# ---- pwm_deadtime ----
$ cat src/rtl/pwm_deadtime.sv
// Complementary high/low gate-drive stage with a programmable dead band.
// Build option: define PWM_DEADTIME_SYNC_EN to pass pwm_in through a 2-flop synchronizer.
//
//   state | meaning
//   ------+-----------------------------------------------
//   OFF   | disabled, both drives low
//   DEAD  | dead band counting, both drives low, in_dead=1
//   HIGH  | high-side drive on
//   LOW   | low-side drive on
module pwm_deadtime #(
  parameter int DT_WIDTH = 8
) (
  input  logic                clk,
  input  logic                rst_n,
  input  logic                en,
  input  logic                pwm_in,
  input  logic [DT_WIDTH-1:0] dead_time,
  output logic                pwm_h,
  output logic                pwm_l,
  output logic                in_dead
);

  typedef enum logic [1:0] {
    S_OFF  = 2'd0,
    S_DEAD = 2'd1,
    S_HIGH = 2'd2,
    S_LOW  = 2'd3
  } state_t;

  state_t              state_q, state_d;
  logic [DT_WIDTH-1:0] cnt_q, cnt_d;
  logic                target_q, target_d;
  logic                pwm_h_q, pwm_h_d;
  logic                pwm_l_q, pwm_l_d;
  logic                in_dead_q, in_dead_d;
  logic                p;

`ifdef PWM_DEADTIME_SYNC_EN
  logic sync1_q, sync1_d;
  logic sync2_q, sync2_d;

  always_comb begin
    sync1_d = pwm_in;
    sync2_d = sync1_q;
  end

  always_ff @(posedge clk or negedge rst_n) begin
    if (!rst_n) begin
      sync1_q <= 1'b0;
      sync2_q <= 1'b0;
    end else begin
      sync1_q <= sync1_d;
      sync2_q <= sync2_d;
    end
  end

  assign p = sync2_q;
`else
  assign p = pwm_in;
`endif

  always_comb begin
    state_d  = state_q;
    cnt_d    = cnt_q;
    target_d = target_q;

    if (!en) begin
      state_d = S_OFF;
      cnt_d   = '0;
    end else begin
      unique case (state_q)
        S_OFF, S_HIGH, S_LOW: begin
          // Any of these leaves only when the drive has to change sides (or turn on).
          if ((state_q == S_OFF) || (state_q == S_HIGH && !p) || (state_q == S_LOW && p)) begin
            target_d = p;
            if (dead_time == '0) begin
              state_d = p ? S_HIGH : S_LOW;
            end else begin
              state_d = S_DEAD;
              cnt_d   = dead_time;
            end
          end
        end
        S_DEAD: begin
          if (p != target_q) begin
            target_d = p;
            cnt_d    = dead_time;
          end else if (cnt_q <= DT_WIDTH'(1)) begin
            state_d = target_q ? S_HIGH : S_LOW;
          end else begin
            cnt_d = cnt_q - DT_WIDTH'(1);
          end
        end
        default: begin
          state_d = S_OFF;
          cnt_d   = '0;
        end
      endcase
    end

    // Outputs are decoded from the next state so they flop on the same edge.
    pwm_h_d   = (state_d == S_HIGH);
    pwm_l_d   = (state_d == S_LOW);
    in_dead_d = (state_d == S_DEAD);
  end

  always_ff @(posedge clk or negedge rst_n) begin
    if (!rst_n) begin
      state_q   <= S_OFF;
      cnt_q     <= '0;
      target_q  <= 1'b0;
      pwm_h_q   <= 1'b0;
      pwm_l_q   <= 1'b0;
      in_dead_q <= 1'b0;
    end else begin
      state_q   <= state_d;
      cnt_q     <= cnt_d;
      target_q  <= target_d;
      pwm_h_q   <= pwm_h_d;
      pwm_l_q   <= pwm_l_d;
      in_dead_q <= in_dead_d;
    end
  end

  assign pwm_h   = pwm_h_q;
  assign pwm_l   = pwm_l_q;
  assign in_dead = in_dead_q;

endmodule

$ cat config.mk
export PLATFORM = sky130hd
export DESIGN_NAME = pwm_deadtime
export DESIGN_NICKNAME = d
export VERILOG_FILES = /design/src/rtl/pwm_deadtime.sv
export SDC_FILE = /design/constraint.sdc
export NUM_CORES = 1
export LEC_CHECK = 0
export ABC_AREA = 0
export CAP_MARGIN = 10
export CORE_MARGIN = 4
export CORE_UTILIZATION = 40
export CTS_BUF_LIST = sky130_fd_sc_hd__clkbuf_8
export CTS_CLUSTER_DIAMETER = 100
export CTS_CLUSTER_SIZE = 16
export DETAILED_ROUTE_END_ITERATION = 7
export PLACE_DENSITY = 0.73
export RECOVER_POWER = 100
export SETUP_SLACK_MARGIN = 0.4
export SLEW_MARGIN = 20
export SYNTH_ARGS = -nofsm -noshare
export SYNTH_HDL_FRONTEND = slang
export SYNTH_SLANG_ARGS = --single-unit
export TNS_END_PERCENT = 5
$ cat constraint.sdc
create_clock -name clk -period 3.4 [get_ports clk]
set_input_delay 0.68 -clock clk [delete_from_list [all_inputs] [get_ports clk]]
set_output_delay 0.68 -clock clk [all_outputs]
set_load 0.01 [all_outputs]
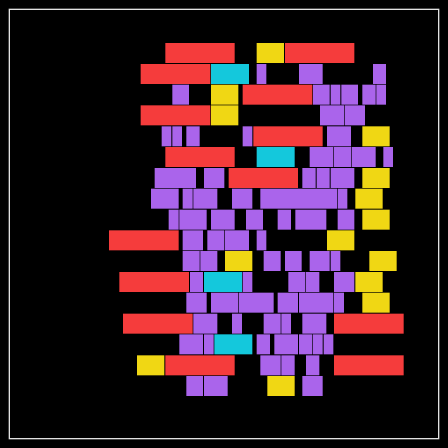
pwm_deadtime: cells colored by class
[yellow] remaining buffers and delay cells | cells: 14
[purple] combinational and other logic | cells: 77
[cyan] clock drivers and dummy loads | cells: 4
[red] sequential cells | cells: 14
Rows: 17
flop share of the area: 0.317
final instance area: 1110 sq um
area of the core: 2190 sq um
Util after Layout: 0.505

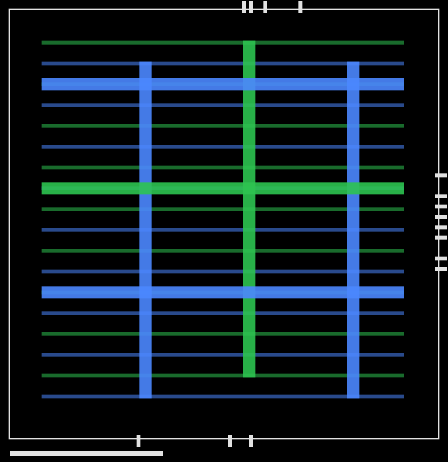
pwm_deadtime: PDN straps and rails
Bar = 20 um. Pins as bars on the die edge.
[blue] VSS
[green] VDD
rows: 17
met5 straps: 3
signal pins: 15
met1 rails: 18
met4 straps: 3
DIE HEIGHT: 56.0 um
Die X: 56.0 um
Worst IR Drop VDD: 0.219 mV

[metal layers]
layer | global-route usage | wire length, um | vias up
met5 | 0 | 0 | -
met4 | 0.0780 | 60 | 0
met3 | 0.0441 | 157 | 7
met2 | 0.264 | 1130 | 32
met1 | 0.209 | 999 | 400
li1 | - | - | 388
[area by class of cell]
class	count	area, sq um	area share
multi-input cells	69	495	0.448
inverters	8	30.0	0.0271
clock buffers	4	55.1	0.0498
well taps	28	35.0	0.0317
repair buffers	14	140	0.127
flip-flops and latches	14	350	0.317
[cells in the final DEF (no fill, tap or decap), types with 2 or more instances in the layout]
cell             instances
nor3b_1                  2
ha_1                     2
dfrtp_1                 14
nand4_1                  5
dlygate4sd3_1            6
a21oi_1                  4
o41ai_1                  4
nor2_1                   8
nand2_1                  3
xnor2_1                  2
xor2_1                   2
nor3_1                   5
inv_1                    8
clkdlybuf4s50_1          8
nand2b_1                 2
nand3_1                  2
nor4_1                   3
clkbuf_8                 4
[state kept, by name (all words and copies together), names as in the netlist]
signal / flops
cnt_q: 8
state_q: 2
in_dead: 1
pwm_h: 1
pwm_l: 1
target_q: 1
==> metrics.csv <==
metric;value;unit
worst_r2r_endpoint;cnt_q[7]$_DFFE_PN0P_;
grt_pass1_wl;4080;um
path_max_fanout;8;
final_antenna_net_count;0;
drt_iter0_markers;21;
status;complete, no violations;
cts.htree.levels;1;
place_area;1080;sq um
cell_internal_pwr;0.000360;W
mux_area_frac;0.0272;
cts_root_buf;clkbuf_8;
ys_sh_aoi;0.249;
critical_path_depth;4;
hold_viol_final;0;
endpoint;cnt_q[7]$_DFFE_PN0P_;
path_cells;or4_1 > or3_4 > o311ai_1 > o41ai_1;
hold_path_depth;1;
async_flop_share;1.00;
wl_per_cell;17.2;um
setup_viol;0;
ys_sh_xor;0.0381;
hold_path.class;register to register;
warning_count;27;
die_area;3130;sq um
combinationalPowerShare;0.295;
placed_cells;133;

# ---- dual_fifo_issue ----
dual_fifo_issue, local utilization:
Bar = 50 um. 14 x 9 tiles, from black (low) to pale yellow (high), 0 to 100% covered.
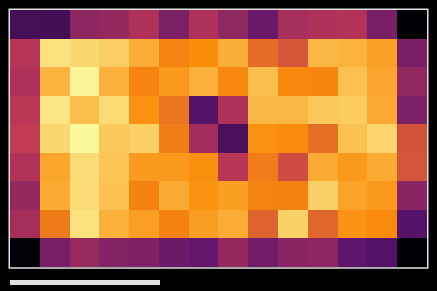
dual_fifo_issue, I/O nets highlighted:
Bar = 50 um.
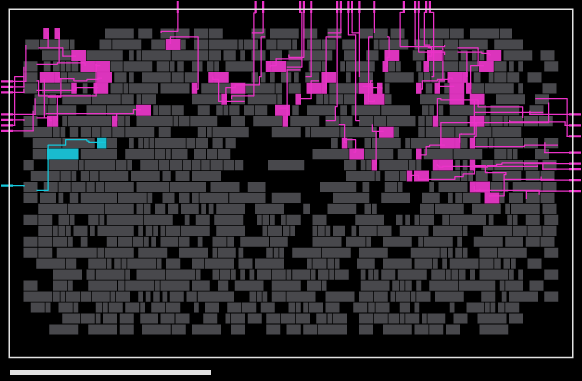
## config.mk

```make
export PLATFORM = sky130hd
export DESIGN_NAME = dual_fifo_issue
export DESIGN_NICKNAME = d
export VERILOG_FILES = /design/src/rtl/dual_fifo_issue.sv
export SDC_FILE = /design/constraint.sdc
export NUM_CORES = 1
export LEC_CHECK = 0
export CAP_MARGIN = 10
export CORE_ASPECT_RATIO = 0.6
export CORE_MARGIN = 3
export CORE_UTILIZATION = 53
export CTS_CLUSTER_DIAMETER = 120
export DETAILED_ROUTE_END_ITERATION = 10
export PLACE_DENSITY = 0.85
export SETUP_SLACK_MARGIN = 0.1
export SYNTH_ARGS = -nofsm -noshare
export SYNTH_HDL_FRONTEND = slang
export SYNTH_SLANG_ARGS = --single-unit
```

## constraint.sdc

```tcl
create_clock -name clk -period 5 [get_ports clk]
set_clock_uncertainty 0.15 [all_clocks]
set_input_delay 1.5 -clock clk [delete_from_list [all_inputs] [get_ports clk]]
set_output_delay 1.5 -clock clk [all_outputs]
set_load 0.1 [all_outputs]
```

## src/rtl/dual_fifo_issue.sv

```systemverilog
`default_nettype none
// ============================================================================
//  Module      : dual_fifo_issue
//  Description : Consumer end of the FIFO_1/FIFO_2 instruction path. Each of
//                the two lanes pops its FIFO, absorbs the one-cycle FIFO read
//                latency, and holds up to two instructions in a skid buffer.
//                The lane presents the oldest instruction over valid/ready and
//                can sustain one instruction per cycle.
//  Options     : ISSUE_COUNT_EN - adds per-lane wrapping issue counters
//                (lane1_issued_cnt / lane2_issued_cnt, CNT_W bits each).
//  Revision    : 1.0 - initial release
// ============================================================================
module dual_fifo_issue #(
  parameter int DATA_W    = 32,
  parameter int BUF_DEPTH = 2
`ifdef ISSUE_COUNT_EN
  ,
  parameter int CNT_W     = 16
`endif
) (
  input  logic              clk,
  input  logic              reset,
  input  logic              flush,
  input  logic              fifo1_empty,
  output logic              fifo1_rd_en,
  input  logic [DATA_W-1:0] fifo1_data,
  input  logic              fifo2_empty,
  output logic              fifo2_rd_en,
  input  logic [DATA_W-1:0] fifo2_data,
  output logic              lane1_valid,
  input  logic              lane1_ready,
  output logic [DATA_W-1:0] lane1_instr,
  output logic              lane2_valid,
  input  logic              lane2_ready,
  output logic [DATA_W-1:0] lane2_instr,
  output logic              idle
`ifdef ISSUE_COUNT_EN
  ,
  output logic [CNT_W-1:0]  lane1_issued_cnt,
  output logic [CNT_W-1:0]  lane2_issued_cnt
`endif
);

  // Skid capacity per lane; the buffer logic below is written for exactly two.
  localparam logic [2:0] c_depth = 3'(BUF_DEPTH);

  // Per-lane views of the two port sets so both lanes share one implementation.
  logic [1:0]        w_empty;
  logic [1:0]        w_ready;
  logic [1:0]        w_rd_en;
  logic [1:0]        w_valid;
  logic [1:0]        w_busy;
  logic [DATA_W-1:0] w_fdata [2];
  logic [DATA_W-1:0] w_instr [2];
`ifdef ISSUE_COUNT_EN
  logic [CNT_W-1:0]  w_cnt   [2];
`endif

  assign w_empty    = {fifo2_empty, fifo1_empty};
  assign w_ready    = {lane2_ready, lane1_ready};
  assign w_fdata[0] = fifo1_data;
  assign w_fdata[1] = fifo2_data;

  assign fifo1_rd_en = w_rd_en[0];
  assign fifo2_rd_en = w_rd_en[1];
  assign lane1_valid = w_valid[0];
  assign lane2_valid = w_valid[1];
  assign lane1_instr = w_instr[0];
  assign lane2_instr = w_instr[1];
`ifdef ISSUE_COUNT_EN
  assign lane1_issued_cnt = w_cnt[0];
  assign lane2_issued_cnt = w_cnt[1];
`endif

  // Idle only when neither lane holds or awaits an instruction; built purely
  // from registered state so it carries no input-to-output path.
  assign idle = ~|w_busy;

  for (genvar g = 0; g < 2; g++) begin : g_lane
    logic [1:0]        r_occ;      // skid entries held, 0..2
    logic              r_infl;     // a FIFO read issued last cycle returns now
    logic [DATA_W-1:0] r_head;     // oldest entry, drives the lane directly
    logic [DATA_W-1:0] r_tail;     // second entry when two are held
    logic              w_deq;
    logic [2:0]        w_level;    // occupancy after this edge
    logic              w_shift;
    logic              w_load_head;
    logic              w_load_tail;

    assign w_valid[g] = (r_occ != 2'd0);
    assign w_deq      = w_valid[g] & w_ready[g];

    // Count the returning word and the departing one so a full buffer that is
    // being drained can still issue a read the same cycle.
    assign w_level    = {1'b0, r_occ} + {2'b00, r_infl} - {2'b00, w_deq};
    assign w_rd_en[g] = ~reset & ~flush & ~w_empty[g] & (w_level < c_depth);

    // Head takes the returning word when it would be the only entry; tail
    // takes it when the head is still occupied after this edge.
    assign w_shift     = w_deq & (r_occ == 2'd2);
    assign w_load_head = r_infl & ((r_occ == 2'd0) | ((r_occ == 2'd1) & w_deq));
    assign w_load_tail = r_infl & (((r_occ == 2'd1) & ~w_deq) | w_shift);

    assign w_busy[g]  = w_valid[g] | r_infl;
    assign w_instr[g] = r_head;

    // Occupancy and in-flight tracking; flush drops both held and returning data.
    always_ff @(posedge clk) begin
      if (reset) begin
        r_occ  <= 2'd0;
        r_infl <= 1'b0;
      end else if (flush) begin
        r_occ  <= 2'd0;
        r_infl <= 1'b0;
      end else begin
        r_occ  <= w_level[1:0];
        r_infl <= w_rd_en[g];
      end
    end

    // Skid buffer storage; contents are don't-care once occupancy says empty.
    always_ff @(posedge clk) begin
      if (reset) begin
        r_head <= '0;
        r_tail <= '0;
      end else if (!flush) begin
        if (w_load_head) begin
          r_head <= w_fdata[g];
        end else if (w_shift) begin
          r_head <= r_tail;
        end
        if (w_load_tail) begin
          r_tail <= w_fdata[g];
        end
      end
    end

    // A third entry can never be requested because reads are throttled.
    a_occ_bound: assert property (@(posedge clk) disable iff (reset)
                                  (w_level <= 3'd2));

`ifdef ISSUE_COUNT_EN
    logic [CNT_W-1:0] r_cnt;

    // Counts every accepted instruction; wraps naturally and survives flush.
    always_ff @(posedge clk) begin
      if (reset) begin
        r_cnt <= '0;
      end else if (w_deq) begin
        r_cnt <= r_cnt + 1'b1;
      end
    end

    assign w_cnt[g] = r_cnt;
`endif
  end

endmodule
`default_nettype wire

```

==> metrics.csv <==
metric;value;unit
drt_iter0_markers;286;
syn_to_final_growth;37.8;%
post-route-period-util;0.982;
sh_seq_area;0.344;
netlist_area;5660;sq um
cell_internal_pwr;0.00199;W
syn_nets;698;
placed_cells;860;
track_usage;0.253;
met3_usage;0.0630;
maxCapViolCount;0;
path_max_fanout;5;
status;complete, no violations;
yosys-top-cells-count;dfxtp_1 (134), nand2_1 (128), mux2i_1 (65), nor2_1 (65), a21oi_1 (64);
synth_cell_types;36;
setup_viol;0;
syn_area_per_cell;9.12;sq um
ys_sh_aoi;0.184;
warning_count;31;
met2_length;7140;um
powerDensity;364;nW/um^2
setup_ws;0.0922;ns
hold_ws;0.304;ns
Notes on 'local utilization' of dual_fifo_issue above:
mean over tiles: 64%
nearly empty tiles: 2.4%
tiles over 75% full: 46%
fullest tile: 99%
FP Util: 0.559
Util after Layout: 0.771
area of the core: 10100 sq um

Notes on 'I/O nets highlighted' of dual_fifo_issue above:
[magenta] `fifo1_data` | direction: input | end cells: 64 | wire: 1060 um
[cyan] `fifo2_empty` | direction: input | end cells: 2 | wire: 33.4 um
IO Pins: 140
# port buffers: 139

==> path summary, 6_finish.rpt <==
| path | end | cells past startpoint |
|---|---|---|
| hold / removal | g_lane[1].r_tail[16]$_SDFFE_PP0P_ | 2 |
| setup reg to reg | g_lane[0].r_infl$_SDFF_PP0_ | 8 |
| setup / recovery | fifo1_rd_en | 8 |
| hold reg to reg | g_lane[1].r_tail[16]$_SDFFE_PP0P_ | 2 |
==> cells in the final DEF (no fill, tap or decap), drive strengths merged, types with 2 or more instances in the layout <==
cell type      Yosys  layout
nor4               5       5
mux2i             65      65
nand2            128     128
o21ai              3       3
nor2b              4       4
fa                 2       2
dfxtp            134     134
and2               6       6
buf               28      22
clkbuf            21      20
nor2              66      66
a221oi            32      32
clkinv             0       8
clkdlybuf4s50      0     133
ha                 4       4
or2                3       3
inv               10      11
a211oi            33      33
a21oi             65      65
xnor2              2       2
==> timing repair <==
action                                  CTS  global route
endpoints found under the setup margin    2             2
setup buffers                             1             1
gates resized                            13            11
pin swaps                                 6             7
==> registers in the layout (all words and copies together), names as in the netlist <==
name / flops
g_lane.r_occ: 4
lane2_instr: 32
lane1_instr: 32
g_lane.r_tail: 64
g_lane.r_infl: 2

# ---- tlight_safety_monitor ----
tlight_safety_monitor, I/O nets highlighted:
Bar = 20 um.
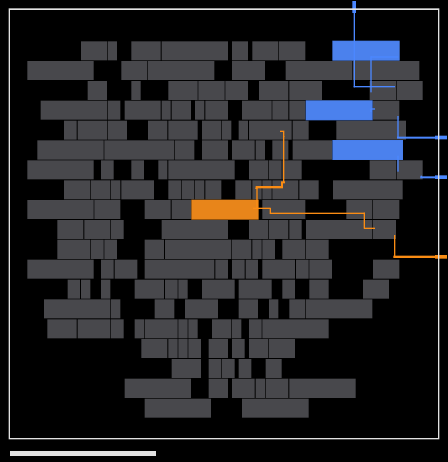
tlight_safety_monitor, routing congestion:
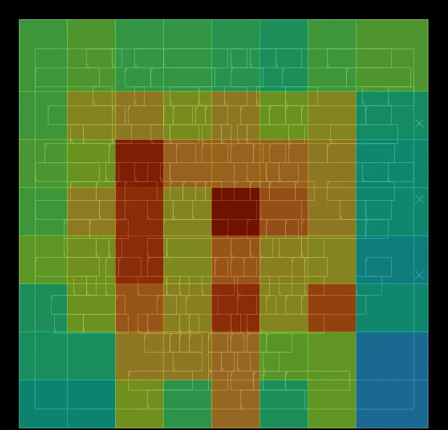
[src/rtl/tlight_package.sv]
// Shared types and lamp encodings for the traffic-light safety monitor.
// Lamp vectors are {red,yellow,green}; an all-zero vector is the dark flash phase.
package tlight_package;

   typedef enum logic [1:0] {
      RED    = 2'd0,
      YELLOW = 2'd1,
      GREEN  = 2'd2
   } tlight_control_t;

   typedef enum logic [1:0] {
      FAULT_NONE     = 2'd0,
      FAULT_CONFLICT = 2'd1,
      FAULT_SEQUENCE = 2'd2,
      FAULT_TIMEOUT  = 2'd3
   } tlight_fault_t;

   typedef enum logic [1:0] {
      ST_STARTUP,
      ST_MONITOR,
      ST_FAULT
   } tlight_state_t;

   localparam logic [2:0] LAMP_RED    = 3'b100;
   localparam logic [2:0] LAMP_YELLOW = 3'b010;
   localparam logic [2:0] LAMP_GREEN  = 3'b001;
   localparam logic [2:0] LAMP_OFF    = 3'b000;

   function automatic logic aspect_valid(input tlight_control_t a);
      return (a == RED) || (a == YELLOW) || (a == GREEN);
   endfunction

   function automatic logic [2:0] lamp_decode(input tlight_control_t a);
      case (a)
         RED:     return LAMP_RED;
         YELLOW:  return LAMP_YELLOW;
         GREEN:   return LAMP_GREEN;
         default: return LAMP_OFF;
      endcase
   endfunction

endpackage

[src/rtl/tlight_aspect_checker.sv]
// Per-approach checker: tracks the previous aspect and the non-RED run length,
// flagging illegal transitions/encodings and over-long non-RED runs.
module tlight_aspect_checker
   import tlight_package::*;
#(
   parameter int unsigned MAX_NON_RED = 24
) (
   input  logic            clock,
   input  logic            reset,
   input  logic            load,
   input  logic            update,
   input  tlight_control_t aspect,
   output logic            seq_err,
   output logic            timeout_err
);

   localparam int unsigned CW = $clog2(MAX_NON_RED + 2);
   localparam logic [CW-1:0] CNT_MAX = CW'(MAX_NON_RED);
   localparam logic [CW-1:0] CNT_SAT = CW'(MAX_NON_RED + 1);

   tlight_control_t prev;
   logic [CW-1:0]   run_cnt;
   logic [CW-1:0]   run_cnt_next;

   always_comb begin
      run_cnt_next = run_cnt;
      if (aspect == RED)
         run_cnt_next = '0;
      else if (run_cnt < CNT_SAT)
         run_cnt_next = run_cnt + CW'(1);
   end

   always_comb begin
      seq_err = !aspect_valid(aspect)
                || ((prev == GREEN) && (aspect == RED))
                || ((prev == RED) && (aspect == GREEN));
      // the aspect shown this cycle would be run number run_cnt+1
      timeout_err = (aspect != RED) && (run_cnt >= CNT_MAX);
   end

   always_ff @(posedge clock or posedge reset) begin
      if (reset) begin
         prev    <= RED;
         run_cnt <= '0;
      end else if (load) begin
         prev    <= aspect;
         run_cnt <= (aspect == RED) ? '0 : CW'(1);
      end else if (update) begin
         prev    <= aspect;
         run_cnt <= run_cnt_next;
      end
   end

endmodule

[src/rtl/tlight_safety_monitor.sv]
// Traffic-light safety monitor: passes controller aspects to the lamps one cycle
// late and forces a latched yellow flash on conflict, sequence or timeout faults.
// Optional fault counter enabled by defining TLIGHT_FAULT_COUNT_EN.
module tlight_safety_monitor
   import tlight_package::*;
#(
   parameter int unsigned MAX_NON_RED = 24,
   parameter int unsigned BLINK_HALF  = 1
) (
   input  logic            clock,
   input  logic            reset,
   input  tlight_control_t ns_in,
   input  tlight_control_t we_in,
   input  logic            fault_clear,
   output logic [2:0]      ns_lamp,
   output logic [2:0]      we_lamp,
   output logic            fault,
`ifdef TLIGHT_FAULT_COUNT_EN
   output logic [7:0]      fault_count,
`endif
   output tlight_fault_t   fault_code
);

   localparam int unsigned BW = (BLINK_HALF > 1) ? $clog2(BLINK_HALF) : 1;
   localparam logic [BW-1:0] BLINK_LAST = BW'(BLINK_HALF - 1);

   tlight_state_t state;
   tlight_state_t state_next;

   logic          ns_seq, ns_timeout;
   logic          we_seq, we_timeout;
   logic          conflict;
   logic          detected;
   logic          clear_ok;
   tlight_fault_t det_code;

   logic [2:0]    ns_lamp_d;
   logic [2:0]    we_lamp_d;
   tlight_fault_t code_d;
   logic          blink_on;
   logic          blink_on_d;
   logic [BW-1:0] blink_cnt;
   logic [BW-1:0] blink_cnt_d;

   tlight_aspect_checker #(.MAX_NON_RED(MAX_NON_RED)) u_ns_check (
      .clock       (clock),
      .reset       (reset),
      .load        (state == ST_STARTUP),
      .update      (state == ST_MONITOR),
      .aspect      (ns_in),
      .seq_err     (ns_seq),
      .timeout_err (ns_timeout)
   );

   tlight_aspect_checker #(.MAX_NON_RED(MAX_NON_RED)) u_we_check (
      .clock       (clock),
      .reset       (reset),
      .load        (state == ST_STARTUP),
      .update      (state == ST_MONITOR),
      .aspect      (we_in),
      .seq_err     (we_seq),
      .timeout_err (we_timeout)
   );

   always_comb begin
      conflict = (ns_in != RED) && (we_in != RED);
      clear_ok = fault_clear && (ns_in == RED) && (we_in == RED);
      if (conflict)
         det_code = FAULT_CONFLICT;
      else if (ns_seq || we_seq)
         det_code = FAULT_SEQUENCE;
      else if (ns_timeout || we_timeout)
         det_code = FAULT_TIMEOUT;
      else
         det_code = FAULT_NONE;
      detected = (det_code != FAULT_NONE);
   end

   always_ff @(posedge clock or posedge reset) begin
      if (reset)
         state <= ST_STARTUP;
      else
         state <= state_next;
   end

   always_comb begin
      state_next = state;
      unique case (state)
         ST_STARTUP: state_next = ST_MONITOR;
         ST_MONITOR: if (detected) state_next = ST_FAULT;
         ST_FAULT:   if (clear_ok) state_next = ST_STARTUP;
         default:    state_next = ST_STARTUP;
      endcase
   end

   always_comb begin
      ns_lamp_d   = LAMP_RED;
      we_lamp_d   = LAMP_RED;
      code_d      = fault_code;
      blink_on_d  = blink_on;
      blink_cnt_d = blink_cnt;
      unique case (state)
         ST_STARTUP: code_d = FAULT_NONE;
         ST_MONITOR: begin
            if (detected) begin
               ns_lamp_d   = LAMP_YELLOW;
               we_lamp_d   = LAMP_YELLOW;
               code_d      = det_code;
               blink_on_d  = 1'b1;
               blink_cnt_d = '0;
            end else begin
               ns_lamp_d = lamp_decode(ns_in);
               we_lamp_d = lamp_decode(we_in);
            end
         end
         ST_FAULT: begin
            if (clear_ok) begin
               code_d      = FAULT_NONE;
               blink_on_d  = 1'b1;
               blink_cnt_d = '0;
            end else begin
               if (blink_cnt == BLINK_LAST) begin
                  blink_on_d  = !blink_on;
                  blink_cnt_d = '0;
               end else begin
                  blink_cnt_d = blink_cnt + BW'(1);
               end
               ns_lamp_d = blink_on_d ? LAMP_YELLOW : LAMP_OFF;
               we_lamp_d = blink_on_d ? LAMP_YELLOW : LAMP_OFF;
            end
         end
         default: ;
      endcase
   end

   always_ff @(posedge clock or posedge reset) begin
      if (reset) begin
         ns_lamp    <= LAMP_RED;
         we_lamp    <= LAMP_RED;
         fault_code <= FAULT_NONE;
         blink_on   <= 1'b1;
         blink_cnt  <= '0;
      end else begin
         ns_lamp    <= ns_lamp_d;
         we_lamp    <= we_lamp_d;
         fault_code <= code_d;
         blink_on   <= blink_on_d;
         blink_cnt  <= blink_cnt_d;
      end
   end

   assign fault = (state == ST_FAULT);

`ifdef TLIGHT_FAULT_COUNT_EN
   always_ff @(posedge clock or posedge reset) begin
      if (reset)
         fault_count <= '0;
      else if ((state == ST_MONITOR) && detected && (fault_count != 8'hFF))
         fault_count <= fault_count + 8'd1;
   end
`endif

endmodule

[config.mk]
export PLATFORM = sky130hd
export DESIGN_NAME = tlight_safety_monitor
export DESIGN_NICKNAME = d
export VERILOG_FILES = /design/src/rtl/tlight_package.sv /design/src/rtl/tlight_aspect_checker.sv /design/src/rtl/tlight_safety_monitor.sv
export SDC_FILE = /design/constraint.sdc
export NUM_CORES = 1
export LEC_CHECK = 0
export ABC_CLOCK_PERIOD_IN_PS = 1950
export CORE_MARGIN = 2
export CORE_UTILIZATION = 50
export DETAILED_ROUTE_END_ITERATION = 6
export GPL_TIMING_DRIVEN = 0
export PLACE_DENSITY = 0.74
export SYNTH_ARGS = -nofsm -noshare
export SYNTH_HDL_FRONTEND = slang
export SYNTH_SLANG_ARGS = --single-unit
[constraint.sdc]
create_clock -name clock -period 1.95 [get_ports clock]
set_clock_uncertainty 0.2 [all_clocks]
set_input_delay 0.195 -clock clock [delete_from_list [all_inputs] [get_ports clock]]
set_output_delay 0.195 -clock clock [all_outputs]
set_load 0.01 [all_outputs]
==> metrics.csv <==
metric;value;unit
die_area;3440;sq um
path_max_fanout;7;
mux_area_frac;0.0881;
post-route-drc-count;3;
maxCapViolCount;0;
final_antenna_net_count;0;
cts_resized;8;
path_cells;clkdlybuf4s50_1 > or4_4 > o21ai_4 > o311ai_0 > o21a_1;
setup_ws;0.0489;ns
status;finished, violations left;
syn_to_final_growth;22.5;%
drt-met1-wl;1420;um
place_area;1670;sq um
p_sw_frac;0.408;
wl;3210;um
failed_checks;design-rule violations;
finish.instance_area;1830;sq um
About 'I/O nets highlighted' of tlight_safety_monitor:
[blue] `ns_lamp` | direction: output | end cells: 3 | wire: 37.2 um
[orange] `fault` | direction: output | end cells: 1 | wire: 42.7 um
# port buffers: 14
IO Pins: 16

About 'routing congestion' of tlight_safety_monitor:
met1 usage: 0.278
met2 Track Usage GR: 0.366
GRT Total Usage: 0.211

layer usage:
| layer | vias up | track usage |
|---|---|---|
| li1 | 585 | - |
| met1 | 571 | 0.278 |
| met2 | 34 | 0.366 |
| met3 | 6 | 0.0264 |
| met4 | 0 | 0.0584 |
| met5 | - | 0 |
worst min path at each step:
stage,from,endpoint,slack [ns],cells after the start
floorplan,reset,fault_code[0]$_DFFE_PP0P_,0.02,1
global placement,we_in[0],u_we_check.prev[0]$_DFFE_PP0P_,0.29,2
detailed placement,we_in[0],u_we_check.prev[0]$_DFFE_PP0P_,0.30,2
CTS,we_in[0],we_lamp[0]$_DFF_PP0_,0.009,2
global route,ns_in[1],ns_lamp[0]$_DFF_PP0_,0.06,2
finish,ns_in[1],ns_lamp[0]$_DFF_PP0_,0.09,2
cell type report:
cell class	count	share of cell area
sequential	25	0.345
timing repair buffer	20	0.106
buffer	6	0.0247
clock buffer	3	0.0123
multi-input combinational	99	0.456
clock inverter	1	0.00411
tap	31	0.0212
inverter	14	0.0301
worst max-delay path: cells and delay by family:
kind	cells	cell delay, ns
and+or+nand+nor	1	0.61
AOI/OAI and AO/OA	3	0.63
buffers and inverters	1	0.51

# ---- fifo_lvl ----
<file path="src/rtl/fifo_lvl_pkg.sv">
// fifo_lvl_pkg: shared mode constants and level-width helper for the FIFO family
package fifo_lvl_pkg;
  localparam string FIFO_MODE_FWFT = "fwft";
  localparam string FIFO_MODE_REG = "reg";
  function automatic int fifo_lb(input int depth);
    return $clog2(depth + 1);
  endfunction
endpackage

</file>
<file path="src/rtl/fifo_ram.sv">
// fifo_ram: DEPTH x WIDTH storage, synchronous write, asynchronous read, no reset
module fifo_ram #(
  parameter int WIDTH = 8,
  parameter int DEPTH = 16,
  localparam int AW = $clog2(DEPTH)
) (
  input  logic             i_clk,
  input  logic             i_we,
  input  logic [AW-1:0]    i_wa,
  input  logic [WIDTH-1:0] i_wd,
  input  logic [AW-1:0]    i_ra,
  output logic [WIDTH-1:0] o_rd
);
  logic [WIDTH-1:0] r_mem [DEPTH];
  // write port; contents are deliberately left unreset so this maps to distributed RAM
  always_ff @(posedge i_clk)
    if (i_we) r_mem[i_wa] <= i_wd;
  assign o_rd = r_mem[i_ra];
endmodule

</file>
<file path="src/rtl/fifo_lvl.sv">
// fifo_lvl: single-clock FIFO with any depth, live level, thresholds, sticky errors, fwft/reg read port
module fifo_lvl
  import fifo_lvl_pkg::*;
#(
  parameter int    WIDTH = 8,
  parameter int    DEPTH = 16,
  parameter string MODE  = FIFO_MODE_FWFT,
  localparam int   LB    = fifo_lb(DEPTH)
) (
  input  logic             i_clk,
  input  logic             i_rst,
  input  logic             i_clr,
  input  logic [WIDTH-1:0] i_din,
  input  logic             i_w,
  input  logic             i_r,
  output logic [WIDTH-1:0] o_dout,
  output logic             o_dvld,
  output logic [LB-1:0]    o_level,
  input  logic [LB-1:0]    i_af_th,
  input  logic [LB-1:0]    i_ae_th,
  output logic             o_full,
  output logic             o_empty,
  output logic             o_almost_full,
  output logic             o_almost_empty,
  output logic             o_ovf,
  output logic             o_udf,
  input  logic             i_err_clr
);
  localparam int AW = $clog2(DEPTH);
  logic [AW-1:0]    r_wptr, r_rptr, w_wptr_nx, w_rptr_nx;
  logic [LB-1:0]    r_level;
  logic             r_ovf, r_udf, w_wr, w_rd;
  logic [WIDTH-1:0] w_head;
  assign o_level        = r_level;
  assign o_full         = r_level == LB'(DEPTH);
  assign o_empty        = r_level == '0;
  assign o_almost_full  = r_level >= i_af_th;
  assign o_almost_empty = r_level <= i_ae_th;
  assign o_ovf          = r_ovf;
  assign o_udf          = r_udf;
  // a write into a full FIFO is still accepted when a read frees the slot in the same cycle
  assign w_wr      = i_w && !i_clr && (!o_full || i_r);
  assign w_rd      = i_r && !i_clr && !o_empty;
  assign w_wptr_nx = (r_wptr == AW'(DEPTH - 1)) ? '0 : r_wptr + 1'b1;
  assign w_rptr_nx = (r_rptr == AW'(DEPTH - 1)) ? '0 : r_rptr + 1'b1;
  // pointers wrap explicitly at DEPTH-1 so non-power-of-two depths need no modulo logic
  always_ff @(posedge i_clk or posedge i_rst)
    if (i_rst) begin
      r_wptr  <= '0;
      r_rptr  <= '0;
      r_level <= '0;
    end else if (i_clr) begin
      r_wptr  <= r_rptr;
      r_level <= '0;
    end else begin
      if (w_wr) r_wptr <= w_wptr_nx;
      if (w_rd) r_rptr <= w_rptr_nx;
      r_level <= r_level + LB'(w_wr) - LB'(w_rd);
    end
  // sticky error flags; a new error wins over err_clr, and clr neither sets nor clears them
  always_ff @(posedge i_clk or posedge i_rst)
    if (i_rst) begin
      r_ovf <= 1'b0;
      r_udf <= 1'b0;
    end else begin
      r_ovf <= (r_ovf && !i_err_clr) || (i_w && !i_clr && o_full && !i_r);
      r_udf <= (r_udf && !i_err_clr) || (i_r && !i_clr && o_empty);
    end
  fifo_ram #(.WIDTH(WIDTH), .DEPTH(DEPTH)) u_ram (
    .i_clk (i_clk),
    .i_we  (w_wr),
    .i_wa  (r_wptr),
    .i_wd  (i_din),
    .i_ra  (r_rptr),
    .o_rd  (w_head)
  );
  if (MODE == FIFO_MODE_REG) begin : g_reg
    logic [WIDTH-1:0] r_dout;
    logic             r_dvld;
    // registered port: capture the head on each accepted read, hold it otherwise
    always_ff @(posedge i_clk or posedge i_rst)
      if (i_rst) begin
        r_dout <= '0;
        r_dvld <= 1'b0;
      end else begin
        r_dvld <= w_rd;
        if (w_rd) r_dout <= w_head;
      end
    assign o_dout = r_dout;
    assign o_dvld = r_dvld;
  end else begin : g_fwft
    assign o_dout = w_head;
    assign o_dvld = !o_empty;
  end
endmodule

</file>
<file path="config.mk">
export PLATFORM = sky130hd
export DESIGN_NAME = fifo_lvl
export DESIGN_NICKNAME = d
export VERILOG_FILES = /design/src/rtl/fifo_lvl_pkg.sv /design/src/rtl/fifo_ram.sv /design/src/rtl/fifo_lvl.sv
export SDC_FILE = /design/constraint.sdc
export NUM_CORES = 1
export LEC_CHECK = 0
export CAP_MARGIN = 20
export CORE_UTILIZATION = 58
export CTS_CLUSTER_SIZE = 10
export DETAILED_ROUTE_END_ITERATION = 16
export GPL_ROUTABILITY_DRIVEN = 0
export PLACE_DENSITY = 0.79
export SLEW_MARGIN = 20
export SYNTH_ARGS = -nofsm -noshare
export SYNTH_HDL_FRONTEND = slang
export SYNTH_SLANG_ARGS = --single-unit
</file>
<file path="constraint.sdc">
create_clock -name i_clk -period 3.2 [get_ports i_clk]
set_clock_uncertainty 0.05 [all_clocks]
set_input_delay 0.32 -clock i_clk [delete_from_list [all_inputs] [get_ports i_clk]]
set_output_delay 0.32 -clock i_clk [all_outputs]
set_load 0.1 [all_outputs]
</file>
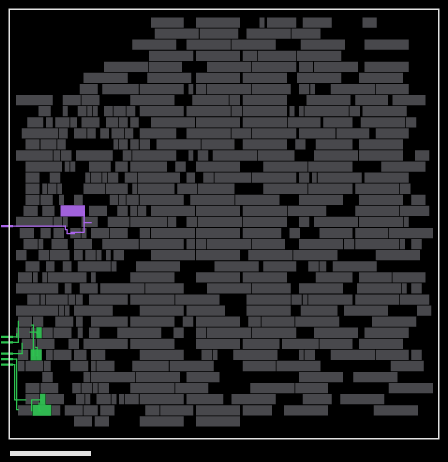
fifo_lvl: I/O nets highlighted
Bar = 20 um.
[green] `i_af_th` | direction: input | end cells: 5 | wire: 60.9 um
[purple] `o_empty` | direction: output | end cells: 1 | wire: 27.4 um
IO Pins: 44
# port buffers: 43

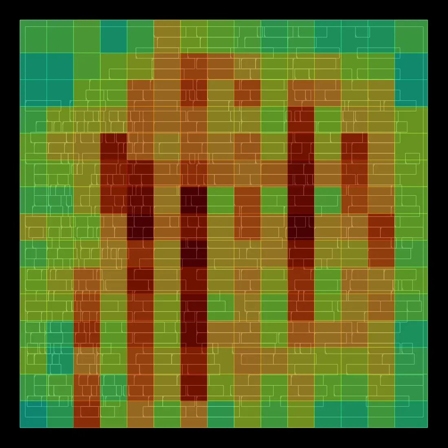
fifo_lvl: routing congestion
Util after Layout: 0.725
busiest grt layer: met2
grt met3 use: 0.0462

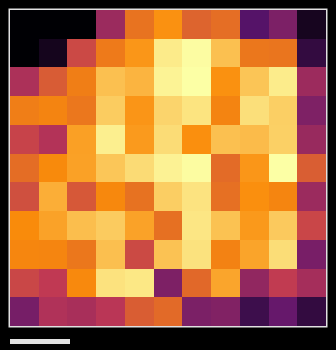
fifo_lvl: local utilization
Bar = 20 um. 11 x 11 tiles, from black (low) to pale yellow (high), 0 to 100% covered.
emptiest ninth of the die: north-west
tiles over 75% full: 44%
fullest tile: 100%
FP Util: 0.597
area of the core: 10300 sq um

==> metrics.csv <==
metric;value;unit
end_kind;register;
fmax;332;MHz
mux_area_frac;0.134;
seq_area;4230;sq um
start_kind;register;
tightestPinTransition;0.967;ns
path_max_fanout;6;
num-nonclk-inverters;24;
simple_gate_share;0.0554;
syn_nets;391;
antenna_found_initial;0;
path_cells;inv_2 > ha_2 > or4b_4 > inv_12 > nor2_4 > ha_1 > inv_1 > ha_1 > inv_1 > fa_2 > nor2b_1 > o21bai_1 > a21oi_1 > nor3b_2;
drt_iter0_markers;330;
status;complete, no violations;
worstPathRequired;3.54;ns
dr.pass1.iters;5;
finalMaxSlewViolations;0;
postCtsHoldBufs;0;
ys_sh_xor;0.00568;
die_w;105;um
==> power breakdown <==
part	internal [W]	total, W	switching, W
Sequential	0.00221	0.00245	0.000249
Clock	0.00129	0.00202	0.000734
Combinational	0.00131	0.00354	0.00222
==> layer usage <==
layer	vias to the layer above	part of all wire
li1	1493	-
met1	1711	0.40
met2	135	0.51
met3	29	0.060
met4	0	0.034
met5	-	0
==> path summary, 6_finish.rpt <==
| path | start | cells after the start | end | slack, ns |
|---|---|---|---|---|
| worst max-delay path | o_level[3]$_DFF_PP0_ | 14 | o_level[4]$_DFF_PP0_ | 0.19 |
| worst min-delay path | i_rst | 2 | r_wptr[1]$_DFFE_PP0P_ | 0.12 |
| worst max register to register | o_level[3]$_DFF_PP0_ | 14 | o_level[4]$_DFF_PP0_ | 0.19 |
| worst min register to register | o_ovf$_DFF_PP0_ | 2 | o_ovf$_DFF_PP0_ | 0.49 |
| max in group asynchronous | i_rst | 2 | r_rptr[0]$_DFFE_PP0P_ | 2.53 |
| min in group i_clk | i_err_clr | 2 | o_ovf$_DFF_PP0_ | 0.35 |

# ---- mr_lsu ----
==> config.mk <==
export PLATFORM = sky130hd
export DESIGN_NAME = mr_lsu
export DESIGN_NICKNAME = d
export VERILOG_FILES = /design/src/rtl/mr_lsu.sv
export SDC_FILE = /design/constraint.sdc
export NUM_CORES = 1
export LEC_CHECK = 0
export CAP_MARGIN = 20
export CORE_MARGIN = 2
export CORE_UTILIZATION = 35
export CTS_CLUSTER_DIAMETER = 30
export DETAILED_ROUTE_END_ITERATION = 7
export GPL_TIMING_DRIVEN = 0
export PLACE_DENSITY_LB_ADDON = 0.15
export REMOVE_ABC_BUFFERS = 1
export SETUP_SLACK_MARGIN = 0.15
export SYNTH_ARGS = -nofsm -noshare
export SYNTH_HDL_FRONTEND = slang
export SYNTH_SLANG_ARGS = --single-unit
==> constraint.sdc <==
create_clock -name clk -period 4.9 [get_ports clk]
set_input_delay 0.98 -clock clk [delete_from_list [all_inputs] [get_ports clk]]
set_output_delay 0.98 -clock clk [all_outputs]
set_load 0.02 [all_outputs]
==> src/rtl/mr_lsu.sv <==
// Load/store stage: single-cycle pass-through for ALU results, one outstanding
// req/ack bus transaction for loads and stores with lane steering and timeout.

`ifndef XLEN
`define XLEN 32
`endif
`ifndef REGSEL_BITS
`define REGSEL_BITS 5
`endif
`ifndef MEM_OP_BITS
`define MEM_OP_BITS 2
`endif
`ifndef MEM_SZ_BITS
`define MEM_SZ_BITS 2
`endif
`ifndef MEMOP_NONE
`define MEMOP_NONE  2'd0
`define MEMOP_LOAD  2'd1
`define MEMOP_STORE 2'd2
`endif
`ifndef MEMSZ_B
`define MEMSZ_B 2'd0
`define MEMSZ_H 2'd1
`define MEMSZ_W 2'd2
`endif

module mr_lsu #(
  parameter int TIMEOUT = 255,
  parameter int TO_BITS = 8
) (
  input  logic                    clk,
  input  logic                    rst,
  // ls_valid/ls_ready: an op transfers on a clock edge where both are high;
  // ls_ready depends on state only, never on ls_valid.
  input  logic                    ls_valid,
  output logic                    ls_ready,
  input  logic [`XLEN-1:0]        ls_dest,
  input  logic [`REGSEL_BITS-1:0] ls_dest_reg,
  input  logic [`MEM_OP_BITS-1:0] ls_memop,
  input  logic [`MEM_SZ_BITS-1:0] ls_size,
  input  logic                    ls_signed,
  input  logic [`XLEN-1:0]        ls_payload,
  output logic                    mem_req,
  output logic                    mem_we,
  output logic [`XLEN-1:0]        mem_addr,
  output logic [`XLEN-1:0]        mem_wdata,
  output logic [3:0]              mem_be,
  input  logic                    mem_ack,
  input  logic [`XLEN-1:0]        mem_rdata,
  output logic                    wb_valid,
  output logic [`REGSEL_BITS-1:0] wb_reg,
  output logic [`XLEN-1:0]        wb_data,
  output logic                    misalign,
  output logic                    bus_err,
  output logic [0:0]              dbg_state
);

  typedef enum logic [0:0] {S_IDLE = 1'b0, S_BUS = 1'b1} state_t;

  state_t                    state_q, state_d;
  logic [TO_BITS-1:0]        count_q;
  logic [`MEM_SZ_BITS-1:0]   size_q;
  logic                      sgn_q;
  logic [1:0]                lane_q;
  logic [`REGSEL_BITS-1:0]   dest_q;

  logic [1:0]                a;
  logic                      is_load, is_store, is_mem, mis;
  logic                      accept, start_bus, ack_hit, to_hit;
  logic [3:0]                st_be;
  logic [`XLEN-1:0]          st_wdata;
  logic [7:0]                ld_byte;
  logic [15:0]               ld_half;
  logic [`XLEN-1:0]          ld_data;

  assign ls_ready  = (state_q == S_IDLE);
  assign mem_req   = (state_q == S_BUS);
  assign dbg_state = state_q;

  always_comb begin
    a         = ls_dest[1:0];
    is_load   = (ls_memop == `MEMOP_LOAD);
    is_store  = (ls_memop == `MEMOP_STORE);
    is_mem    = is_load || is_store;
    mis       = ((ls_size == `MEMSZ_H) && a[0]) ||
                ((ls_size != `MEMSZ_B) && (ls_size != `MEMSZ_H) && (a != 2'b00));
    accept    = ls_valid && (state_q == S_IDLE);
    start_bus = accept && is_mem && !mis;
    ack_hit   = (state_q == S_BUS) && mem_ack;
    // Ack has priority over the timeout on the final allowed cycle.
    to_hit    = (state_q == S_BUS) && !mem_ack &&
                (count_q == TO_BITS'(TIMEOUT - 1));

    state_d = state_q;
    if (start_bus)
      state_d = S_BUS;
    else if (ack_hit || to_hit)
      state_d = S_IDLE;
  end

  always_comb begin
    st_be    = 4'b1111;
    st_wdata = ls_payload;
    if (is_store) begin
      case (ls_size)
        `MEMSZ_B: begin
          st_be    = 4'b0001 << a;
          st_wdata = {4{ls_payload[7:0]}};
        end
        `MEMSZ_H: begin
          st_be    = 4'b0011 << a;
          st_wdata = {2{ls_payload[15:0]}};
        end
        default: begin
          st_be    = 4'b1111;
          st_wdata = ls_payload;
        end
      endcase
    end
  end

  always_comb begin
    ld_byte = mem_rdata[7:0];
    case (lane_q)
      2'd1:    ld_byte = mem_rdata[15:8];
      2'd2:    ld_byte = mem_rdata[23:16];
      2'd3:    ld_byte = mem_rdata[31:24];
      default: ld_byte = mem_rdata[7:0];
    endcase
    ld_half = lane_q[1] ? mem_rdata[31:16] : mem_rdata[15:0];
    case (size_q)
      `MEMSZ_B: ld_data = {{(`XLEN-8){sgn_q & ld_byte[7]}}, ld_byte};
      `MEMSZ_H: ld_data = {{(`XLEN-16){sgn_q & ld_half[15]}}, ld_half};
      default:  ld_data = mem_rdata;
    endcase
  end

  always_ff @(posedge clk) begin
    if (rst) begin
      state_q   <= S_IDLE;
      count_q   <= '0;
      mem_we    <= 1'b0;
      mem_addr  <= '0;
      mem_wdata <= '0;
      mem_be    <= 4'b0000;
      wb_valid  <= 1'b0;
      wb_reg    <= '0;
      wb_data   <= '0;
      misalign  <= 1'b0;
      bus_err   <= 1'b0;
      size_q    <= '0;
      sgn_q     <= 1'b0;
      lane_q    <= 2'b00;
      dest_q    <= '0;
    end else begin
      state_q  <= state_d;
      wb_valid <= 1'b0;
      misalign <= 1'b0;
      bus_err  <= 1'b0;

      if (accept) begin
        if (!is_mem) begin
          wb_valid <= 1'b1;
          wb_reg   <= ls_dest_reg;
          wb_data  <= ls_dest;
        end else if (mis) begin
          misalign <= 1'b1;
        end else begin
          mem_we    <= is_store;
          mem_addr  <= {ls_dest[`XLEN-1:2], 2'b00};
          mem_wdata <= st_wdata;
          mem_be    <= st_be;
          size_q    <= ls_size;
          sgn_q     <= ls_signed;
          lane_q    <= a;
          dest_q    <= ls_dest_reg;
          count_q   <= '0;
        end
      end

      if (ack_hit) begin
        wb_valid <= !mem_we && (dest_q != '0);
        wb_reg   <= dest_q;
        wb_data  <= ld_data;
      end else if (to_hit) begin
        bus_err <= 1'b1;
      end else if (state_q == S_BUS) begin
        count_q <= count_q + TO_BITS'(1);
      end
    end
  end

endmodule
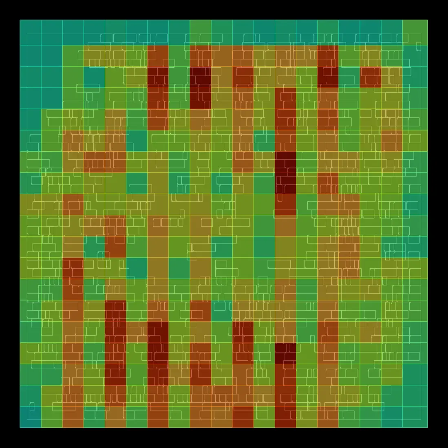
mr_lsu: routing congestion
busiest grt layer: met2
drt wl/cell: 17.5 um
GRT Total Usage: 0.216

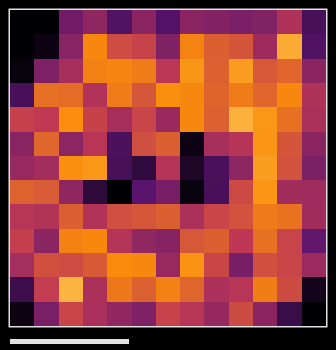
mr_lsu: local utilization
Bar = 50 um. 13 x 13 tiles, from black (low) to pale yellow (high), 0 to 100% covered.
mean over tiles: 48%
tiles over 75% full: 8.3%
fullest tile: 84%
nearly empty tiles: 3.0%
area of the core: 16000 sq um
FP Util: 0.360
Util after Layout: 0.545

==> metrics.csv <==
metric;value;unit
cp_slowest_cell;a221oi_4;
status;complete, no violations;
grt.met1_usage;0.261;
cts.sinks;126;
maxCapViolCount;0;
ys_area;5770;sq um
top_power_group;clock;
drt_iter0_markers;212;
largest_area_cell;dfxtp_1;
critical_path_depth;9;
p_sw_frac;0.252;
end_kind;register;
die_h;132;um
ys_sh_aoi;0.225;
ff_type;dfxtp_1;
topCombFamilyByArea;AND-OR/OR-AND gates;
cell_internal_pwr;0.00216;W
dr.pass1.iters;5;
rsz0062_at_grt;false;
finalMaxSlewViolations;0;
seq_power_share;0.388;
synth_stat.cells;678;
endpoint;mem_wdata[23]$_SDFFE_PP0P_;
ys_sh_xor;0.00304;
syn_area_per_cell;8.51;sq um
final_common_cell;clkdlybuf4s50_1;
final_antenna_net_count;0;
pg_comb;0.000508;W
hold_path_depth;2;
==> cell type report <==
type	count	area, sq um	share of cell area
timing repair buffer	227	2340	0.269
multi-input combinational	468	2910	0.334
sequential	126	2520	0.290
tap	216	270	0.0310
inverter	22	82.6	0.00948
clock inverter	7	113	0.0129
clock buffer	23	468	0.0537
==> per-layer routing <==
metal	wire length (um)	share of wire
met4	525	0.028
met5	0	0
met3	1060	0.056
met2	9430	0.50
met1	8000	0.42
==> through the flow <==
| step | power (W) | TNS, ns | setup slack [ns] | hold slack [ns] | cell area [sq um] |
|---|---|---|---|---|---|
| after global routing | 0.00300 | 0 | 1.55 | 0.464 | 8710 |
| final | 0.00288 | 0 | 1.64 | 0.449 | 8710 |
| after CTS | 0.00291 | 0 | 1.69 | 0.452 | 8710 |
| after floorplan | 0.00136 | -1.14 | -0.0691 | 0.426 | 5480 |
| after detailed placement | 0.00165 | 0 | 1.29 | 0.444 | 8130 |
| after global placement | 0.00163 | -201.00 | -2.57 | 0.439 | 7950 |

# ---- sha256_msg_padder ----
**src/rtl/sha256_msg_padder.sv**
```systemverilog
// Byte-stream to SHA-256 padded 512-bit block converter.
// Block byte i sits at [511-8i -: 8]; message length is appended as a 64-bit big-endian bit count.
//
// state      | meaning
// FILL       | accepting message bytes into the block buffer
// EMIT_MSG   | presenting a non-final block (full, or padding did not fit)
// EMIT_FINAL | presenting the block that carries the length field
// EMIT_EXTRA | presenting the length-only block after a padding overflow
module sha256_msg_padder #(
    parameter int LEN_W = 32
) (
    input  logic         clk,
    input  logic         reset,
    input  logic         in_valid,
    output logic         in_ready,
    input  logic [7:0]   in_data,
    input  logic         in_last,
    output logic         blk_valid,
    input  logic         blk_ready,
    output logic [511:0] blk_data,
    output logic         blk_first,
    output logic         blk_final
);
    typedef enum logic [1:0] {FILL, EMIT_MSG, EMIT_FINAL, EMIT_EXTRA} state_t;

    state_t           state, state_nxt;
    logic [511:0]     data, data_nxt;
    logic [5:0]       idx;
    logic [LEN_W-1:0] byte_count, count_inc;
    logic             pad_pending, last_at_63, first;
    logic             accept, handshake;
    logic [63:0]      len_cur, len_inc;

    assign accept    = (state == FILL) && in_valid;
    assign handshake = (state != FILL) && blk_ready;
    assign count_inc = byte_count + LEN_W'(1);
    assign len_cur   = {{(61-LEN_W){1'b0}}, byte_count, 3'b000};
    assign len_inc   = {{(61-LEN_W){1'b0}}, count_inc, 3'b000};

    always_ff @(posedge clk or posedge reset) begin
        if (reset) begin
            state <= FILL;
        end else begin
            state <= state_nxt;
        end
    end

    always_comb begin
        state_nxt = state;
        case (state)
            FILL: begin
                if (in_valid) begin
                    if (in_last) begin
                        state_nxt = (idx <= 6'd54) ? EMIT_FINAL : EMIT_MSG;
                    end else if (idx == 6'd63) begin
                        state_nxt = EMIT_MSG;
                    end
                end
            end
            EMIT_MSG: begin
                if (blk_ready) begin
                    state_nxt = pad_pending ? EMIT_EXTRA : FILL;
                end
            end
            default: begin
                if (blk_ready) begin
                    state_nxt = FILL;
                end
            end
        endcase
    end

    // The buffer is cleared after every block, so zero fill past the terminator comes for free.
    always_comb begin
        data_nxt = data;
        if (accept) begin
            for (int i = 0; i < 64; i++) begin
                if (6'(i) == idx) begin
                    data_nxt[511-8*i -: 8] = in_data;
                end
                if (in_last && (i > 0) && (6'(i-1) == idx)) begin
                    data_nxt[511-8*i -: 8] = 8'h80;
                end
            end
            if (in_last && (idx <= 6'd54)) begin
                data_nxt[63:0] = len_inc;
            end
        end else if (handshake) begin
            data_nxt = '0;
            if ((state == EMIT_MSG) && pad_pending) begin
                data_nxt[511:504] = last_at_63 ? 8'h80 : 8'h00;
                data_nxt[63:0]    = len_cur;
            end
        end
    end

    always_ff @(posedge clk or posedge reset) begin
        if (reset) begin
            data        <= '0;
            idx         <= '0;
            byte_count  <= '0;
            pad_pending <= 1'b0;
            last_at_63  <= 1'b0;
            first       <= 1'b1;
        end else begin
            data <= data_nxt;
            if (accept) begin
                idx        <= idx + 6'd1;
                byte_count <= count_inc;
                if (in_last) begin
                    pad_pending <= (idx > 6'd54);
                    last_at_63  <= (idx == 6'd63);
                end
            end else if (handshake) begin
                idx <= '0;
                if (state == EMIT_MSG) begin
                    first <= 1'b0;
                end else begin
                    byte_count  <= '0;
                    pad_pending <= 1'b0;
                    last_at_63  <= 1'b0;
                    first       <= 1'b1;
                end
            end
        end
    end

    assign in_ready  = (state == FILL);
    assign blk_valid = (state != FILL);
    assign blk_final = (state == EMIT_FINAL) || (state == EMIT_EXTRA);
    assign blk_first = first;
    assign blk_data  = data;

endmodule

```
**config.mk**
```make
export PLATFORM = sky130hd
export DESIGN_NAME = sha256_msg_padder
export DESIGN_NICKNAME = d
export VERILOG_FILES = /design/src/rtl/sha256_msg_padder.sv
export SDC_FILE = /design/constraint.sdc
export NUM_CORES = 2
export LEC_CHECK = 0
export CAP_MARGIN = 20
export CORE_UTILIZATION = 40
export CTS_BUF_LIST = sky130_fd_sc_hd__clkbuf_16
export DETAILED_ROUTE_END_ITERATION = 12
export GPL_TIMING_DRIVEN = 0
export PLACE_DENSITY = 0.67
export SETUP_SLACK_MARGIN = 0.2
export SLEW_MARGIN = 0
export SYNTH_ARGS = -nofsm -noshare
export SYNTH_HDL_FRONTEND = slang
export SYNTH_SLANG_ARGS = --single-unit
```
**constraint.sdc**
```tcl
create_clock -name clk -period 26.9 [get_ports clk]
set_input_delay 2.69 -clock clk [delete_from_list [all_inputs] [get_ports clk]]
set_output_delay 2.69 -clock clk [all_outputs]
set_load 0.05 [all_outputs]
```
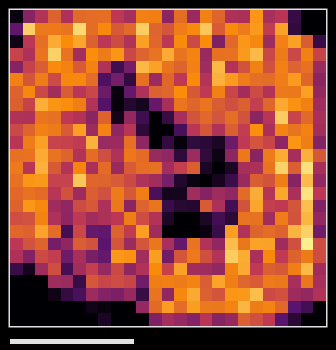
sha256_msg_padder: local utilization
Bar = 100 um. 25 x 25 tiles, from black (low) to pale yellow (high), 0 to 100% covered.
emptiest ninth of the die: south-west
tiles over 75% full: 13%
nearly empty tiles: 7.0%
FP Util: 0.404
Util after Layout: 0.537
area of the core: 63000 sq um

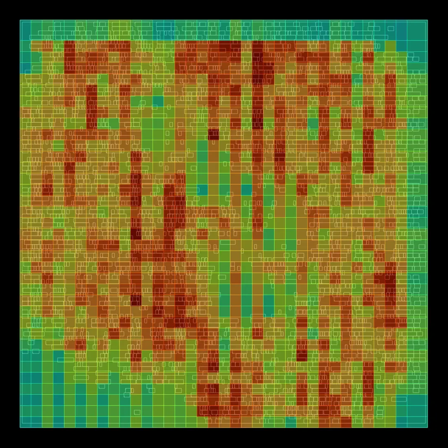
sha256_msg_padder: routing congestion
GRT Total Usage: 0.297
met2 Track Usage GR: 0.486

==> metrics.csv <==
metric;value;unit
status;complete, no violations;
final_cell_count_no_fill;4063;
yosysWarnings;0;
cts_resized;0;
grt_pass1_wl;144000;um
drt_iter0_markers;2138;
clock_power;0.000809;W
critPathLaunch;state[1]$_DFFE_PP0P_;
postCtsSetupRepairBufs;0;
synth_stat.cells;2576;
place_hpwl;70900;um
warning_count;35;
ff_type;dfrtp_1;
hold_viol_final;0;
tritoncts;built;
path_class;register to output port;
min_from;blk_first$_DFFE_PP1P_;
ys_seq_share;0.546;
rr_worst_depth;8;
die_h;254;um
netlist_area;25500;sq um
yosys-top-cells-count;dfrtp_1 (554), nand2_1 (427), o31ai_1 (320);
relSlewSlack;0.365;
clkSlewWorstSetupHoldPaths;0.07;ns
critPathBufInv;4;
fmax;180;MHz
top_power_group;combinational logic;
ys.flops;555;
grt_pass1_vias;22411;
placed_cells;3956;
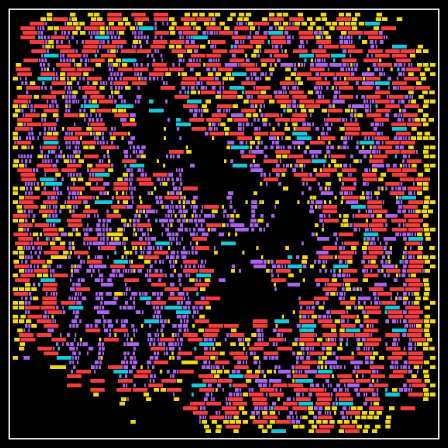
sha256_msg_padder: cells colored by class
[purple] combinational and other logic | cells: 1789
[yellow] remaining buffers and delay cells | cells: 766
[cyan] clock drivers and dummy loads | cells: 107
[red] sequential cells | cells: 555
flop share of the area: 0.411
final instance area: 33800 sq um
Rows: 92

==> flip-flops by register name, summed over array words and instances (netlist names) <==
name / count
blk_data: 512
blk_first: 1
byte_count: 32
idx: 6
last_at_63: 1
pad_pending: 1
state: 2
==> layout make-up <==
| type | instances | area, sq um |
|---|---|---|
| Clock inverter | 48 | 390 |
| Timing Repair Buffer | 534 | 5410 |
| Clock buffer | 59 | 1480 |
| Inverter | 122 | 465 |
| Fill cell | 5583 | 29200 |
| Buffer | 232 | 1130 |
| Sequential cell | 555 | 13900 |
| Tap cell | 846 | 1060 |
| Multi-Input combinational cell | 1667 | 9980 |
==> per-stage QoR <==
step                hold WS [ns]   util  total power (W)
floorplan                  0.469      -          0.00341
global placement           0.451  0.505          0.00453
detailed placement         0.458  0.507          0.00457
CTS                        0.469  0.537          0.00539
global route               0.486  0.537          0.00561
finish                     0.472  0.537          0.00538
==> metal layers <==
layer,track usage,vias up
li1,-,10259
met1,0.379,11333
met2,0.486,997
met3,0.0709,231
met4,0.119,8
met5,0,-
==> logic make-up after synthesis <==
family / share of synthesized area
compound gates: 0.224
xor+xnor: 0.00619
fa+ha+maj: 0.00246
buf+inv: 0.0624
flops: 0.546
mux: 0.00383
simple gates: 0.156

# ---- alu_issue_arbiter ----
### config.mk
export PLATFORM = sky130hd
export DESIGN_NAME = alu_issue_arbiter
export DESIGN_NICKNAME = d
export VERILOG_FILES = /design/src/rtl/alu_pkg.sv /design/src/rtl/alu_control.sv /design/src/rtl/alu_issue_arbiter.sv
export SDC_FILE = /design/constraint.sdc
export NUM_CORES = 1
export LEC_CHECK = 0
export ABC_AREA = 1
export CAP_MARGIN = 20
export CORE_MARGIN = 2
export CORE_UTILIZATION = 40
export DETAILED_ROUTE_END_ITERATION = 6
export PLACE_DENSITY = 0.77
export REMOVE_ABC_BUFFERS = 1
export SKIP_CTS_REPAIR_TIMING = 1
export SLEW_MARGIN = 15
export SYNTH_ARGS = -nofsm -noshare
export SYNTH_HDL_FRONTEND = slang
export SYNTH_SLANG_ARGS = --single-unit
export TNS_END_PERCENT = 30
### constraint.sdc
create_clock -name clk -period 4.6 [get_ports clk]
set_clock_uncertainty 0.15 [all_clocks]
set_input_delay 0.69 -clock clk [delete_from_list [all_inputs] [get_ports clk]]
set_output_delay 0.69 -clock clk [all_outputs]
set_load 0.005 [all_outputs]
### src/rtl/alu_pkg.sv
// Shared ALU definitions: opcode constants, default datapath width and the
// requester-ID type used by the ALU issue arbiter.
package alu_pkg;

    localparam int XLEN_DEFAULT = 32;
    localparam int INSTR_W      = 6;

    localparam logic [3:0] ALU_AND = 4'b0000;
    localparam logic [3:0] ALU_OR  = 4'b0001;
    localparam logic [3:0] ALU_ADD = 4'b0010;
    localparam logic [3:0] ALU_SUB = 4'b0110;

    typedef logic req_id_t;

    typedef enum logic {
        RES_EMPTY = 1'b0,
        RES_FULL  = 1'b1
    } res_state_e;

endpackage

### src/rtl/alu_control.sv
// Maps a 6-bit instruction field onto the 4-bit ALU opcode; the first
// matching rule wins.
module alu_control
    import alu_pkg::*;
(
    input  logic [INSTR_W-1:0] instr_i,
    output logic [3:0]         alu_op_o
);

    always_comb begin
        alu_op_o = ALU_AND;
        if (instr_i[5:4] == 2'b00) begin
            alu_op_o = ALU_ADD;
        end else if (instr_i[5:4] == 2'b01 || (instr_i[5] && instr_i[3:0] == 4'b0000)) begin
            alu_op_o = ALU_SUB;
        end else if (instr_i[5:4] == 2'b10) begin
            alu_op_o = ALU_ADD;
        end else begin
            alu_op_o = ALU_AND;
        end
    end

endmodule

### src/rtl/alu_issue_arbiter.sv
// Two-requester issue arbiter for the shared single-cycle ALU with a
// registered, ID-tagged result. Define ALU_ISSUE_FIXED_PRIO_EN for fixed priority.
module alu_issue_arbiter
    import alu_pkg::*;
#(
    parameter int XLEN    = XLEN_DEFAULT,
    parameter int NUM_REQ = 2
) (
    input  logic                       clk,
    input  logic                       reset,
    input  logic [NUM_REQ-1:0]         req_valid,
    output logic [NUM_REQ-1:0]         req_ready,
    input  logic [NUM_REQ*INSTR_W-1:0] req_instr,
    input  logic [NUM_REQ*XLEN-1:0]    req_a,
    input  logic [NUM_REQ*XLEN-1:0]    req_b,
    output logic                       res_valid,
    input  logic                       res_ready,
    output logic [XLEN-1:0]            res_data,
    output logic                       res_zero,
    output logic                       res_id
);

    // Handshake: a transfer happens on valid & ready in the same cycle; ready is
    // never raised without valid, and a requester holds its payload until transfer.

    res_state_e           state_q, state_d;
    logic [XLEN-1:0]      res_data_q;
    logic                 res_zero_q;
    req_id_t              res_id_q;

    logic                 can_accept;
    logic                 grant_any;
    req_id_t              grant_id;
    logic                 xfer;
    logic [INSTR_W-1:0]   sel_instr;
    logic [XLEN-1:0]      sel_a;
    logic [XLEN-1:0]      sel_b;
    logic [3:0]           alu_op;
    logic [XLEN-1:0]      alu_result;

    function automatic logic [XLEN-1:0] alu_exec(input logic [3:0] op,
                                                 input logic [XLEN-1:0] a,
                                                 input logic [XLEN-1:0] b);
        case (op)
            ALU_ADD: alu_exec = a + b;
            ALU_SUB: alu_exec = a - b;
            ALU_AND: alu_exec = a & b;
            ALU_OR:  alu_exec = a | b;
            default: alu_exec = '0;
        endcase
    endfunction

    assign can_accept = (state_q == RES_EMPTY) || res_ready;
    assign grant_any  = |req_valid;

`ifdef ALU_ISSUE_FIXED_PRIO_EN
    assign grant_id = req_valid[0] ? 1'b0 : 1'b1;
`else
    req_id_t rr_ptr_q;

    // Contention goes to rr_ptr; a lone requester always wins.
    always_comb begin
        if (req_valid == 2'b11) begin
            grant_id = rr_ptr_q;
        end else begin
            grant_id = req_valid[0] ? 1'b0 : 1'b1;
        end
    end

    always_ff @(posedge clk) begin
        if (reset) begin
            rr_ptr_q <= 1'b0;
        end else if (xfer) begin
            rr_ptr_q <= ~grant_id;
        end
    end
`endif

    assign xfer         = !reset && can_accept && grant_any;
    assign req_ready[0] = xfer && (grant_id == 1'b0);
    assign req_ready[1] = xfer && (grant_id == 1'b1);

    assign sel_instr = grant_id ? req_instr[2*INSTR_W-1:INSTR_W] : req_instr[INSTR_W-1:0];
    assign sel_a     = grant_id ? req_a[2*XLEN-1:XLEN] : req_a[XLEN-1:0];
    assign sel_b     = grant_id ? req_b[2*XLEN-1:XLEN] : req_b[XLEN-1:0];

    alu_control u_alu_control (
        .instr_i  (sel_instr),
        .alu_op_o (alu_op)
    );

    assign alu_result = alu_exec(alu_op, sel_a, sel_b);

    always_ff @(posedge clk) begin
        if (reset) begin
            state_q <= RES_EMPTY;
        end else begin
            state_q <= state_d;
        end
    end

    always_comb begin
        state_d = state_q;
        case (state_q)
            RES_EMPTY: state_d = xfer ? RES_FULL : RES_EMPTY;
            RES_FULL: begin
                if (xfer) begin
                    state_d = RES_FULL;
                end else if (res_ready) begin
                    state_d = RES_EMPTY;
                end else begin
                    state_d = RES_FULL;
                end
            end
            default: state_d = RES_EMPTY;
        endcase
    end

    always_comb begin
        res_valid = (state_q == RES_FULL);
        res_data  = res_data_q;
        res_zero  = res_zero_q;
        res_id    = res_id_q;
    end

    always_ff @(posedge clk) begin
        if (reset) begin
            res_data_q <= '0;
            res_zero_q <= 1'b0;
            res_id_q   <= 1'b0;
        end else if (xfer) begin
            res_data_q <= alu_result;
            res_zero_q <= (alu_result == '0);
            res_id_q   <= grant_id;
        end
    end

endmodule

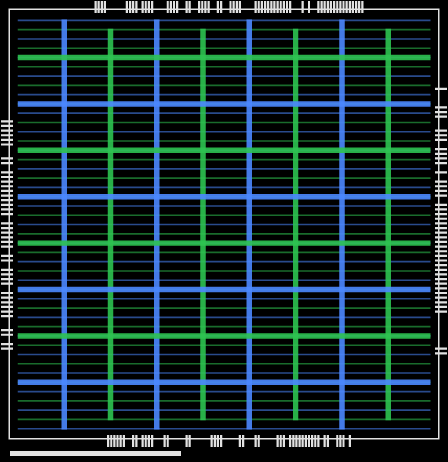
alu_issue_arbiter: PDN straps and rails
Bar = 50 um. Pins as bars on the die edge.
[blue] VSS
[green] VDD
met1 rails: 45
met5 straps: 8
DIE HEIGHT: 125 um
Die X: 125 um
area of the core: 14500 sq um
Worst IR Drop VDD: 0.172 mV

==> metrics.csv <==
metric;value;unit
status;complete, no violations;
insertion_delay;0.28;ns
critPathBufInv;8;
cellLeakagePower;5.11;nW
syn_area_per_cell;5.33;sq um
ys.flops;36;
end_kind;register;
finish.instance_area;9770;sq um
setup_viol;0;
syn_inst;1106;
hold_path.class;register to register;
r2r_start;rr_ptr_q$_SDFFE_PP0P_;
place_ws;-0.580;ns
place_hpwl;17400;um
cp_top_family;simple AND/OR/NAND/NOR gates;
synth_top_area_share;0.249;
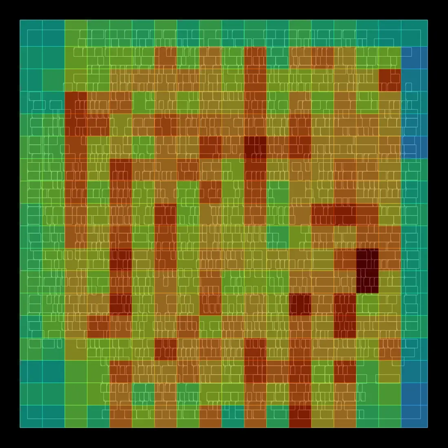
alu_issue_arbiter: routing congestion
drt wl/cell: 13.3 um
met1 usage: 0.354
grt met3 use: 0.0223
busiest grt layer: met2

-- worst max path at each step --
| stage | startpoint | to | slack (ns) | cells past startpoint |
|---|---|---|---|---|
| 2_1_floorplan | req_valid[1] | res_data[29]$_SDFFE_PP0P_ | -0.81 | 26 |
| 3_3_place_gp | req_valid[1] | res_zero$_SDFFE_PP0P_ | -0.55 | 30 |
| 3_5_place_dp | req_valid[1] | res_zero$_SDFFE_PP0P_ | -0.58 | 30 |
| 4_1_cts | req_valid[1] | res_zero$_SDFFE_PP0P_ | -0.32 | 30 |
| 5_1_grt | req_valid[1] | res_zero$_SDFFE_PP0P_ | -0.04 | 31 |
| 6_report | req_valid[1] | res_zero$_SDFFE_PP0P_ | 0.28 | 31 |
-- registers in the layout, summed over array words and instances (netlist names) --
name and flops:
res_data 32, res_zero 1, res_id 1, res_valid 1, rr_ptr_q 1
-- cells by family (layout without fill, tap and decap cells) --
logic type,after synthesis,in the layout,synth area share
simple gates,629,631,0.452
buf+inv,215,557,0.151
compound gates,155,155,0.147
flops,36,36,0.122
fa+ha+maj,33,33,0.0713
xor+xnor,33,33,0.0490
mux,5,5,0.00848

# ---- pipeline_hazard_ctrl_flat ----
pipeline_hazard_ctrl_flat, routing congestion:
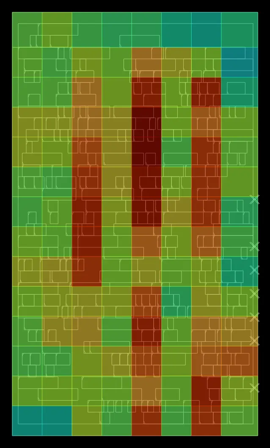
pipeline_hazard_ctrl_flat, I/O nets highlighted:
Bar = 20 um.
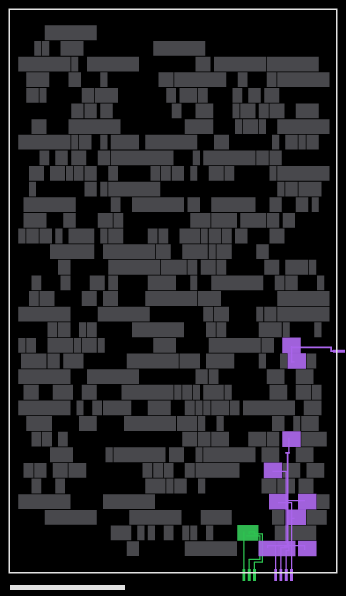
==> config.mk <==
export PLATFORM = sky130hd
export DESIGN_NAME = pipeline_hazard_ctrl_flat
export DESIGN_NICKNAME = d
export VERILOG_FILES = /design/src/rtl/pipeline_pkg.sv /design/src/rtl/pipeline_hazard_ctrl_if.sv /design/src/rtl/sat_counter.sv /design/src/rtl/pipeline_hazard_ctrl.sv /design/src/flat_wrapper.sv
export SDC_FILE = /design/constraint.sdc
export NUM_CORES = 1
export LEC_CHECK = 0
export CAP_MARGIN = 20
export CORE_ASPECT_RATIO = 1.75
export CORE_UTILIZATION = 50
export DETAILED_ROUTE_END_ITERATION = 7
export DONT_BUFFER_PORTS = 1
export GPL_TIMING_DRIVEN = 0
export HOLD_SLACK_MARGIN = 0.02
export PLACE_DENSITY = 0.63
export SLEW_MARGIN = 5
export SYNTH_ARGS = -nofsm -noshare
export SYNTH_HDL_FRONTEND = slang
export SYNTH_HIERARCHICAL = 1
export SYNTH_SLANG_ARGS = --single-unit
==> constraint.sdc <==
create_clock -name clk -period 2.9 [get_ports clk]
set_input_delay 0.29 -clock clk [delete_from_list [all_inputs] [get_ports clk]]
set_output_delay 0.29 -clock clk [all_outputs]
set_load 0.005 [all_outputs]
==> src/rtl/pipeline_pkg.sv <==
// Shared pipeline definitions: hazard-controller FSM states, counter width default and
// a load-detect helper.
package pipeline_pkg;

    localparam int unsigned CNT_W_DEFAULT = 16;

    typedef enum logic [1:0] {
        StRun     = 2'd0,
        StLuStall = 2'd1,
        StMemWait = 2'd2
    } hz_state_e;

    // Any nonzero data-memory read control marks the instruction as a load.
    function automatic logic is_load(input logic [2:0] dm_rd_ctrl);
        return |dm_rd_ctrl;
    endfunction

endpackage

==> src/rtl/pipeline_hazard_ctrl_if.sv <==
// Hazard-controller bundle: decode/execute operand info in, pipeline steering and counters out.
interface pipeline_hazard_ctrl_if
    import pipeline_pkg::*;
#(
    parameter int unsigned CNT_W = CNT_W_DEFAULT
);
    logic [4:0]       rs1_IDC;
    logic [4:0]       rs2_IDC;
    logic             is_rs1_used;
    logic             is_rs2_used;
    logic [4:0]       rd_IDR;
    logic [4:0]       rd_EX;
    logic [2:0]       dm_rd_ctrl_IDR;
    logic [2:0]       dm_rd_ctrl_EX;
    logic             redirect_EX;
    logic             dm_busy;
    logic             stall_front;
    logic             bubble_idr;
    logic             flush_front;
    logic             stall_all;
    logic [1:0]       state;
    logic [CNT_W-1:0] stall_cycles;
    logic [CNT_W-1:0] flush_count;

    modport master (
        output rs1_IDC, rs2_IDC, is_rs1_used, is_rs2_used, rd_IDR, rd_EX,
               dm_rd_ctrl_IDR, dm_rd_ctrl_EX, redirect_EX, dm_busy,
        input  stall_front, bubble_idr, flush_front, stall_all, state,
               stall_cycles, flush_count
    );

    modport slave (
        input  rs1_IDC, rs2_IDC, is_rs1_used, is_rs2_used, rd_IDR, rd_EX,
               dm_rd_ctrl_IDR, dm_rd_ctrl_EX, redirect_EX, dm_busy,
        output stall_front, bubble_idr, flush_front, stall_all, state,
               stall_cycles, flush_count
    );

endinterface

==> src/rtl/sat_counter.sv <==
// Saturating up-counter with synchronous clear; sticks at all-ones.
module sat_counter #(
    parameter int unsigned CNT_W = 16
) (
    input  logic             clk,
    input  logic             reset,
    input  logic             inc,
    input  logic             clear,
    output logic [CNT_W-1:0] count
);

    logic [CNT_W-1:0] count_q, count_d;

    always_comb begin
        count_d = count_q;
        if (clear) begin
            count_d = '0;
        end else if (inc && (count_q != '1)) begin
            count_d = count_q + CNT_W'(1);
        end
    end

    always_ff @(posedge clk or negedge reset) begin
        if (!reset) begin
            count_q <= '0;
        end else begin
            count_q <= count_d;
        end
    end

    assign count = count_q;

endmodule

==> src/rtl/pipeline_hazard_ctrl.sv <==
// Load-use stall, branch-redirect flush and memory-wait freeze controller for the in-order
// pipeline, with saturating stall/flush performance counters.
module pipeline_hazard_ctrl
    import pipeline_pkg::*;
#(
    parameter int unsigned CNT_W = CNT_W_DEFAULT
) (
    input logic                  clk,
    input logic                  reset,
    pipeline_hazard_ctrl_if.slave hz
);

    hz_state_e  state_q, state_d, saved_state_q, saved_state_d, cur_state;
    logic [1:0] remain_q, remain_d, saved_remain_q, saved_remain_d, cur_remain;
    logic       pending_q, pending_d;
    logic       hz_idr, hz_ex, redirect;
    logic       stall_front_c, bubble_c, flush_c, stall_all_c;

    always_comb begin
        hz_idr = is_load(hz.dm_rd_ctrl_IDR) && (hz.rd_IDR != 5'd0) &&
                 ((hz.is_rs1_used && (hz.rs1_IDC == hz.rd_IDR)) ||
                  (hz.is_rs2_used && (hz.rs2_IDC == hz.rd_IDR)));
        hz_ex  = is_load(hz.dm_rd_ctrl_EX) && (hz.rd_EX != 5'd0) &&
                 ((hz.is_rs1_used && (hz.rs1_IDC == hz.rd_EX)) ||
                  (hz.is_rs2_used && (hz.rs2_IDC == hz.rd_EX)));
    end

    always_comb begin
        // The first non-busy cycle after a freeze behaves as the saved pre-freeze state.
        cur_state      = (state_q == StMemWait) ? saved_state_q : state_q;
        cur_remain     = (state_q == StMemWait) ? saved_remain_q : remain_q;
        state_d        = cur_state;
        remain_d       = cur_remain;
        saved_state_d  = saved_state_q;
        saved_remain_d = saved_remain_q;
        pending_d      = pending_q;
        redirect       = hz.redirect_EX || pending_q;
        stall_front_c  = 1'b0;
        bubble_c       = 1'b0;
        flush_c        = 1'b0;
        stall_all_c    = 1'b0;

        if (hz.dm_busy) begin
            stall_all_c = 1'b1;
            state_d     = StMemWait;
            pending_d   = redirect;
            if (state_q != StMemWait) begin
                saved_state_d  = state_q;
                saved_remain_d = remain_q;
            end
        end else if (redirect) begin
            flush_c   = 1'b1;
            bubble_c  = 1'b1;
            state_d   = StRun;
            remain_d  = 2'd0;
            pending_d = 1'b0;
        end else begin
            case (cur_state)
                StLuStall: begin
                    stall_front_c = 1'b1;
                    bubble_c      = 1'b1;
                    remain_d      = (cur_remain > 2'd1) ? cur_remain - 2'd1 : 2'd0;
                    state_d       = (cur_remain > 2'd1) ? StLuStall : StRun;
                end
                default: begin
                    state_d = StRun;
                    if (hz_idr) begin
                        stall_front_c = 1'b1;
                        bubble_c      = 1'b1;
                        state_d       = StLuStall;
                        remain_d      = 2'd1;
                    end else if (hz_ex) begin
                        stall_front_c = 1'b1;
                        bubble_c      = 1'b1;
                    end
                end
            endcase
        end
    end

    always_ff @(posedge clk or negedge reset) begin
        if (!reset) begin
            state_q        <= StRun;
            remain_q       <= 2'd0;
            saved_state_q  <= StRun;
            saved_remain_q <= 2'd0;
            pending_q      <= 1'b0;
        end else begin
            state_q        <= state_d;
            remain_q       <= remain_d;
            saved_state_q  <= saved_state_d;
            saved_remain_q <= saved_remain_d;
            pending_q      <= pending_d;
        end
    end

    // Gate the decoded controls so they drop the instant reset is asserted.
    assign hz.stall_front = reset & stall_front_c;
    assign hz.bubble_idr  = reset & bubble_c;
    assign hz.flush_front = reset & flush_c;
    assign hz.stall_all   = reset & stall_all_c;
    assign hz.state       = state_q;

    sat_counter #(
        .CNT_W (CNT_W)
    ) u_stall_cnt (
        .clk   (clk),
        .reset (reset),
        .inc   (hz.stall_front | hz.stall_all),
        .clear (1'b0),
        .count (hz.stall_cycles)
    );

    sat_counter #(
        .CNT_W (CNT_W)
    ) u_flush_cnt (
        .clk   (clk),
        .reset (reset),
        .inc   (hz.flush_front),
        .clear (1'b0),
        .count (hz.flush_count)
    );

endmodule

==> src/flat_wrapper.sv <==
// flat-port wrapper written by rule: the top's interface ports become plain ports
module pipeline_hazard_ctrl_flat import pipeline_pkg::*;
#(
    parameter int unsigned CNT_W = CNT_W_DEFAULT
)
  (clk, reset, hz_rs1_IDC, hz_rs2_IDC, hz_is_rs1_used, hz_is_rs2_used, hz_rd_IDR, hz_rd_EX, hz_dm_rd_ctrl_IDR, hz_dm_rd_ctrl_EX, hz_redirect_EX, hz_dm_busy, hz_stall_front, hz_bubble_idr, hz_flush_front, hz_stall_all, hz_state, hz_stall_cycles, hz_flush_count);
  pipeline_hazard_ctrl_if #(.CNT_W(CNT_W)) hz_i ();
  input logic clk;
  input logic reset;
  input wire logic [$bits(hz_i.rs1_IDC)-1:0] hz_rs1_IDC;
  input wire logic [$bits(hz_i.rs2_IDC)-1:0] hz_rs2_IDC;
  input wire logic [$bits(hz_i.is_rs1_used)-1:0] hz_is_rs1_used;
  input wire logic [$bits(hz_i.is_rs2_used)-1:0] hz_is_rs2_used;
  input wire logic [$bits(hz_i.rd_IDR)-1:0] hz_rd_IDR;
  input wire logic [$bits(hz_i.rd_EX)-1:0] hz_rd_EX;
  input wire logic [$bits(hz_i.dm_rd_ctrl_IDR)-1:0] hz_dm_rd_ctrl_IDR;
  input wire logic [$bits(hz_i.dm_rd_ctrl_EX)-1:0] hz_dm_rd_ctrl_EX;
  input wire logic [$bits(hz_i.redirect_EX)-1:0] hz_redirect_EX;
  input wire logic [$bits(hz_i.dm_busy)-1:0] hz_dm_busy;
  output wire logic [$bits(hz_i.stall_front)-1:0] hz_stall_front;
  output wire logic [$bits(hz_i.bubble_idr)-1:0] hz_bubble_idr;
  output wire logic [$bits(hz_i.flush_front)-1:0] hz_flush_front;
  output wire logic [$bits(hz_i.stall_all)-1:0] hz_stall_all;
  output wire logic [$bits(hz_i.state)-1:0] hz_state;
  output wire logic [$bits(hz_i.stall_cycles)-1:0] hz_stall_cycles;
  output wire logic [$bits(hz_i.flush_count)-1:0] hz_flush_count;
  assign hz_i.rs1_IDC = hz_rs1_IDC;
  assign hz_i.rs2_IDC = hz_rs2_IDC;
  assign hz_i.is_rs1_used = hz_is_rs1_used;
  assign hz_i.is_rs2_used = hz_is_rs2_used;
  assign hz_i.rd_IDR = hz_rd_IDR;
  assign hz_i.rd_EX = hz_rd_EX;
  assign hz_i.dm_rd_ctrl_IDR = hz_dm_rd_ctrl_IDR;
  assign hz_i.dm_rd_ctrl_EX = hz_dm_rd_ctrl_EX;
  assign hz_i.redirect_EX = hz_redirect_EX;
  assign hz_i.dm_busy = hz_dm_busy;
  assign hz_stall_front = hz_i.stall_front;
  assign hz_bubble_idr = hz_i.bubble_idr;
  assign hz_flush_front = hz_i.flush_front;
  assign hz_stall_all = hz_i.stall_all;
  assign hz_state = hz_i.state;
  assign hz_stall_cycles = hz_i.stall_cycles;
  assign hz_flush_count = hz_i.flush_count;
  pipeline_hazard_ctrl #(.CNT_W(CNT_W)) u_core (.clk(clk), .reset(reset), .hz(hz_i));
endmodule
==> metrics.csv <==
metric;value;unit
die_area;5550;sq um
finish.instance_area;2860;sq um
critPathMaxStageDelay;0.67;ns
place_hpwl;4610;um
path_class;register to register;
status;finished, violations left;
min_from;hz_dm_busy;
hold_ws;0.0824;ns
finalMaxSlewViolations;0;
yosysWarnings;6;
drt_iter0_markers;97;
clkSlewWorstSetupHoldPaths;0.08;ns
start_kind;register;
post-route-drc-count;14;
path_max_fanout;10;
cts.sinks;41;
fp.coreArea;5020;sq um
cp_top_family;simple AND/OR/NAND/NOR gates;
layout.area.comb;1530;sq um
worstPathRequired;3.13;ns
place_ws;-0.00680;ns
n_fill_cell;461;
ys_sh_xor;0.0668;
failed_checks;design-rule violations;
placed_cells;336;
path_cells;nor4bb_1 > a21o_1 > a21oi_2 > a31oi_4 > inv_1 > clkbuf_1 > or4_2 > a21oi_1;
r2r_start;u_core/hz.state[0]$_DFF_PN0_;
wl_per_cell;18.4;um
About 'routing congestion' of pipeline_hazard_ctrl_flat:
grt met3 use: 0.0609
met1 usage: 0.234
met2 Track Usage GR: 0.445
busiest grt layer: met2
Util after Layout: 0.570

About 'I/O nets highlighted' of pipeline_hazard_ctrl_flat:
[purple] `hz_rs1_IDC` | direction: input | end cells: 10 | wire: 85.6 um
[green] `hz_dm_rd_ctrl_IDR` | direction: input | end cells: 1 | wire: 27.4 um
IO Pins: 70
# port buffers: 0

layout make-up:
type / instances / area share
flip-flops and latches: 41 / 0.359
clock inverters: 2 / 0.0122
inverters: 10 / 0.0131
repair buffers: 3 / 0.0140
multi-input cells: 221 / 0.536
well taps: 54 / 0.0236
clock buffers: 5 / 0.0241
plain buffers: 10 / 0.0184
where the power goes:
group          switching (W)  total [W]  internal, W
sequential        0.00000977   0.000594     0.000584
clock               0.000203   0.000454     0.000250
combinational      0.0000708   0.000118    0.0000468
total               0.000284    0.00117     0.000881
state kept, by name, indices dropped and copies added, names as in the netlist:
name	flops
u_core/pending_q	1
u_core/remain_q	2
u_core/hz.state	2
u_core/u_flush_cnt/count	16
u_core/u_stall_cnt/count	16
u_core/saved_state_q	2
u_core/saved_remain_q	2
per-layer routing:
layer | global-route usage | part of all wire | routed length (um) | up-vias
li1 | - | - | - | 1089
met1 | 0.234 | 0.37 | 2340 | 1088
met2 | 0.445 | 0.55 | 3530 | 63
met3 | 0.0609 | 0.058 | 372 | 10
met4 | 0.113 | 0.020 | 125 | 0
met5 | 0 | 0 | 0 | -

# ---- stopwatch_ctrl ----
## src/rtl/stopwatch_pkg.sv

```systemverilog
// ---------------------------------------------------------------------------
// stopwatch_pkg
//   Shared definitions for the stopwatch control slice:
//     - state_e         : control FSM state encoding (IDLE, RUN, LAP, STOP)
//     - CLK_HZ_DEFAULT  : default system clock frequency
//     - TICK_HZ_DEFAULT : default count rate of the least-significant digit
//     - presc_width()   : prescaler counter width for a given divide ratio
// ---------------------------------------------------------------------------
package stopwatch_pkg;

    typedef enum logic [1:0] {
        IDLE = 2'd0,
        RUN  = 2'd1,
        LAP  = 2'd2,
        STOP = 2'd3
    } state_e;

    localparam int unsigned CLK_HZ_DEFAULT  = 100_000_000;
    localparam int unsigned TICK_HZ_DEFAULT = 100;

    // Width able to hold 0..div-1. Clamped to 1 so that an illegal divide
    // ratio still yields a legal vector while the elaboration check reports it.
    function automatic int unsigned presc_width(input int unsigned div);
        if (div < 2) begin
            return 1;
        end
        return $clog2(div);
    endfunction

endpackage

```

## src/rtl/tick_prescaler.sv

```systemverilog
// ---------------------------------------------------------------------------
// tick_prescaler
//   Divides the system clock down to the least-significant-digit tick.
//   The counter runs 0..DIV-1; wrap_o is high while the count sits at DIV-1,
//   and the following edge returns the count to 0.
//
//   Ports:
//     clk    in  system clock, rising-edge
//     rst_n  in  asynchronous active-low reset, zeroes the count
//     en_i   in  advance the count on this edge
//     clr_i  in  synchronous clear to 0 (dominates everything else)
//     wrap_o out count is at DIV-1; the tick is consumed on the next edge
// ---------------------------------------------------------------------------
module tick_prescaler
    import stopwatch_pkg::*;
#(
    parameter int unsigned DIV = 10
) (
    input  logic clk,
    input  logic rst_n,
    input  logic en_i,
    input  logic clr_i,
    output logic wrap_o
);

    localparam int unsigned W = presc_width(DIV);
    localparam logic [W-1:0] LAST = W'(DIV - 1);

    generate
        if (DIV < 2) begin : g_div_check
            $error("tick_prescaler: DIV must be at least 2");
        end
    endgenerate

    logic [W-1:0] cnt_q;
    logic [W-1:0] cnt_d;

    assign wrap_o = (cnt_q == LAST);

    // The wrap back to 0 does not depend on en_i: DIV-1 is only ever reached
    // on an enabled edge, so a stop arriving on the wrap edge still consumes
    // that tick and the count restarts cleanly from 0 on resume.
    always_comb begin
        cnt_d = cnt_q;
        if (clr_i) begin
            cnt_d = '0;
        end else if (wrap_o) begin
            cnt_d = '0;
        end else if (en_i) begin
            cnt_d = cnt_q + W'(1);
        end
    end

    always_ff @(posedge clk or negedge rst_n) begin
        if (!rst_n) begin
            cnt_q <= '0;
        end else begin
            cnt_q <= cnt_d;
        end
    end

endmodule

```

## src/rtl/stopwatch_ctrl.sv

```systemverilog
// ---------------------------------------------------------------------------
// stopwatch_ctrl
//   Control FSM for the stopwatch digit chain. Converts one-cycle keyboard
//   command pulses into the LSD count enable and the shared digit clear,
//   and handles lap freeze and overflow saturation.
//
//   Parameters:
//     CLK_HZ   system clock frequency
//     TICK_HZ  LSD count rate; CLK_HZ/TICK_HZ must be at least 2
//
//   Ports:
//     clk        in  system clock, rising-edge
//     rst        in  asynchronous active-low reset
//     cmd_ss     in  start/stop command pulse
//     cmd_lap    in  lap command pulse
//     cmd_clr    in  clear command pulse
//     at_max     in  digit chain holds its maximum value
//     inc        out one-cycle count enable to the LSD counter
//     is_reset   out one-cycle synchronous clear to all digit counters
//     running    out high in RUN and LAP
//     lap_hold   out display freeze, high in LAP
//     lap_strobe out one-cycle pulse on entry to LAP
//     ovf        out sticky overflow flag, cleared by a clear from STOP
// ---------------------------------------------------------------------------
module stopwatch_ctrl
    import stopwatch_pkg::*;
#(
    parameter int unsigned CLK_HZ  = CLK_HZ_DEFAULT,
    parameter int unsigned TICK_HZ = TICK_HZ_DEFAULT
) (
    input  logic clk,
    input  logic rst,
    input  logic cmd_ss,
    input  logic cmd_lap,
    input  logic cmd_clr,
    input  logic at_max,
    output logic inc,
    output logic is_reset,
    output logic running,
    output logic lap_hold,
    output logic lap_strobe,
    output logic ovf
);

    localparam int unsigned DIV = CLK_HZ / TICK_HZ;

    state_e state_q, state_d;
    logic   inc_q, inc_d;
    logic   is_reset_q, is_reset_d;
    logic   running_q, running_d;
    logic   lap_hold_q, lap_hold_d;
    logic   lap_strobe_q, lap_strobe_d;
    logic   ovf_q, ovf_d;

    logic   tick_wrap;
    logic   presc_en;
    logic   presc_clr;

    // The prescaler advances on every edge whose resulting state is RUN or
    // LAP, including the entry edge itself; this puts the first inc exactly
    // DIV cycles after the start command and keeps a partial tick across STOP.
    assign presc_en  = (state_d == RUN) || (state_d == LAP);
    assign presc_clr = is_reset_d;

    tick_prescaler #(
        .DIV (DIV)
    ) u_presc (
        .clk    (clk),
        .rst_n  (rst),
        .en_i   (presc_en),
        .clr_i  (presc_clr),
        .wrap_o (tick_wrap)
    );

    always_comb begin
        state_d      = state_q;
        inc_d        = 1'b0;
        is_reset_d   = 1'b0;
        lap_strobe_d = 1'b0;
        ovf_d        = ovf_q;

        // Only the highest-priority command is evaluated; if it is illegal
        // in the current state the lower ones are dropped, not promoted.
        if (cmd_clr) begin
            if (state_q == IDLE || state_q == STOP) begin
                state_d    = IDLE;
                is_reset_d = 1'b1;
                ovf_d      = 1'b0;
            end
        end else if (cmd_ss) begin
            case (state_q)
                IDLE:    state_d = RUN;
                RUN:     state_d = STOP;
                LAP:     state_d = STOP;
                STOP:    state_d = RUN;
                default: state_d = state_q;
            endcase
        end else if (cmd_lap) begin
            if (state_q == RUN) begin
                state_d      = LAP;
                lap_strobe_d = 1'b1;
            end else if (state_q == LAP) begin
                state_d = RUN;
            end
        end

        // A wrap only occurs in RUN/LAP, where clear is ignored, so inc and
        // is_reset cannot coincide. Saturation overrides any command outcome.
        if (tick_wrap) begin
            if (at_max) begin
                state_d      = STOP;
                ovf_d        = 1'b1;
                lap_strobe_d = 1'b0;
            end else begin
                inc_d = 1'b1;
            end
        end

        running_d  = (state_d == RUN) || (state_d == LAP);
        lap_hold_d = (state_d == LAP);
    end

    always_ff @(posedge clk or negedge rst) begin
        if (!rst) begin
            state_q      <= IDLE;
            inc_q        <= 1'b0;
            is_reset_q   <= 1'b0;
            running_q    <= 1'b0;
            lap_hold_q   <= 1'b0;
            lap_strobe_q <= 1'b0;
            ovf_q        <= 1'b0;
        end else begin
            state_q      <= state_d;
            inc_q        <= inc_d;
            is_reset_q   <= is_reset_d;
            running_q    <= running_d;
            lap_hold_q   <= lap_hold_d;
            lap_strobe_q <= lap_strobe_d;
            ovf_q        <= ovf_d;
        end
    end

    assign inc        = inc_q;
    assign is_reset   = is_reset_q;
    assign running    = running_q;
    assign lap_hold   = lap_hold_q;
    assign lap_strobe = lap_strobe_q;
    assign ovf        = ovf_q;

endmodule

```

## config.mk

```make
export PLATFORM = sky130hd
export DESIGN_NAME = stopwatch_ctrl
export DESIGN_NICKNAME = d
export VERILOG_FILES = /design/src/rtl/stopwatch_pkg.sv /design/src/rtl/tick_prescaler.sv /design/src/rtl/stopwatch_ctrl.sv
export SDC_FILE = /design/constraint.sdc
export NUM_CORES = 1
export LEC_CHECK = 0
export CAP_MARGIN = 0
export CORE_MARGIN = 5
export CORE_UTILIZATION = 35
export CTS_CLUSTER_SIZE = 16
export DETAILED_ROUTE_END_ITERATION = 7
export PLACE_DENSITY = 0.51
export SYNTH_ARGS = -nofsm -noshare
export SYNTH_HDL_FRONTEND = slang
export SYNTH_SLANG_ARGS = --single-unit
export TNS_END_PERCENT = 1
```

## constraint.sdc

```tcl
create_clock -name clk -period 3.8 [get_ports clk]
set_clock_uncertainty 0.05 [all_clocks]
set_input_delay 0.57 -clock clk [delete_from_list [all_inputs] [get_ports clk]]
set_output_delay 0.57 -clock clk [all_outputs]
set_load 0.005 [all_outputs]
```

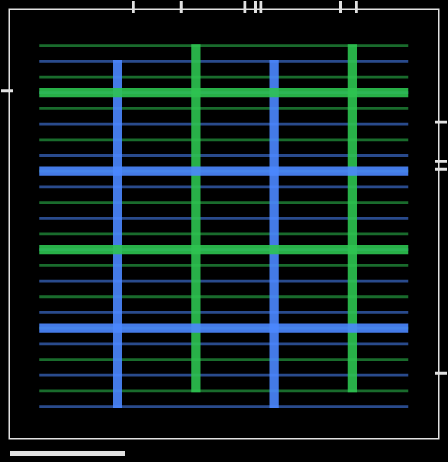
stopwatch_ctrl: PDN straps and rails
Bar = 20 um. Pins as bars on the die edge.
[green] VDD
[blue] VSS
met1 rails: 24
met5 straps: 4
rows: 23
Worst IR Drop VDD: 0.196 mV
DIE HEIGHT: 74.2 um
area of the core: 4000 sq um

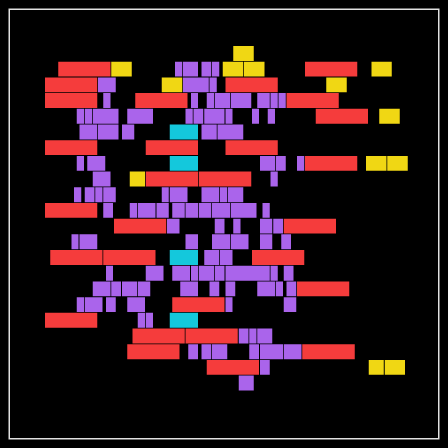
stopwatch_ctrl: cells colored by class
[purple] combinational and other logic | cells: 108
[red] sequential cells | cells: 28
[yellow] remaining buffers and delay cells | cells: 13
[cyan] clock drivers and dummy loads | cells: 4
Rows: 23
flop share of the area: 0.429
final instance area: 1630 sq um

==> metrics.csv <==
metric;value;unit
viasPerCell;5.11;
p_sw;0.000175;W
nonClkBufAreaFrac;0.0766;
num-nonclk-inverters;4;
die_w;74.2;um
hold_viol_final;0;
ys_sh_adder;0.0347;
biggestCellCategory;registers;
cts.htree.levels;1;
track_usage;0.107;
crit_arrival;3.45;ns
lay_top_cells;dfrtp_1 (28), nor2_1 (16), nand2_1 (14), xor2_1 (12), clkdlybuf4s50_1 (11);
place_area;1580;sq um
status;complete, no violations;
syn_to_final_growth;13.3;%
powerDensity;397;nW/um^2
seq_cell_count;28;
place_hpwl;1900;um
==> registers in the layout (all words and copies together) (netlist names) <==
register,cells
u_presc.cnt_q,20
state_q,2
running,1
lap_strobe,1
ovf,1
inc,1
lap_hold,1
is_reset,1
==> per-layer routing <==
metal	wire length [um]	GRT usage	up-vias
met5	0	0	-
met4	10	0.0302	0
met1	1330	0.150	504
met2	1220	0.169	13
met3	94	0.0176	2
li1	-	-	519
==> worst paths after layout <==
check / start / endpoint / depth (start not counted)
worst min register to register: ovf$_DFF_PN0_ / ovf$_DFF_PN0_ / 2
worst max-delay path: u_presc.cnt_q[13]$_DFFE_PN0P_ / u_presc.cnt_q[19]$_DFFE_PN0P_ / 9
min in group asynchronous: rst / u_presc.cnt_q[18]$_DFFE_PN0P_ / 2
max in group asynchronous: rst / u_presc.cnt_q[8]$_DFFE_PN0P_ / 2
worst min-delay path: ovf$_DFF_PN0_ / ovf$_DFF_PN0_ / 2
worst max register to register: u_presc.cnt_q[13]$_DFFE_PN0P_ / u_presc.cnt_q[19]$_DFFE_PN0P_ / 9

# ---- jk_excite_counter ----
File: src/rtl/jk_excite_counter_pkg.sv
`default_nettype none
// ============================================================================
//  Module      : jk_excite_counter_pkg
//  Description : JK input encodings and the excitation (inverse characteristic)
//                function shared by the JK counter and FSM labs.
//  Revision    : 1.0 - initial release
// ============================================================================
package jk_excite_counter_pkg;

    localparam logic [1:0] JK_HOLD = 2'b00;
    localparam logic [1:0] JK_RST  = 2'b01;
    localparam logic [1:0] JK_SET  = 2'b10;
    localparam logic [1:0] JK_TGL  = 2'b11;

    // Returns {J,K}; don't-cares resolve to 0, so a change is always set or reset, never toggle.
    function automatic logic [1:0] jk_excite(input logic q_now, input logic q_next);
        if (q_now == q_next) begin
            return JK_HOLD;
        end else if (q_next) begin
            return JK_SET;
        end else begin
            return JK_RST;
        end
    endfunction

endpackage
`default_nettype wire

File: src/rtl/jk_excite_counter_jk_cell.sv
`default_nettype none
// ============================================================================
//  Module      : jk_cell
//  Description : Single JK storage bit with asynchronous active-low reset.
//  Revision    : 1.0 - initial release
// ============================================================================
module jk_cell
    import jk_excite_counter_pkg::*;
(
    input  logic C,
    input  logic RN,
    input  logic J,
    input  logic K,
    output logic Q
);

    logic q_q;
    logic q_d;

    always_comb begin
        q_d = q_q;
        case ({J, K})
            JK_HOLD: q_d = q_q;
            JK_RST:  q_d = 1'b0;
            JK_SET:  q_d = 1'b1;
            JK_TGL:  q_d = ~q_q;
        endcase
    end

    always_ff @(posedge C or negedge RN) begin
        if (!RN) begin
            q_q <= 1'b0;
        end else begin
            q_q <= q_d;
        end
    end

    assign Q = q_q;

endmodule
`default_nettype wire

File: src/rtl/jk_excite_counter.sv
`default_nettype none
// ============================================================================
//  Module      : jk_excite_counter
//  Description : Loadable up/down mod-MOD counter built from JK cells driven
//                through the JK excitation table.
//  Revision    : 1.0 - initial release
// ============================================================================
module jk_excite_counter
    import jk_excite_counter_pkg::*;
#(
    parameter int W   = 4,
    parameter int MOD = 10
) (
    input  logic         C,
    input  logic         RN,
    input  logic         EN,
    input  logic         UD,
    input  logic         LD,
    input  logic [W-1:0] DIN,
    output logic [W-1:0] Q,
    output logic [W-1:0] Qb,
    output logic         TC,
    output logic [W-1:0] JX,
    output logic [W-1:0] KX
);

    localparam logic [W-1:0] C_TOP = W'(MOD - 1);

    logic [W-1:0] q_w;
    logic [W-1:0] n_d;
    logic         at_top;
    logic         at_zero;
    logic         q_valid;

    always_comb begin
        at_top  = (q_w == C_TOP);
        at_zero = (q_w == '0);
        q_valid = (32'(q_w) < MOD);

        // Out-of-range states (only reachable by corruption) recover to 0.
        if (LD) begin
            n_d = (32'(DIN) < MOD) ? DIN : '0;
        end else if (!EN) begin
            n_d = q_w;
        end else if (!q_valid) begin
            n_d = '0;
        end else if (UD) begin
            n_d = at_top ? '0 : q_w + W'(1);
        end else begin
            n_d = at_zero ? C_TOP : q_w - W'(1);
        end

        JX = '0;
        KX = '0;
        for (int i = 0; i < W; i++) begin
            {JX[i], KX[i]} = RN ? jk_excite(q_w[i], n_d[i]) : JK_HOLD;
        end

        TC = RN & EN & ~LD & ((UD & at_top) | (~UD & at_zero));
    end

    for (genvar gi = 0; gi < W; gi++) begin : g_bit
        jk_cell u_cell (
            .C  (C),
            .RN (RN),
            .J  (JX[gi]),
            .K  (KX[gi]),
            .Q  (q_w[gi])
        );
    end

    assign Q  = q_w;
    assign Qb = ~q_w;

endmodule
`default_nettype wire

File: config.mk
export PLATFORM = sky130hd
export DESIGN_NAME = jk_excite_counter
export DESIGN_NICKNAME = d
export VERILOG_FILES = /design/src/rtl/jk_excite_counter_pkg.sv /design/src/rtl/jk_excite_counter_jk_cell.sv /design/src/rtl/jk_excite_counter.sv
export SDC_FILE = /design/constraint.sdc
export NUM_CORES = 1
export LEC_CHECK = 0
export CAP_MARGIN = 10
export CORE_MARGIN = 8
export CORE_UTILIZATION = 46
export CTS_CLUSTER_DIAMETER = 40
export DETAILED_ROUTE_END_ITERATION = 8
export PLACE_DENSITY = 0.81
export SLEW_MARGIN = 10
export SYNTH_ARGS = -nofsm -noshare
export SYNTH_HDL_FRONTEND = slang
export SYNTH_SLANG_ARGS = --single-unit
export TNS_END_PERCENT = 10
File: constraint.sdc
create_clock -name C -period 4.6 [get_ports C]
set_input_delay 0.46 -clock C [delete_from_list [all_inputs] [get_ports C]]
set_output_delay 0.46 -clock C [all_outputs]
set_load 0.01 [all_outputs]
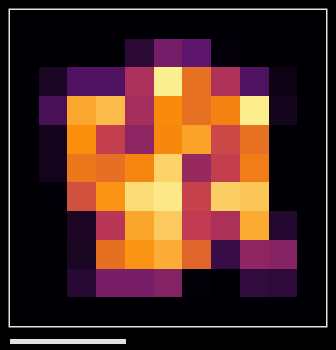
jk_excite_counter: local utilization
Bar = 20 um. 11 x 11 tiles, from black (low) to pale yellow (high), 0 to 100% covered.
densest ninth of the die: center
emptiest ninth of the die: south-west
nearly empty tiles: 46%
tiles over 75% full: 14%
Util after Layout: 0.582
FP Util: 0.472
area of the core: 1450 sq um

==> metrics.csv <==
metric;value;unit
tap_cells;16;
n_fill_cell;143;
place_area;823;sq um
rr_worst_depth;6;
dr.pass1.iters;4;
num-nonclk-inverters;7;
start_kind;register;
ys_sh_adder;0.0730;
clkSlewWorstSetupHoldPaths;0.04;ns
antenna_found_initial;0;
sh_seq_area;0.118;
viasPerCell;5.79;
status;complete, no violations;
max-clock-path-buffers;2;
fmax;329;MHz
-- per-stage QoR --
step / hold slack [ns] / std cells
3_5_place_dp: 0.711 / 111
5_1_grt: 0.554 / 114
2_1_floorplan: 0.164 / 87
3_3_place_gp: 0.698 / 111
4_1_cts: 0.534 / 114
6_report: 0.533 / 114
-- cells in the mapped netlist (2+ instances only) --
library cell  count  area (sq um)
a31oi_1           2          12.5
a21oi_1           4          20.0
ha_1              4          50.1
nor2_1            8          30.0
nand2_1           3          11.3
nor4_1            2          12.5
and3_1            3          18.8
buf_6             2          22.5
buf_4            14           105
o211a_1           2          20.0
nor3_1            5          25.0
nor3b_1           2          15.0
a211oi_1          2          15.0
inv_1             7          26.3
dfrtp_1           4           100
o21ai_0           3          15.0
-- cell families after synthesis --
group,count (synthesis)
AND-OR/OR-AND,25
adder cells (fa/ha/maj),4
buffers and inverters,24
flip-flops,4
multiplexers,1
AND/OR/NAND/NOR,29
-- report_power, final --
group	internal, W	switching, W	leakage (nW)	total (W)
clock	0.0000292	0.0000144	0.0138	0.0000436
sequential	0.0000406	0.0000182	0.0492	0.0000588
combinational	0.0000617	0.0000544	0.291	0.000116
total	0.000132	0.0000871	0.354	0.000219

# ---- instr_fetch ----
instr_fetch, routing congestion:
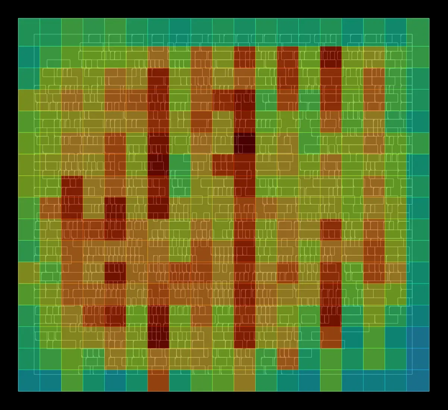
instr_fetch, local utilization:
Bar = 50 um. 13 x 12 tiles, from black (low) to pale yellow (high), 0 to 100% covered.
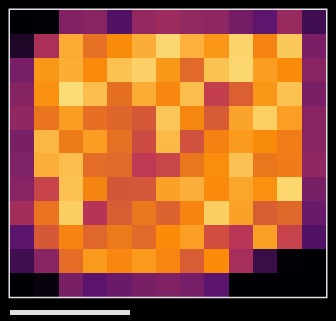
<file path="src/rtl/instr_fetch_pkg.sv">
`default_nettype none
// ============================================================================
// Module      : instr_fetch_pkg
// Description : Shared constants, IR field positions and the fetch state
//               encoding for the instruction fetch stage.
// Revision    : 1.0 - initial release
// ============================================================================
package instr_fetch_pkg;

    // Default vectors and the all-zero word that decodes as a nop
    localparam logic [31:0] c_RESET_VECTOR = 32'hBFC0_0000;
    localparam logic [31:0] c_TRAP_VECTOR  = 32'h8000_0200;
    localparam logic [31:0] c_NOP          = 32'h0000_0000;

    // Instruction-word field positions
    localparam int c_OP_HI    = 31;
    localparam int c_OP_LO    = 26;
    localparam int c_RS_HI    = 25;
    localparam int c_RS_LO    = 21;
    localparam int c_RT_HI    = 20;
    localparam int c_RT_LO    = 16;
    localparam int c_FUNCT_HI = 5;
    localparam int c_FUNCT_LO = 0;

    // Fetch controller states
    typedef enum logic [1:0] {
        ST_IDLE = 2'd0,
        ST_REQ  = 2'd1,
        ST_HOLD = 2'd2
    } fetchState_t;

endpackage
`default_nettype wire

</file>
<file path="src/rtl/instr_fetch.sv">
`default_nettype none
// ============================================================================
// Module      : instr_fetch
// Description : Multi-cycle fetch stage. Owns PC and IR, fetches one word per
//               P0 strobe over a req/ack bus, handles redirects, traps,
//               misaligned-PC and ack-timeout errors.
// Revision    : 1.0 - initial release
// ============================================================================
module instr_fetch
    import instr_fetch_pkg::*;
#(
    parameter logic [31:0] RESET_VECTOR = c_RESET_VECTOR,
    parameter logic [31:0] TRAP_VECTOR  = c_TRAP_VECTOR,
    parameter int          TIMEOUT      = 16
) (
    input  logic        clk,
    input  logic        clr,
    input  logic        P0,
    output logic        mem_req,
    output logic [31:0] mem_addr,
    input  logic        mem_ack,
    input  logic [31:0] mem_rdata,
    input  logic        pc_load,
    input  logic [31:0] pc_next,
    input  logic        trap,
    output logic [31:0] IR,
    output logic [5:0]  Op,
    output logic [5:0]  IRFunc,
    output logic [4:0]  IRFunc1,
    output logic [4:0]  IRFunc2,
    output logic [31:0] fetch_pc,
    output logic [31:0] PC,
    output logic        ir_valid,
    output logic        fetch_busy,
    output logic        addr_err,
    output logic        bus_err
);

    // Last timer value before the outstanding request is abandoned
    localparam logic [7:0] c_TIMER_LAST = 8'(TIMEOUT - 1);

    fetchState_t r_state;
    fetchState_t w_nextState;

    logic [31:0] r_pc;
    logic [31:0] r_ir;
    logic [31:0] r_fetchPc;
    logic [31:0] r_reqAddr;
    logic [7:0]  r_timer;
    logic        r_irValid;
    logic        r_discard;
    logic        r_addrErr;
    logic        r_busErr;

    logic        w_startFetch;
    logic        w_ack;
    logic        w_timeout;
    logic        w_misaligned;
    logic        w_redirect;
    logic [31:0] w_redirTarget;
    logic        w_dropData;

    // Trap outranks a branch/jump load when both arrive together
    assign w_redirect    = trap | pc_load;
    assign w_redirTarget = trap ? TRAP_VECTOR : pc_next;
    assign w_misaligned  = (r_pc[1:0] != 2'b00);

    // Returned data is stale if the PC was redirected while it was in flight
    assign w_dropData    = w_redirect | r_discard;

    // Next-state and per-cycle event decode
    always_comb begin
        w_nextState  = r_state;
        w_startFetch = 1'b0;
        w_ack        = 1'b0;
        w_timeout    = 1'b0;
        case (r_state)
            ST_IDLE, ST_HOLD: begin
                if (P0) begin
                    w_startFetch = 1'b1;
                    w_nextState  = w_misaligned ? ST_HOLD : ST_REQ;
                end
            end
            ST_REQ: begin
                if (mem_ack) begin
                    w_ack       = 1'b1;
                    w_nextState = ST_HOLD;
                end else if (r_timer == c_TIMER_LAST) begin
                    w_timeout   = 1'b1;
                    w_nextState = ST_HOLD;
                end
            end
            default: begin
                w_nextState = ST_IDLE;
            end
        endcase
    end

    // State register
    always_ff @(posedge clk) begin
        if (clr) begin
            r_state <= ST_IDLE;
        end else begin
            r_state <= w_nextState;
        end
    end

    // PC, IR, timer and error-pulse datapath
    always_ff @(posedge clk) begin
        if (clr) begin
            r_pc      <= RESET_VECTOR;
            r_ir      <= c_NOP;
            r_fetchPc <= 32'h0;
            r_reqAddr <= 32'h0;
            r_timer   <= 8'h0;
            r_irValid <= 1'b0;
            r_discard <= 1'b0;
            r_addrErr <= 1'b0;
            r_busErr  <= 1'b0;
        end else begin
            r_addrErr <= 1'b0;
            r_busErr  <= 1'b0;

            if (w_startFetch) begin
                r_irValid <= 1'b0;
                if (w_misaligned) begin
                    r_ir      <= c_NOP;
                    r_addrErr <= 1'b1;
                end else begin
                    r_timer   <= 8'h0;
                    r_reqAddr <= r_pc;
                    // A redirect in the launch cycle moves PC away from the
                    // address being fetched, so that word must not be kept.
                    r_discard <= w_redirect;
                end
            end

            if (r_state == ST_REQ) begin
                r_timer <= r_timer + 8'd1;
                if (w_redirect) begin
                    r_discard <= 1'b1;
                end
            end

            if (w_ack) begin
                if (w_dropData) begin
                    r_ir      <= c_NOP;
                    r_irValid <= 1'b0;
                end else begin
                    r_ir      <= mem_rdata;
                    r_fetchPc <= r_reqAddr;
                    r_irValid <= 1'b1;
                end
            end

            if (w_timeout) begin
                r_ir      <= c_NOP;
                r_irValid <= 1'b0;
                r_busErr  <= 1'b1;
            end

            if (w_redirect) begin
                r_pc <= w_redirTarget;
            end else if (w_ack && !r_discard) begin
                r_pc <= r_pc + 32'd4;
            end
        end
    end

    // Address is frozen for the whole request even if PC is redirected
    assign mem_req    = (r_state == ST_REQ);
    assign fetch_busy = (r_state == ST_REQ);
    assign mem_addr   = (r_state == ST_REQ) ? r_reqAddr : r_pc;

    assign IR       = r_ir;
    assign Op       = r_ir[c_OP_HI:c_OP_LO];
    assign IRFunc2  = r_ir[c_RS_HI:c_RS_LO];
    assign IRFunc1  = r_ir[c_RT_HI:c_RT_LO];
    assign IRFunc   = r_ir[c_FUNCT_HI:c_FUNCT_LO];
    assign fetch_pc = r_fetchPc;
    assign PC       = r_pc;
    assign ir_valid = r_irValid;
    assign addr_err = r_addrErr;
    assign bus_err  = r_busErr;

endmodule
`default_nettype wire

</file>
<file path="config.mk">
export PLATFORM = sky130hd
export DESIGN_NAME = instr_fetch
export DESIGN_NICKNAME = d
export VERILOG_FILES = /design/src/rtl/instr_fetch_pkg.sv /design/src/rtl/instr_fetch.sv
export SDC_FILE = /design/constraint.sdc
export NUM_CORES = 1
export LEC_CHECK = 0
export ABC_AREA = 1
export CORE_ASPECT_RATIO = 0.9
export CORE_MARGIN = 5
export CORE_UTILIZATION = 50
export DETAILED_ROUTE_END_ITERATION = 8
export PLACE_DENSITY_LB_ADDON = 0.3
export SETUP_SLACK_MARGIN = 0.4
export SYNTH_ARGS = -nofsm -noshare
export SYNTH_HDL_FRONTEND = slang
export SYNTH_SLANG_ARGS = --single-unit
</file>
<file path="constraint.sdc">
create_clock -name clk -period 5.15 [get_ports clk]
set_input_delay 0.7725 -clock clk [delete_from_list [all_inputs] [get_ports clk]]
set_output_delay 0.7725 -clock clk [all_outputs]
set_load 0.05 [all_outputs]
</file>
==> metrics.csv <==
metric;value;unit
skew;0.00991;ns
ys_seq_share;0.428;
warning_count;26;
nNetsFinal;1230;
seq_cell_count;142;
grt_pass1_wl;35000;um
ys_sh_aoi;0.194;
sh_seq_area;0.305;
portBuffers;224;
topCombFamilyByArea;simple AND/OR/NAND/NOR gates;
place_hpwl;15500;um
lay_top_cells;nand2_1 (267), clkdlybuf4s50_1 (224), dfxtp_1 (142), o21ai_0 (125), nor2_1 (124);
synthTopCellsByArea;dfxtp_1 (43%), nand2_1 (15%), o21ai_0 (9.4%), a21oi_1 (8.5%), nor2_1 (7.1%);
status;complete, no violations;
n_fill_cell;1097;
ios;225;
end_kind;output port;
insertion_delay;0.42;ns
powerDensity;322;nW/um^2
antenna_found_initial;0;
cp_slowest_cell;clkdlybuf4s50_1;
synth_top_area_share;0.428;
## Picture notes: 'routing congestion' of instr_fetch
busiest grt layer: met2
Util after Layout: 0.707
GRT Total Usage: 0.273

## Picture notes: 'local utilization' of instr_fetch
emptiest ninth of the die: south-east
fullest tile: 93%
mean over tiles: 58%
FP Util: 0.505
area of the core: 13200 sq um

## path summary, 6_finish.rpt
path	from	endpoint	slack (ns)	cells after the start
setup reg to reg	r_state[0]$_SDFFE_PP0P_	fetch_pc[26]$_SDFFE_PP0P_	2.16	10
hold reg to reg	r_reqAddr[1]$_SDFFE_PP0P_	r_reqAddr[1]$_SDFFE_PP0P_	0.46	2
setup / recovery	r_state[0]$_SDFFE_PP0P_	mem_addr[5]	1.72	5
hold / removal	r_reqAddr[1]$_SDFFE_PP0P_	r_reqAddr[1]$_SDFFE_PP0P_	0.46	2
## through the flow
step | setup WS, ns | total power, W | instances | util | hold slack, ns
floorplan | 2.09 | 0.00158 | 986 | - | 0.439
global placement | 1.93 | 0.00179 | 1307 | 0.663 | 0.450
detailed placement | 1.88 | 0.00180 | 1307 | 0.663 | 0.452
CTS | 1.73 | 0.00301 | 1339 | 0.707 | 0.461
global route | 1.53 | 0.00311 | 1339 | 0.707 | 0.482
finish | 1.72 | 0.00300 | 1339 | 0.707 | 0.459
## metal layers
layer  global-route usage  vias to the layer above  routed length (um)
met5                    0                        -                   0
met4                0.123                        0                 758
met3               0.0680                       57                1790
met2                0.453                      337               10500
met1                0.335                     3255                8950
li1                     -                     3535                   -

# ---- minimal_dma_cmd_gen ----
minimal_dma_cmd_gen, PDN straps and rails:
Bar = 50 um. Pins as bars on the die edge.
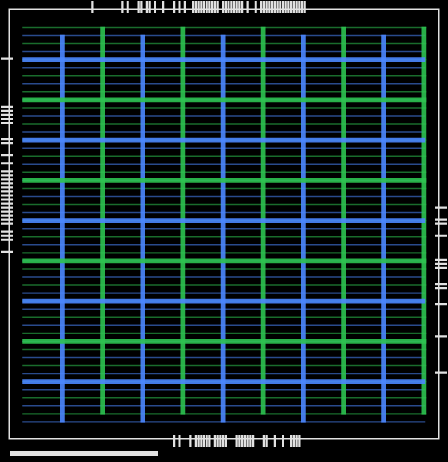
minimal_dma_cmd_gen, cells colored by class:
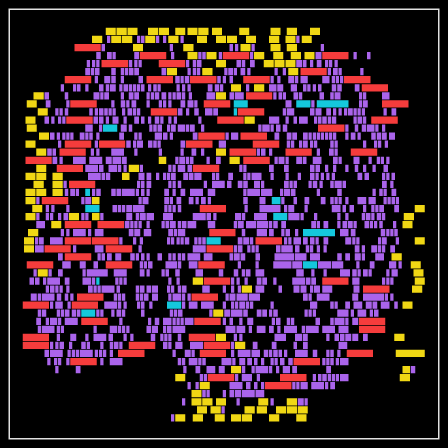
minimal_dma_cmd_gen, local utilization:
Bar = 50 um. 14 x 14 tiles, from black (low) to pale yellow (high), 0 to 100% covered.
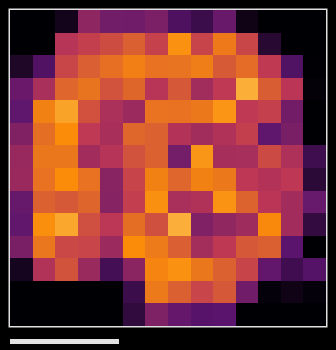
$ cat config.mk
export PLATFORM = sky130hd
export DESIGN_NAME = minimal_dma_cmd_gen
export DESIGN_NICKNAME = d
export VERILOG_FILES = /design/src/rtl/minimal_dma_cmd_gen.sv
export SDC_FILE = /design/constraint.sdc
export NUM_CORES = 1
export LEC_CHECK = 0
export ABC_AREA = 1
export CAP_MARGIN = 40
export CORE_MARGIN = 4
export CORE_UTILIZATION = 40
export CTS_BUF_LIST = sky130_fd_sc_hd__clkbuf_8
export DETAILED_ROUTE_END_ITERATION = 12
export HOLD_SLACK_MARGIN = 0.12
export PLACE_DENSITY_LB_ADDON = 0.3
export SYNTH_ARGS = -nofsm -noshare
export SYNTH_HDL_FRONTEND = slang
export SYNTH_SLANG_ARGS = --single-unit
$ cat constraint.sdc
create_clock -name ACLK -period 9.2 [get_ports ACLK]
set_input_delay 2.3 -clock ACLK [delete_from_list [all_inputs] [get_ports ACLK]]
set_output_delay 2.3 -clock ACLK [all_outputs]
set_load 0.01 [all_outputs]
$ cat src/rtl/minimal_dma_cmd_gen.sv
`default_nettype none
// ============================================================================
// Module   : minimal_dma_cmd_gen
// Brief    : Splits a DMA transfer into boundary-safe datamover burst commands.
//            Optional irq pulse on completion: define MINIMAL_DMA_CMD_IRQ_EN.
// Revision : 1.0
// ============================================================================
module minimal_dma_cmd_gen #(
  parameter int ADDR_W          = 32,
  parameter int LEN_W           = 23,
  parameter int MAX_BURST_BYTES = 4096,
  parameter int TAG_W           = 4
) (
  input  logic                               ACLK,
  input  logic                               ARESET,
  input  logic                               cfg_start,
  input  logic                               cfg_abort,
  input  logic [ADDR_W-1:0]                  cfg_addr,
  input  logic [LEN_W-1:0]                   cfg_len,
  output logic                               cmd_valid,
  input  logic                               cmd_ready,
  output logic [ADDR_W-1:0]                  cmd_addr,
  output logic [$clog2(MAX_BURST_BYTES):0]   cmd_btt,
  output logic [TAG_W-1:0]                   cmd_tag,
  output logic                               cmd_last,
  input  logic                               sts_valid,
  input  logic                               sts_ok,
  output logic                               sts_ready,
  output logic                               busy,
  output logic                               done,
  output logic                               err,
  output logic                               irq
);

  localparam int c_MB_LOG = $clog2(MAX_BURST_BYTES);
  localparam int c_BTT_W  = c_MB_LOG + 1;
  localparam int c_CMP_W  = (LEN_W > c_BTT_W) ? LEN_W : c_BTT_W;
  // Enough for the worst-case command count of one transfer, plus headroom.
  localparam int c_OUT_W  = ((LEN_W > c_MB_LOG) ? (LEN_W - c_MB_LOG) : 0) + 2;

  typedef enum logic [1:0] {
    S_IDLE  = 2'd0,
    S_ISSUE = 2'd1,
    S_DRAIN = 2'd2,
    S_DONE  = 2'd3
  } state_t;

  state_t               r_state;
  state_t               w_state_nxt;
  logic [ADDR_W-1:0]    r_addr;
  logic [LEN_W-1:0]     r_rem;
  logic [TAG_W-1:0]     r_tag;
  logic [c_OUT_W-1:0]   r_out_cnt;
  logic                 r_stop;
  logic                 r_done;
  logic                 r_err;

  logic [c_BTT_W-1:0]   w_room;
  logic [c_CMP_W-1:0]   w_rem_ext;
  logic [c_CMP_W-1:0]   w_room_ext;
  logic [c_CMP_W-1:0]   w_btt_ext;
  logic                 w_last;
  logic                 w_cmd_hs;
  logic                 w_sts_acc;
  logic                 w_start_acc;
  logic                 w_stop_req;
  logic                 w_done_entry;

  // Bytes left before the next MAX_BURST_BYTES-aligned boundary.
  assign w_room     = c_BTT_W'(MAX_BURST_BYTES) - {1'b0, r_addr[c_MB_LOG-1:0]};
  assign w_rem_ext  = c_CMP_W'(r_rem);
  assign w_room_ext = c_CMP_W'(w_room);
  assign w_last     = (w_rem_ext <= w_room_ext);
  assign w_btt_ext  = w_last ? w_rem_ext : w_room_ext;

  assign cmd_valid  = (r_state == S_ISSUE);
  assign cmd_addr   = r_addr;
  assign cmd_btt    = c_BTT_W'(w_btt_ext);
  assign cmd_tag    = r_tag;
  assign cmd_last   = cmd_valid & w_last;
  assign sts_ready  = (r_state == S_ISSUE) || (r_state == S_DRAIN);
  assign busy       = sts_ready;
  assign done       = r_done;
  assign err        = r_err;

  assign w_cmd_hs     = cmd_valid & cmd_ready;
  assign w_sts_acc    = sts_valid & sts_ready & (r_out_cnt != '0);
  assign w_start_acc  = (r_state == S_IDLE) & cfg_start;
  assign w_stop_req   = cfg_abort | (w_sts_acc & ~sts_ok);
  assign w_done_entry = (w_state_nxt == S_DONE) && (r_state != S_DONE);

  always_ff @(posedge ACLK or posedge ARESET) begin
    if (ARESET) begin
      r_state <= S_IDLE;
    end else begin
      r_state <= w_state_nxt;
    end
  end

  always_comb begin
    w_state_nxt = r_state;
    case (r_state)
      S_IDLE: begin
        if (cfg_start) begin
          w_state_nxt = (cfg_len == '0) ? S_DONE : S_ISSUE;
        end
      end
      S_ISSUE: begin
        // A presented command is never retracted; stopping waits for its handshake.
        if (w_cmd_hs && (w_last || r_stop || w_stop_req)) begin
          w_state_nxt = S_DRAIN;
        end
      end
      S_DRAIN: begin
        if (r_out_cnt == '0) begin
          w_state_nxt = S_DONE;
        end
      end
      S_DONE: begin
        w_state_nxt = S_IDLE;
      end
      default: begin
        w_state_nxt = S_IDLE;
      end
    endcase
  end

  always_ff @(posedge ACLK or posedge ARESET) begin
    if (ARESET) begin
      r_addr    <= '0;
      r_rem     <= '0;
      r_tag     <= '0;
      r_out_cnt <= '0;
      r_stop    <= 1'b0;
      r_done    <= 1'b0;
      r_err     <= 1'b0;
    end else begin
      if (w_start_acc) begin
        r_addr <= cfg_addr;
        r_rem  <= cfg_len;
      end else if (w_cmd_hs) begin
        r_addr <= r_addr + ADDR_W'(cmd_btt);
        r_rem  <= r_rem - LEN_W'(cmd_btt);
      end

      if (w_cmd_hs) begin
        r_tag <= r_tag + TAG_W'(1);
      end

      case ({w_cmd_hs, w_sts_acc})
        2'b10:   r_out_cnt <= r_out_cnt + c_OUT_W'(1);
        2'b01:   r_out_cnt <= r_out_cnt - c_OUT_W'(1);
        default: r_out_cnt <= r_out_cnt;
      endcase

      if (w_start_acc) begin
        r_stop <= 1'b0;
      end else if ((r_state == S_ISSUE) && w_stop_req) begin
        r_stop <= 1'b1;
      end

      if (w_start_acc) begin
        r_err <= 1'b0;
      end else if (w_sts_acc && !sts_ok) begin
        r_err <= 1'b1;
      end

      if (w_done_entry) begin
        r_done <= 1'b1;
      end else if (w_start_acc) begin
        r_done <= 1'b0;
      end
    end
  end

`ifdef MINIMAL_DMA_CMD_IRQ_EN
  logic r_irq;

  always_ff @(posedge ACLK or posedge ARESET) begin
    if (ARESET) begin
      r_irq <= 1'b0;
    end else begin
      r_irq <= w_done_entry;
    end
  end

  assign irq = r_irq;
`else
  assign irq = 1'b0;
`endif

endmodule
`default_nettype wire

==> metrics.csv <==
metric;value;unit
critPathBufInv;5;
insertion_delay;0.38;ns
simple_gate_share;0.396;
ys_sh_adder;0.0714;
edf_count;0;
antenna_found_initial;0;
syn_to_final_growth;21.4;%
tap_cells;229;
ios;118;
fmax;152;MHz
top_power_group;combinational logic;
synth_stat.cells;1166;
buffers;122;
status;complete, no violations;
place_hpwl;19400;um
netlist_area;7460;sq um
hold_ws;0.475;ns
die_area;20900;sq um
crit_arrival;4.28;ns
fin_crit;6.58;ns
cts.htree.levels;3;
## Picture notes: 'PDN straps and rails' of minimal_dma_cmd_gen
[green] VDD
[blue] VSS
met4 straps: 10
signal pins: 118
rows: 49
Worst IR Drop VDD: 0.210 mV
Die X: 145 um

## Picture notes: 'cells colored by class' of minimal_dma_cmd_gen
[yellow] remaining buffers and delay cells | cells: 122
[purple] combinational and other logic | cells: 1066
[red] sequential cells | cells: 77
[cyan] clock drivers and dummy loads | cells: 15
final instance area: 9060 sq um
area of the core: 18100 sq um
Util after Layout: 0.499

## Picture notes: 'local utilization' of minimal_dma_cmd_gen
mean over tiles: 42%
fullest tile: 83%
nearly empty tiles: 15%
tiles over 75% full: 6.1%
FP Util: 0.411

[synthesized netlist by cell type (8+ instances only)]
master	count	area (sq um)
a21oi_1	42	210
clkbuf_1	18	67.6
dfrtp_1	77	1930
ha_1	41	513
inv_1	170	638
nand2_1	314	1180
nand2_2	21	131
nand3_1	110	551
nand3_2	10	100
nand4_1	15	93.8
nor2_1	116	435
nor3_1	16	80.1
nor4_1	11	68.8
o211ai_1	11	82.6
o21ai_0	68	340
o21ai_1	9	45.0
o21bai_1	15	113
o221ai_1	8	70.1
o22ai_1	8	50.1
xor2_1	12	105
[metal layers]
layer	wire length [um]	vias up	part of all wire	track usage
met2	11900	231	0.48	0.393
met1	10700	3671	0.44	0.309
met3	1240	49	0.050	0.0387
li1	-	4017	-	-
met4	771	0	0.031	0.0908
met5	0	-	0	0
[metrics by stage]
step | utilization | setup slack [ns] | instances | instance area, sq um
3_3_place_gp | 0.486 | 3.19 | 1493 | 8830
3_5_place_dp | 0.488 | 3.07 | 1494 | 8860
4_1_cts | 0.499 | 2.64 | 1509 | 9060
2_1_floorplan | - | 3.77 | 1166 | 7460
5_1_grt | 0.499 | 2.26 | 1509 | 9060
6_report | 0.499 | 2.62 | 1509 | 9060

# ---- uart_tx_sched ----
uart_tx_sched, local utilization:
Bar = 20 um. 6 x 6 tiles, from black (low) to pale yellow (high), 0 to 100% covered.
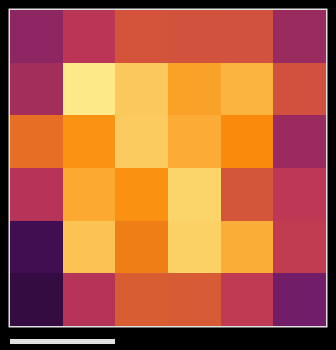
uart_tx_sched, routing congestion:
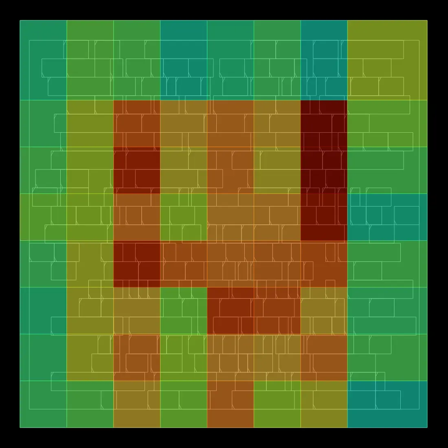
uart_tx_sched, PDN straps and rails:
Bar = 20 um. Pins as bars on the die edge.
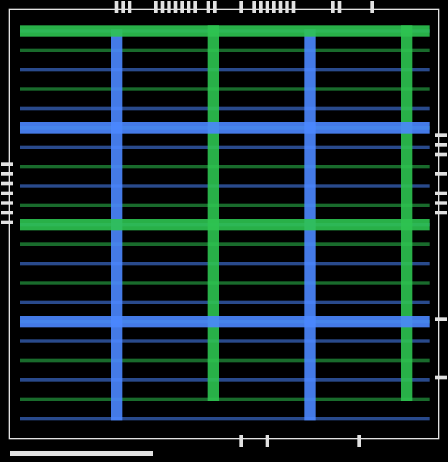
--- config.mk ---
export PLATFORM = sky130hd
export DESIGN_NAME = uart_tx_sched
export DESIGN_NICKNAME = d
export VERILOG_FILES = /design/src/rtl/uart_tx_sched.sv
export SDC_FILE = /design/constraint.sdc
export NUM_CORES = 1
export LEC_CHECK = 0
export CAP_MARGIN = 10
export CORE_UTILIZATION = 51
export CTS_BUF_LIST = sky130_fd_sc_hd__clkbuf_8
export DETAILED_ROUTE_END_ITERATION = 16
export PLACE_DENSITY = 0.82
export RECOVER_POWER = 50
export SYNTH_ARGS = -nofsm -noshare
export SYNTH_HDL_FRONTEND = slang
export SYNTH_SLANG_ARGS = --single-unit
--- constraint.sdc ---
create_clock -name CLK -period 2.3 [get_ports CLK]
set_input_delay 0.345 -clock CLK [delete_from_list [all_inputs] [get_ports CLK]]
set_output_delay 0.345 -clock CLK [all_outputs]
set_load 0.02 [all_outputs]
--- src/rtl/uart_tx_sched.sv ---
// uart_tx_sched: round-robin ALU/RF frame scheduler that paces single-byte
// transfers into the UART transmitter on its Busy flag, with bounded retries.
module uart_tx_sched #(
  parameter int WIDTH = 8,
  parameter int RETRY_CYC = 8,
  parameter int MAX_TRY = 3
) (
  input  logic               CLK,
  input  logic               RST,
  input  logic [2*WIDTH-1:0] ALU_OUT,
  input  logic               ALU_REQ,
  output logic               ALU_GNT,
  input  logic [WIDTH-1:0]   RF_RD_DATA,
  input  logic               RF_REQ,
  output logic               RF_GNT,
  input  logic               TX_BUSY,
  output logic [WIDTH-1:0]   TX_P_DATA,
  output logic               TX_D_VLD,
  output logic               SCHED_BUSY,
  output logic               TX_ERR
);
  localparam logic [1:0] IDLE = 2'd0, SEND = 2'd1, WAIT_HI = 2'd2, WAIT_LO = 2'd3;
  localparam int WW = RETRY_CYC > 1 ? $clog2(RETRY_CYC) : 1;
  localparam int TW = $clog2(MAX_TRY + 1);
  logic [1:0] state, left;
  logic last_rf, pick_alu, req, retry_end;
  logic [WIDTH-1:0] hi;
  logic [WW-1:0] wcnt;
  logic [TW-1:0] tries;
  // last_rf resets high so the ALU wins the first tie
  always_comb begin
    pick_alu = ALU_REQ && (!RF_REQ || last_rf);
    req = ALU_REQ || RF_REQ;
    retry_end = wcnt == WW'(RETRY_CYC - 1);
  end
  always_ff @(posedge CLK or negedge RST) begin
    if (!RST) begin
      state <= IDLE;
      left <= '0;
      last_rf <= 1'b1;
      hi <= '0;
      wcnt <= '0;
      tries <= '0;
      ALU_GNT <= 1'b0;
      RF_GNT <= 1'b0;
      TX_P_DATA <= '0;
      TX_D_VLD <= 1'b0;
      SCHED_BUSY <= 1'b0;
      TX_ERR <= 1'b0;
    end else begin
      ALU_GNT <= 1'b0;
      RF_GNT <= 1'b0;
      TX_D_VLD <= 1'b0;
      TX_ERR <= 1'b0;
      case (state)
        IDLE: if (req && !TX_BUSY) begin
          state <= SEND;
          SCHED_BUSY <= 1'b1;
          TX_D_VLD <= 1'b1;
          tries <= TW'(1);
          last_rf <= !pick_alu;
          ALU_GNT <= pick_alu;
          RF_GNT <= !pick_alu;
          TX_P_DATA <= pick_alu ? ALU_OUT[WIDTH-1:0] : RF_RD_DATA;
          hi <= ALU_OUT[2*WIDTH-1:WIDTH];
          left <= pick_alu ? 2'd2 : 2'd1;
        end
        SEND: begin
          state <= WAIT_HI;
          wcnt <= '0;
        end
        WAIT_HI: if (TX_BUSY) begin
          state <= WAIT_LO;
          tries <= '0;
        end else if (retry_end) begin
          if (tries < TW'(MAX_TRY)) begin
            state <= SEND;
            TX_D_VLD <= 1'b1;
            tries <= tries + 1'b1;
          end else begin
            state <= IDLE;
            SCHED_BUSY <= 1'b0;
            TX_ERR <= 1'b1;
            left <= '0;
          end
        end else wcnt <= wcnt + 1'b1;
        default: if (!TX_BUSY) begin
          if (left > 2'd1) begin
            state <= SEND;
            left <= left - 1'b1;
            TX_P_DATA <= hi;
            TX_D_VLD <= 1'b1;
            tries <= TW'(1);
          end else begin
            state <= IDLE;
            SCHED_BUSY <= 1'b0;
          end
        end
      endcase
    end
  end
endmodule

==> metrics.csv <==
metric;value;unit
track_usage;0.260;
hold_path.class;register to register;
failed_checks;max-capacitance violations, max-slew violations;
finalMaxSlewViolations;32;
place_area;2230;sq um
ys_sh_adder;0.0728;
path_cells;inv_1 > ha_1 > inv_2 > o21a_1 > a211oi_4 > mux2_2;
hold_ws;0.486;ns
top_regs;TX_P_DATA (8), hi (8), wcnt (3);
worst_r2r_endpoint;TX_P_DATA[6]$_DFFE_PN0P_;
status;finished, violations left;
powerDensity;1250;nW/um^2
postCtsHoldBufs;0;
syn_inst;157;
cts_root_buf;clkbuf_8;
wl;4110;um
maxCapViolCount;1;
netlist_area;1720;sq um
About 'local utilization' of uart_tx_sched:
mean over tiles: 63%
densest ninth of the die: center
tiles over 75% full: 36%
fullest tile: 95%
area of the core: 3130 sq um
FP Util: 0.550
Util after Layout: 0.738

About 'routing congestion' of uart_tx_sched:
drt wl/cell: 16.2 um
busiest grt layer: met2

About 'PDN straps and rails' of uart_tx_sched:
[green] VDD
[blue] VSS
met5 straps: 4
met1 rails: 21
met4 straps: 4
signal pins: 42
Worst IR Drop VDD: 0.534 mV
DIE HEIGHT: 60.1 um
Die X: 60.1 um

through the flow:
step | setup WS [ns] | util
after floorplan | 0.398 | -
after global placement | 0.171 | 0.714
after detailed placement | 0.132 | 0.714
after CTS | 0.217 | 0.741
after global routing | 0.0423 | 0.738
final | 0.200 | 0.738
where the power goes:
group	leakage, nW	total (W)	internal [W]	switching (W)
registers	0.384	0.000952	0.000788	0.000164
logic	0.608	0.00153	0.000781	0.000745
clock network	0.0477	0.000417	0.000207	0.000210
synthesized netlist by cell type, types with 2 or more instances:
cell type	instances	area, sq um
dfrtp_1	30	751
mux2_2	19	214
nand2_1	16	60.1
a21oi_1	13	65.1
ha_1	10	125
inv_1	9	33.8
a221o_1	7	70.1
nor2_1	7	26.3
mux2i_1	4	40.0
nand2b_1	4	25.0
o21ai_0	4	20.0
buf_2	3	15.0
clkbuf_1	3	11.3
a22o_1	2	17.5
nor2b_1	2	12.5
o211ai_1	2	15.0
o21a_1	2	15.0
o221ai_1	2	17.5
layout make-up:
cell class	count	area [sq um]
Inverter	10	37.5
Sequential cell	31	777
Timing Repair Buffer	52	485
Fill cell	224	818
Clock buffer	5	68.8
Tap cell	44	55.1
Clock inverter	3	15.0
Multi-Input combinational cell	109	871

# ---- arbiter_rr_burst_flat ----
arbiter_rr_burst_flat, I/O nets highlighted:
Bar = 20 um.
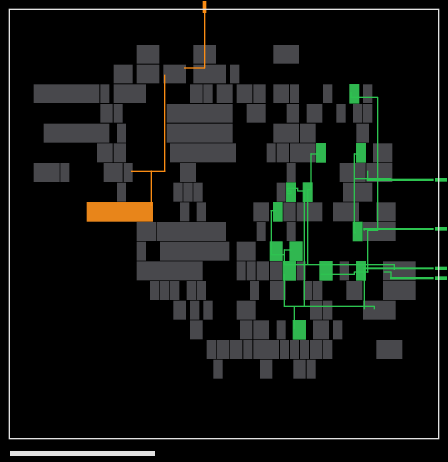
arbiter_rr_burst_flat, cells colored by class:
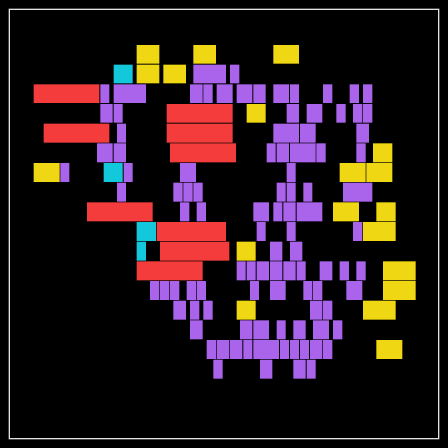
$ cat src/rtl/arbiter_rr_burst_if.sv
// Bus bundle between the requesting agents and arbiter_rr_burst.
// Defining ARB_WEIGHT_EN adds the per-agent weight vector to the bundle.
interface arbiter_rr_burst_if #(
   parameter int N         = 4,
   parameter int MAX_BURST = 4
);
   localparam int TW = $clog2(N);
   localparam int BW = $clog2(MAX_BURST + 1);

   logic [N-1:0]  pndng;
   logic [N-1:0]  blk;
   logic          xfer;
   logic [TW-1:0] trn;
   logic          trn_vld;
   logic [BW-1:0] burst;

`ifdef ARB_WEIGHT_EN
   logic [N*BW-1:0] weight;

   modport master (
      output pndng, blk, xfer, weight,
      input  trn, trn_vld, burst
   );

   modport slave (
      input  pndng, blk, xfer, weight,
      output trn, trn_vld, burst
   );
`else
   modport master (
      output pndng, blk, xfer,
      input  trn, trn_vld, burst
   );

   modport slave (
      input  pndng, blk, xfer,
      output trn, trn_vld, burst
   );
`endif
endinterface

$ cat src/rtl/arbiter_rr_burst.sv
// Round-robin bus arbiter granting one agent for up to a per-agent number of transfers.
// Defining ARB_WEIGHT_EN takes the per-agent limit from the weight vector instead of MAX_BURST.
module arbiter_rr_burst #(
   parameter int N         = 4,
   parameter int MAX_BURST = 4
) (
   input logic               clk,
   input logic               rst,
   arbiter_rr_burst_if.slave bus
);
   localparam int TW = $clog2(N);
   localparam int BW = $clog2(MAX_BURST + 1);

   typedef enum logic [0:0] {
      IDLE  = 1'b0,
      GRANT = 1'b1
   } state_t;

   state_t        state_r;
   logic [TW-1:0] trn_r;
   logic          trn_vld_r;
   logic [BW-1:0] burst_r;
   logic [TW-1:0] ptr_r;

   state_t        state_nxt_s;
   logic [TW-1:0] trn_nxt_s;
   logic          trn_vld_nxt_s;
   logic [BW-1:0] burst_nxt_s;
   logic [TW-1:0] ptr_nxt_s;

   logic [N-1:0]  elig_s;
   logic [TW-1:0] pick_s;
   logic [BW-1:0] limit_s [N];
   logic [BW-1:0] cur_limit_s;
   logic          counted_s;
   logic          expire_s;
   logic          grant_end_s;

   // First eligible agent after p, wrapping, with p itself considered last.
   function automatic logic [TW-1:0] rr_pick(input logic [N-1:0] e, input logic [TW-1:0] p);
      logic [TW-1:0] sel;
      logic          found;
      sel   = p;
      found = 1'b0;
      for (int k = 1; k <= N; k++) begin
         int j;
         j = (int'(p) + k) % N;
         if (!found && e[j]) begin
            sel   = TW'(j);
            found = 1'b1;
         end
      end
      return sel;
   endfunction

`ifdef ARB_WEIGHT_EN
   // Zero weight still allows one transfer; oversize weights saturate.
   function automatic logic [BW-1:0] clamp_limit(input logic [BW-1:0] w);
      logic [BW-1:0] lim;
      if (w == {BW{1'b0}}) begin
         lim = BW'(1);
      end else if (w > BW'(MAX_BURST)) begin
         lim = BW'(MAX_BURST);
      end else begin
         lim = w;
      end
      return lim;
   endfunction
`endif

   // Per-agent burst limits.
   always_comb begin
      for (int i = 0; i < N; i++) begin
`ifdef ARB_WEIGHT_EN
         limit_s[i] = clamp_limit(bus.weight[i*BW +: BW]);
`else
         limit_s[i] = BW'(MAX_BURST);
`endif
      end
   end

   // Eligibility, candidate selection and end-of-grant detection.
   always_comb begin
      elig_s      = bus.pndng & ~bus.blk;
      pick_s      = rr_pick(elig_s, ptr_r);
      cur_limit_s = limit_s[trn_r];
      counted_s   = bus.xfer & bus.pndng[trn_r];
      expire_s    = counted_s && ((burst_r + BW'(1)) == cur_limit_s);
      grant_end_s = expire_s | ~bus.pndng[trn_r] | bus.blk[trn_r];
   end

   // Next-state and next-output logic.
   always_comb begin
      state_nxt_s   = state_r;
      trn_nxt_s     = trn_r;
      trn_vld_nxt_s = trn_vld_r;
      burst_nxt_s   = burst_r;
      ptr_nxt_s     = ptr_r;
      case (state_r)
         IDLE: begin
            if (elig_s != {N{1'b0}}) begin
               state_nxt_s   = GRANT;
               trn_nxt_s     = pick_s;
               ptr_nxt_s     = pick_s;
               trn_vld_nxt_s = 1'b1;
               burst_nxt_s   = {BW{1'b0}};
            end else begin
               trn_vld_nxt_s = 1'b0;
               burst_nxt_s   = {BW{1'b0}};
            end
         end
         GRANT: begin
            if (grant_end_s) begin
               // Hand over in the same cycle so back-to-back grants have no bubble.
               burst_nxt_s = {BW{1'b0}};
               if (elig_s != {N{1'b0}}) begin
                  state_nxt_s   = GRANT;
                  trn_nxt_s     = pick_s;
                  ptr_nxt_s     = pick_s;
                  trn_vld_nxt_s = 1'b1;
               end else begin
                  state_nxt_s   = IDLE;
                  trn_vld_nxt_s = 1'b0;
               end
            end else begin
               if (counted_s) begin
                  burst_nxt_s = burst_r + BW'(1);
               end else begin
                  burst_nxt_s = burst_r;
               end
            end
         end
         default: begin
            state_nxt_s   = IDLE;
            trn_vld_nxt_s = 1'b0;
            burst_nxt_s   = {BW{1'b0}};
         end
      endcase
   end

   // State and output registers; reset leaves agent 0 with first priority.
   always_ff @(posedge clk or posedge rst) begin
      if (rst) begin
         state_r   <= IDLE;
         trn_r     <= {TW{1'b0}};
         trn_vld_r <= 1'b0;
         burst_r   <= {BW{1'b0}};
         ptr_r     <= TW'(N - 1);
      end else begin
         state_r   <= state_nxt_s;
         trn_r     <= trn_nxt_s;
         trn_vld_r <= trn_vld_nxt_s;
         burst_r   <= burst_nxt_s;
         ptr_r     <= ptr_nxt_s;
      end
   end

   assign bus.trn     = trn_r;
   assign bus.trn_vld = trn_vld_r;
   assign bus.burst   = burst_r;

endmodule

$ cat src/flat_wrapper.sv
// flat-port wrapper written by rule: the top's interface ports become plain ports
module arbiter_rr_burst_flat 
#(
   parameter int N         = 4,
   parameter int MAX_BURST = 4
)
  (clk, rst, bus_pndng, bus_blk, bus_xfer, bus_trn, bus_trn_vld, bus_burst);
  arbiter_rr_burst_if #(.N(N), .MAX_BURST(MAX_BURST)) bus_i ();
  input logic clk;
  input logic rst;
  input wire logic [$bits(bus_i.pndng)-1:0] bus_pndng;
  input wire logic [$bits(bus_i.blk)-1:0] bus_blk;
  input wire logic [$bits(bus_i.xfer)-1:0] bus_xfer;
  output wire logic [$bits(bus_i.trn)-1:0] bus_trn;
  output wire logic [$bits(bus_i.trn_vld)-1:0] bus_trn_vld;
  output wire logic [$bits(bus_i.burst)-1:0] bus_burst;
  assign bus_i.pndng = bus_pndng;
  assign bus_i.blk = bus_blk;
  assign bus_i.xfer = bus_xfer;
  assign bus_trn = bus_i.trn;
  assign bus_trn_vld = bus_i.trn_vld;
  assign bus_burst = bus_i.burst;
  arbiter_rr_burst #(.N(N), .MAX_BURST(MAX_BURST)) u_core (.clk(clk), .rst(rst), .bus(bus_i));
endmodule
$ cat config.mk
export PLATFORM = sky130hd
export DESIGN_NAME = arbiter_rr_burst_flat
export DESIGN_NICKNAME = d
export VERILOG_FILES = /design/src/rtl/arbiter_rr_burst_if.sv /design/src/rtl/arbiter_rr_burst.sv /design/src/flat_wrapper.sv
export SDC_FILE = /design/constraint.sdc
export NUM_CORES = 1
export LEC_CHECK = 0
export ABC_AREA = 1
export CAP_MARGIN = 25
export CELL_PAD_IN_SITES_DETAIL_PLACEMENT = 0
export CELL_PAD_IN_SITES_GLOBAL_PLACEMENT = 2
export CORE_MARGIN = 3
export CORE_UTILIZATION = 25
export CTS_CLUSTER_SIZE = 28
export DETAILED_ROUTE_END_ITERATION = 6
export PLACE_DENSITY = 0.82
export SETUP_SLACK_MARGIN = 0.3
export SLEW_MARGIN = 30
export SYNTH_ARGS = -nofsm -noshare
export SYNTH_HDL_FRONTEND = slang
export SYNTH_SLANG_ARGS = --single-unit
$ cat constraint.sdc
create_clock -name clk -period 2.2 [get_ports clk]
set_clock_uncertainty 0.2 [all_clocks]
set_input_delay 0.44 -clock clk [delete_from_list [all_inputs] [get_ports clk]]
set_output_delay 0.44 -clock clk [all_outputs]
set_load 0.05 [all_outputs]
==> metrics.csv <==
metric;value;unit
status;complete, no violations;
ys_sh_adder;0.0354;
clkSlewWorstSetupHoldPaths;0.06;ns
regToRegSetupSlack;0.48;ns
hold_ws;0.234;ns
antenna_found_initial;0;
mux_area_frac;0;
end_kind;output port;
cp_top_family;buffers and inverters;
hold_viol_final;0;
seq_cell_count;9;
largest_reg_flops;3;
clkCellAreaFrac;0.0274;
cts_root_buf;clkbuf_4;
insertion_delay;0.25;ns
simple_gate_share;0.488;
wl_per_cell;10.3;um
warning_count;27;
path_class;register to output port;
viasPerCell;4.45;
fin_setup_tns;0;ns
## Picture notes: 'I/O nets highlighted' of arbiter_rr_burst_flat
[orange] `bus_trn_vld` | direction: output | end cells: 1 | wire: 33.0 um
[green] `bus_pndng` | direction: input | end cells: 13 | wire: 180 um
IO Pins: 17
# port buffers: 16

## Picture notes: 'cells colored by class' of arbiter_rr_burst_flat
[purple] combinational and other logic | cells: 100
[yellow] remaining buffers and delay cells | cells: 19
[cyan] clock drivers and dummy loads | cells: 4
[red] sequential cells | cells: 9
Rows: 18
Util after Layout: 0.371
flop share of the area: 0.237

-- stage by stage --
stage | cell area [sq um] | setup slack [ns]
6_report | 960 | 0.383
3_3_place_gp | 896 | 0.0186
3_5_place_dp | 896 | 0.0459
2_1_floorplan | 707 | 0.415
5_1_grt | 960 | 0.289
4_1_cts | 917 | 0.314
-- synthesized netlist by cell type --
library cell / instances / area (sq um)
a21oi_1: 1 / 5.00
buf_6: 1 / 11.3
dfrtp_1: 7 / 175
dfstp_2: 2 / 52.6
ha_1: 2 / 25.0
inv_1: 15 / 56.3
inv_2: 3 / 11.3
nand2_1: 38 / 143
nand2_2: 6 / 37.5
nand3_1: 17 / 85.1
nand3_2: 3 / 30.0
nand4_1: 1 / 6.26
nor2_1: 4 / 15.0
nor2_2: 2 / 12.5
nor3_1: 2 / 10.0
o21ai_0: 4 / 20.0
o21ai_1: 1 / 5.00
or2_0: 1 / 6.26
-- what timing repair did --
action	in CTS	in global routing
endpoints found under the setup margin	4	5
buffers inserted	0	2
gates resized	4	10
-- power breakdown --
group          internal (W)  leakage [nW]  total (W)  switching (W)
logic              0.000259         0.411   0.000746       0.000487
clock network     0.0000695        0.0150   0.000121      0.0000511
registers          0.000234         0.108   0.000294      0.0000603

# ---- scene_sequencer_flat ----
`src/rtl/scene_sequencer_if.sv`:
```
// rtl/scene_sequencer_if.sv - sync/control inputs and scene/brightness outputs of the scene sequencer
interface scene_sequencer_if;
    logic       v_sync;
    logic       pause;
    logic       skip;
    logic       frame_tick;
    logic [9:0] anim_ctr;
    logic [1:0] scene;
    logic [1:0] bright;
    logic [2:0] layer_en;

    modport master (
        output v_sync, pause, skip,
        input  frame_tick, anim_ctr, scene, bright, layer_en
    );

    modport slave (
        input  v_sync, pause, skip,
        output frame_tick, anim_ctr, scene, bright, layer_en
    );
endinterface

```
`src/rtl/scene_sequencer.sv`:
```
// rtl/scene_sequencer.sv - frame-rate scene rotation with fade in/hold/fade out and layer selection
module scene_sequencer #(
    parameter int FADE_STEP_FRAMES = 8,
    parameter int HOLD_FRAMES      = 240,
    parameter int NUM_SCENES       = 4
) (
    input  logic                clk,
    input  logic                rst_n,
    scene_sequencer_if.slave    bus
);
    typedef enum logic [1:0] {
        ST_FADE_IN  = 2'd0,
        ST_HOLD     = 2'd1,
        ST_FADE_OUT = 2'd2,
        ST_SWITCH   = 2'd3
    } state_t;

    localparam logic [9:0] FADE_LAST  = 10'(FADE_STEP_FRAMES - 1);
    localparam logic [9:0] HOLD_LAST  = 10'(HOLD_FRAMES - 1);
    localparam logic [1:0] SCENE_LAST = 2'(NUM_SCENES - 1);

    state_t     state_q, state_d;
    logic [9:0] frame_cnt_q, frame_cnt_d;
    logic [1:0] bright_q, bright_d;
    logic [1:0] scene_q, scene_d;
    logic [9:0] anim_ctr_q, anim_ctr_d;
    logic       skip_req_q, skip_req_d;
    logic       v_sync_q;
    logic       armed_q, armed_d;
    logic       frame_tick_q;
    logic       frame_edge;
    logic       advance;
    logic       skip_pend;

    // armed_q keeps a v_sync level held high across reset from posing as a fresh edge
    assign frame_edge = bus.v_sync & ~v_sync_q & armed_q;
    assign advance    = frame_edge & ~bus.pause;
    assign skip_pend  = skip_req_q | bus.skip;
    assign armed_d    = armed_q | ~bus.v_sync;

    always_ff @(posedge clk or negedge rst_n) begin
        if (!rst_n) begin
            state_q      <= ST_FADE_IN;
            frame_cnt_q  <= '0;
            bright_q     <= '0;
            scene_q      <= '0;
            anim_ctr_q   <= '0;
            skip_req_q   <= 1'b0;
            v_sync_q     <= 1'b0;
            armed_q      <= 1'b0;
            frame_tick_q <= 1'b0;
        end else begin
            state_q      <= state_d;
            frame_cnt_q  <= frame_cnt_d;
            bright_q     <= bright_d;
            scene_q      <= scene_d;
            anim_ctr_q   <= anim_ctr_d;
            skip_req_q   <= skip_req_d;
            v_sync_q     <= bus.v_sync;
            armed_q      <= armed_d;
            frame_tick_q <= frame_edge;
        end
    end

    always_comb begin
        state_d     = state_q;
        frame_cnt_d = frame_cnt_q;
        bright_d    = bright_q;
        scene_d     = scene_q;
        anim_ctr_d  = anim_ctr_q;
        skip_req_d  = skip_pend;
        if (advance) begin
            anim_ctr_d = anim_ctr_q + {8'd0, scene_q} + 10'd1;
            skip_req_d = 1'b0;
            case (state_q)
                ST_FADE_IN: begin
                    if (skip_pend) begin
                        state_d     = ST_FADE_OUT;
                        frame_cnt_d = '0;
                    end else if (frame_cnt_q == FADE_LAST) begin
                        frame_cnt_d = '0;
                        if (bright_q >= 2'd2) begin
                            bright_d = 2'd3;
                            state_d  = ST_HOLD;
                        end else begin
                            bright_d = bright_q + 2'd1;
                        end
                    end else begin
                        frame_cnt_d = frame_cnt_q + 10'd1;
                    end
                end
                ST_HOLD: begin
                    if (skip_pend || frame_cnt_q == HOLD_LAST) begin
                        state_d     = ST_FADE_OUT;
                        frame_cnt_d = '0;
                    end else begin
                        frame_cnt_d = frame_cnt_q + 10'd1;
                    end
                end
                ST_FADE_OUT: begin
                    if (frame_cnt_q == FADE_LAST) begin
                        frame_cnt_d = '0;
                        if (bright_q <= 2'd1) begin
                            bright_d = 2'd0;
                            state_d  = ST_SWITCH;
                        end else begin
                            bright_d = bright_q - 2'd1;
                        end
                    end else begin
                        frame_cnt_d = frame_cnt_q + 10'd1;
                    end
                end
                ST_SWITCH: begin
                    scene_d     = (scene_q == SCENE_LAST) ? 2'd0 : scene_q + 2'd1;
                    frame_cnt_d = '0;
                    state_d     = ST_FADE_IN;
                end
            endcase
        end
    end

    always_comb begin
        case (scene_q)
            2'd0:    bus.layer_en = 3'b111;
            2'd1:    bus.layer_en = 3'b011;
            2'd2:    bus.layer_en = 3'b110;
            default: bus.layer_en = 3'b101;
        endcase
    end

    assign bus.frame_tick = frame_tick_q;
    assign bus.anim_ctr   = anim_ctr_q;
    assign bus.scene      = scene_q;
    assign bus.bright     = bright_q;
endmodule
```
`src/flat_wrapper.sv`:
```
// flat-port wrapper written by rule: the top's interface ports become plain ports
module scene_sequencer_flat 
#(
    parameter int FADE_STEP_FRAMES = 8,
    parameter int HOLD_FRAMES      = 240,
    parameter int NUM_SCENES       = 4
)
  (clk, rst_n, bus_v_sync, bus_pause, bus_skip, bus_frame_tick, bus_anim_ctr, bus_scene, bus_bright, bus_layer_en);
  scene_sequencer_if bus_i ();
  input  logic clk;
  input  logic rst_n;
  input wire logic [$bits(bus_i.v_sync)-1:0] bus_v_sync;
  input wire logic [$bits(bus_i.pause)-1:0] bus_pause;
  input wire logic [$bits(bus_i.skip)-1:0] bus_skip;
  output wire logic [$bits(bus_i.frame_tick)-1:0] bus_frame_tick;
  output wire logic [$bits(bus_i.anim_ctr)-1:0] bus_anim_ctr;
  output wire logic [$bits(bus_i.scene)-1:0] bus_scene;
  output wire logic [$bits(bus_i.bright)-1:0] bus_bright;
  output wire logic [$bits(bus_i.layer_en)-1:0] bus_layer_en;
  assign bus_i.v_sync = bus_v_sync;
  assign bus_i.pause = bus_pause;
  assign bus_i.skip = bus_skip;
  assign bus_frame_tick = bus_i.frame_tick;
  assign bus_anim_ctr = bus_i.anim_ctr;
  assign bus_scene = bus_i.scene;
  assign bus_bright = bus_i.bright;
  assign bus_layer_en = bus_i.layer_en;
  scene_sequencer #(.FADE_STEP_FRAMES(FADE_STEP_FRAMES), .HOLD_FRAMES(HOLD_FRAMES), .NUM_SCENES(NUM_SCENES)) u_core (.clk(clk), .rst_n(rst_n), .bus(bus_i));
endmodule
```
`config.mk`:
```
export PLATFORM = sky130hd
export DESIGN_NAME = scene_sequencer_flat
export DESIGN_NICKNAME = d
export VERILOG_FILES = /design/src/rtl/scene_sequencer_if.sv /design/src/rtl/scene_sequencer.sv /design/src/flat_wrapper.sv
export SDC_FILE = /design/constraint.sdc
export NUM_CORES = 1
export LEC_CHECK = 0
export ABC_AREA = 1
export CAP_MARGIN = 5
export CORE_MARGIN = 8
export CORE_UTILIZATION = 55
export CTS_CLUSTER_SIZE = 24
export DETAILED_ROUTE_END_ITERATION = 10
export GPL_ROUTABILITY_DRIVEN = 0
export GPL_TIMING_DRIVEN = 1
export PLACE_DENSITY = 0.8
export SLEW_MARGIN = 20
export SYNTH_ARGS = -nofsm -noshare
export SYNTH_HDL_FRONTEND = slang
export SYNTH_SLANG_ARGS = --single-unit
```
`constraint.sdc`:
```
create_clock -name clk -period 3.82 [get_ports clk]
set_input_delay 0.573 -clock clk [delete_from_list [all_inputs] [get_ports clk]]
set_output_delay 0.573 -clock clk [all_outputs]
set_load 0.1 [all_outputs]
```
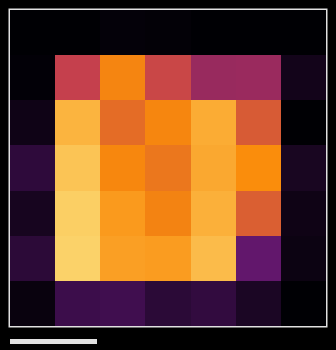
scene_sequencer_flat: local utilization
Bar = 20 um. 7 x 7 tiles, from black (low) to pale yellow (high), 0 to 100% covered.
emptiest ninth of the die: north-east
densest ninth of the die: center
mean over tiles: 39%
tiles over 75% full: 25%
nearly empty tiles: 20%
fullest tile: 90%
Util after Layout: 0.685
area of the core: 3050 sq um
FP Util: 0.580

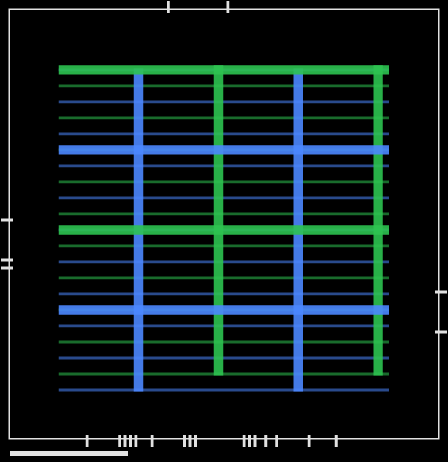
scene_sequencer_flat: PDN straps and rails
Bar = 20 um. Pins as bars on the die edge.
[blue] VSS
[green] VDD
met1 rails: 21
rows: 20
met5 straps: 4
met4 straps: 4
Die X: 72.7 um
DIE HEIGHT: 72.7 um

[metal layers]
metal | share of wire | vias to the layer above
met5 | 0 | -
met4 | 0.0086 | 0
met3 | 0.022 | 2
met2 | 0.47 | 12
met1 | 0.50 | 600
li1 | - | 720
[sequential cells by signal, indices dropped and copies added (netlist names)]
| signal | count |
|---|---|
| u_core.bus.frame_tick | 1 |
| u_core.frame_cnt_q | 10 |
| u_core.bus.scene | 2 |
| u_core.skip_req_q | 1 |
| u_core.bus.bright | 2 |
| u_core.v_sync_q | 1 |
| u_core.armed_q | 1 |
| u_core.state_q | 2 |
| u_core.bus.anim_ctr | 10 |
[cell type report]
cell class,count,area [sq um]
clock buffers,5,37.5
clock inverters,2,10.0
fillers,270,962
inverters,42,158
multi-input cells,143,852
flip-flops and latches,30,751
well taps,44,55.1
repair buffers,23,228
[power breakdown]
group / internal (W) / leakage [nW] / total (W) / switching, W
Combinational: 0.000192 / 0.659 / 0.000777 / 0.000584
Sequential: 0.000377 / 0.375 / 0.000449 / 0.0000719
Clock: 0.0000661 / 0.0308 / 0.000170 / 0.000104
==> metrics.csv <==
metric;value;unit
top_usage_layer;met2;
synth_stat.cells;217;
ys_sh_adder;0.0890;
critPathBufInv;3;
drive_gt1_frac;0.0898;
insertion_delay;0.31;ns
place_hpwl;2420;um
wl_per_cell;10.8;um
path_cells;inv_1 > ha_1 > inv_1 > clkdlybuf4s50_1;
fin_setup_tns;0;ns
finish.instance_area;2090;sq um
netlist_area;1770;sq um
wl;3130;um
start_kind;register;
met3_usage;0.0288;
cp_top_family;buffers and inverters;
antenna_cells;0;
grt_pass1_vias;1268;
min_from;u_core.bus.anim_ctr[9]$_DFFE_PN0P_;
status;complete, no violations;
hold_path.class;register to register;
synth_cell_types;25;
endpoint;bus_layer_en[2];
cts.sinks;30;
largest_area_cell;dfrtp_1;
critPathMaxStageDelay;1.12;ns
final_antenna_net_count;0;
cellLeakagePower;1.07;nW

# ---- register_file_p ----
**config.mk**
```make
export PLATFORM = sky130hd
export DESIGN_NAME = register_file_p
export DESIGN_NICKNAME = d
export VERILOG_FILES = /design/src/rtl/register_file_p_pkg.sv /design/src/rtl/register_file_p_ret_stack.sv /design/src/rtl/register_file_p.sv
export SDC_FILE = /design/constraint.sdc
export NUM_CORES = 1
export LEC_CHECK = 0
export ABC_CLOCK_PERIOD_IN_PS = 6750
export CORE_MARGIN = 3
export CORE_UTILIZATION = 59
export DETAILED_ROUTE_END_ITERATION = 6
export PLACE_DENSITY_LB_ADDON = 0.15
export SLEW_MARGIN = 10
export SYNTH_ARGS = -nofsm -noshare
export SYNTH_HDL_FRONTEND = slang
export SYNTH_SLANG_ARGS = --single-unit
```
**constraint.sdc**
```tcl
create_clock -name clk -period 6.75 [get_ports clk]
set_input_delay 2.025 -clock clk [delete_from_list [all_inputs] [get_ports clk]]
set_output_delay 2.025 -clock clk [all_outputs]
set_load 0.005 [all_outputs]
```
**src/rtl/register_file_p_pkg.sv**
```systemverilog
// Shared definitions for the parametrised register file: op encoding,
// register index constants and a stack-pointer width helper.
package rf_pkg;

  typedef enum logic [3:0] {
    NOP    = 4'd0,
    MOV    = 4'd1,
    INCR   = 4'd2,
    DECR   = 4'd3,
    LDV_LO = 4'd4,
    LDV_HI = 4'd5,
    SETB   = 4'd6,
    FLIPB  = 4'd7,
    CALL   = 4'd8,
    RET    = 4'd9,
    CLRF   = 4'd10
  } rf_op_t;

  localparam int unsigned REG_ZERO     = 32'd0;
  localparam int unsigned VREG_DEFAULT = 32'd13;
  localparam int unsigned IMM_W        = 32'd4;

  // Pointer must count 0..depth inclusive, hence depth+1 states.
  function automatic int unsigned ptr_width(input int unsigned depth);
    return $clog2(depth + 32'd1);
  endfunction

endpackage

```
**src/rtl/register_file_p_ret_stack.sv**
```systemverilog
// Hardware return-address stack: push/pop/clear with full/empty decode and
// sticky overflow/underflow flags.
module ret_stack
  import rf_pkg::*;
#(
  parameter int unsigned ADDR_W  = 10,
  parameter int unsigned STACK_D = 4
) (
  input  logic              clk,
  input  logic              rst_n,
  input  logic              push,
  input  logic              pop,
  input  logic              clr,
  input  logic [ADDR_W-1:0] push_data,
  output logic [ADDR_W-1:0] top,
  output logic              full,
  output logic              empty,
  output logic              ovf,
  output logic              unf
);

  localparam int unsigned PTR_W = ptr_width(STACK_D);

  logic [PTR_W-1:0]  ptr_q, ptr_d;
  logic [ADDR_W-1:0] mem_q [STACK_D];
  logic [ADDR_W-1:0] mem_d [STACK_D];
  logic              ovf_q, ovf_d;
  logic              unf_q, unf_d;

  assign full  = (ptr_q == PTR_W'(STACK_D));
  assign empty = (ptr_q == {PTR_W{1'b0}});
  assign ovf   = ovf_q;
  assign unf   = unf_q;

  // Top-of-stack select; reads zero when empty.
  always_comb begin
    top = {ADDR_W{1'b0}};
    for (int i = 0; i < int'(STACK_D); i++) begin
      top = (ptr_q == PTR_W'(i + 1)) ? mem_q[i] : top;
    end
  end

  // Next-state: clear first so a same-cycle setting event overrides it.
  always_comb begin
    mem_d = mem_q;
    ptr_d = ptr_q;
    ovf_d = clr ? 1'b0 : ovf_q;
    unf_d = clr ? 1'b0 : unf_q;
    if (push) begin
      if (full) begin
        ovf_d = 1'b1;
      end else begin
        for (int i = 0; i < int'(STACK_D); i++) begin
          mem_d[i] = (ptr_q == PTR_W'(i)) ? push_data : mem_q[i];
        end
        ptr_d = ptr_q + PTR_W'(1);
      end
    end else if (pop) begin
      if (empty) begin
        unf_d = 1'b1;
      end else begin
        ptr_d = ptr_q - PTR_W'(1);
      end
    end else begin
      ptr_d = ptr_q;
    end
  end

  // Stack state registers.
  always_ff @(posedge clk or negedge rst_n) begin
    if (!rst_n) begin
      ptr_q <= {PTR_W{1'b0}};
      ovf_q <= 1'b0;
      unf_q <= 1'b0;
      for (int i = 0; i < int'(STACK_D); i++) begin
        mem_q[i] <= {ADDR_W{1'b0}};
      end
    end else begin
      ptr_q <= ptr_d;
      ovf_q <= ovf_d;
      unf_q <= unf_d;
      mem_q <= mem_d;
    end
  end

endmodule

```
**src/rtl/register_file_p.sv**
```systemverilog
// Parametrised CPU register file with register-local ops, load/execute
// write arbitration and a nested return-address stack.
module register_file_p
  import rf_pkg::*;
#(
  parameter int unsigned DATA_W  = 8,
  parameter int unsigned NREGS   = 16,
  parameter int unsigned ADDR_W  = 10,
  parameter int unsigned STACK_D = 4,
  parameter int unsigned VREG    = VREG_DEFAULT
) (
  input  logic                     clk,
  input  logic                     rst_n,
  input  logic [3:0]               op,
  input  logic [$clog2(NREGS)-1:0] src_sel,
  input  logic [$clog2(NREGS)-1:0] dst_sel,
  input  logic [3:0]               imm,
  input  logic                     load_en,
  input  logic [DATA_W-1:0]        load_data,
  input  logic                     stor_en,
  input  logic [ADDR_W-1:0]        npc,
  output logic [DATA_W-1:0]        src_data,
  output logic [DATA_W-1:0]        dst_data,
  output logic [DATA_W-1:0]        stor_data,
  output logic                     src_zero,
  output logic [ADDR_W-1:0]        ret_addr,
  output logic                     stack_full,
  output logic                     stack_empty,
  output logic                     ovf,
  output logic                     unf
);

  localparam int unsigned IDX_W = $clog2(NREGS);
  localparam logic [IDX_W-1:0]  VREG_IDX = IDX_W'(VREG);
  localparam logic [DATA_W-1:0] ZERO_W   = {DATA_W{1'b0}};
  localparam logic [DATA_W-1:0] ONE_W    = {{(DATA_W-1){1'b0}}, 1'b1};
  localparam logic [DATA_W-1:0] LO_NIB   = DATA_W'(4'hF);
  localparam logic [DATA_W-1:0] HI_NIB   = DATA_W'(8'hF0);
  localparam logic              HAS_HI   = (DATA_W >= 32'd8);

  rf_op_t            op_s;
  logic [DATA_W-1:0] regs_q [NREGS];
  logic [DATA_W-1:0] regs_d [NREGS];
  logic [DATA_W-1:0] vreg_data;
  logic [DATA_W-1:0] bit_mask;
  logic              bit_ok;
  logic              wr_en;
  logic [IDX_W-1:0]  wr_idx;
  logic [DATA_W-1:0] wr_val;

  assign op_s      = rf_op_t'(op);
  assign src_data  = regs_q[src_sel];
  assign dst_data  = regs_q[dst_sel];
  assign vreg_data = regs_q[VREG_IDX];
  assign stor_data = stor_en ? src_data : ZERO_W;
  assign src_zero  = (src_data == ZERO_W);
  assign bit_ok    = (32'(imm) < 32'(DATA_W));
  assign bit_mask  = bit_ok ? (ONE_W << imm) : ZERO_W;

  // Write arbitration: the memory load path pre-empts any op-based write.
  always_comb begin
    wr_en  = 1'b0;
    wr_idx = dst_sel;
    wr_val = ZERO_W;
    if (load_en) begin
      wr_en  = 1'b1;
      wr_val = load_data;
    end else begin
      case (op_s)
        MOV: begin
          wr_en  = 1'b1;
          wr_val = (src_sel == dst_sel) ? ZERO_W : src_data;
        end
        INCR: begin
          wr_en  = 1'b1;
          wr_val = src_data + ONE_W;
        end
        DECR: begin
          wr_en  = 1'b1;
          wr_val = src_data - ONE_W;
        end
        LDV_LO: begin
          wr_en  = 1'b1;
          wr_idx = VREG_IDX;
          wr_val = (vreg_data & ~LO_NIB) | DATA_W'(imm);
        end
        LDV_HI: begin
          wr_en  = HAS_HI;
          wr_idx = VREG_IDX;
          wr_val = (vreg_data & ~HI_NIB) | DATA_W'({imm, 4'h0});
        end
        SETB: begin
          wr_en  = bit_ok;
          wr_val = dst_data | bit_mask;
        end
        FLIPB: begin
          wr_en  = bit_ok;
          wr_val = dst_data ^ bit_mask;
        end
        default: begin
          wr_en = 1'b0;
        end
      endcase
    end
  end

  // Register 0 never takes a write, so it reads zero forever.
  always_comb begin
    for (int i = 0; i < int'(NREGS); i++) begin
      regs_d[i] = (wr_en && (wr_idx == IDX_W'(i)) && (i != int'(REG_ZERO)))
                  ? wr_val : regs_q[i];
    end
  end

  // Register array.
  always_ff @(posedge clk or negedge rst_n) begin
    if (!rst_n) begin
      for (int i = 0; i < int'(NREGS); i++) begin
        regs_q[i] <= ZERO_W;
      end
    end else begin
      regs_q <= regs_d;
    end
  end

  ret_stack #(
    .ADDR_W  (ADDR_W),
    .STACK_D (STACK_D)
  ) u_ret_stack (
    .clk       (clk),
    .rst_n     (rst_n),
    .push      (op_s == CALL),
    .pop       (op_s == RET),
    .clr       (op_s == CLRF),
    .push_data (npc),
    .top       (ret_addr),
    .full      (stack_full),
    .empty     (stack_empty),
    .ovf       (ovf),
    .unf       (unf)
  );

endmodule

```
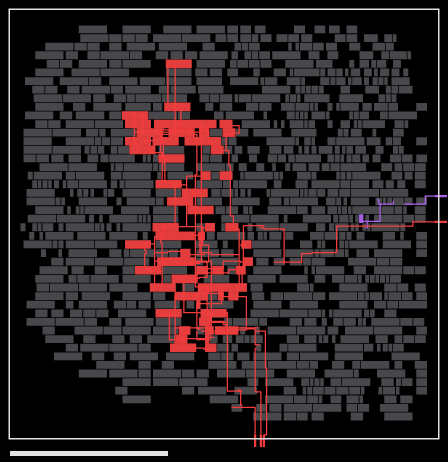
register_file_p: I/O nets highlighted
Bar = 50 um.
[red] `src_sel` | direction: input | end cells: 63 | wire: 1040 um
[purple] `stack_empty` | direction: output | end cells: 1 | wire: 34.7 um
IO Pins: 77
# port buffers: 76

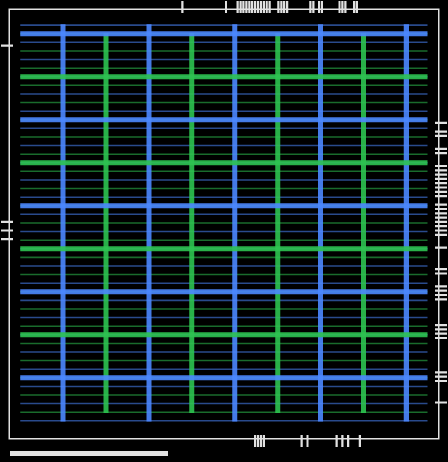
register_file_p: PDN straps and rails
Bar = 50 um. Pins as bars on the die edge.
[green] VDD
[blue] VSS
signal pins: 77
met1 rails: 47
DIE HEIGHT: 135 um
Worst IR Drop VDD: 0.274 mV
Die X: 135 um
area of the core: 16100 sq um

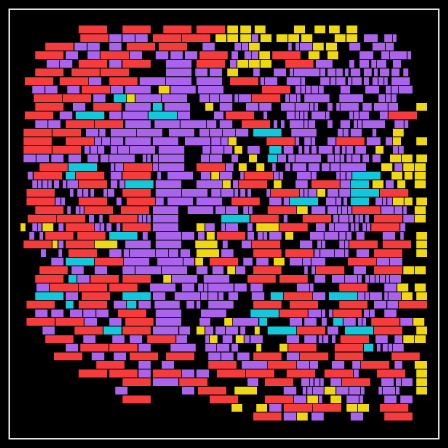
register_file_p: cells colored by class
[cyan] clock drivers and dummy loads | cells: 32
[red] sequential cells | cells: 165
[purple] combinational and other logic | cells: 579
[yellow] remaining buffers and delay cells | cells: 108
flop share of the area: 0.359
Rows: 46
Util after Layout: 0.713
final instance area: 11500 sq um

==> metrics.csv <==
metric;value;unit
crit_arrival;4.67;ns
worst_r2r_endpoint;regs_q[15]$_DFFE_PN0P_;
insertion_delay;0.44;ns
biggestCellCategory;multi-input combinational cells;
ys_sh_xor;0.0106;
nonClkBufAreaFrac;0.0909;
path_max_fanout;19;
cts_root_buf;clkbuf_16;
max-clock-path-buffers;2;
syn_inst;804;
grt_pass1_wl;42400;um
ys_sh_aoi;0.0932;
post-route-period-util;0.991;
clkbuf_count;17;
worstPathRequired;4.72;ns
dr.pass1.iters;5;
lay_top_cells;dfrtp_1 (165), mux2_2 (145), clkdlybuf4s50_1 (71), mux4_2 (66), nand2_1 (56);
critPathLaunch;src_sel[0];
status;complete, no violations;
top_register;regs_q;
clkCellAreaFrac;0.0507;
==> synthesized netlist by cell type (2+ instances only) <==
library cell	n
a211oi_1	2
a21o_1	3
a21oi_1	32
a221o_1	10
a222oi_1	2
a22o_1	15
a22oi_1	10
a31oi_1	2
and2_1	10
buf_1	10
buf_2	12
buf_4	2
buf_6	4
clkbuf_1	32
dfrtp_1	165
ha_1	20
inv_1	19
mux2_2	145
mux2i_1	10
mux4_2	66
nand2_1	56
nand2b_1	6
nand3_1	10
nand3b_1	5
nand4_1	2
nand4b_1	2
nor2_1	44
nor2b_1	7
nor3_1	6
nor3_2	4
nor3b_1	3
o21a_1	2
o21ai_0	25
o21ai_1	11
or3_1	6
or4_1	8
xnor2_1	8
xor2_1	4
==> report_power, final <==
group          internal (W)  switching, W  leakage [nW]
clock              0.000492      0.000456         0.275
sequential          0.00122      0.000212          2.16
combinational      0.000558      0.000480          2.58
==> metal layers <==
layer / wire length (um) / vias up / GRT usage / part of all wire
met5: 20 / - / 0 / 0.00074
met4: 645 / 2 / 0.0868 / 0.024
met3: 2460 / 74 / 0.0695 / 0.091
met2: 13100 / 413 / 0.491 / 0.48
met1: 10900 / 3782 / 0.421 / 0.40
li1: - / 3171 / - / -

# ---- axi_burst_scheduler ----
axi_burst_scheduler, PDN straps and rails:
Bar = 50 um. Pins as bars on the die edge.
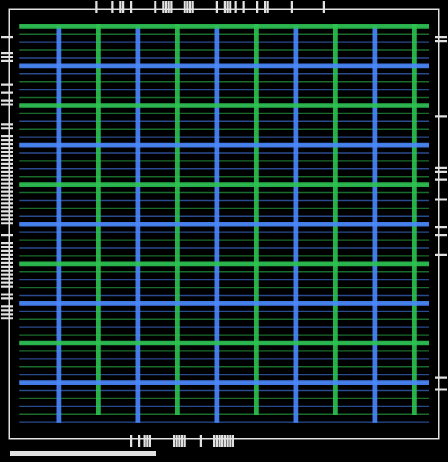
File: src/rtl/axi_burst_scheduler.sv
// Splits a byte-addressed transfer request into AXI INCR bursts.
// Bursts are capped at 256 beats and never cross a 4 KB boundary. Only one burst is outstanding at a time.
module axi_burst_scheduler #(
    parameter int AXI_ADDR_W = 32,
    parameter int AXI_DATA_W = 32,
    parameter int LEN_W      = 20
) (
    input  logic                  clk,
    input  logic                  rst,
    input  logic                  req_valid,
    output logic                  req_ready,
    input  logic [AXI_ADDR_W-1:0] req_addr,
    input  logic [LEN_W-1:0]      req_length,
    output logic [AXI_ADDR_W-1:0] m_axi_axaddr,
    output logic [7:0]            m_axi_axlen,
    output logic [2:0]            m_axi_axsize,
    output logic [1:0]            m_axi_axburst,
    output logic                  m_axi_axvalid,
    input  logic                  m_axi_axready,
    input  logic                  beat_valid,
    input  logic                  beat_last,
    output logic                  busy,
    output logic                  done,
    output logic                  error
);

    localparam int BYTES    = AXI_DATA_W / 8;
    localparam int OFFSET_W = $clog2(BYTES);
    // Wide enough for offset+length with carry, and for 256*BYTES at the widest bus.
    localparam int CW       = (LEN_W + 2 > 17) ? LEN_W + 2 : 17;

    localparam logic [AXI_ADDR_W-1:0] ADDR_MASK = AXI_ADDR_W'(BYTES - 1);

    localparam logic [1:0] IDLE = 2'd0;
    localparam logic [1:0] CALC = 2'd1;
    localparam logic [1:0] ADDR = 2'd2;
    localparam logic [1:0] DATA = 2'd3;

    logic [1:0]            state;
    logic [AXI_ADDR_W-1:0] cur_addr;
    logic [LEN_W-1:0]      remaining;
    logic [CW-1:0]         offset_q;
    logic [8:0]            beats_q;
    logic [8:0]            count_q;
    logic [AXI_ADDR_W-1:0] axaddr_q;
    logic [7:0]            axlen_q;
    logic                  done_q;
    logic                  error_q;

    logic [AXI_ADDR_W-1:0] aligned;
    logic [CW-1:0]         offset_c;
    logic [CW-1:0]         need;
    logic [CW-1:0]         to4k;
    logic [CW-1:0]         beats_c;
    logic [CW-1:0]         burst_bytes;
    logic [CW-1:0]         span;
    logic [CW-1:0]         consumed;
    logic [LEN_W-1:0]      remaining_next;
    logic                  last_beat;

    always_comb begin
        aligned  = cur_addr & ~ADDR_MASK;
        offset_c = CW'(cur_addr & ADDR_MASK);
        need     = (offset_c + CW'(remaining) + CW'(BYTES - 1)) >> OFFSET_W;
        to4k     = (CW'(4096) - CW'(aligned[11:0])) >> OFFSET_W;
        beats_c  = (need < to4k) ? need : to4k;
        if (beats_c > CW'(256)) begin
            beats_c = CW'(256);
        end
        // Bytes of the request actually covered by this burst exclude the leading offset.
        burst_bytes    = CW'(beats_q) << OFFSET_W;
        span           = burst_bytes - offset_q;
        consumed       = (CW'(remaining) < span) ? CW'(remaining) : span;
        remaining_next = remaining - LEN_W'(consumed);
        last_beat      = (count_q == beats_q - 9'd1);
    end

    always_ff @(posedge clk) begin
        if (rst) begin
            state     <= IDLE;
            cur_addr  <= '0;
            remaining <= '0;
            offset_q  <= '0;
            beats_q   <= '0;
            count_q   <= '0;
            axaddr_q  <= '0;
            axlen_q   <= '0;
            done_q    <= 1'b0;
            error_q   <= 1'b0;
        end else begin
            done_q <= 1'b0;
            case (state)
                IDLE: begin
                    if (req_valid) begin
                        cur_addr  <= req_addr;
                        remaining <= req_length;
                        if (req_length == '0) begin
                            done_q <= 1'b1;
                        end else begin
                            state <= CALC;
                        end
                    end
                end
                CALC: begin
                    axaddr_q <= aligned;
                    axlen_q  <= 8'(beats_c - CW'(1));
                    beats_q  <= 9'(beats_c);
                    offset_q <= offset_c;
                    count_q  <= '0;
                    state    <= ADDR;
                end
                ADDR: begin
                    if (m_axi_axready) begin
                        state <= DATA;
                    end
                end
                DATA: begin
                    if (beat_valid) begin
                        if (beat_last != last_beat) begin
                            error_q <= 1'b1;
                        end
                        if (last_beat) begin
                            count_q   <= '0;
                            remaining <= remaining_next;
                            cur_addr  <= axaddr_q + AXI_ADDR_W'(burst_bytes);
                            if (remaining_next == '0) begin
                                done_q <= 1'b1;
                                state  <= IDLE;
                            end else begin
                                state <= CALC;
                            end
                        end else begin
                            count_q <= count_q + 9'd1;
                        end
                    end
                end
                default: state <= IDLE;
            endcase
        end
    end

    assign req_ready     = (state == IDLE);
    assign busy          = (state != IDLE);
    assign m_axi_axvalid = (state == ADDR);
    assign m_axi_axaddr  = axaddr_q;
    assign m_axi_axlen   = axlen_q;
    assign m_axi_axsize  = 3'(OFFSET_W);
    assign m_axi_axburst = 2'b01;
    assign done          = done_q;
    assign error         = error_q;

endmodule

File: config.mk
export PLATFORM = sky130hd
export DESIGN_NAME = axi_burst_scheduler
export DESIGN_NICKNAME = d
export VERILOG_FILES = /design/src/rtl/axi_burst_scheduler.sv
export SDC_FILE = /design/constraint.sdc
export NUM_CORES = 1
export LEC_CHECK = 0
export ABC_AREA = 1
export CORE_MARGIN = 3
export CORE_UTILIZATION = 45
export CTS_CLUSTER_SIZE = 10
export DETAILED_ROUTE_END_ITERATION = 16
export PLACE_DENSITY_LB_ADDON = 0.15
export SLEW_MARGIN = 20
export SYNTH_ARGS = -nofsm -noshare
export SYNTH_HDL_FRONTEND = slang
export SYNTH_SLANG_ARGS = --single-unit
export TNS_END_PERCENT = 20
File: constraint.sdc
create_clock -name clk -period 4.44 [get_ports clk]
set_input_delay 0.888 -clock clk [delete_from_list [all_inputs] [get_ports clk]]
set_output_delay 0.888 -clock clk [all_outputs]
set_load 0.02 [all_outputs]
==> metrics.csv <==
metric;value;unit
failed_checks;negative setup slack;
postCtsHoldBufs;0;
layout.area.comb;6450;sq um
setup_viol;11;
ff_type;dfxtp_1;
grt_max_degree;53;
fmax;207;MHz
setup_ws;-0.402;ns
n_fill_cell;1717;
seq_area;2290;sq um
topCombFamilyByArea;simple AND/OR/NAND/NOR gates;
regToRegSetupSlack;-0.40;ns
cts_inserted_buffers;17;
ys_sh_xor;0.0763;
crit_arrival;5.16;ns
synthTopCellsByArea;dfxtp_1 (25%), nand2_1 (11%), ha_1 (9.6%), nor2_1 (7.3%), a21oi_1 (7.2%);
lay_top_cells;nand2_1 (251), buf_4 (167), nor2_1 (155), inv_1 (143), a21oi_1 (118);
num_vias;10382;
status;finished, violations left;
hold_path_end;cur_addr[22]$_SDFFE_PP0P_;
cts.sinks;114;
viasPerCell;5.48;
fp_util;0.468;
drt_iter0_markers;871;
nonClkBufAreaFrac;0.186;
path_common_cell;nor2_2;
fin_crit;4.84;ns
## Picture notes: 'PDN straps and rails' of axi_burst_scheduler
[green] VDD
[blue] VSS
met4 straps: 10
met5 straps: 10
signal pins: 108
met1 rails: 51
DIE HEIGHT: 147 um
Die X: 147 um
area of the core: 19100 sq um

metal layers:
| layer | vias up | global-route usage | part of all wire |
|---|---|---|---|
| met1 | 4875 | 0.372 | 0.43 |
| met2 | 377 | 0.461 | 0.46 |
| met3 | 70 | 0.0552 | 0.076 |
| li1 | 5056 | - | - |
| met4 | 4 | 0.103 | 0.027 |
| met5 | - | 0 | 0.00059 |
per-stage QoR:
stage / util
2_1_floorplan: -
4_1_cts: 0.627
3_3_place_gp: 0.579
3_5_place_dp: 0.579
6_report: 0.659
5_1_grt: 0.659
registers in the layout, indices dropped and copies added, names as in the netlist, 2 cells and up:
| register | cells |
|---|---|
| cur_addr | 32 |
| m_axi_axaddr | 30 |
| remaining | 20 |
| beats_q | 9 |
| count_q | 9 |
| m_axi_axlen | 8 |
| offset_q | 2 |
| state | 2 |

# ---- uart_tx_arbiter ----
uart_tx_arbiter, PDN straps and rails:
Bar = 20 um. Pins as bars on the die edge.
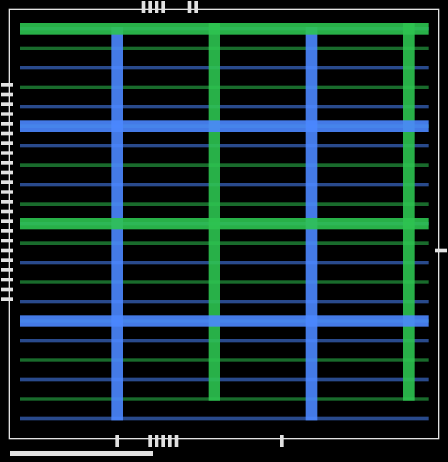
uart_tx_arbiter, cells colored by class:
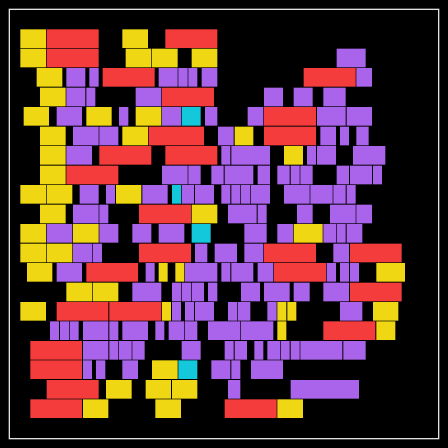
File: src/rtl/uart_tx_arbiter.sv
// uart_tx_arbiter
//
// Shares one UART transmitter between two byte-stream requesters. A requester
// keeps the transmitter for a whole packet (terminated by its `last` flag);
// ownership rotates round-robin at packet boundaries, and a grant is revoked
// when the owner leaves `valid` low mid-packet for TIMEOUT SEND cycles.
//
// Build option:
//   UART_ARB_FIXED_PRIO_EN  when defined, req0 always wins arbitration in IDLE
//                           and the round-robin pointer is removed. Timeout
//                           behaviour is identical in both builds.
//
// Parameters:
//   TIMEOUT          stalled SEND cycles before revocation, 1..255
//
// Ports:
//   clock            sole clock, posedge
//   reset            synchronous, active-high
//   reqN_valid       requester N has a byte pending
//   reqN_byte[7:0]   pending byte, stable until reqN_ready is seen
//   reqN_last        pending byte ends the packet
//   reqN_ready       one-cycle pulse, byte accepted
//   is_transmitting  UART busy flag
//   transmit         one-cycle start pulse to the UART
//   tx_byte[7:0]     byte to the UART, holds its value between pulses
//   grant[1:0]       one-hot owner, 00 when idle
//   timeout          one-cycle pulse when a grant is revoked
//
// state  | meaning
// -------+---------------------------------------------------------------
// IDLE   | no owner; arbitrate among asserted valids
// SEND   | owner holds grant; issue its byte once the UART is idle
// WAIT   | byte issued; skip one cycle for the UART busy flag, then wait
//        | for it to clear and either return to SEND or release the grant

module uart_tx_arbiter #(
   parameter int TIMEOUT = 255
) (
   input  logic       clock,
   input  logic       reset,
   input  logic       req0_valid,
   input  logic [7:0] req0_byte,
   input  logic       req0_last,
   output logic       req0_ready,
   input  logic       req1_valid,
   input  logic [7:0] req1_byte,
   input  logic       req1_last,
   output logic       req1_ready,
   input  logic       is_transmitting,
   output logic       transmit,
   output logic [7:0] tx_byte,
   output logic [1:0] grant,
   output logic       timeout
);

   localparam logic [7:0] TIMEOUT_C = 8'(TIMEOUT);

   typedef enum logic [1:0] {
      S_IDLE = 2'd0,
      S_SEND = 2'd1,
      S_WAIT = 2'd2
   } state_t;

   state_t     state_q;
   logic       wait_first_q;
   logic       last_q;
   logic [7:0] cnt_q;
   logic       transmit_q;
   logic [7:0] tx_byte_q;
   logic       ready0_q;
   logic       ready1_q;
   logic [1:0] grant_q;
   logic       timeout_q;
`ifndef UART_ARB_FIXED_PRIO_EN
   // 0: req0 preferred on a tie, 1: req1 preferred
   logic       ptr_q;
`endif

   logic       own_valid;
   logic [7:0] own_byte;
   logic       own_last;
   logic [7:0] cnt_d;
   logic [1:0] grant_d;

   // Owner-side mux; only meaningful while grant_q is non-zero.
   always_comb begin
      own_valid = 1'b0;
      own_byte  = 8'h00;
      own_last  = 1'b0;
      if (grant_q[1]) begin
         own_valid = req1_valid;
         own_byte  = req1_byte;
         own_last  = req1_last;
      end else begin
         own_valid = req0_valid;
         own_byte  = req0_byte;
         own_last  = req0_last;
      end
   end

   // Saturating increment: the counter must never wrap back to zero.
   always_comb begin
      cnt_d = cnt_q;
      if (cnt_q != 8'hFF) begin
         cnt_d = cnt_q + 8'd1;
      end
   end

   // Arbitration result for the IDLE state.
   always_comb begin
      grant_d = 2'b00;
`ifdef UART_ARB_FIXED_PRIO_EN
      if (req0_valid) begin
         grant_d = 2'b01;
      end else if (req1_valid) begin
         grant_d = 2'b10;
      end
`else
      if (req0_valid && req1_valid) begin
         grant_d = ptr_q ? 2'b10 : 2'b01;
      end else if (req0_valid) begin
         grant_d = 2'b01;
      end else if (req1_valid) begin
         grant_d = 2'b10;
      end
`endif
   end

   always_ff @(posedge clock) begin
      if (reset) begin
         state_q      <= S_IDLE;
         wait_first_q <= 1'b0;
         last_q       <= 1'b0;
         cnt_q        <= 8'h00;
         transmit_q   <= 1'b0;
         tx_byte_q    <= 8'h00;
         ready0_q     <= 1'b0;
         ready1_q     <= 1'b0;
         grant_q      <= 2'b00;
         timeout_q    <= 1'b0;
`ifndef UART_ARB_FIXED_PRIO_EN
         ptr_q        <= 1'b0;
`endif
      end else begin
         // Pulsed outputs default low; tx_byte_q is deliberately not cleared.
         transmit_q <= 1'b0;
         ready0_q   <= 1'b0;
         ready1_q   <= 1'b0;
         timeout_q  <= 1'b0;

         case (state_q)
            S_IDLE: begin
               if (grant_d != 2'b00) begin
                  grant_q <= grant_d;
                  cnt_q   <= 8'h00;
                  state_q <= S_SEND;
               end
            end

            S_SEND: begin
               if (own_valid) begin
                  // Owner ready but UART busy: hold without advancing the counter.
                  if (!is_transmitting) begin
                     transmit_q   <= 1'b1;
                     tx_byte_q    <= own_byte;
                     ready0_q     <= grant_q[0];
                     ready1_q     <= grant_q[1];
                     last_q       <= own_last;
                     cnt_q        <= 8'h00;
                     wait_first_q <= 1'b1;
                     state_q      <= S_WAIT;
                  end
               end else if (cnt_d >= TIMEOUT_C) begin
                  timeout_q <= 1'b1;
                  grant_q   <= 2'b00;
                  cnt_q     <= 8'h00;
`ifndef UART_ARB_FIXED_PRIO_EN
                  ptr_q     <= grant_q[0];
`endif
                  state_q   <= S_IDLE;
               end else begin
                  cnt_q <= cnt_d;
               end
            end

            S_WAIT: begin
               // The UART only raises its busy flag one cycle after the start
               // pulse, so the first WAIT cycle must not trust is_transmitting.
               if (wait_first_q) begin
                  wait_first_q <= 1'b0;
               end else if (!is_transmitting) begin
                  if (last_q) begin
                     grant_q <= 2'b00;
`ifndef UART_ARB_FIXED_PRIO_EN
                     ptr_q   <= grant_q[0];
`endif
                     state_q <= S_IDLE;
                  end else begin
                     state_q <= S_SEND;
                  end
               end
            end

            default: begin
               state_q <= S_IDLE;
            end
         endcase
      end
   end

   assign transmit   = transmit_q;
   assign tx_byte    = tx_byte_q;
   assign req0_ready = ready0_q;
   assign req1_ready = ready1_q;
   assign grant      = grant_q;
   assign timeout    = timeout_q;

endmodule

File: config.mk
export PLATFORM = sky130hd
export DESIGN_NAME = uart_tx_arbiter
export DESIGN_NICKNAME = d
export VERILOG_FILES = /design/src/rtl/uart_tx_arbiter.sv
export SDC_FILE = /design/constraint.sdc
export NUM_CORES = 1
export LEC_CHECK = 0
export CORE_UTILIZATION = 45
export DETAILED_ROUTE_END_ITERATION = 10
export GPL_TIMING_DRIVEN = 0
export HOLD_SLACK_MARGIN = 0.06
export MAX_ROUTING_LAYER = met4
export PLACE_DENSITY = 0.78
export SLEW_MARGIN = 20
export SYNTH_ARGS = -nofsm -noshare
export SYNTH_HDL_FRONTEND = slang
export SYNTH_SLANG_ARGS = --single-unit
File: constraint.sdc
create_clock -name clock -period 2.48 [get_ports clock]
set_input_delay 0.496 -clock clock [delete_from_list [all_inputs] [get_ports clock]]
set_output_delay 0.496 -clock clock [all_outputs]
set_load 0.03 [all_outputs]
==> metrics.csv <==
metric;value;unit
syn_inst;173;
netlist_area;1500;sq um
critPathMaxStageDelay;0.42;ns
grt_pass1_vias;1424;
hold_path_depth;2;
topCombFamilyByArea;simple AND/OR/NAND/NOR gates;
cts_resized;2;
hold_path_end;ptr_q$_SDFFE_PP0P_;
insertion_delay;0.33;ns
nNetsFinal;243;
fmax;421;MHz
num-multi-input-gates;131;
synthTopCellsByArea;dfxtp_1 (36%), mux2i_1 (9.3%), nor2_1 (6.8%), a211oi_1 (5.0%), ha_1 (4.2%);
ios;37;
clkbuf_count;4;
syn_area_per_cell;8.67;sq um
status;complete, no violations;
die_w;59.7;um
drt_iter0_markers;57;
Notes on 'PDN straps and rails' of uart_tx_arbiter above:
[blue] VSS
[green] VDD
met1 rails: 21
rows: 20
Worst IR Drop VDD: 0.380 mV
area of the core: 3100 sq um

Notes on 'cells colored by class' of uart_tx_arbiter above:
[yellow] remaining buffers and delay cells | cells: 47
[purple] combinational and other logic | cells: 136
[cyan] clock drivers and dummy loads | cells: 4
[red] sequential cells | cells: 27
Util after Layout: 0.636
final instance area: 1970 sq um
flop share of the area: 0.275
Rows: 20

[sequential cells by signal, summed over array words and instances (netlist names), 2 cells and up]
name / cells
cnt_q: 8
state_q: 2
grant: 2
tx_byte: 8
[cells in the final DEF (no fill, tap or decap), types with 2 or more instances in the layout]
| cell | instances |
|---|---|
| a211oi_1 | 10 |
| a21oi_1 | 5 |
| a31oi_1 | 3 |
| a32oi_1 | 2 |
| a41oi_1 | 2 |
| and3_2 | 3 |
| buf_4 | 3 |
| buf_6 | 2 |
| clkbuf_1 | 7 |
| clkbuf_4 | 3 |
| clkdlybuf4s50_1 | 36 |
| dfxtp_1 | 26 |
| ha_1 | 4 |
| inv_1 | 5 |
| mux2_2 | 2 |
| mux2i_1 | 14 |
| nand2_1 | 14 |
| nand2b_1 | 2 |
| nand3_1 | 7 |
| nand4_1 | 2 |
| nor2_1 | 25 |
| nor3b_1 | 2 |
| nor4_1 | 2 |
| o21ai_0 | 7 |
[report_power, final]
| part | switching (W) | internal [W] | total [W] |
|---|---|---|---|
| registers | 0.0000395 | 0.000480 | 0.000520 |
| logic | 0.000311 | 0.000224 | 0.000535 |
| clock network | 0.000129 | 0.0000632 | 0.000192 |

# ---- multicycle_alu_flat ----
==> config.mk <==
export PLATFORM = sky130hd
export DESIGN_NAME = multicycle_alu_flat
export DESIGN_NICKNAME = d
export VERILOG_FILES = /design/src/rtl/multicycle_alu_if.sv /design/src/rtl/multicycle_alu.sv /design/src/flat_wrapper.sv
export SDC_FILE = /design/constraint.sdc
export NUM_CORES = 1
export LEC_CHECK = 0
export CORE_ASPECT_RATIO = 0.7
export CORE_UTILIZATION = 43
export CTS_CLUSTER_DIAMETER = 40
export DETAILED_ROUTE_END_ITERATION = 10
export PLACE_DENSITY = 0.71
export SETUP_SLACK_MARGIN = 0.15
export SYNTH_ARGS = -nofsm -noshare
export SYNTH_HDL_FRONTEND = slang
export SYNTH_SLANG_ARGS = --single-unit
==> constraint.sdc <==
create_clock -name clk -period 7.7 [get_ports clk]
set_input_delay 1.54 -clock clk [delete_from_list [all_inputs] [get_ports clk]]
set_output_delay 1.54 -clock clk [all_outputs]
set_load 0.005 [all_outputs]
==> src/rtl/multicycle_alu_if.sv <==
`timescale 1ns/1ps
// multicycle_alu_if: start/busy/done handshake, operands and result/flag bus of the multicycle ALU.
interface multicycle_alu_if #(parameter int WIDTH = 16);
    logic             start;
    logic [3:0]       Function;
    logic [WIDTH-1:0] operandA, operandB;
    logic             busy, done;
    logic [WIDTH-1:0] res, res_hi;
    logic             zero, carry, overflow, negative, takeBranch, illegal;
    modport master(output start, Function, operandA, operandB,
                   input busy, done, res, res_hi, zero, carry, overflow, negative, takeBranch, illegal);
    modport slave(input start, Function, operandA, operandB,
                  output busy, done, res, res_hi, zero, carry, overflow, negative, takeBranch, illegal);
endinterface

==> src/rtl/multicycle_alu.sv <==
`timescale 1ns/1ps
// multicycle_alu: sequential ALU with iterative shifts, shift-add multiplier and start/busy/done handshake.
// Branch compares (EQ/NE) report only takeBranch; their res is 0.
module multicycle_alu #(
    parameter int WIDTH = 16,
    parameter int SHW   = $clog2(WIDTH)
) (
    input logic            clk,
    input logic            rst_n,
    multicycle_alu_if.slave bus
);
    localparam logic [1:0] IDLE = 2'd0, SHIFT = 2'd1, MUL = 2'd2, DONE = 2'd3;
    localparam logic [3:0] F_AND = 4'h0, F_ADD = 4'h1, F_SUB = 4'h2, F_SLL = 4'h3, F_SRL = 4'h4,
                           F_SRA = 4'h5, F_MUL = 4'h6, F_EQ = 4'h7, F_NE = 4'h8, F_PASSA = 4'h9,
                           F_PASSB = 4'hA, F_OR = 4'hB, F_XOR = 4'hC;
    logic [1:0]         st;
    logic [3:0]         fn, op;
    logic [WIDTH-1:0]   a_r, sh1, x, y, r, rh;
    logic [2*WIDTH-1:0] acc, acc_nx;
    logic [WIDTH:0]     sum, dif, mac;
    logic [SHW:0]       cnt;
    logic               c, v, t, il, is_sh, last, upd;
    assign bus.busy = st == SHIFT || st == MUL;
    assign bus.done = st == DONE;
    assign is_sh = bus.Function inside {F_SLL, F_SRL, F_SRA};
    assign last = cnt == (SHW+1)'(1);
    // In IDLE the result is formed straight from the inputs; later from the latched working registers.
    always_comb begin
        op = st == IDLE ? bus.Function : fn;
        x = st == IDLE ? bus.operandA : a_r;
        y = bus.operandB;
        sh1 = fn == F_SLL ? {a_r[WIDTH-2:0], 1'b0} : fn == F_SRL ? {1'b0, a_r[WIDTH-1:1]} : {a_r[WIDTH-1], a_r[WIDTH-1:1]};
        mac = {1'b0, acc[2*WIDTH-1:WIDTH]} + (acc[0] ? {1'b0, a_r} : '0);
        acc_nx = {mac, acc[WIDTH-1:1]};
        sum = {1'b0, x} + {1'b0, y};
        dif = {1'b0, x} - {1'b0, y};
        r = '0;
        rh = '0;
        c = 1'b0;
        v = 1'b0;
        t = 1'b0;
        il = 1'b0;
        case (op)
            F_AND: r = x & y;
            F_ADD: begin
                r = sum[WIDTH-1:0];
                c = sum[WIDTH];
                v = x[WIDTH-1] == y[WIDTH-1] && sum[WIDTH-1] != x[WIDTH-1];
            end
            F_SUB: begin
                r = dif[WIDTH-1:0];
                c = dif[WIDTH];
                v = x[WIDTH-1] != y[WIDTH-1] && dif[WIDTH-1] != x[WIDTH-1];
            end
            F_SLL, F_SRL, F_SRA: r = st == SHIFT ? sh1 : x;
            F_MUL: {rh, r} = acc_nx;
            F_EQ: t = x == y;
            F_NE: t = x != y;
            F_PASSA: r = x;
            F_PASSB: r = y;
            F_OR: r = x | y;
            F_XOR: r = x ^ y;
            default: il = 1'b1;
        endcase
        upd = st == IDLE ? bus.start && bus.Function != F_MUL && !(is_sh && |bus.operandB[SHW-1:0])
                         : (st == SHIFT || st == MUL) && last;
    end
    always_ff @(posedge clk or negedge rst_n) begin
        if (!rst_n) begin
            st <= IDLE;
            fn <= '0;
            a_r <= '0;
            acc <= '0;
            cnt <= '0;
            bus.res <= '0;
            bus.res_hi <= '0;
            bus.zero <= 1'b0;
            bus.carry <= 1'b0;
            bus.overflow <= 1'b0;
            bus.negative <= 1'b0;
            bus.takeBranch <= 1'b0;
            bus.illegal <= 1'b0;
        end else begin
            if (upd) begin
                bus.res <= r;
                bus.res_hi <= rh;
                bus.zero <= r == '0 && rh == '0;
                bus.carry <= c;
                bus.overflow <= v;
                bus.negative <= op == F_MUL ? rh[WIDTH-1] : r[WIDTH-1];
                bus.takeBranch <= t;
                bus.illegal <= il;
            end
            case (st)
                IDLE: if (bus.start) begin
                    fn <= bus.Function;
                    a_r <= bus.operandA;
                    acc <= {{WIDTH{1'b0}}, bus.operandB};
                    cnt <= bus.Function == F_MUL ? (SHW+1)'(WIDTH) : {1'b0, bus.operandB[SHW-1:0]};
                    st <= bus.Function == F_MUL ? MUL : is_sh && |bus.operandB[SHW-1:0] ? SHIFT : DONE;
                end
                SHIFT: begin
                    a_r <= sh1;
                    cnt <= cnt - 1'b1;
                    if (last) st <= DONE;
                end
                MUL: begin
                    acc <= acc_nx;
                    cnt <= cnt - 1'b1;
                    if (last) st <= DONE;
                end
                default: st <= IDLE;
            endcase
        end
    end
endmodule

==> src/flat_wrapper.sv <==
// flat-port wrapper written by rule: the top's interface ports become plain ports
module multicycle_alu_flat 
#(
    parameter int WIDTH = 16,
    parameter int SHW   = $clog2(WIDTH)
)
  (clk, rst_n, bus_start, bus_Function, bus_operandA, bus_operandB, bus_busy, bus_done, bus_res, bus_res_hi, bus_zero, bus_carry, bus_overflow, bus_negative, bus_takeBranch, bus_illegal);
  multicycle_alu_if #(.WIDTH(WIDTH)) bus_i ();
  input logic clk;
  input logic rst_n;
  input wire logic [$bits(bus_i.start)-1:0] bus_start;
  input wire logic [$bits(bus_i.Function)-1:0] bus_Function;
  input wire logic [$bits(bus_i.operandA)-1:0] bus_operandA;
  input wire logic [$bits(bus_i.operandB)-1:0] bus_operandB;
  output wire logic [$bits(bus_i.busy)-1:0] bus_busy;
  output wire logic [$bits(bus_i.done)-1:0] bus_done;
  output wire logic [$bits(bus_i.res)-1:0] bus_res;
  output wire logic [$bits(bus_i.res_hi)-1:0] bus_res_hi;
  output wire logic [$bits(bus_i.zero)-1:0] bus_zero;
  output wire logic [$bits(bus_i.carry)-1:0] bus_carry;
  output wire logic [$bits(bus_i.overflow)-1:0] bus_overflow;
  output wire logic [$bits(bus_i.negative)-1:0] bus_negative;
  output wire logic [$bits(bus_i.takeBranch)-1:0] bus_takeBranch;
  output wire logic [$bits(bus_i.illegal)-1:0] bus_illegal;
  assign bus_i.start = bus_start;
  assign bus_i.Function = bus_Function;
  assign bus_i.operandA = bus_operandA;
  assign bus_i.operandB = bus_operandB;
  assign bus_busy = bus_i.busy;
  assign bus_done = bus_i.done;
  assign bus_res = bus_i.res;
  assign bus_res_hi = bus_i.res_hi;
  assign bus_zero = bus_i.zero;
  assign bus_carry = bus_i.carry;
  assign bus_overflow = bus_i.overflow;
  assign bus_negative = bus_i.negative;
  assign bus_takeBranch = bus_i.takeBranch;
  assign bus_illegal = bus_i.illegal;
  multicycle_alu #(.WIDTH(WIDTH), .SHW(SHW)) u_core (.clk(clk), .rst_n(rst_n), .bus(bus_i));
endmodule
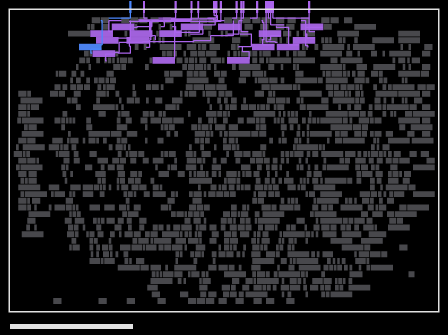
multicycle_alu_flat: I/O nets highlighted
Bar = 50 um.
[blue] `bus_carry` | direction: output | end cells: 1 | wire: 28.7 um
[purple] `bus_res` | direction: output | end cells: 16 | wire: 510 um
IO Pins: 79
# port buffers: 78

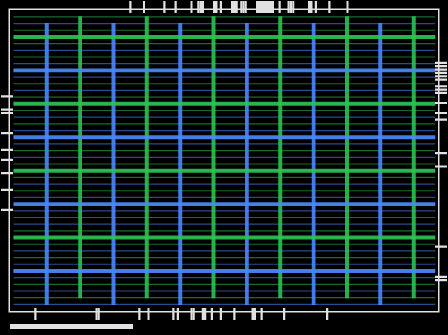
multicycle_alu_flat: PDN straps and rails
Bar = 50 um. Pins as bars on the die edge.
[green] VDD
[blue] VSS
rows: 43
met5 straps: 8
signal pins: 79
Die X: 174 um
DIE HEIGHT: 122 um
Worst IR Drop VDD: 0.170 mV
area of the core: 20100 sq um

==> metrics.csv <==
metric;value;unit
critPathMaxStageDelay;0.66;ns
final_common_cell;nand2_1;
setup_ws;2.21;ns
antenna_found_initial;0;
path_cells;clkdlybuf4s50_1 > mux2i_1 > inv_1 > ha_1 > nor2b_1 > o311ai_1 > a211oi_1 > o41ai_1 > xor2_1 > a2111oi_0 > and3b_1 > nand4_1 > o21ai_1;
status;complete, no violations;
cellLeakagePower;4.46;nW
fin_crit;5.49;ns
mux_area_frac;0.0540;
rr_worst_depth;14;
synthTopCellsByArea;dfrtp_1 (27%), ha_1 (10%), nand2_1 (6.0%), o21ai_0 (4.9%), nor2_1 (4.5%);
maxCapViolCount;0;
edf_count;0;
wl_met3;3500;um
top_usage_layer;met1;
topCombFamilyByArea;AND-OR/OR-AND gates;
final_cell_count_no_fill;1431;
regToRegSetupSlack;2.45;ns
crit_arrival;5.79;ns
met3_usage;0.0688;
cts.htree.levels;3;
grt-ovfl-total;0;
## registers in the layout, summed over array words and instances, names as in the netlist
signal / flops
u_core.bus.negative: 1
u_core.bus.res: 16
u_core.fn: 4
u_core.cnt: 5
u_core.bus.carry: 1
u_core.bus.overflow: 1
u_core.a_r: 16
u_core.st: 2
u_core.bus.res_hi: 16
u_core.bus.takeBranch: 1
u_core.bus.zero: 1
u_core.acc: 32
u_core.bus.illegal: 1
## final cells by class
class                           count  area, sq um
Clock buffer                        9          225
Clock inverter                      7         61.3
Fill cell                        1930         9900
Inverter                           55          206
Multi-Input combinational cell    901         6030
Sequential cell                    97         2430
Tap cell                          270          338
Timing Repair Buffer               92          883
## worst reg2reg max path, stage by stage (launching register included)
cell       delay (ns)
dfrtp_1          0.40
inv_1            0.11
ha_2             0.78
mux2i_1          0.66
inv_1            0.19
ha_1             0.29
nor2b_1          0.17
o311ai_1         0.49
a211oi_1         0.21
o41ai_1          0.60
xor2_1           0.13
a2111oi_0        0.66
and3b_1          0.26
nand4_1          0.10
o21ai_1          0.14
## power breakdown
part | internal (W) | switching (W)
combinational | 0.00129 | 0.00214
sequential | 0.000721 | 0.000259
clock | 0.000226 | 0.000240
total | 0.00223 | 0.00263

# ---- ps2_tx_flat ----
$ cat src/rtl/ps2_tx_if.sv
// Host-side and pad-side signals of the PS/2 transmitter.
// The master drives the command strobe and returns the resolved pad values.
interface ps2_tx_if;
    logic       wr_ps2;
    logic [7:0] din;
    logic       ps2c_in;
    logic       ps2d_in;
    logic       ps2c_out;
    logic       ps2d_out;
    logic       tri_c;
    logic       tri_d;
    logic       tx_idle;
    logic       tx_done_tick;

    modport master (
        output wr_ps2, din, ps2c_in, ps2d_in,
        input  ps2c_out, ps2d_out, tri_c, tri_d, tx_idle, tx_done_tick
    );

    modport slave (
        input  wr_ps2, din, ps2c_in, ps2d_in,
        output ps2c_out, ps2d_out, tri_c, tri_d, tx_idle, tx_done_tick
    );
endinterface

$ cat src/rtl/ps2_tx.sv
// Host-to-device PS/2 transmitter: request-to-send, then start, 8 data bits
// LSB-first and odd parity, clocked by falling edges of the device clock.
module ps2_tx #(
    parameter int RTS_CYCLES = 10000,
    parameter int FILTER_LEN = 8
) (
    input logic     clk,
    input logic     reset,
    ps2_tx_if.slave bus
);
    localparam int CW = $clog2(RTS_CYCLES);

    typedef enum logic [2:0] {IDLE, RTS, START, DATA, STOP} state_t;

    state_t                state_reg, state_next;
    logic [FILTER_LEN-1:0] filter_reg;
    logic                  f_ps2c_reg, f_ps2c_next;
    logic                  fall_edge;
    logic [CW-1:0]         c_reg, c_next;
    logic [3:0]            n_reg, n_next;
    logic [8:0]            b_reg, b_next;
    logic                  unused_ps2d;

    assign unused_ps2d = bus.ps2d_in;

    // Filtered clock only moves on a unanimous window, so short glitches are absorbed.
    always_comb begin
        f_ps2c_next = f_ps2c_reg;
        if (&filter_reg)
            f_ps2c_next = 1'b1;
        else if (~|filter_reg)
            f_ps2c_next = 1'b0;
    end

    assign fall_edge = f_ps2c_reg & ~f_ps2c_next;

    always_ff @(posedge clk) begin
        if (reset) begin
            filter_reg <= '0;
            f_ps2c_reg <= 1'b0;
            state_reg  <= IDLE;
            c_reg      <= '0;
            n_reg      <= '0;
            b_reg      <= '0;
        end else begin
            filter_reg <= {bus.ps2c_in, filter_reg[FILTER_LEN-1:1]};
            f_ps2c_reg <= f_ps2c_next;
            state_reg  <= state_next;
            c_reg      <= c_next;
            n_reg      <= n_next;
            b_reg      <= b_next;
        end
    end

    always_comb begin
        state_next       = state_reg;
        c_next           = c_reg;
        n_next           = n_reg;
        b_next           = b_reg;
        bus.tri_c        = 1'b0;
        bus.tri_d        = 1'b0;
        bus.ps2c_out     = 1'b0;
        bus.ps2d_out     = 1'b0;
        bus.tx_idle      = 1'b0;
        bus.tx_done_tick = 1'b0;
        unique case (state_reg)
            IDLE: begin
                bus.tx_idle = 1'b1;
                if (bus.wr_ps2) begin
                    b_next     = {~^bus.din, bus.din};
                    c_next     = CW'(RTS_CYCLES - 1);
                    state_next = RTS;
                end
            end
            RTS: begin
                bus.tri_c = 1'b1;
                if (c_reg == '0)
                    state_next = START;
                else
                    c_next = c_reg - 1'b1;
            end
            START: begin
                bus.tri_d = 1'b1;
                if (fall_edge) begin
                    n_next     = 4'd8;
                    state_next = DATA;
                end
            end
            DATA: begin
                bus.tri_d    = 1'b1;
                bus.ps2d_out = b_reg[0];
                if (fall_edge) begin
                    b_next = {1'b0, b_reg[8:1]};
                    if (n_reg == 4'd0)
                        state_next = STOP;
                    else
                        n_next = n_reg - 1'b1;
                end
            end
            STOP: begin
                // Data released: the pull-up supplies the stop bit.
                if (fall_edge) begin
                    bus.tx_done_tick = 1'b1;
                    state_next       = IDLE;
                end
            end
            default: state_next = IDLE;
        endcase
    end
endmodule

$ cat src/flat_wrapper.sv
// flat-port wrapper written by rule: the top's interface ports become plain ports
module ps2_tx_flat 
#(
    parameter int RTS_CYCLES = 10000,
    parameter int FILTER_LEN = 8
)
  (clk, reset, bus_wr_ps2, bus_din, bus_ps2c_in, bus_ps2d_in, bus_ps2c_out, bus_ps2d_out, bus_tri_c, bus_tri_d, bus_tx_idle, bus_tx_done_tick);
  ps2_tx_if bus_i ();
  input logic clk;
  input logic reset;
  input wire logic [$bits(bus_i.wr_ps2)-1:0] bus_wr_ps2;
  input wire logic [$bits(bus_i.din)-1:0] bus_din;
  input wire logic [$bits(bus_i.ps2c_in)-1:0] bus_ps2c_in;
  input wire logic [$bits(bus_i.ps2d_in)-1:0] bus_ps2d_in;
  output wire logic [$bits(bus_i.ps2c_out)-1:0] bus_ps2c_out;
  output wire logic [$bits(bus_i.ps2d_out)-1:0] bus_ps2d_out;
  output wire logic [$bits(bus_i.tri_c)-1:0] bus_tri_c;
  output wire logic [$bits(bus_i.tri_d)-1:0] bus_tri_d;
  output wire logic [$bits(bus_i.tx_idle)-1:0] bus_tx_idle;
  output wire logic [$bits(bus_i.tx_done_tick)-1:0] bus_tx_done_tick;
  assign bus_i.wr_ps2 = bus_wr_ps2;
  assign bus_i.din = bus_din;
  assign bus_i.ps2c_in = bus_ps2c_in;
  assign bus_i.ps2d_in = bus_ps2d_in;
  assign bus_ps2c_out = bus_i.ps2c_out;
  assign bus_ps2d_out = bus_i.ps2d_out;
  assign bus_tri_c = bus_i.tri_c;
  assign bus_tri_d = bus_i.tri_d;
  assign bus_tx_idle = bus_i.tx_idle;
  assign bus_tx_done_tick = bus_i.tx_done_tick;
  ps2_tx #(.RTS_CYCLES(RTS_CYCLES), .FILTER_LEN(FILTER_LEN)) u_core (.clk(clk), .reset(reset), .bus(bus_i));
endmodule
$ cat config.mk
export PLATFORM = sky130hd
export DESIGN_NAME = ps2_tx_flat
export DESIGN_NICKNAME = d
export VERILOG_FILES = /design/src/rtl/ps2_tx_if.sv /design/src/rtl/ps2_tx.sv /design/src/flat_wrapper.sv
export SDC_FILE = /design/constraint.sdc
export NUM_CORES = 1
export LEC_CHECK = 0
export ABC_AREA = 1
export CORE_UTILIZATION = 40
export DETAILED_ROUTE_END_ITERATION = 10
export GPL_TIMING_DRIVEN = 0
export RECOVER_POWER = 50
export SLEW_MARGIN = 10
export SYNTH_ARGS = -nofsm -noshare
export SYNTH_HDL_FRONTEND = slang
export SYNTH_SLANG_ARGS = --single-unit
export TNS_END_PERCENT = 100
$ cat constraint.sdc
create_clock -name clk -period 4.1 [get_ports clk]
set_input_delay 0.41 -clock clk [delete_from_list [all_inputs] [get_ports clk]]
set_output_delay 0.41 -clock clk [all_outputs]
set_load 0.005 [all_outputs]
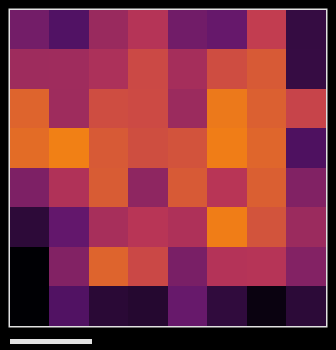
ps2_tx_flat: local utilization
Bar = 20 um. 8 x 8 tiles, from black (low) to pale yellow (high), 0 to 100% covered.
emptiest ninth of the die: south-west
nearly empty tiles: 3.1%
fullest tile: 71%
mean over tiles: 42%
area of the core: 5240 sq um
FP Util: 0.425
Util after Layout: 0.489

==> metrics.csv <==
metric;value;unit
synth_stat.cells;343;
ys_sh_xor;0.0472;
gp_congestion;0.813;
ys.flops;39;
clkSlewWorstSetupHoldPaths;0.07;ns
ys_seq_share;0.350;
synth_top_area_share;0.350;
wl_met3;97;um
skew;0.00869;ns
cts.sinks;39;
tightestPinTransition;0.658;ns
relSlewSlack;0.561;
num_vias;2057;
max-clock-path-buffers;2;
postCtsSetupRepairBufs;0;
power.share.clock;0.169;
status;complete, no violations;
==> worst max-delay path, stage by stage (launching register included) <==
cell	delay [ns]
dfxtp_1	0.34
inv_1	0.10
nor2_1	0.09
nand2_1	0.14
buf_2	0.24
nor2_1	0.11
clkdlybuf4s50_1	0.51
==> through the flow <==
| step | hold slack [ns] | setup WS, ns | instance area [sq um] | std cells | utilization |
|---|---|---|---|---|---|
| floorplan | 0.416 | 2.71 | 2230 | 343 | - |
| global placement | 0.422 | 2.18 | 2480 | 429 | 0.473 |
| detailed placement | 0.432 | 2.18 | 2480 | 429 | 0.473 |
| CTS | 0.439 | 1.85 | 2580 | 436 | 0.492 |
| global route | 0.470 | 1.69 | 2560 | 436 | 0.489 |
| finish | 0.438 | 1.88 | 2560 | 436 | 0.489 |
==> layout make-up <==
class                   count  area (sq um)  area share
flip-flops and latches     39           781       0.305
plain buffers              10          75.1      0.0293
clock buffers               6          72.6      0.0284
multi-input cells         257          1210       0.474
repair buffers             16           160      0.0626
well taps                  70          87.6      0.0342
inverters                  37           139      0.0543
clock inverters             1          30.0      0.0117

# ---- alu_issue_ctrl_flat ----
alu_issue_ctrl_flat, cells colored by class:
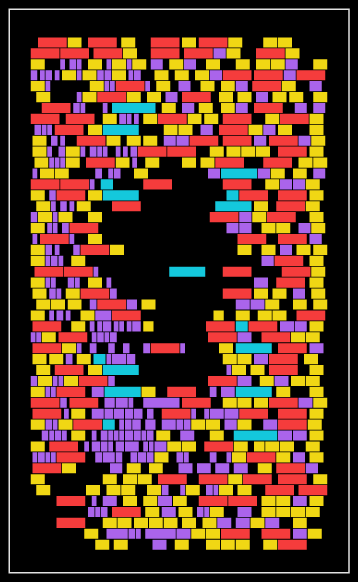
==> src/rtl/alu_pkg.sv <==
// Shared constants for the ALU issue controller: ALUop codes, RV32 opcode and
// funct fields, FSM state encoding and the I-type immediate sign extension.
package alu_pkg;

  localparam logic [3:0] ALU_ADD = 4'b1001;
  localparam logic [3:0] ALU_SUB = 4'b0001;
  localparam logic [3:0] ALU_XOR = 4'b0010;
  localparam logic [3:0] ALU_OR  = 4'b0011;
  localparam logic [3:0] ALU_AND = 4'b0100;
  localparam logic [3:0] ALU_SLL = 4'b0101;
  localparam logic [3:0] ALU_SRL = 4'b1101;
  localparam logic [3:0] ALU_NOP = 4'b1111;

  localparam logic [6:0] OPC_R = 7'b0110011;
  localparam logic [6:0] OPC_I = 7'b0010011;

  localparam logic [2:0] F3_ADD = 3'b000;
  localparam logic [2:0] F3_SLL = 3'b001;
  localparam logic [2:0] F3_XOR = 3'b100;
  localparam logic [2:0] F3_SRL = 3'b101;
  localparam logic [2:0] F3_OR  = 3'b110;
  localparam logic [2:0] F3_AND = 3'b111;

  localparam logic [6:0] F7_ZERO = 7'b0000000;
  localparam logic [6:0] F7_ALT  = 7'b0100000;

  typedef enum logic [1:0] {
    ST_IDLE = 2'd0,
    ST_EXEC = 2'd1,
    ST_DONE = 2'd2
  } state_e;

  function automatic logic [31:0] sext12(input logic [11:0] v);
    return {{20{v[11]}}, v};
  endfunction

endpackage

==> src/rtl/alu_issue_ctrl_if.sv <==
// Issue-side and result-side valid/ready channels of the ALU issue controller.
// master = upstream issue logic / result consumer, slave = the controller.
interface alu_issue_ctrl_if;
  logic        in_valid;
  logic        in_ready;
  logic [31:0] instr;
  logic [31:0] rs1_val;
  logic [31:0] rs2_val;
  logic        out_valid;
  logic        out_ready;
  logic [31:0] out_result;
  logic [4:0]  out_rd;
  logic        out_illegal;

  modport master (
    output in_valid, instr, rs1_val, rs2_val, out_ready,
    input  in_ready, out_valid, out_result, out_rd, out_illegal
  );

  modport slave (
    input  in_valid, instr, rs1_val, rs2_val, out_ready,
    output in_ready, out_valid, out_result, out_rd, out_illegal
  );
endinterface

==> src/rtl/alu_op_decode.sv <==
// Combinational RV32 R/I-type ALU decode: instruction word to ALUop, operand-2
// source select, sign-extended immediate and illegal flag.
module alu_op_decode
  import alu_pkg::*;
(
  input  logic [31:0] instr,
  output logic [3:0]  alu_op,
  output logic        use_imm,
  output logic [31:0] imm,
  output logic        illegal
);

  logic [6:0] opcode;
  logic [2:0] f3;
  logic [6:0] f7;
  logic       unused_fields;

  assign opcode = instr[6:0];
  assign f3     = instr[14:12];
  assign f7     = instr[31:25];
  // register index fields are consumed by the register file and the top
  assign unused_fields = ^{instr[19:15], instr[11:7]};

  // R-type needs an exact funct7 so that M-extension and SRA encodings fall out as illegal
  always_comb begin
    alu_op  = ALU_NOP;
    use_imm = 1'b0;
    imm     = sext12(instr[31:20]);
    illegal = 1'b1;
    case (opcode)
      OPC_R: begin
        case (f3)
          F3_ADD: begin
            if (f7 == F7_ZERO) begin
              alu_op  = ALU_ADD;
              illegal = 1'b0;
            end else if (f7 == F7_ALT) begin
              alu_op  = ALU_SUB;
              illegal = 1'b0;
            end
          end
          F3_XOR: if (f7 == F7_ZERO) begin alu_op = ALU_XOR; illegal = 1'b0; end
          F3_OR:  if (f7 == F7_ZERO) begin alu_op = ALU_OR;  illegal = 1'b0; end
          F3_AND: if (f7 == F7_ZERO) begin alu_op = ALU_AND; illegal = 1'b0; end
          F3_SLL: if (f7 == F7_ZERO) begin alu_op = ALU_SLL; illegal = 1'b0; end
          F3_SRL: if (f7 == F7_ZERO) begin alu_op = ALU_SRL; illegal = 1'b0; end
          default: ;
        endcase
      end
      OPC_I: begin
        use_imm = 1'b1;
        case (f3)
          F3_ADD: begin alu_op = ALU_ADD; illegal = 1'b0; end
          F3_XOR: begin alu_op = ALU_XOR; illegal = 1'b0; end
          F3_OR:  begin alu_op = ALU_OR;  illegal = 1'b0; end
          F3_AND: begin alu_op = ALU_AND; illegal = 1'b0; end
          F3_SLL: if (f7 == F7_ZERO) begin alu_op = ALU_SLL; illegal = 1'b0; end
          F3_SRL: if (f7 == F7_ZERO) begin alu_op = ALU_SRL; illegal = 1'b0; end
          default: ;
        endcase
      end
      default: ;
    endcase
    if (illegal) begin
      use_imm = 1'b0;
    end
  end

endmodule

==> src/rtl/alu_issue_ctrl.sv <==
// ALU issue controller: accepts one instruction, drives a registered ALU,
// waits out its latency and returns the result with rd. One op in flight.
//
// state   | meaning
// --------+-----------------------------------------------------------------
// ST_IDLE | in_ready=1, waiting for in_valid; ALU inputs hold last values
// ST_EXEC | ALU inputs stable, latency counter running down to zero
// ST_DONE | out_valid=1, result/rd/illegal held until out_ready
module alu_issue_ctrl
  import alu_pkg::*;
#(
  parameter int unsigned ALU_LAT = 1
) (
  input  logic              clk,
  input  logic              rst_n,
  alu_issue_ctrl_if.slave   bus,
  output logic [31:0]       alu_rs1,
  output logic [31:0]       alu_rs2,
  output logic [3:0]        alu_op,
  input  logic [31:0]       alu_result
);

  localparam int CNT_W = (ALU_LAT < 1) ? 1 : $clog2(ALU_LAT + 1);

  state_e             state_q, state_d;
  logic [CNT_W-1:0]   cnt_q, cnt_d;
  logic [31:0]        alu_rs1_q, alu_rs1_d;
  logic [31:0]        alu_rs2_q, alu_rs2_d;
  logic [3:0]         alu_op_q, alu_op_d;
  logic [31:0]        out_result_q, out_result_d;
  logic [4:0]         out_rd_q, out_rd_d;
  logic               out_illegal_q, out_illegal_d;

  logic [3:0]         dec_op;
  logic               dec_use_imm;
  logic [31:0]        dec_imm;
  logic               dec_illegal;
  logic               accept;
  logic               exec_last;

  alu_op_decode u_decode (
    .instr   (bus.instr),
    .alu_op  (dec_op),
    .use_imm (dec_use_imm),
    .imm     (dec_imm),
    .illegal (dec_illegal)
  );

  assign accept    = (state_q == ST_IDLE) && bus.in_valid;
  assign exec_last = (state_q == ST_EXEC) && (cnt_q == '0);

  // FSM state register with synchronous reset
  always_ff @(posedge clk) begin
    if (!rst_n) begin
      state_q <= ST_IDLE;
    end else begin
      state_q <= state_d;
    end
  end

  // FSM next-state: illegal instructions skip EXEC and report immediately
  always_comb begin
    state_d = state_q;
    case (state_q)
      ST_IDLE: if (bus.in_valid) state_d = dec_illegal ? ST_DONE : ST_EXEC;
      ST_EXEC: if (cnt_q == '0) state_d = ST_DONE;
      ST_DONE: if (bus.out_ready) state_d = ST_IDLE;
      default: state_d = ST_IDLE;
    endcase
  end

  // FSM outputs: handshake signals are pure functions of the state
  always_comb begin
    bus.in_ready  = (state_q == ST_IDLE);
    bus.out_valid = (state_q == ST_DONE);
  end

  // Datapath next values: capture operands on accept, result on the last EXEC edge
  always_comb begin
    cnt_d         = cnt_q;
    alu_rs1_d     = alu_rs1_q;
    alu_rs2_d     = alu_rs2_q;
    alu_op_d      = alu_op_q;
    out_result_d  = out_result_q;
    out_rd_d      = out_rd_q;
    out_illegal_d = out_illegal_q;
    if (accept) begin
      alu_rs1_d     = bus.rs1_val;
      alu_rs2_d     = dec_use_imm ? dec_imm : bus.rs2_val;
      alu_op_d      = dec_illegal ? ALU_NOP : dec_op;
      out_rd_d      = bus.instr[11:7];
      out_illegal_d = dec_illegal;
      out_result_d  = '0;
      cnt_d         = CNT_W'(ALU_LAT);
    end else if (exec_last) begin
      out_result_d = alu_result;
    end else if (state_q == ST_EXEC) begin
      cnt_d = cnt_q - CNT_W'(1);
    end
  end

  // Datapath registers with synchronous reset
  always_ff @(posedge clk) begin
    if (!rst_n) begin
      cnt_q         <= '0;
      alu_rs1_q     <= '0;
      alu_rs2_q     <= '0;
      alu_op_q      <= ALU_NOP;
      out_result_q  <= '0;
      out_rd_q      <= '0;
      out_illegal_q <= 1'b0;
    end else begin
      cnt_q         <= cnt_d;
      alu_rs1_q     <= alu_rs1_d;
      alu_rs2_q     <= alu_rs2_d;
      alu_op_q      <= alu_op_d;
      out_result_q  <= out_result_d;
      out_rd_q      <= out_rd_d;
      out_illegal_q <= out_illegal_d;
    end
  end

  assign alu_rs1         = alu_rs1_q;
  assign alu_rs2         = alu_rs2_q;
  assign alu_op          = alu_op_q;
  assign bus.out_result  = out_result_q;
  assign bus.out_rd      = out_rd_q;
  assign bus.out_illegal = out_illegal_q;

endmodule
==> src/flat_wrapper.sv <==
// flat-port wrapper written by rule: the top's interface ports become plain ports
module alu_issue_ctrl_flat import alu_pkg::*;
#(
  parameter int unsigned ALU_LAT = 1
)
  (clk, rst_n, alu_rs1, alu_rs2, alu_op, alu_result, bus_in_valid, bus_instr, bus_rs1_val, bus_rs2_val, bus_out_ready, bus_in_ready, bus_out_valid, bus_out_result, bus_out_rd, bus_out_illegal);
  alu_issue_ctrl_if bus_i ();
  input  logic clk;
  input  logic rst_n;
  output logic [31:0] alu_rs1;
  output logic [31:0] alu_rs2;
  output logic [3:0] alu_op;
  input  logic [31:0] alu_result;
  input wire logic [$bits(bus_i.in_valid)-1:0] bus_in_valid;
  input wire logic [$bits(bus_i.instr)-1:0] bus_instr;
  input wire logic [$bits(bus_i.rs1_val)-1:0] bus_rs1_val;
  input wire logic [$bits(bus_i.rs2_val)-1:0] bus_rs2_val;
  input wire logic [$bits(bus_i.out_ready)-1:0] bus_out_ready;
  output wire logic [$bits(bus_i.in_ready)-1:0] bus_in_ready;
  output wire logic [$bits(bus_i.out_valid)-1:0] bus_out_valid;
  output wire logic [$bits(bus_i.out_result)-1:0] bus_out_result;
  output wire logic [$bits(bus_i.out_rd)-1:0] bus_out_rd;
  output wire logic [$bits(bus_i.out_illegal)-1:0] bus_out_illegal;
  assign bus_i.in_valid = bus_in_valid;
  assign bus_i.instr = bus_instr;
  assign bus_i.rs1_val = bus_rs1_val;
  assign bus_i.rs2_val = bus_rs2_val;
  assign bus_i.out_ready = bus_out_ready;
  assign bus_in_ready = bus_i.in_ready;
  assign bus_out_valid = bus_i.out_valid;
  assign bus_out_result = bus_i.out_result;
  assign bus_out_rd = bus_i.out_rd;
  assign bus_out_illegal = bus_i.out_illegal;
  alu_issue_ctrl #(.ALU_LAT(ALU_LAT)) u_core (.clk(clk), .rst_n(rst_n), .bus(bus_i), .alu_rs1(alu_rs1), .alu_rs2(alu_rs2), .alu_op(alu_op), .alu_result(alu_result));
endmodule
==> config.mk <==
export PLATFORM = sky130hd
export DESIGN_NAME = alu_issue_ctrl_flat
export DESIGN_NICKNAME = d
export VERILOG_FILES = /design/src/rtl/alu_pkg.sv /design/src/rtl/alu_issue_ctrl_if.sv /design/src/rtl/alu_op_decode.sv /design/src/rtl/alu_issue_ctrl.sv /design/src/flat_wrapper.sv
export SDC_FILE = /design/constraint.sdc
export NUM_CORES = 1
export LEC_CHECK = 0
export CAP_MARGIN = 20
export CORE_ASPECT_RATIO = 1.75
export CORE_MARGIN = 5
export CORE_UTILIZATION = 40
export DETAILED_ROUTE_END_ITERATION = 8
export PLACE_DENSITY = 0.88
export SETUP_SLACK_MARGIN = 0.15
export SLEW_MARGIN = 20
export SYNTH_ARGS = -nofsm -noshare
export SYNTH_HDL_FRONTEND = slang
export SYNTH_SLANG_ARGS = --single-unit
export TNS_END_PERCENT = 50
==> constraint.sdc <==
create_clock -name clk -period 4.09 [get_ports clk]
set_input_delay 0.409 -clock clk [delete_from_list [all_inputs] [get_ports clk]]
set_output_delay 0.409 -clock clk [all_outputs]
set_load 0.01 [all_outputs]
==> metrics.csv <==
metric;value;unit
critPathBufInv;1;
insertion_delay;0.34;ns
warning_count;31;
ys_sh_xor;0;
power.share.clock;0.386;
powerDensity;370;nW/um^2
gp_congestion;0.831;
synth_cell_types;34;
buffers;237;
seq_cell_count;109;
status;complete, no violations;
die_w;84.3;um
portBuffers;234;
ir_worst_vdd;0.282;mV
post-route-drc-count;0;
num_vias;3847;
die_area;11800;sq um
drt_iter0_markers;178;
p_sw_frac;0.229;
clkbuf_count;9;
p_sw;0.000559;W
netlist_area;3860;sq um
ys_seq_share;0.565;
fmax;361;MHz
hold_path.class;register to register;
endpoint;u_core.alu_rs2[30]$_SDFFE_PN0P_;
antenna_found_initial;0;
About 'cells colored by class' of alu_issue_ctrl_flat:
[purple] combinational and other logic | cells: 256
[red] sequential cells | cells: 109
[yellow] remaining buffers and delay cells | cells: 237
[cyan] clock drivers and dummy loads | cells: 16
Rows: 47
area of the core: 9470 sq um
Util after Layout: 0.698

## cell usage in the layout (no fill, tap or decap), drive strengths merged, types with 2 or more instances in the layout
cell type,synthesis,final
nand3,3,3
clkinv,0,2
a21oi,36,36
nor3,7,7
bufinv,0,2
clkdlybuf4s50,0,234
nand2,83,83
inv,4,7
o21ai,18,18
clkbuf,26,9
buf,4,3
and2,3,3
mux2i,13,13
dfxtp,109,109
o22a,2,2
nand2b,2,2
nor4b,2,2
a31oi,2,2
a22o,37,37
nor2b,2,2
nor2,11,11
a221o,21,21
## stage by stage
stage / hold slack (ns) / setup WS (ns) / std cells / total power [W] / util
after global placement: 0.438 / 1.06 / 723 / 0.00151 / 0.661
after CTS: 0.455 / 1.34 / 739 / 0.00247 / 0.696
after floorplan: 0.470 / 1.90 / 395 / 0.00127 / -
final: 0.453 / 1.32 / 740 / 0.00244 / 0.698
after detailed placement: 0.441 / 0.992 / 723 / 0.00152 / 0.661
after global routing: 0.476 / 1.21 / 740 / 0.00253 / 0.698
## per-layer routing
layer	track usage	wire length, um
met1	0.217	4580
met2	0.384	6940
met3	0.0676	1070
met4	0.107	508
met5	0	0

# ---- alu2_ex_mem_skid_reg ----
alu2_ex_mem_skid_reg, I/O nets highlighted:
Bar = 50 um.
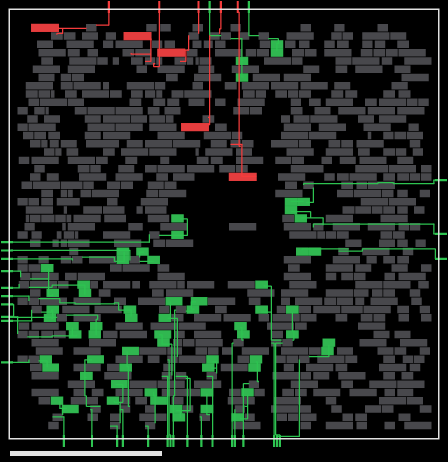
alu2_ex_mem_skid_reg, local utilization:
Bar = 50 um. 14 x 14 tiles, from black (low) to pale yellow (high), 0 to 100% covered.
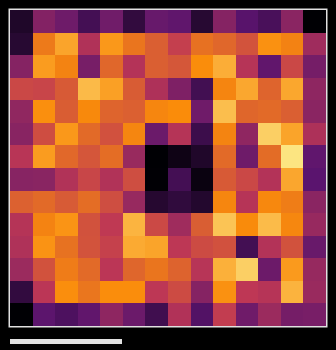
`config.mk`:
```
export PLATFORM = sky130hd
export DESIGN_NAME = alu2_ex_mem_skid_reg
export DESIGN_NICKNAME = d
export VERILOG_FILES = /design/src/rtl/alu2_ex_mem_skid_reg.sv
export SDC_FILE = /design/constraint.sdc
export NUM_CORES = 1
export LEC_CHECK = 0
export CAP_MARGIN = 10
export CELL_PAD_IN_SITES_DETAIL_PLACEMENT = 0
export CELL_PAD_IN_SITES_GLOBAL_PLACEMENT = 1
export CORE_MARGIN = 2
export CORE_UTILIZATION = 45
export CTS_CLUSTER_DIAMETER = 80
export DETAILED_ROUTE_END_ITERATION = 7
export PLACE_DENSITY_LB_ADDON = 0.1
export SLEW_MARGIN = 10
export SYNTH_ARGS = -nofsm -noshare
export SYNTH_HDL_FRONTEND = slang
export SYNTH_SLANG_ARGS = --single-unit
```
`constraint.sdc`:
```
create_clock -name clk -period 2.7 [get_ports clk]
set_input_delay 0.54 -clock clk [delete_from_list [all_inputs] [get_ports clk]]
set_output_delay 0.54 -clock clk [all_outputs]
set_load 0.03 [all_outputs]
```
`src/rtl/alu2_ex_mem_skid_reg.sv`:
```
// EX->MEM boundary register for the second (ALU-only) pipe: a 2-entry skid buffer
// with valid/ready on both sides that freezes intake after a faulting instruction.
module alu2_ex_mem_skid_reg #(
    parameter int DATA_W  = 32,
    parameter int EXP_W   = 14,
    parameter int RADDR_W = 5
) (
    input  logic               clk,
    input  logic               resetn,
    input  logic               flush,
    input  logic               in_valid,
    output logic               in_ready,
    input  logic [DATA_W-1:0]  in_result,
    input  logic [EXP_W-1:0]   in_exp,
    input  logic [RADDR_W-1:0] in_waddr,
    input  logic               in_wen,
    input  logic [DATA_W-1:0]  in_pc,
    output logic               out_valid,
    input  logic               out_ready,
    output logic [DATA_W-1:0]  out_result,
    output logic [EXP_W-1:0]   out_exp,
    output logic               out_has_exp,
    output logic [RADDR_W-1:0] out_waddr,
    output logic               out_wen,
    output logic [DATA_W-1:0]  out_pc,
    output logic               exp_hold
);

    // Entry layout, LSB first: result | exp | waddr | wen | pc
    localparam int EXP_LSB   = DATA_W;
    localparam int WADDR_LSB = EXP_LSB + EXP_W;
    localparam int WEN_BIT   = WADDR_LSB + RADDR_W;
    localparam int PC_LSB    = WEN_BIT + 1;
    localparam int ENT_W     = PC_LSB + DATA_W;

    logic [ENT_W-1:0] ent0_q, ent0_d;
    logic [ENT_W-1:0] ent1_q, ent1_d;
    logic [1:0]       count_q, count_d;
    logic             exp_hold_q, exp_hold_d;
    logic [ENT_W-1:0] in_ent;
    logic             push;
    logic             pop;

    assign in_ent    = {in_pc, in_wen, in_waddr, in_exp, in_result};
    assign in_ready  = (count_q < 2'd2) && !exp_hold_q;
    assign out_valid = (count_q != 2'd0);
    assign push      = in_valid && in_ready;
    assign pop       = out_valid && out_ready;

    always_comb begin
        ent0_d     = ent0_q;
        ent1_d     = ent1_q;
        count_d    = count_q;
        exp_hold_d = exp_hold_q;
        if (flush) begin
            // Entry payload is left stale; out_valid gating hides it.
            count_d    = 2'd0;
            exp_hold_d = 1'b0;
        end else begin
            if (push && (|in_exp)) begin
                exp_hold_d = 1'b1;
            end
            case (count_q)
                2'd0: begin
                    if (push) begin
                        ent0_d  = in_ent;
                        count_d = 2'd1;
                    end
                end
                2'd1: begin
                    if (push && pop) begin
                        ent0_d = in_ent;
                    end else if (push) begin
                        ent1_d  = in_ent;
                        count_d = 2'd2;
                    end else if (pop) begin
                        count_d = 2'd0;
                    end
                end
                2'd2: begin
                    if (pop) begin
                        ent0_d  = ent1_q;
                        count_d = 2'd1;
                    end
                end
                default: begin
                    count_d = 2'd0;
                end
            endcase
        end
    end

    always_ff @(posedge clk or negedge resetn) begin
        if (!resetn) begin
            ent0_q     <= '0;
            ent1_q     <= '0;
            count_q    <= 2'd0;
            exp_hold_q <= 1'b0;
        end else begin
            ent0_q     <= ent0_d;
            ent1_q     <= ent1_d;
            count_q    <= count_d;
            exp_hold_q <= exp_hold_d;
        end
    end

    assign out_result  = ent0_q[DATA_W-1:0];
    assign out_exp     = ent0_q[EXP_LSB +: EXP_W];
    assign out_waddr   = ent0_q[WADDR_LSB +: RADDR_W];
    assign out_pc      = ent0_q[PC_LSB +: DATA_W];
    assign out_has_exp = out_valid && (|out_exp);
    assign out_wen     = out_valid && ent0_q[WEN_BIT] && !(|out_exp);
    assign exp_hold    = exp_hold_q;

endmodule

```
==> metrics.csv <==
metric;value;unit
post-route-drc-count;0;
nonClkBufAreaFrac;0.186;
regToRegSetupSlack;0.81;ns
syn_inst;565;
seq_cell_count;171;
ys_seq_share;0.511;
die_w;140;um
drt_iter0_markers;177;
end_kind;output port;
synth_cell_types;28;
rows;49;
setup_viol;0;
clkbuf_count;21;
path_cells;nor4_2 > nand4_1 > and2_1 > dlygate4sd2_1;
status;complete, no violations;
ff_type;dfrtp_1;
num-nonclk-inverters;1;
yosysMostFrequentCell;dfrtp_1;
yosys-top-cells-count;dfrtp_1 (171), mux2_2 (153), buf_4 (90);
relSlewSlack;0.610;
Notes on 'I/O nets highlighted' of alu2_ex_mem_skid_reg above:
[red] `out_waddr` | direction: output | end cells: 5 | wire: 182 um
[green] `in_result` | direction: input | end cells: 64 | wire: 1130 um
IO Pins: 177
# port buffers: 176

Notes on 'local utilization' of alu2_ex_mem_skid_reg above:
fullest tile: 94%
tiles over 75% full: 17%
mean over tiles: 51%
FP Util: 0.462
Util after Layout: 0.575
area of the core: 18100 sq um

-- worst reg2reg max path, cell delays in order, from the launching register on --
cell and delay, ns:
dfrtp_1 0.49, nor4bb_1 0.39, a41o_4 0.19, buf_12 0.27, mux2_2 0.43
-- layer usage --
metal | vias up | global-route usage | part of all wire
met4 | 0 | 0.0474 | 0.010
met2 | 112 | 0.289 | 0.48
li1 | 2102 | - | -
met5 | - | 0 | 0
met1 | 2364 | 0.231 | 0.46
met3 | 13 | 0.0520 | 0.050
-- through the flow --
| stage | cell area [sq um] | hold slack, ns |
|---|---|---|
| after floorplan | 8380 | 0.244 |
| after global placement | 9800 | 0.481 |
| after detailed placement | 9800 | 0.488 |
| after CTS | 10400 | 0.0920 |
| after global routing | 10400 | 0.111 |
| final | 10400 | 0.0767 |
-- flip-flops by register name, indices dropped and copies added, names as in the netlist --
register,flops
exp_hold,1
ent0_q,84
ent1_q,84
count_q,2
-- logic make-up (layout without fill, tap and decap cells) --
family	Yosys count	in the layout
compound gates	5	5
buf+inv	112	220
simple gates	24	24
mux	253	253
flops	171	171
-- power breakdown --
part,switching [W],internal (W)
Clock,0.00104,0.00155
Sequential,0.000464,0.00340
Combinational,0.00138,0.00166
Total,0.00289,0.00661

# ---- alu_result_stage ----
alu_result_stage, cells colored by class:
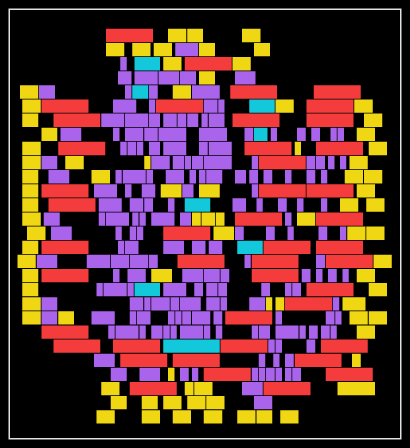
alu_result_stage, I/O nets highlighted:
Bar = 20 um.
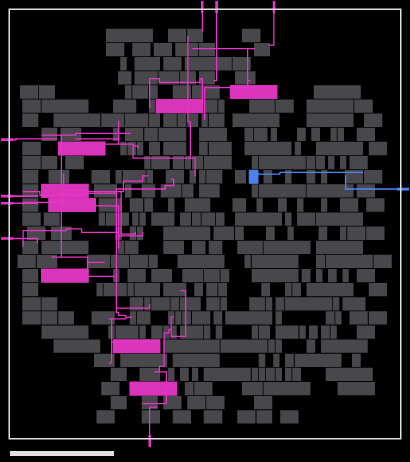
File: src/rtl/alu_result_stage.sv
// Sequencing and writeback stage around the relay adder: latches operands, waits for the
// adder to settle, then writes the selected result to A or D and updates the flags.
module alu_result_stage #(
  parameter int unsigned SETTLE_CYCLES = 3
) (
  input  logic       clk,
  input  logic       rst_n,
  input  logic       op_valid,
  output logic       op_ready,
  input  logic [2:0] func,
  input  logic       dest_sel,
  input  logic [7:0] b,
  input  logic [7:0] c,
  output logic [7:0] operand_b_out,
  output logic [7:0] operand_c_out,
  input  logic [7:0] adder_out,
  input  logic       adder_carry,
  output logic [7:0] reg_a,
  output logic [7:0] reg_d,
  output logic       flag_sign,
  output logic       flag_carry,
  output logic       flag_zero,
  output logic       done
);

  localparam int unsigned CntW = $clog2(SETTLE_CYCLES + 1);
  localparam logic [CntW-1:0] CntLoad = CntW'(SETTLE_CYCLES - 1);

  localparam logic [2:0] FnAdd = 3'b000;
  localparam logic [2:0] FnInc = 3'b001;
  localparam logic [2:0] FnAnd = 3'b010;
  localparam logic [2:0] FnOr  = 3'b011;
  localparam logic [2:0] FnXor = 3'b100;
  localparam logic [2:0] FnNot = 3'b101;
  localparam logic [2:0] FnShl = 3'b110;

  typedef enum logic [1:0] {StIdle, StSettle, StLatch} state_e;

  state_e          state_q, state_d;
  logic [CntW-1:0] cnt_q, cnt_d;
  logic [2:0]      func_q;
  logic            dest_q;
  logic            accept;
  logic            writeback;
  logic [7:0]      result;
  logic            carry;

  always_ff @(posedge clk or negedge rst_n) begin
    if (!rst_n) begin
      state_q <= StIdle;
      cnt_q   <= '0;
    end else begin
      state_q <= state_d;
      cnt_q   <= cnt_d;
    end
  end

  always_comb begin
    state_d = state_q;
    cnt_d   = cnt_q;
    case (state_q)
      StIdle: begin
        if (op_valid) begin
          state_d = StSettle;
          cnt_d   = CntLoad;
        end
      end
      StSettle: begin
        if (cnt_q == '0) begin
          state_d = StLatch;
        end else begin
          cnt_d = cnt_q - CntW'(1);
        end
      end
      StLatch: state_d = StIdle;
      default: state_d = StIdle;
    endcase
  end

  always_comb begin
    op_ready  = (state_q == StIdle);
    accept    = op_ready && op_valid;
    writeback = (state_q == StLatch);
  end

  // The captured operands are the adder inputs themselves, so logic ops reuse them.
  always_comb begin
    result = 8'h00;
    carry  = 1'b0;
    case (func_q)
      FnAdd, FnInc: begin
        result = adder_out;
        carry  = adder_carry;
      end
      FnAnd:   result = operand_b_out & operand_c_out;
      FnOr:    result = operand_b_out | operand_c_out;
      FnXor:   result = operand_b_out ^ operand_c_out;
      FnNot:   result = ~operand_b_out;
      FnShl:   result = {operand_b_out[6:0], operand_b_out[7]};
      default: result = 8'h00;
    endcase
  end

  always_ff @(posedge clk or negedge rst_n) begin
    if (!rst_n) begin
      func_q        <= 3'b000;
      dest_q        <= 1'b0;
      operand_b_out <= 8'h00;
      operand_c_out <= 8'h00;
      reg_a         <= 8'h00;
      reg_d         <= 8'h00;
      flag_sign     <= 1'b0;
      flag_carry    <= 1'b0;
      flag_zero     <= 1'b0;
      done          <= 1'b0;
    end else begin
      done <= writeback;
      if (accept) begin
        func_q        <= func;
        dest_q        <= dest_sel;
        operand_b_out <= b;
        operand_c_out <= (func == FnInc) ? 8'h01 : c;
      end
      if (writeback) begin
        if (dest_q) begin
          reg_d <= result;
        end else begin
          reg_a <= result;
        end
        flag_sign  <= result[7];
        flag_zero  <= (result == 8'h00);
        flag_carry <= carry;
      end
    end
  end

endmodule
File: config.mk
export PLATFORM = sky130hd
export DESIGN_NAME = alu_result_stage
export DESIGN_NICKNAME = d
export VERILOG_FILES = /design/src/rtl/alu_result_stage.sv
export SDC_FILE = /design/constraint.sdc
export NUM_CORES = 1
export LEC_CHECK = 0
export CAP_MARGIN = 40
export CORE_ASPECT_RATIO = 1.1
export CORE_UTILIZATION = 41
export CTS_CLUSTER_DIAMETER = 80
export DETAILED_ROUTE_END_ITERATION = 6
export GPL_TIMING_DRIVEN = 0
export PLACE_DENSITY = 0.79
export SLEW_MARGIN = 20
export SYNTH_ARGS = -nofsm -noshare
export SYNTH_HDL_FRONTEND = slang
export SYNTH_SLANG_ARGS = --single-unit
File: constraint.sdc
create_clock -name clk -period 2 [get_ports clk]
set_input_delay 0.6 -clock clk [delete_from_list [all_inputs] [get_ports clk]]
set_output_delay 0.6 -clock clk [all_outputs]
set_load 0.03 [all_outputs]
==> metrics.csv <==
metric;value;unit
fmax;512;MHz
comb_area_frac;0.342;
path_cells;clkdlybuf4s50_1;
end_kind;output port;
yosysWarnings;0;
fp_util;0.436;
status;complete, no violations;
worstPathRequired;1.40;ns
hold_viol_final;0;
num_vias;2015;
clkCellAreaFrac;0.0348;
grt_max_degree;27;
skew;0.0106;ns
postCtsSetupRepairBufs;0;
gp_congestion;0.905;
cts_resized;16;
cp_top_family;buffers and inverters;
cp_slowest_cell;clkdlybuf4s50_1;
place_ws;-0.186;ns
n_fill_cell;529;
dr.pass1.iters;4;
wl;5600;um
powerDensity;1800;nW/um^2
worst_r2r_endpoint;flag_zero$_DFFE_PN0P_;
fin_crit;1.95;ns
ys_area;2410;sq um
Notes on 'cells colored by class' of alu_result_stage above:
[purple] combinational and other logic | cells: 186
[cyan] clock drivers and dummy loads | cells: 8
[yellow] remaining buffers and delay cells | cells: 82
[red] sequential cells | cells: 44
flop share of the area: 0.333
area of the core: 5540 sq um
Rows: 28
final instance area: 3310 sq um
Util after Layout: 0.598

Notes on 'I/O nets highlighted' of alu_result_stage above:
[blue] `adder_carry` | direction: input | end cells: 1 | wire: 33.6 um
[magenta] `operand_b_out` | direction: output | end cells: 8 | wire: 455 um
# port buffers: 68
IO Pins: 69

Yosys cell counts, drive strengths merged:
cell and number:
dfrtp 44, nand2 32, inv 27, o21ai 22, ha 17, mux2 14, nor2 11, a21oi 10
buf 9, a22o 7, a211oi 6, mux2i 6, nand2b 5, o211ai 5, clkbuf 4, a32o 3
nor3 3, nand3 2, nand3b 2, nor2b 2, or3 2, a221oi 1, a22oi 1, a311oi 1
a31oi 1, a41oi 1, nand4 1, o22a 1, o2bb2ai 1, o31ai 1, o32ai 1
layout by cell type, fill, tap and decap left out, types with 6 or more instances in the layout:
cell / count
clkdlybuf4s50_1: 50
nor2_1: 11
ha_1: 17
inv_1: 27
nand2_1: 32
mux2_2: 12
dfrtp_1: 44
o21ai_0: 22
mux2i_1: 6
dlygate4sd2_1: 16
a21oi_1: 10
a22o_1: 7
cells by family (layout without fill, tap and decap cells):
logic type | count (synthesis) | after routing | synth area share
multiplexers | 20 | 20 | 0.0934
buffers and inverters | 40 | 117 | 0.0784
flip-flops | 44 | 44 | 0.457
adder cells (fa/ha/maj) | 17 | 17 | 0.0882
AND-OR/OR-AND | 62 | 62 | 0.174
AND/OR/NAND/NOR | 60 | 60 | 0.109

# ---- traffic_phase_scheduler ----
traffic_phase_scheduler, cells colored by class:
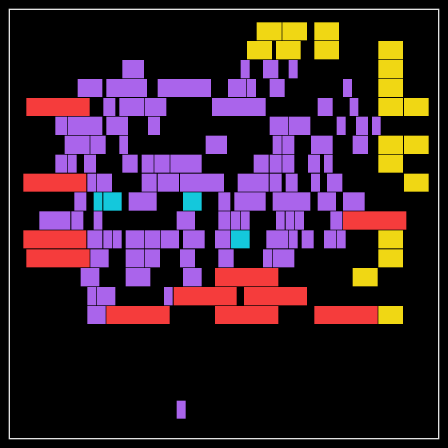
File: src/rtl/traffic_phase_scheduler.sv
// Four-approach traffic phase scheduler: NS/EW green-yellow-clear cycle with demand-driven gapping.
// Optional pedestrian walk phase is built only when TRAFFIC_PED_PHASE_EN is defined.
module traffic_phase_scheduler #(
    parameter logic [7:0] MIN_GREEN   = 8'd4,
    parameter logic [7:0] MAX_GREEN   = 8'd8,
    parameter logic [7:0] YELLOW_TIME = 8'd3,
    parameter logic [7:0] CLEAR_TIME  = 8'd1,
    parameter logic [7:0] PED_TIME    = 8'd5
) (
    input  logic       clk,
    input  logic       rst_n,
    input  logic       tick,
    input  logic       ns_req,
    input  logic       ew_req,
    input  logic       ped_req,
    output logic [2:0] n_light,
    output logic [2:0] s_light,
    output logic [2:0] e_light,
    output logic [2:0] w_light,
    output logic       ped_walk,
    output logic [2:0] phase
);

    typedef enum logic [2:0] {
        NS_GREEN  = 3'd0,
        NS_YELLOW = 3'd1,
        NS_CLEAR  = 3'd2,
        EW_GREEN  = 3'd3,
        EW_YELLOW = 3'd4,
        EW_CLEAR  = 3'd5,
        PED_WALK  = 3'd6,
        ILLEGAL   = 3'd7
    } state_t;

    localparam logic [2:0] LAMP_GREEN  = 3'b001;
    localparam logic [2:0] LAMP_YELLOW = 3'b010;
    localparam logic [2:0] LAMP_RED    = 3'b100;
    localparam logic [7:0] TIMER_MAX   = 8'hFF;

    state_t     state;
    state_t     state_nxt;
    logic [7:0] timer;
    logic [8:0] elapsed;
    logic       legal;
    logic       ns_opp;
    logic       ew_opp;
    logic       ped_pend_w;

`ifdef TRAFFIC_PED_PHASE_EN
    localparam logic DIR_NS = 1'b0;
    localparam logic DIR_EW = 1'b1;
    logic ped_pending;
    logic next_dir;
    assign ped_pend_w = ped_pending;
`else
    logic ped_unused;
    assign ped_unused = ped_req;
    assign ped_pend_w = 1'b0;
`endif

    // elapsed is one wider than the timer so a saturated timer still compares correctly
    assign elapsed = {1'b0, timer} + 9'd1;
    assign ns_opp  = ew_req | ped_pend_w;
    assign ew_opp  = ns_req | ped_pend_w;

    function automatic logic green_done(input logic [8:0] el, input logic opp, input logic own);
        return (el >= {1'b0, MIN_GREEN}) && opp && (!own || (el >= {1'b0, MAX_GREEN}));
    endfunction

    always_comb begin
        state_nxt = state;
        legal     = 1'b1;
        case (state)
            NS_GREEN:  if (green_done(elapsed, ns_opp, ns_req)) state_nxt = NS_YELLOW;
            NS_YELLOW: if (timer == YELLOW_TIME - 8'd1) state_nxt = NS_CLEAR;
            NS_CLEAR:  if (timer == CLEAR_TIME - 8'd1) state_nxt = ped_pend_w ? PED_WALK : EW_GREEN;
            EW_GREEN:  if (green_done(elapsed, ew_opp, ew_req)) state_nxt = EW_YELLOW;
            EW_YELLOW: if (timer == YELLOW_TIME - 8'd1) state_nxt = EW_CLEAR;
            EW_CLEAR:  if (timer == CLEAR_TIME - 8'd1) state_nxt = ped_pend_w ? PED_WALK : NS_GREEN;
`ifdef TRAFFIC_PED_PHASE_EN
            PED_WALK:  if (timer == PED_TIME - 8'd1) state_nxt = (next_dir == DIR_EW) ? EW_GREEN : NS_GREEN;
`endif
            default: begin
                state_nxt = NS_GREEN;
                legal     = 1'b0;
            end
        endcase
    end

    // Illegal codes recover on the next clock whether or not tick is present
    always_ff @(posedge clk or negedge rst_n) begin
        if (!rst_n) begin
            state <= NS_GREEN;
            timer <= '0;
        end else if (!legal) begin
            state <= NS_GREEN;
            timer <= '0;
        end else if (tick) begin
            state <= state_nxt;
            if (state_nxt != state) begin
                timer <= '0;
            end else if (timer != TIMER_MAX) begin
                timer <= timer + 8'd1;
            end
        end
    end

`ifdef TRAFFIC_PED_PHASE_EN
    // A press on the walk-entry clock or during the walk is absorbed by the walk being served
    always_ff @(posedge clk or negedge rst_n) begin
        if (!rst_n) begin
            ped_pending <= 1'b0;
            next_dir    <= DIR_EW;
        end else begin
            if (legal && tick && (state_nxt == PED_WALK) && (state != PED_WALK)) begin
                ped_pending <= 1'b0;
            end else if (ped_req && (state != PED_WALK)) begin
                ped_pending <= 1'b1;
            end
            if (legal && tick && (state == NS_CLEAR) && (state_nxt != NS_CLEAR)) begin
                next_dir <= DIR_EW;
            end else if (legal && tick && (state == EW_CLEAR) && (state_nxt != EW_CLEAR)) begin
                next_dir <= DIR_NS;
            end
        end
    end
`endif

    always_comb begin
        n_light  = LAMP_RED;
        s_light  = LAMP_RED;
        e_light  = LAMP_RED;
        w_light  = LAMP_RED;
        ped_walk = 1'b0;
        case (state)
            NS_GREEN: begin
                n_light = LAMP_GREEN;
                s_light = LAMP_GREEN;
            end
            NS_YELLOW: begin
                n_light = LAMP_YELLOW;
                s_light = LAMP_YELLOW;
            end
            EW_GREEN: begin
                e_light = LAMP_GREEN;
                w_light = LAMP_GREEN;
            end
            EW_YELLOW: begin
                e_light = LAMP_YELLOW;
                w_light = LAMP_YELLOW;
            end
`ifdef TRAFFIC_PED_PHASE_EN
            PED_WALK: ped_walk = 1'b1;
`endif
            default: ;
        endcase
    end

    assign phase = state;

endmodule

File: config.mk
export PLATFORM = sky130hd
export DESIGN_NAME = traffic_phase_scheduler
export DESIGN_NICKNAME = d
export VERILOG_FILES = /design/src/rtl/traffic_phase_scheduler.sv
export SDC_FILE = /design/constraint.sdc
export NUM_CORES = 1
export LEC_CHECK = 0
export CAP_MARGIN = 20
export CORE_UTILIZATION = 30
export DETAILED_ROUTE_END_ITERATION = 6
export HOLD_SLACK_MARGIN = 0.02
export MAX_ROUTING_LAYER = met4
export PLACE_DENSITY = 0.6
export SYNTH_ARGS = -nofsm -noshare
export SYNTH_HDL_FRONTEND = slang
export SYNTH_SLANG_ARGS = --single-unit
File: constraint.sdc
create_clock -name clk -period 5.05 [get_ports clk]
set_clock_uncertainty 0.1 [all_clocks]
set_input_delay 0.505 -clock clk [delete_from_list [all_inputs] [get_ports clk]]
set_output_delay 0.505 -clock clk [all_outputs]
set_load 0.05 [all_outputs]
==> metrics.csv <==
metric;value;unit
synth_cell_types;48;
ys_seq_share;0.259;
post-route-period-util;0.551;
cp_top_family;buffers and inverters;
finalMaxSlewViolations;0;
largest_area_cell;dfrtp_1;
syn_to_final_growth;17.5;%
fin_setup_tns;0;ns
grt.met1_usage;0.183;
ir_worst_vdd;0.247;mV
status;complete, no violations;
ys_sh_xor;0.0247;
synthTopCellsByArea;dfrtp_1 (26%), buf_4 (5.6%), o31ai_4 (4.0%), nand2_1 (3.9%), ha_1 (3.5%);
place_ws;2.54;ns
ys_sh_adder;0.0353;
top_usage_layer;met2;
About 'cells colored by class' of traffic_phase_scheduler:
[red] sequential cells | cells: 11
[yellow] remaining buffers and delay cells | cells: 19
[cyan] clock drivers and dummy loads | cells: 4
[purple] combinational and other logic | cells: 102
Util after Layout: 0.372
Rows: 21

[where the power goes]
part           total [W]  leakage, nW  switching, W  internal, W
clock network  0.0000608       0.0150     0.0000302    0.0000306
logic           0.000653        0.315      0.000428     0.000225
registers       0.000207        0.140     0.0000853     0.000121
total           0.000920        0.470      0.000543     0.000377
[area by class of cell]
type | instances | share of cell area
repair buffers | 19 | 0.152
flip-flops and latches | 11 | 0.220
well taps | 46 | 0.0460
inverters | 6 | 0.0180
clock buffers | 4 | 0.0210
multi-input cells | 96 | 0.543
[how the worst max path moves through the flow]
stage               slack [ns]            startpoint    endpoint  cells past startpoint
global route              2.13  phase[1]$_DFFE_PN0P_  w_light[0]                      3
CTS                       2.24  phase[1]$_DFFE_PN0P_  e_light[0]                      3
detailed placement        2.54  phase[1]$_DFFE_PN0P_  e_light[0]                      3
floorplan                 1.21  phase[1]$_DFFE_PN0P_  w_light[2]                      5
finish                    2.27  phase[1]$_DFFE_PN0P_  e_light[0]                      3
global placement          2.57  phase[1]$_DFFE_PN0P_  e_light[0]                      3
[sequential cells by signal, summed over array words and instances, names as in the netlist]
register,cells
phase,3
timer,8

# ---- bus_responder ----
bus_responder, local utilization:
Bar = 20 um. 11 x 11 tiles, from black (low) to pale yellow (high), 0 to 100% covered.
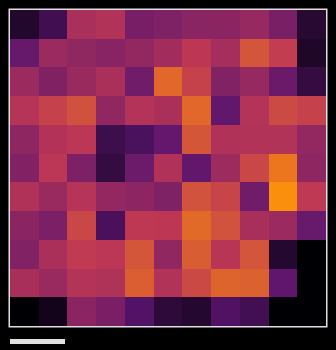
bus_responder, routing congestion:
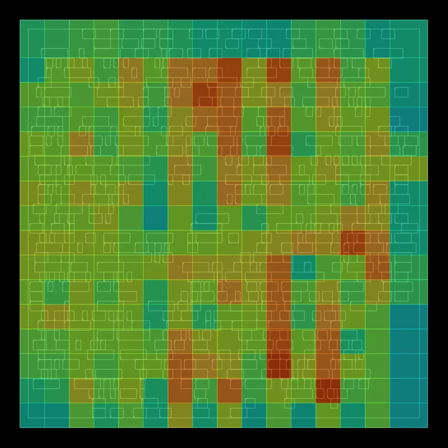
==> src/rtl/bus_responder.sv <==
`default_nettype none
// ============================================================================
// Module   : bus_responder
// Brief    : Completes a decoded CPU bus access by sending a one-hot device request, waiting for ready or timeout, then returning data with an ack/err pulse.
// Revision : 1.0 - initial release
// ============================================================================
module bus_responder #(
   parameter int DATA_W  = 16,
   parameter int TIMEOUT = 16
) (
   input  logic                clk,
   input  logic                rst,
   input  logic                cpu_req,
   input  logic                cpu_we,
   input  logic [2:0]          cpu_sel,
   input  logic [15:0]         cpu_addr,
   input  logic [DATA_W-1:0]   cpu_wdata,
   output logic [DATA_W-1:0]   cpu_rdata,
   output logic                cpu_ack,
   output logic                cpu_err,
   output logic                cpu_busy,
   output logic [3:0]          dev_req,
   output logic                dev_we,
   output logic [15:0]         dev_addr,
   output logic [DATA_W-1:0]   dev_wdata,
   input  logic [4*DATA_W-1:0] dev_rdata,
   input  logic [3:0]          dev_ready
);

   typedef enum logic [1:0] {
      S_IDLE = 2'd0,
      S_WAIT = 2'd1,
      S_RESP = 2'd2,
      S_ERR  = 2'd3
   } state_t;

   localparam logic [7:0] c_timeout_last = 8'(TIMEOUT - 1);
   localparam logic [7:0] c_cnt_max      = 8'hFF;

   state_t              r_state;
   state_t              w_state_nxt;
   logic [1:0]          r_idx;
   logic [1:0]          w_idx_nxt;
   logic [7:0]          r_cnt;
   logic [7:0]          w_cnt_nxt;
   logic [3:0]          r_dev_req;
   logic [3:0]          w_dev_req_nxt;
   logic                r_dev_we;
   logic                w_dev_we_nxt;
   logic [15:0]         r_dev_addr;
   logic [15:0]         w_dev_addr_nxt;
   logic [DATA_W-1:0]   r_dev_wdata;
   logic [DATA_W-1:0]   w_dev_wdata_nxt;
   logic [DATA_W-1:0]   r_cpu_rdata;
   logic [DATA_W-1:0]   w_cpu_rdata_nxt;
   logic                r_ack;
   logic                w_ack_nxt;
   logic                r_err;
   logic                w_err_nxt;
   logic                r_busy;
   logic                w_busy_nxt;

   logic [1:0]          w_sel_idx;
   logic                w_sel_mapped;
   logic                w_ready;
   logic [DATA_W-1:0]   w_rdata_arr [4];

   genvar k;
   generate
      for (k = 0; k < 4; k++) begin : g_rdata_slice
         assign w_rdata_arr[k] = dev_rdata[DATA_W*k +: DATA_W];
      end
   endgenerate

   // Selects 1..4 wrap to device index 0..3 in their low two bits.
   assign w_sel_idx    = cpu_sel[1:0] - 2'd1;
   assign w_sel_mapped = (cpu_sel >= 3'd1) && (cpu_sel <= 3'd4);
   assign w_ready      = dev_ready[r_idx];

   always_comb begin
      w_state_nxt     = r_state;
      w_idx_nxt       = r_idx;
      w_cnt_nxt       = r_cnt;
      w_dev_req_nxt   = r_dev_req;
      w_dev_we_nxt    = r_dev_we;
      w_dev_addr_nxt  = r_dev_addr;
      w_dev_wdata_nxt = r_dev_wdata;
      w_cpu_rdata_nxt = r_cpu_rdata;
      w_ack_nxt       = 1'b0;
      w_err_nxt       = 1'b0;

      case (r_state)
         S_IDLE: begin
            if (cpu_req) begin
               w_dev_we_nxt    = cpu_we;
               w_dev_addr_nxt  = cpu_addr;
               w_dev_wdata_nxt = cpu_wdata;
               w_idx_nxt       = w_sel_idx;
               if (w_sel_mapped) begin
                  w_state_nxt   = S_WAIT;
                  w_dev_req_nxt = 4'b0001 << w_sel_idx;
                  w_cnt_nxt     = 8'd0;
               end else begin
                  w_state_nxt = S_ERR;
                  w_ack_nxt   = 1'b1;
                  w_err_nxt   = 1'b1;
               end
            end
         end

         S_WAIT: begin
            // Ready is checked first so it beats a coincident timeout.
            if (w_ready) begin
               w_state_nxt   = S_RESP;
               w_dev_req_nxt = 4'b0000;
               w_ack_nxt     = 1'b1;
               if (!r_dev_we) begin
                  w_cpu_rdata_nxt = w_rdata_arr[r_idx];
               end
            end else if (r_cnt == c_timeout_last) begin
               w_state_nxt   = S_ERR;
               w_dev_req_nxt = 4'b0000;
               w_ack_nxt     = 1'b1;
               w_err_nxt     = 1'b1;
            end else if (r_cnt != c_cnt_max) begin
               w_cnt_nxt = r_cnt + 8'd1;
            end
         end

         S_RESP: w_state_nxt = S_IDLE;

         S_ERR:  w_state_nxt = S_IDLE;

         default: w_state_nxt = S_IDLE;
      endcase
   end

   assign w_busy_nxt = (w_state_nxt != S_IDLE);

   always_ff @(posedge clk) begin
      if (rst) begin
         r_state     <= S_IDLE;
         r_idx       <= 2'd0;
         r_cnt       <= 8'd0;
         r_dev_req   <= 4'b0000;
         r_dev_we    <= 1'b0;
         r_dev_addr  <= 16'd0;
         r_dev_wdata <= '0;
         r_cpu_rdata <= '0;
         r_ack       <= 1'b0;
         r_err       <= 1'b0;
         r_busy      <= 1'b0;
      end else begin
         r_state     <= w_state_nxt;
         r_idx       <= w_idx_nxt;
         r_cnt       <= w_cnt_nxt;
         r_dev_req   <= w_dev_req_nxt;
         r_dev_we    <= w_dev_we_nxt;
         r_dev_addr  <= w_dev_addr_nxt;
         r_dev_wdata <= w_dev_wdata_nxt;
         r_cpu_rdata <= w_cpu_rdata_nxt;
         r_ack       <= w_ack_nxt;
         r_err       <= w_err_nxt;
         r_busy      <= w_busy_nxt;
      end
   end

   assign cpu_rdata = r_cpu_rdata;
   assign cpu_ack   = r_ack;
   assign cpu_err   = r_err;
   assign cpu_busy  = r_busy;
   assign dev_req   = r_dev_req;
   assign dev_we    = r_dev_we;
   assign dev_addr  = r_dev_addr;
   assign dev_wdata = r_dev_wdata;

endmodule
`default_nettype wire

==> config.mk <==
export PLATFORM = sky130hd
export DESIGN_NAME = bus_responder
export DESIGN_NICKNAME = d
export VERILOG_FILES = /design/src/rtl/bus_responder.sv
export SDC_FILE = /design/constraint.sdc
export NUM_CORES = 1
export LEC_CHECK = 0
export CAP_MARGIN = 20
export CELL_PAD_IN_SITES_DETAIL_PLACEMENT = 1
export CELL_PAD_IN_SITES_GLOBAL_PLACEMENT = 1
export CORE_MARGIN = 2
export CORE_UTILIZATION = 25
export CTS_CLUSTER_DIAMETER = 60
export DETAILED_ROUTE_END_ITERATION = 6
export GPL_ROUTABILITY_DRIVEN = 0
export PLACE_DENSITY_LB_ADDON = 0.1
export SYNTH_ARGS = -nofsm -noshare
export SYNTH_HDL_FRONTEND = slang
export SYNTH_SLANG_ARGS = --single-unit
export TNS_END_PERCENT = 50
==> constraint.sdc <==
create_clock -name clk -period 2 [get_ports clk]
set_clock_uncertainty 0.1 [all_clocks]
set_input_delay 0.4 -clock clk [delete_from_list [all_inputs] [get_ports clk]]
set_output_delay 0.4 -clock clk [all_outputs]
set_load 0.05 [all_outputs]
==> metrics.csv <==
metric;value;unit
syn_to_final_growth;74.2;%
edf_count;0;
top_power_group;clock;
insertion_delay;0.32;ns
post-route-drc-count;0;
min_from;rst;
viasPerCell;4.71;
combinationalPowerShare;0.266;
status;complete, no violations;
lay_top_cells;clkdlybuf4s50_1 (108), nand2_1 (104), dfxtp_1 (67), a21oi_1 (53), buf_4 (53);
cell_internal_pwr;0.00288;W
drt-met1-wl;4630;um
die_h;114;um
ys_seq_share;0.450;
sh_seq_area;0.259;
clkbuf_count;12;
n_fill_cell;1373;
end_kind;output port;
rsz0062_at_grt;true;
ir_worst_vdd;0.398;mV
p_sw;0.00120;W
critPathLaunch;dev_wdata[11]$_SDFFE_PP0P_;
grt_pass1_wl;16700;um
worst_r2r_endpoint;cpu_err$_SDFF_PP0_;
tightestPinTransition;0.670;ns
maxCapViolCount;0;
hold_path_end;r_cnt[0]$_SDFFE_PP0P_;
cts.sinks;68;
max-clock-path-buffers;2;
## Picture notes: 'local utilization' of bus_responder
tiles over 75% full: 0.80%
densest ninth of the die: east
emptiest ninth of the die: south-east
fullest tile: 76%
Util after Layout: 0.443
area of the core: 11900 sq um
FP Util: 0.254

## Picture notes: 'routing congestion' of bus_responder
drt wl/cell: 16.0 um
grt met3 use: 0.0582
busiest grt layer: met2
met1 usage: 0.204
GRT Total Usage: 0.163

through the flow:
| step | utilization | hold slack, ns | total power (W) | TNS, ns | area, sq um |
|---|---|---|---|---|---|
| 5_1_grt | 0.443 | 0.271 | 0.00430 | -0.0277 | 5280 |
| 6_report | 0.443 | 0.267 | 0.00408 | 0 | 5280 |
| 3_3_place_gp | 0.408 | 0.343 | 0.00258 | -9.84 | 4860 |
| 2_1_floorplan | - | 0.369 | 0.00210 | 0 | 3030 |
| 3_5_place_dp | 0.408 | 0.347 | 0.00259 | -12.08 | 4860 |
| 4_1_cts | 0.436 | 0.266 | 0.00414 | -0.0765 | 5200 |
flip-flops by register name, summed over array words and instances (netlist names):
register,flops
cpu_rdata,16
r_cnt,8
dev_we,1
dev_addr,16
cpu_ack,1
r_idx,2
dev_wdata,16
r_state,2
cpu_err,1
dev_req,4
cpu_busy,1
what timing repair did:
| action | CTS | global route |
|---|---|---|
| gates cloned | 0 | 1 |
| buffers inserted | 0 | 1 |
| pin swaps | 1 | 2 |
| hold buffers | 0 | 0 |
| hold endpoints to repair | 0 | 0 |
| gates resized | 12 | 23 |
| setup endpoints to repair | 28 | 20 |


==> layout pictures side by side <==
Local utilization.
shot_01.png
Bar = 20 um. 12 x 12 tiles, from black (low) to pale yellow (high), 0 to 100% covered.
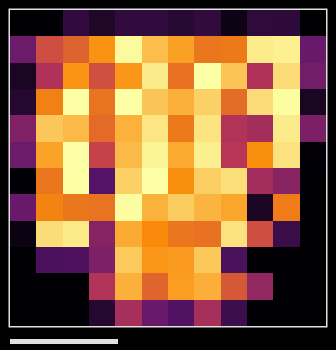
shot_02.png
Bar = 20 um. 12 x 12 tiles, from black (low) to pale yellow (high), 0 to 100% covered.
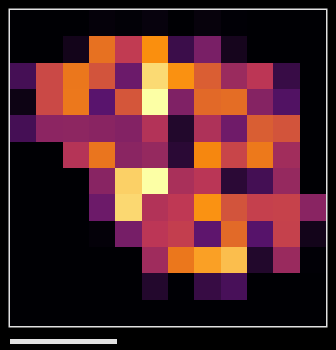
shot_03.png
Bar = 20 um. 8 x 14 tiles, from black (low) to pale yellow (high), 0 to 100% covered.
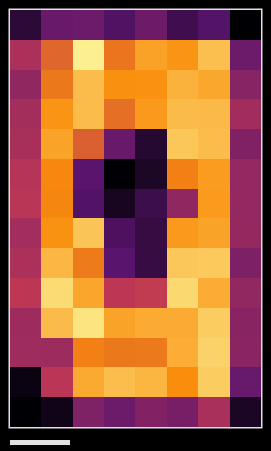
shot_04.png
Bar = 20 um. 7 x 7 tiles, from black (low) to pale yellow (high), 0 to 100% covered.
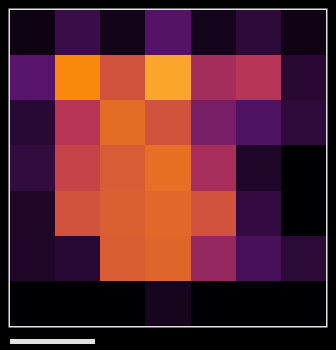
shot_05.png
Bar = 50 um. 15 x 15 tiles, from black (low) to pale yellow (high), 0 to 100% covered.
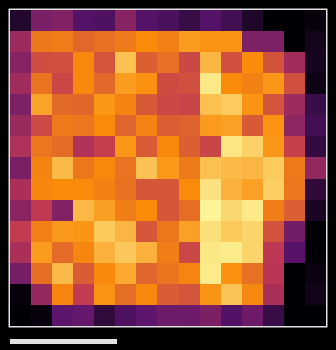
shot_06.png
Bar = 50 um. 17 x 12 tiles, from black (low) to pale yellow (high), 0 to 100% covered.
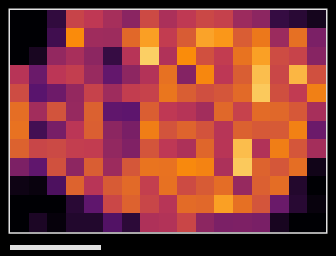
| picture | from |
|---|---|
| shot_01.png | tlight_safety_monitor |
| shot_02.png | arbiter_rr_burst_flat |
| shot_05.png | axi_burst_scheduler |
| shot_06.png | multicycle_alu_flat |
| shot_03.png | alu_issue_ctrl_flat |
| shot_04.png | stopwatch_ctrl |

Key to shot_02.png:
mean over tiles: 26%
fullest tile: 100%
tiles over 75% full: 6.9%
emptiest ninth of the die: south-west
densest ninth of the die: center
nearly empty tiles: 42%


## Gallery

Local utilization.
Plate I
Bar = 50 um. 13 x 13 tiles, from black (low) to pale yellow (high), 0 to 100% covered.
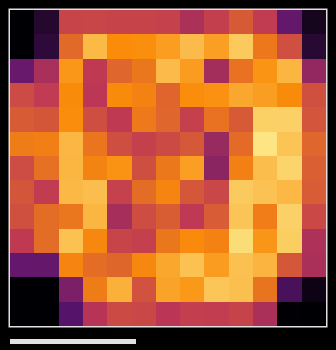
Plate II
Bar = 20 um. 6 x 6 tiles, from black (low) to pale yellow (high), 0 to 100% covered.
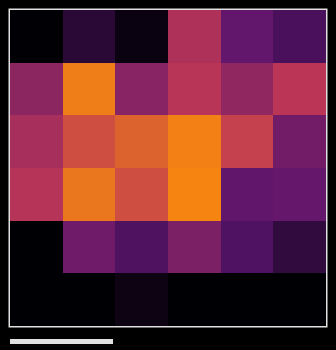
Plate III
Bar = 50 um. 14 x 14 tiles, from black (low) to pale yellow (high), 0 to 100% covered.
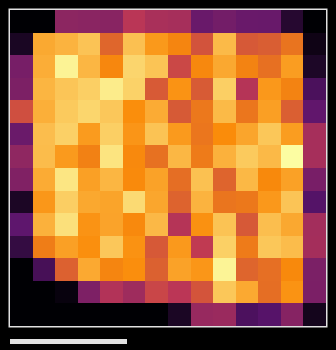
Plate IV
Bar = 20 um. 12 x 12 tiles, from black (low) to pale yellow (high), 0 to 100% covered.
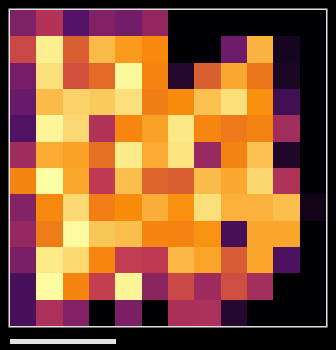
Plate V
Bar = 20 um. 11 x 11 tiles, from black (low) to pale yellow (high), 0 to 100% covered.
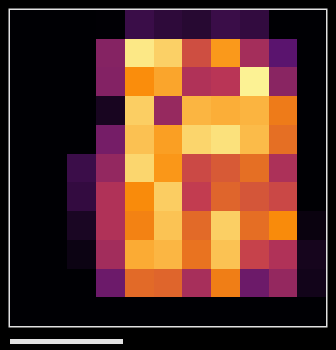
Plate VI
Bar = 20 um. 8 x 8 tiles, from black (low) to pale yellow (high), 0 to 100% covered.
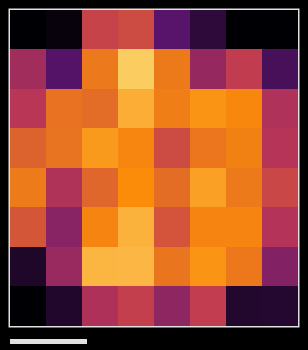
| picture | from |
|---|---|
| Plate V | pwm_deadtime |
| Plate VI | alu_result_stage |
| Plate I | alu_issue_arbiter |
| Plate IV | uart_tx_arbiter |
| Plate II | traffic_phase_scheduler |
| Plate III | register_file_p |

No activity file was given, so power comes from the tool's default toggle rates.
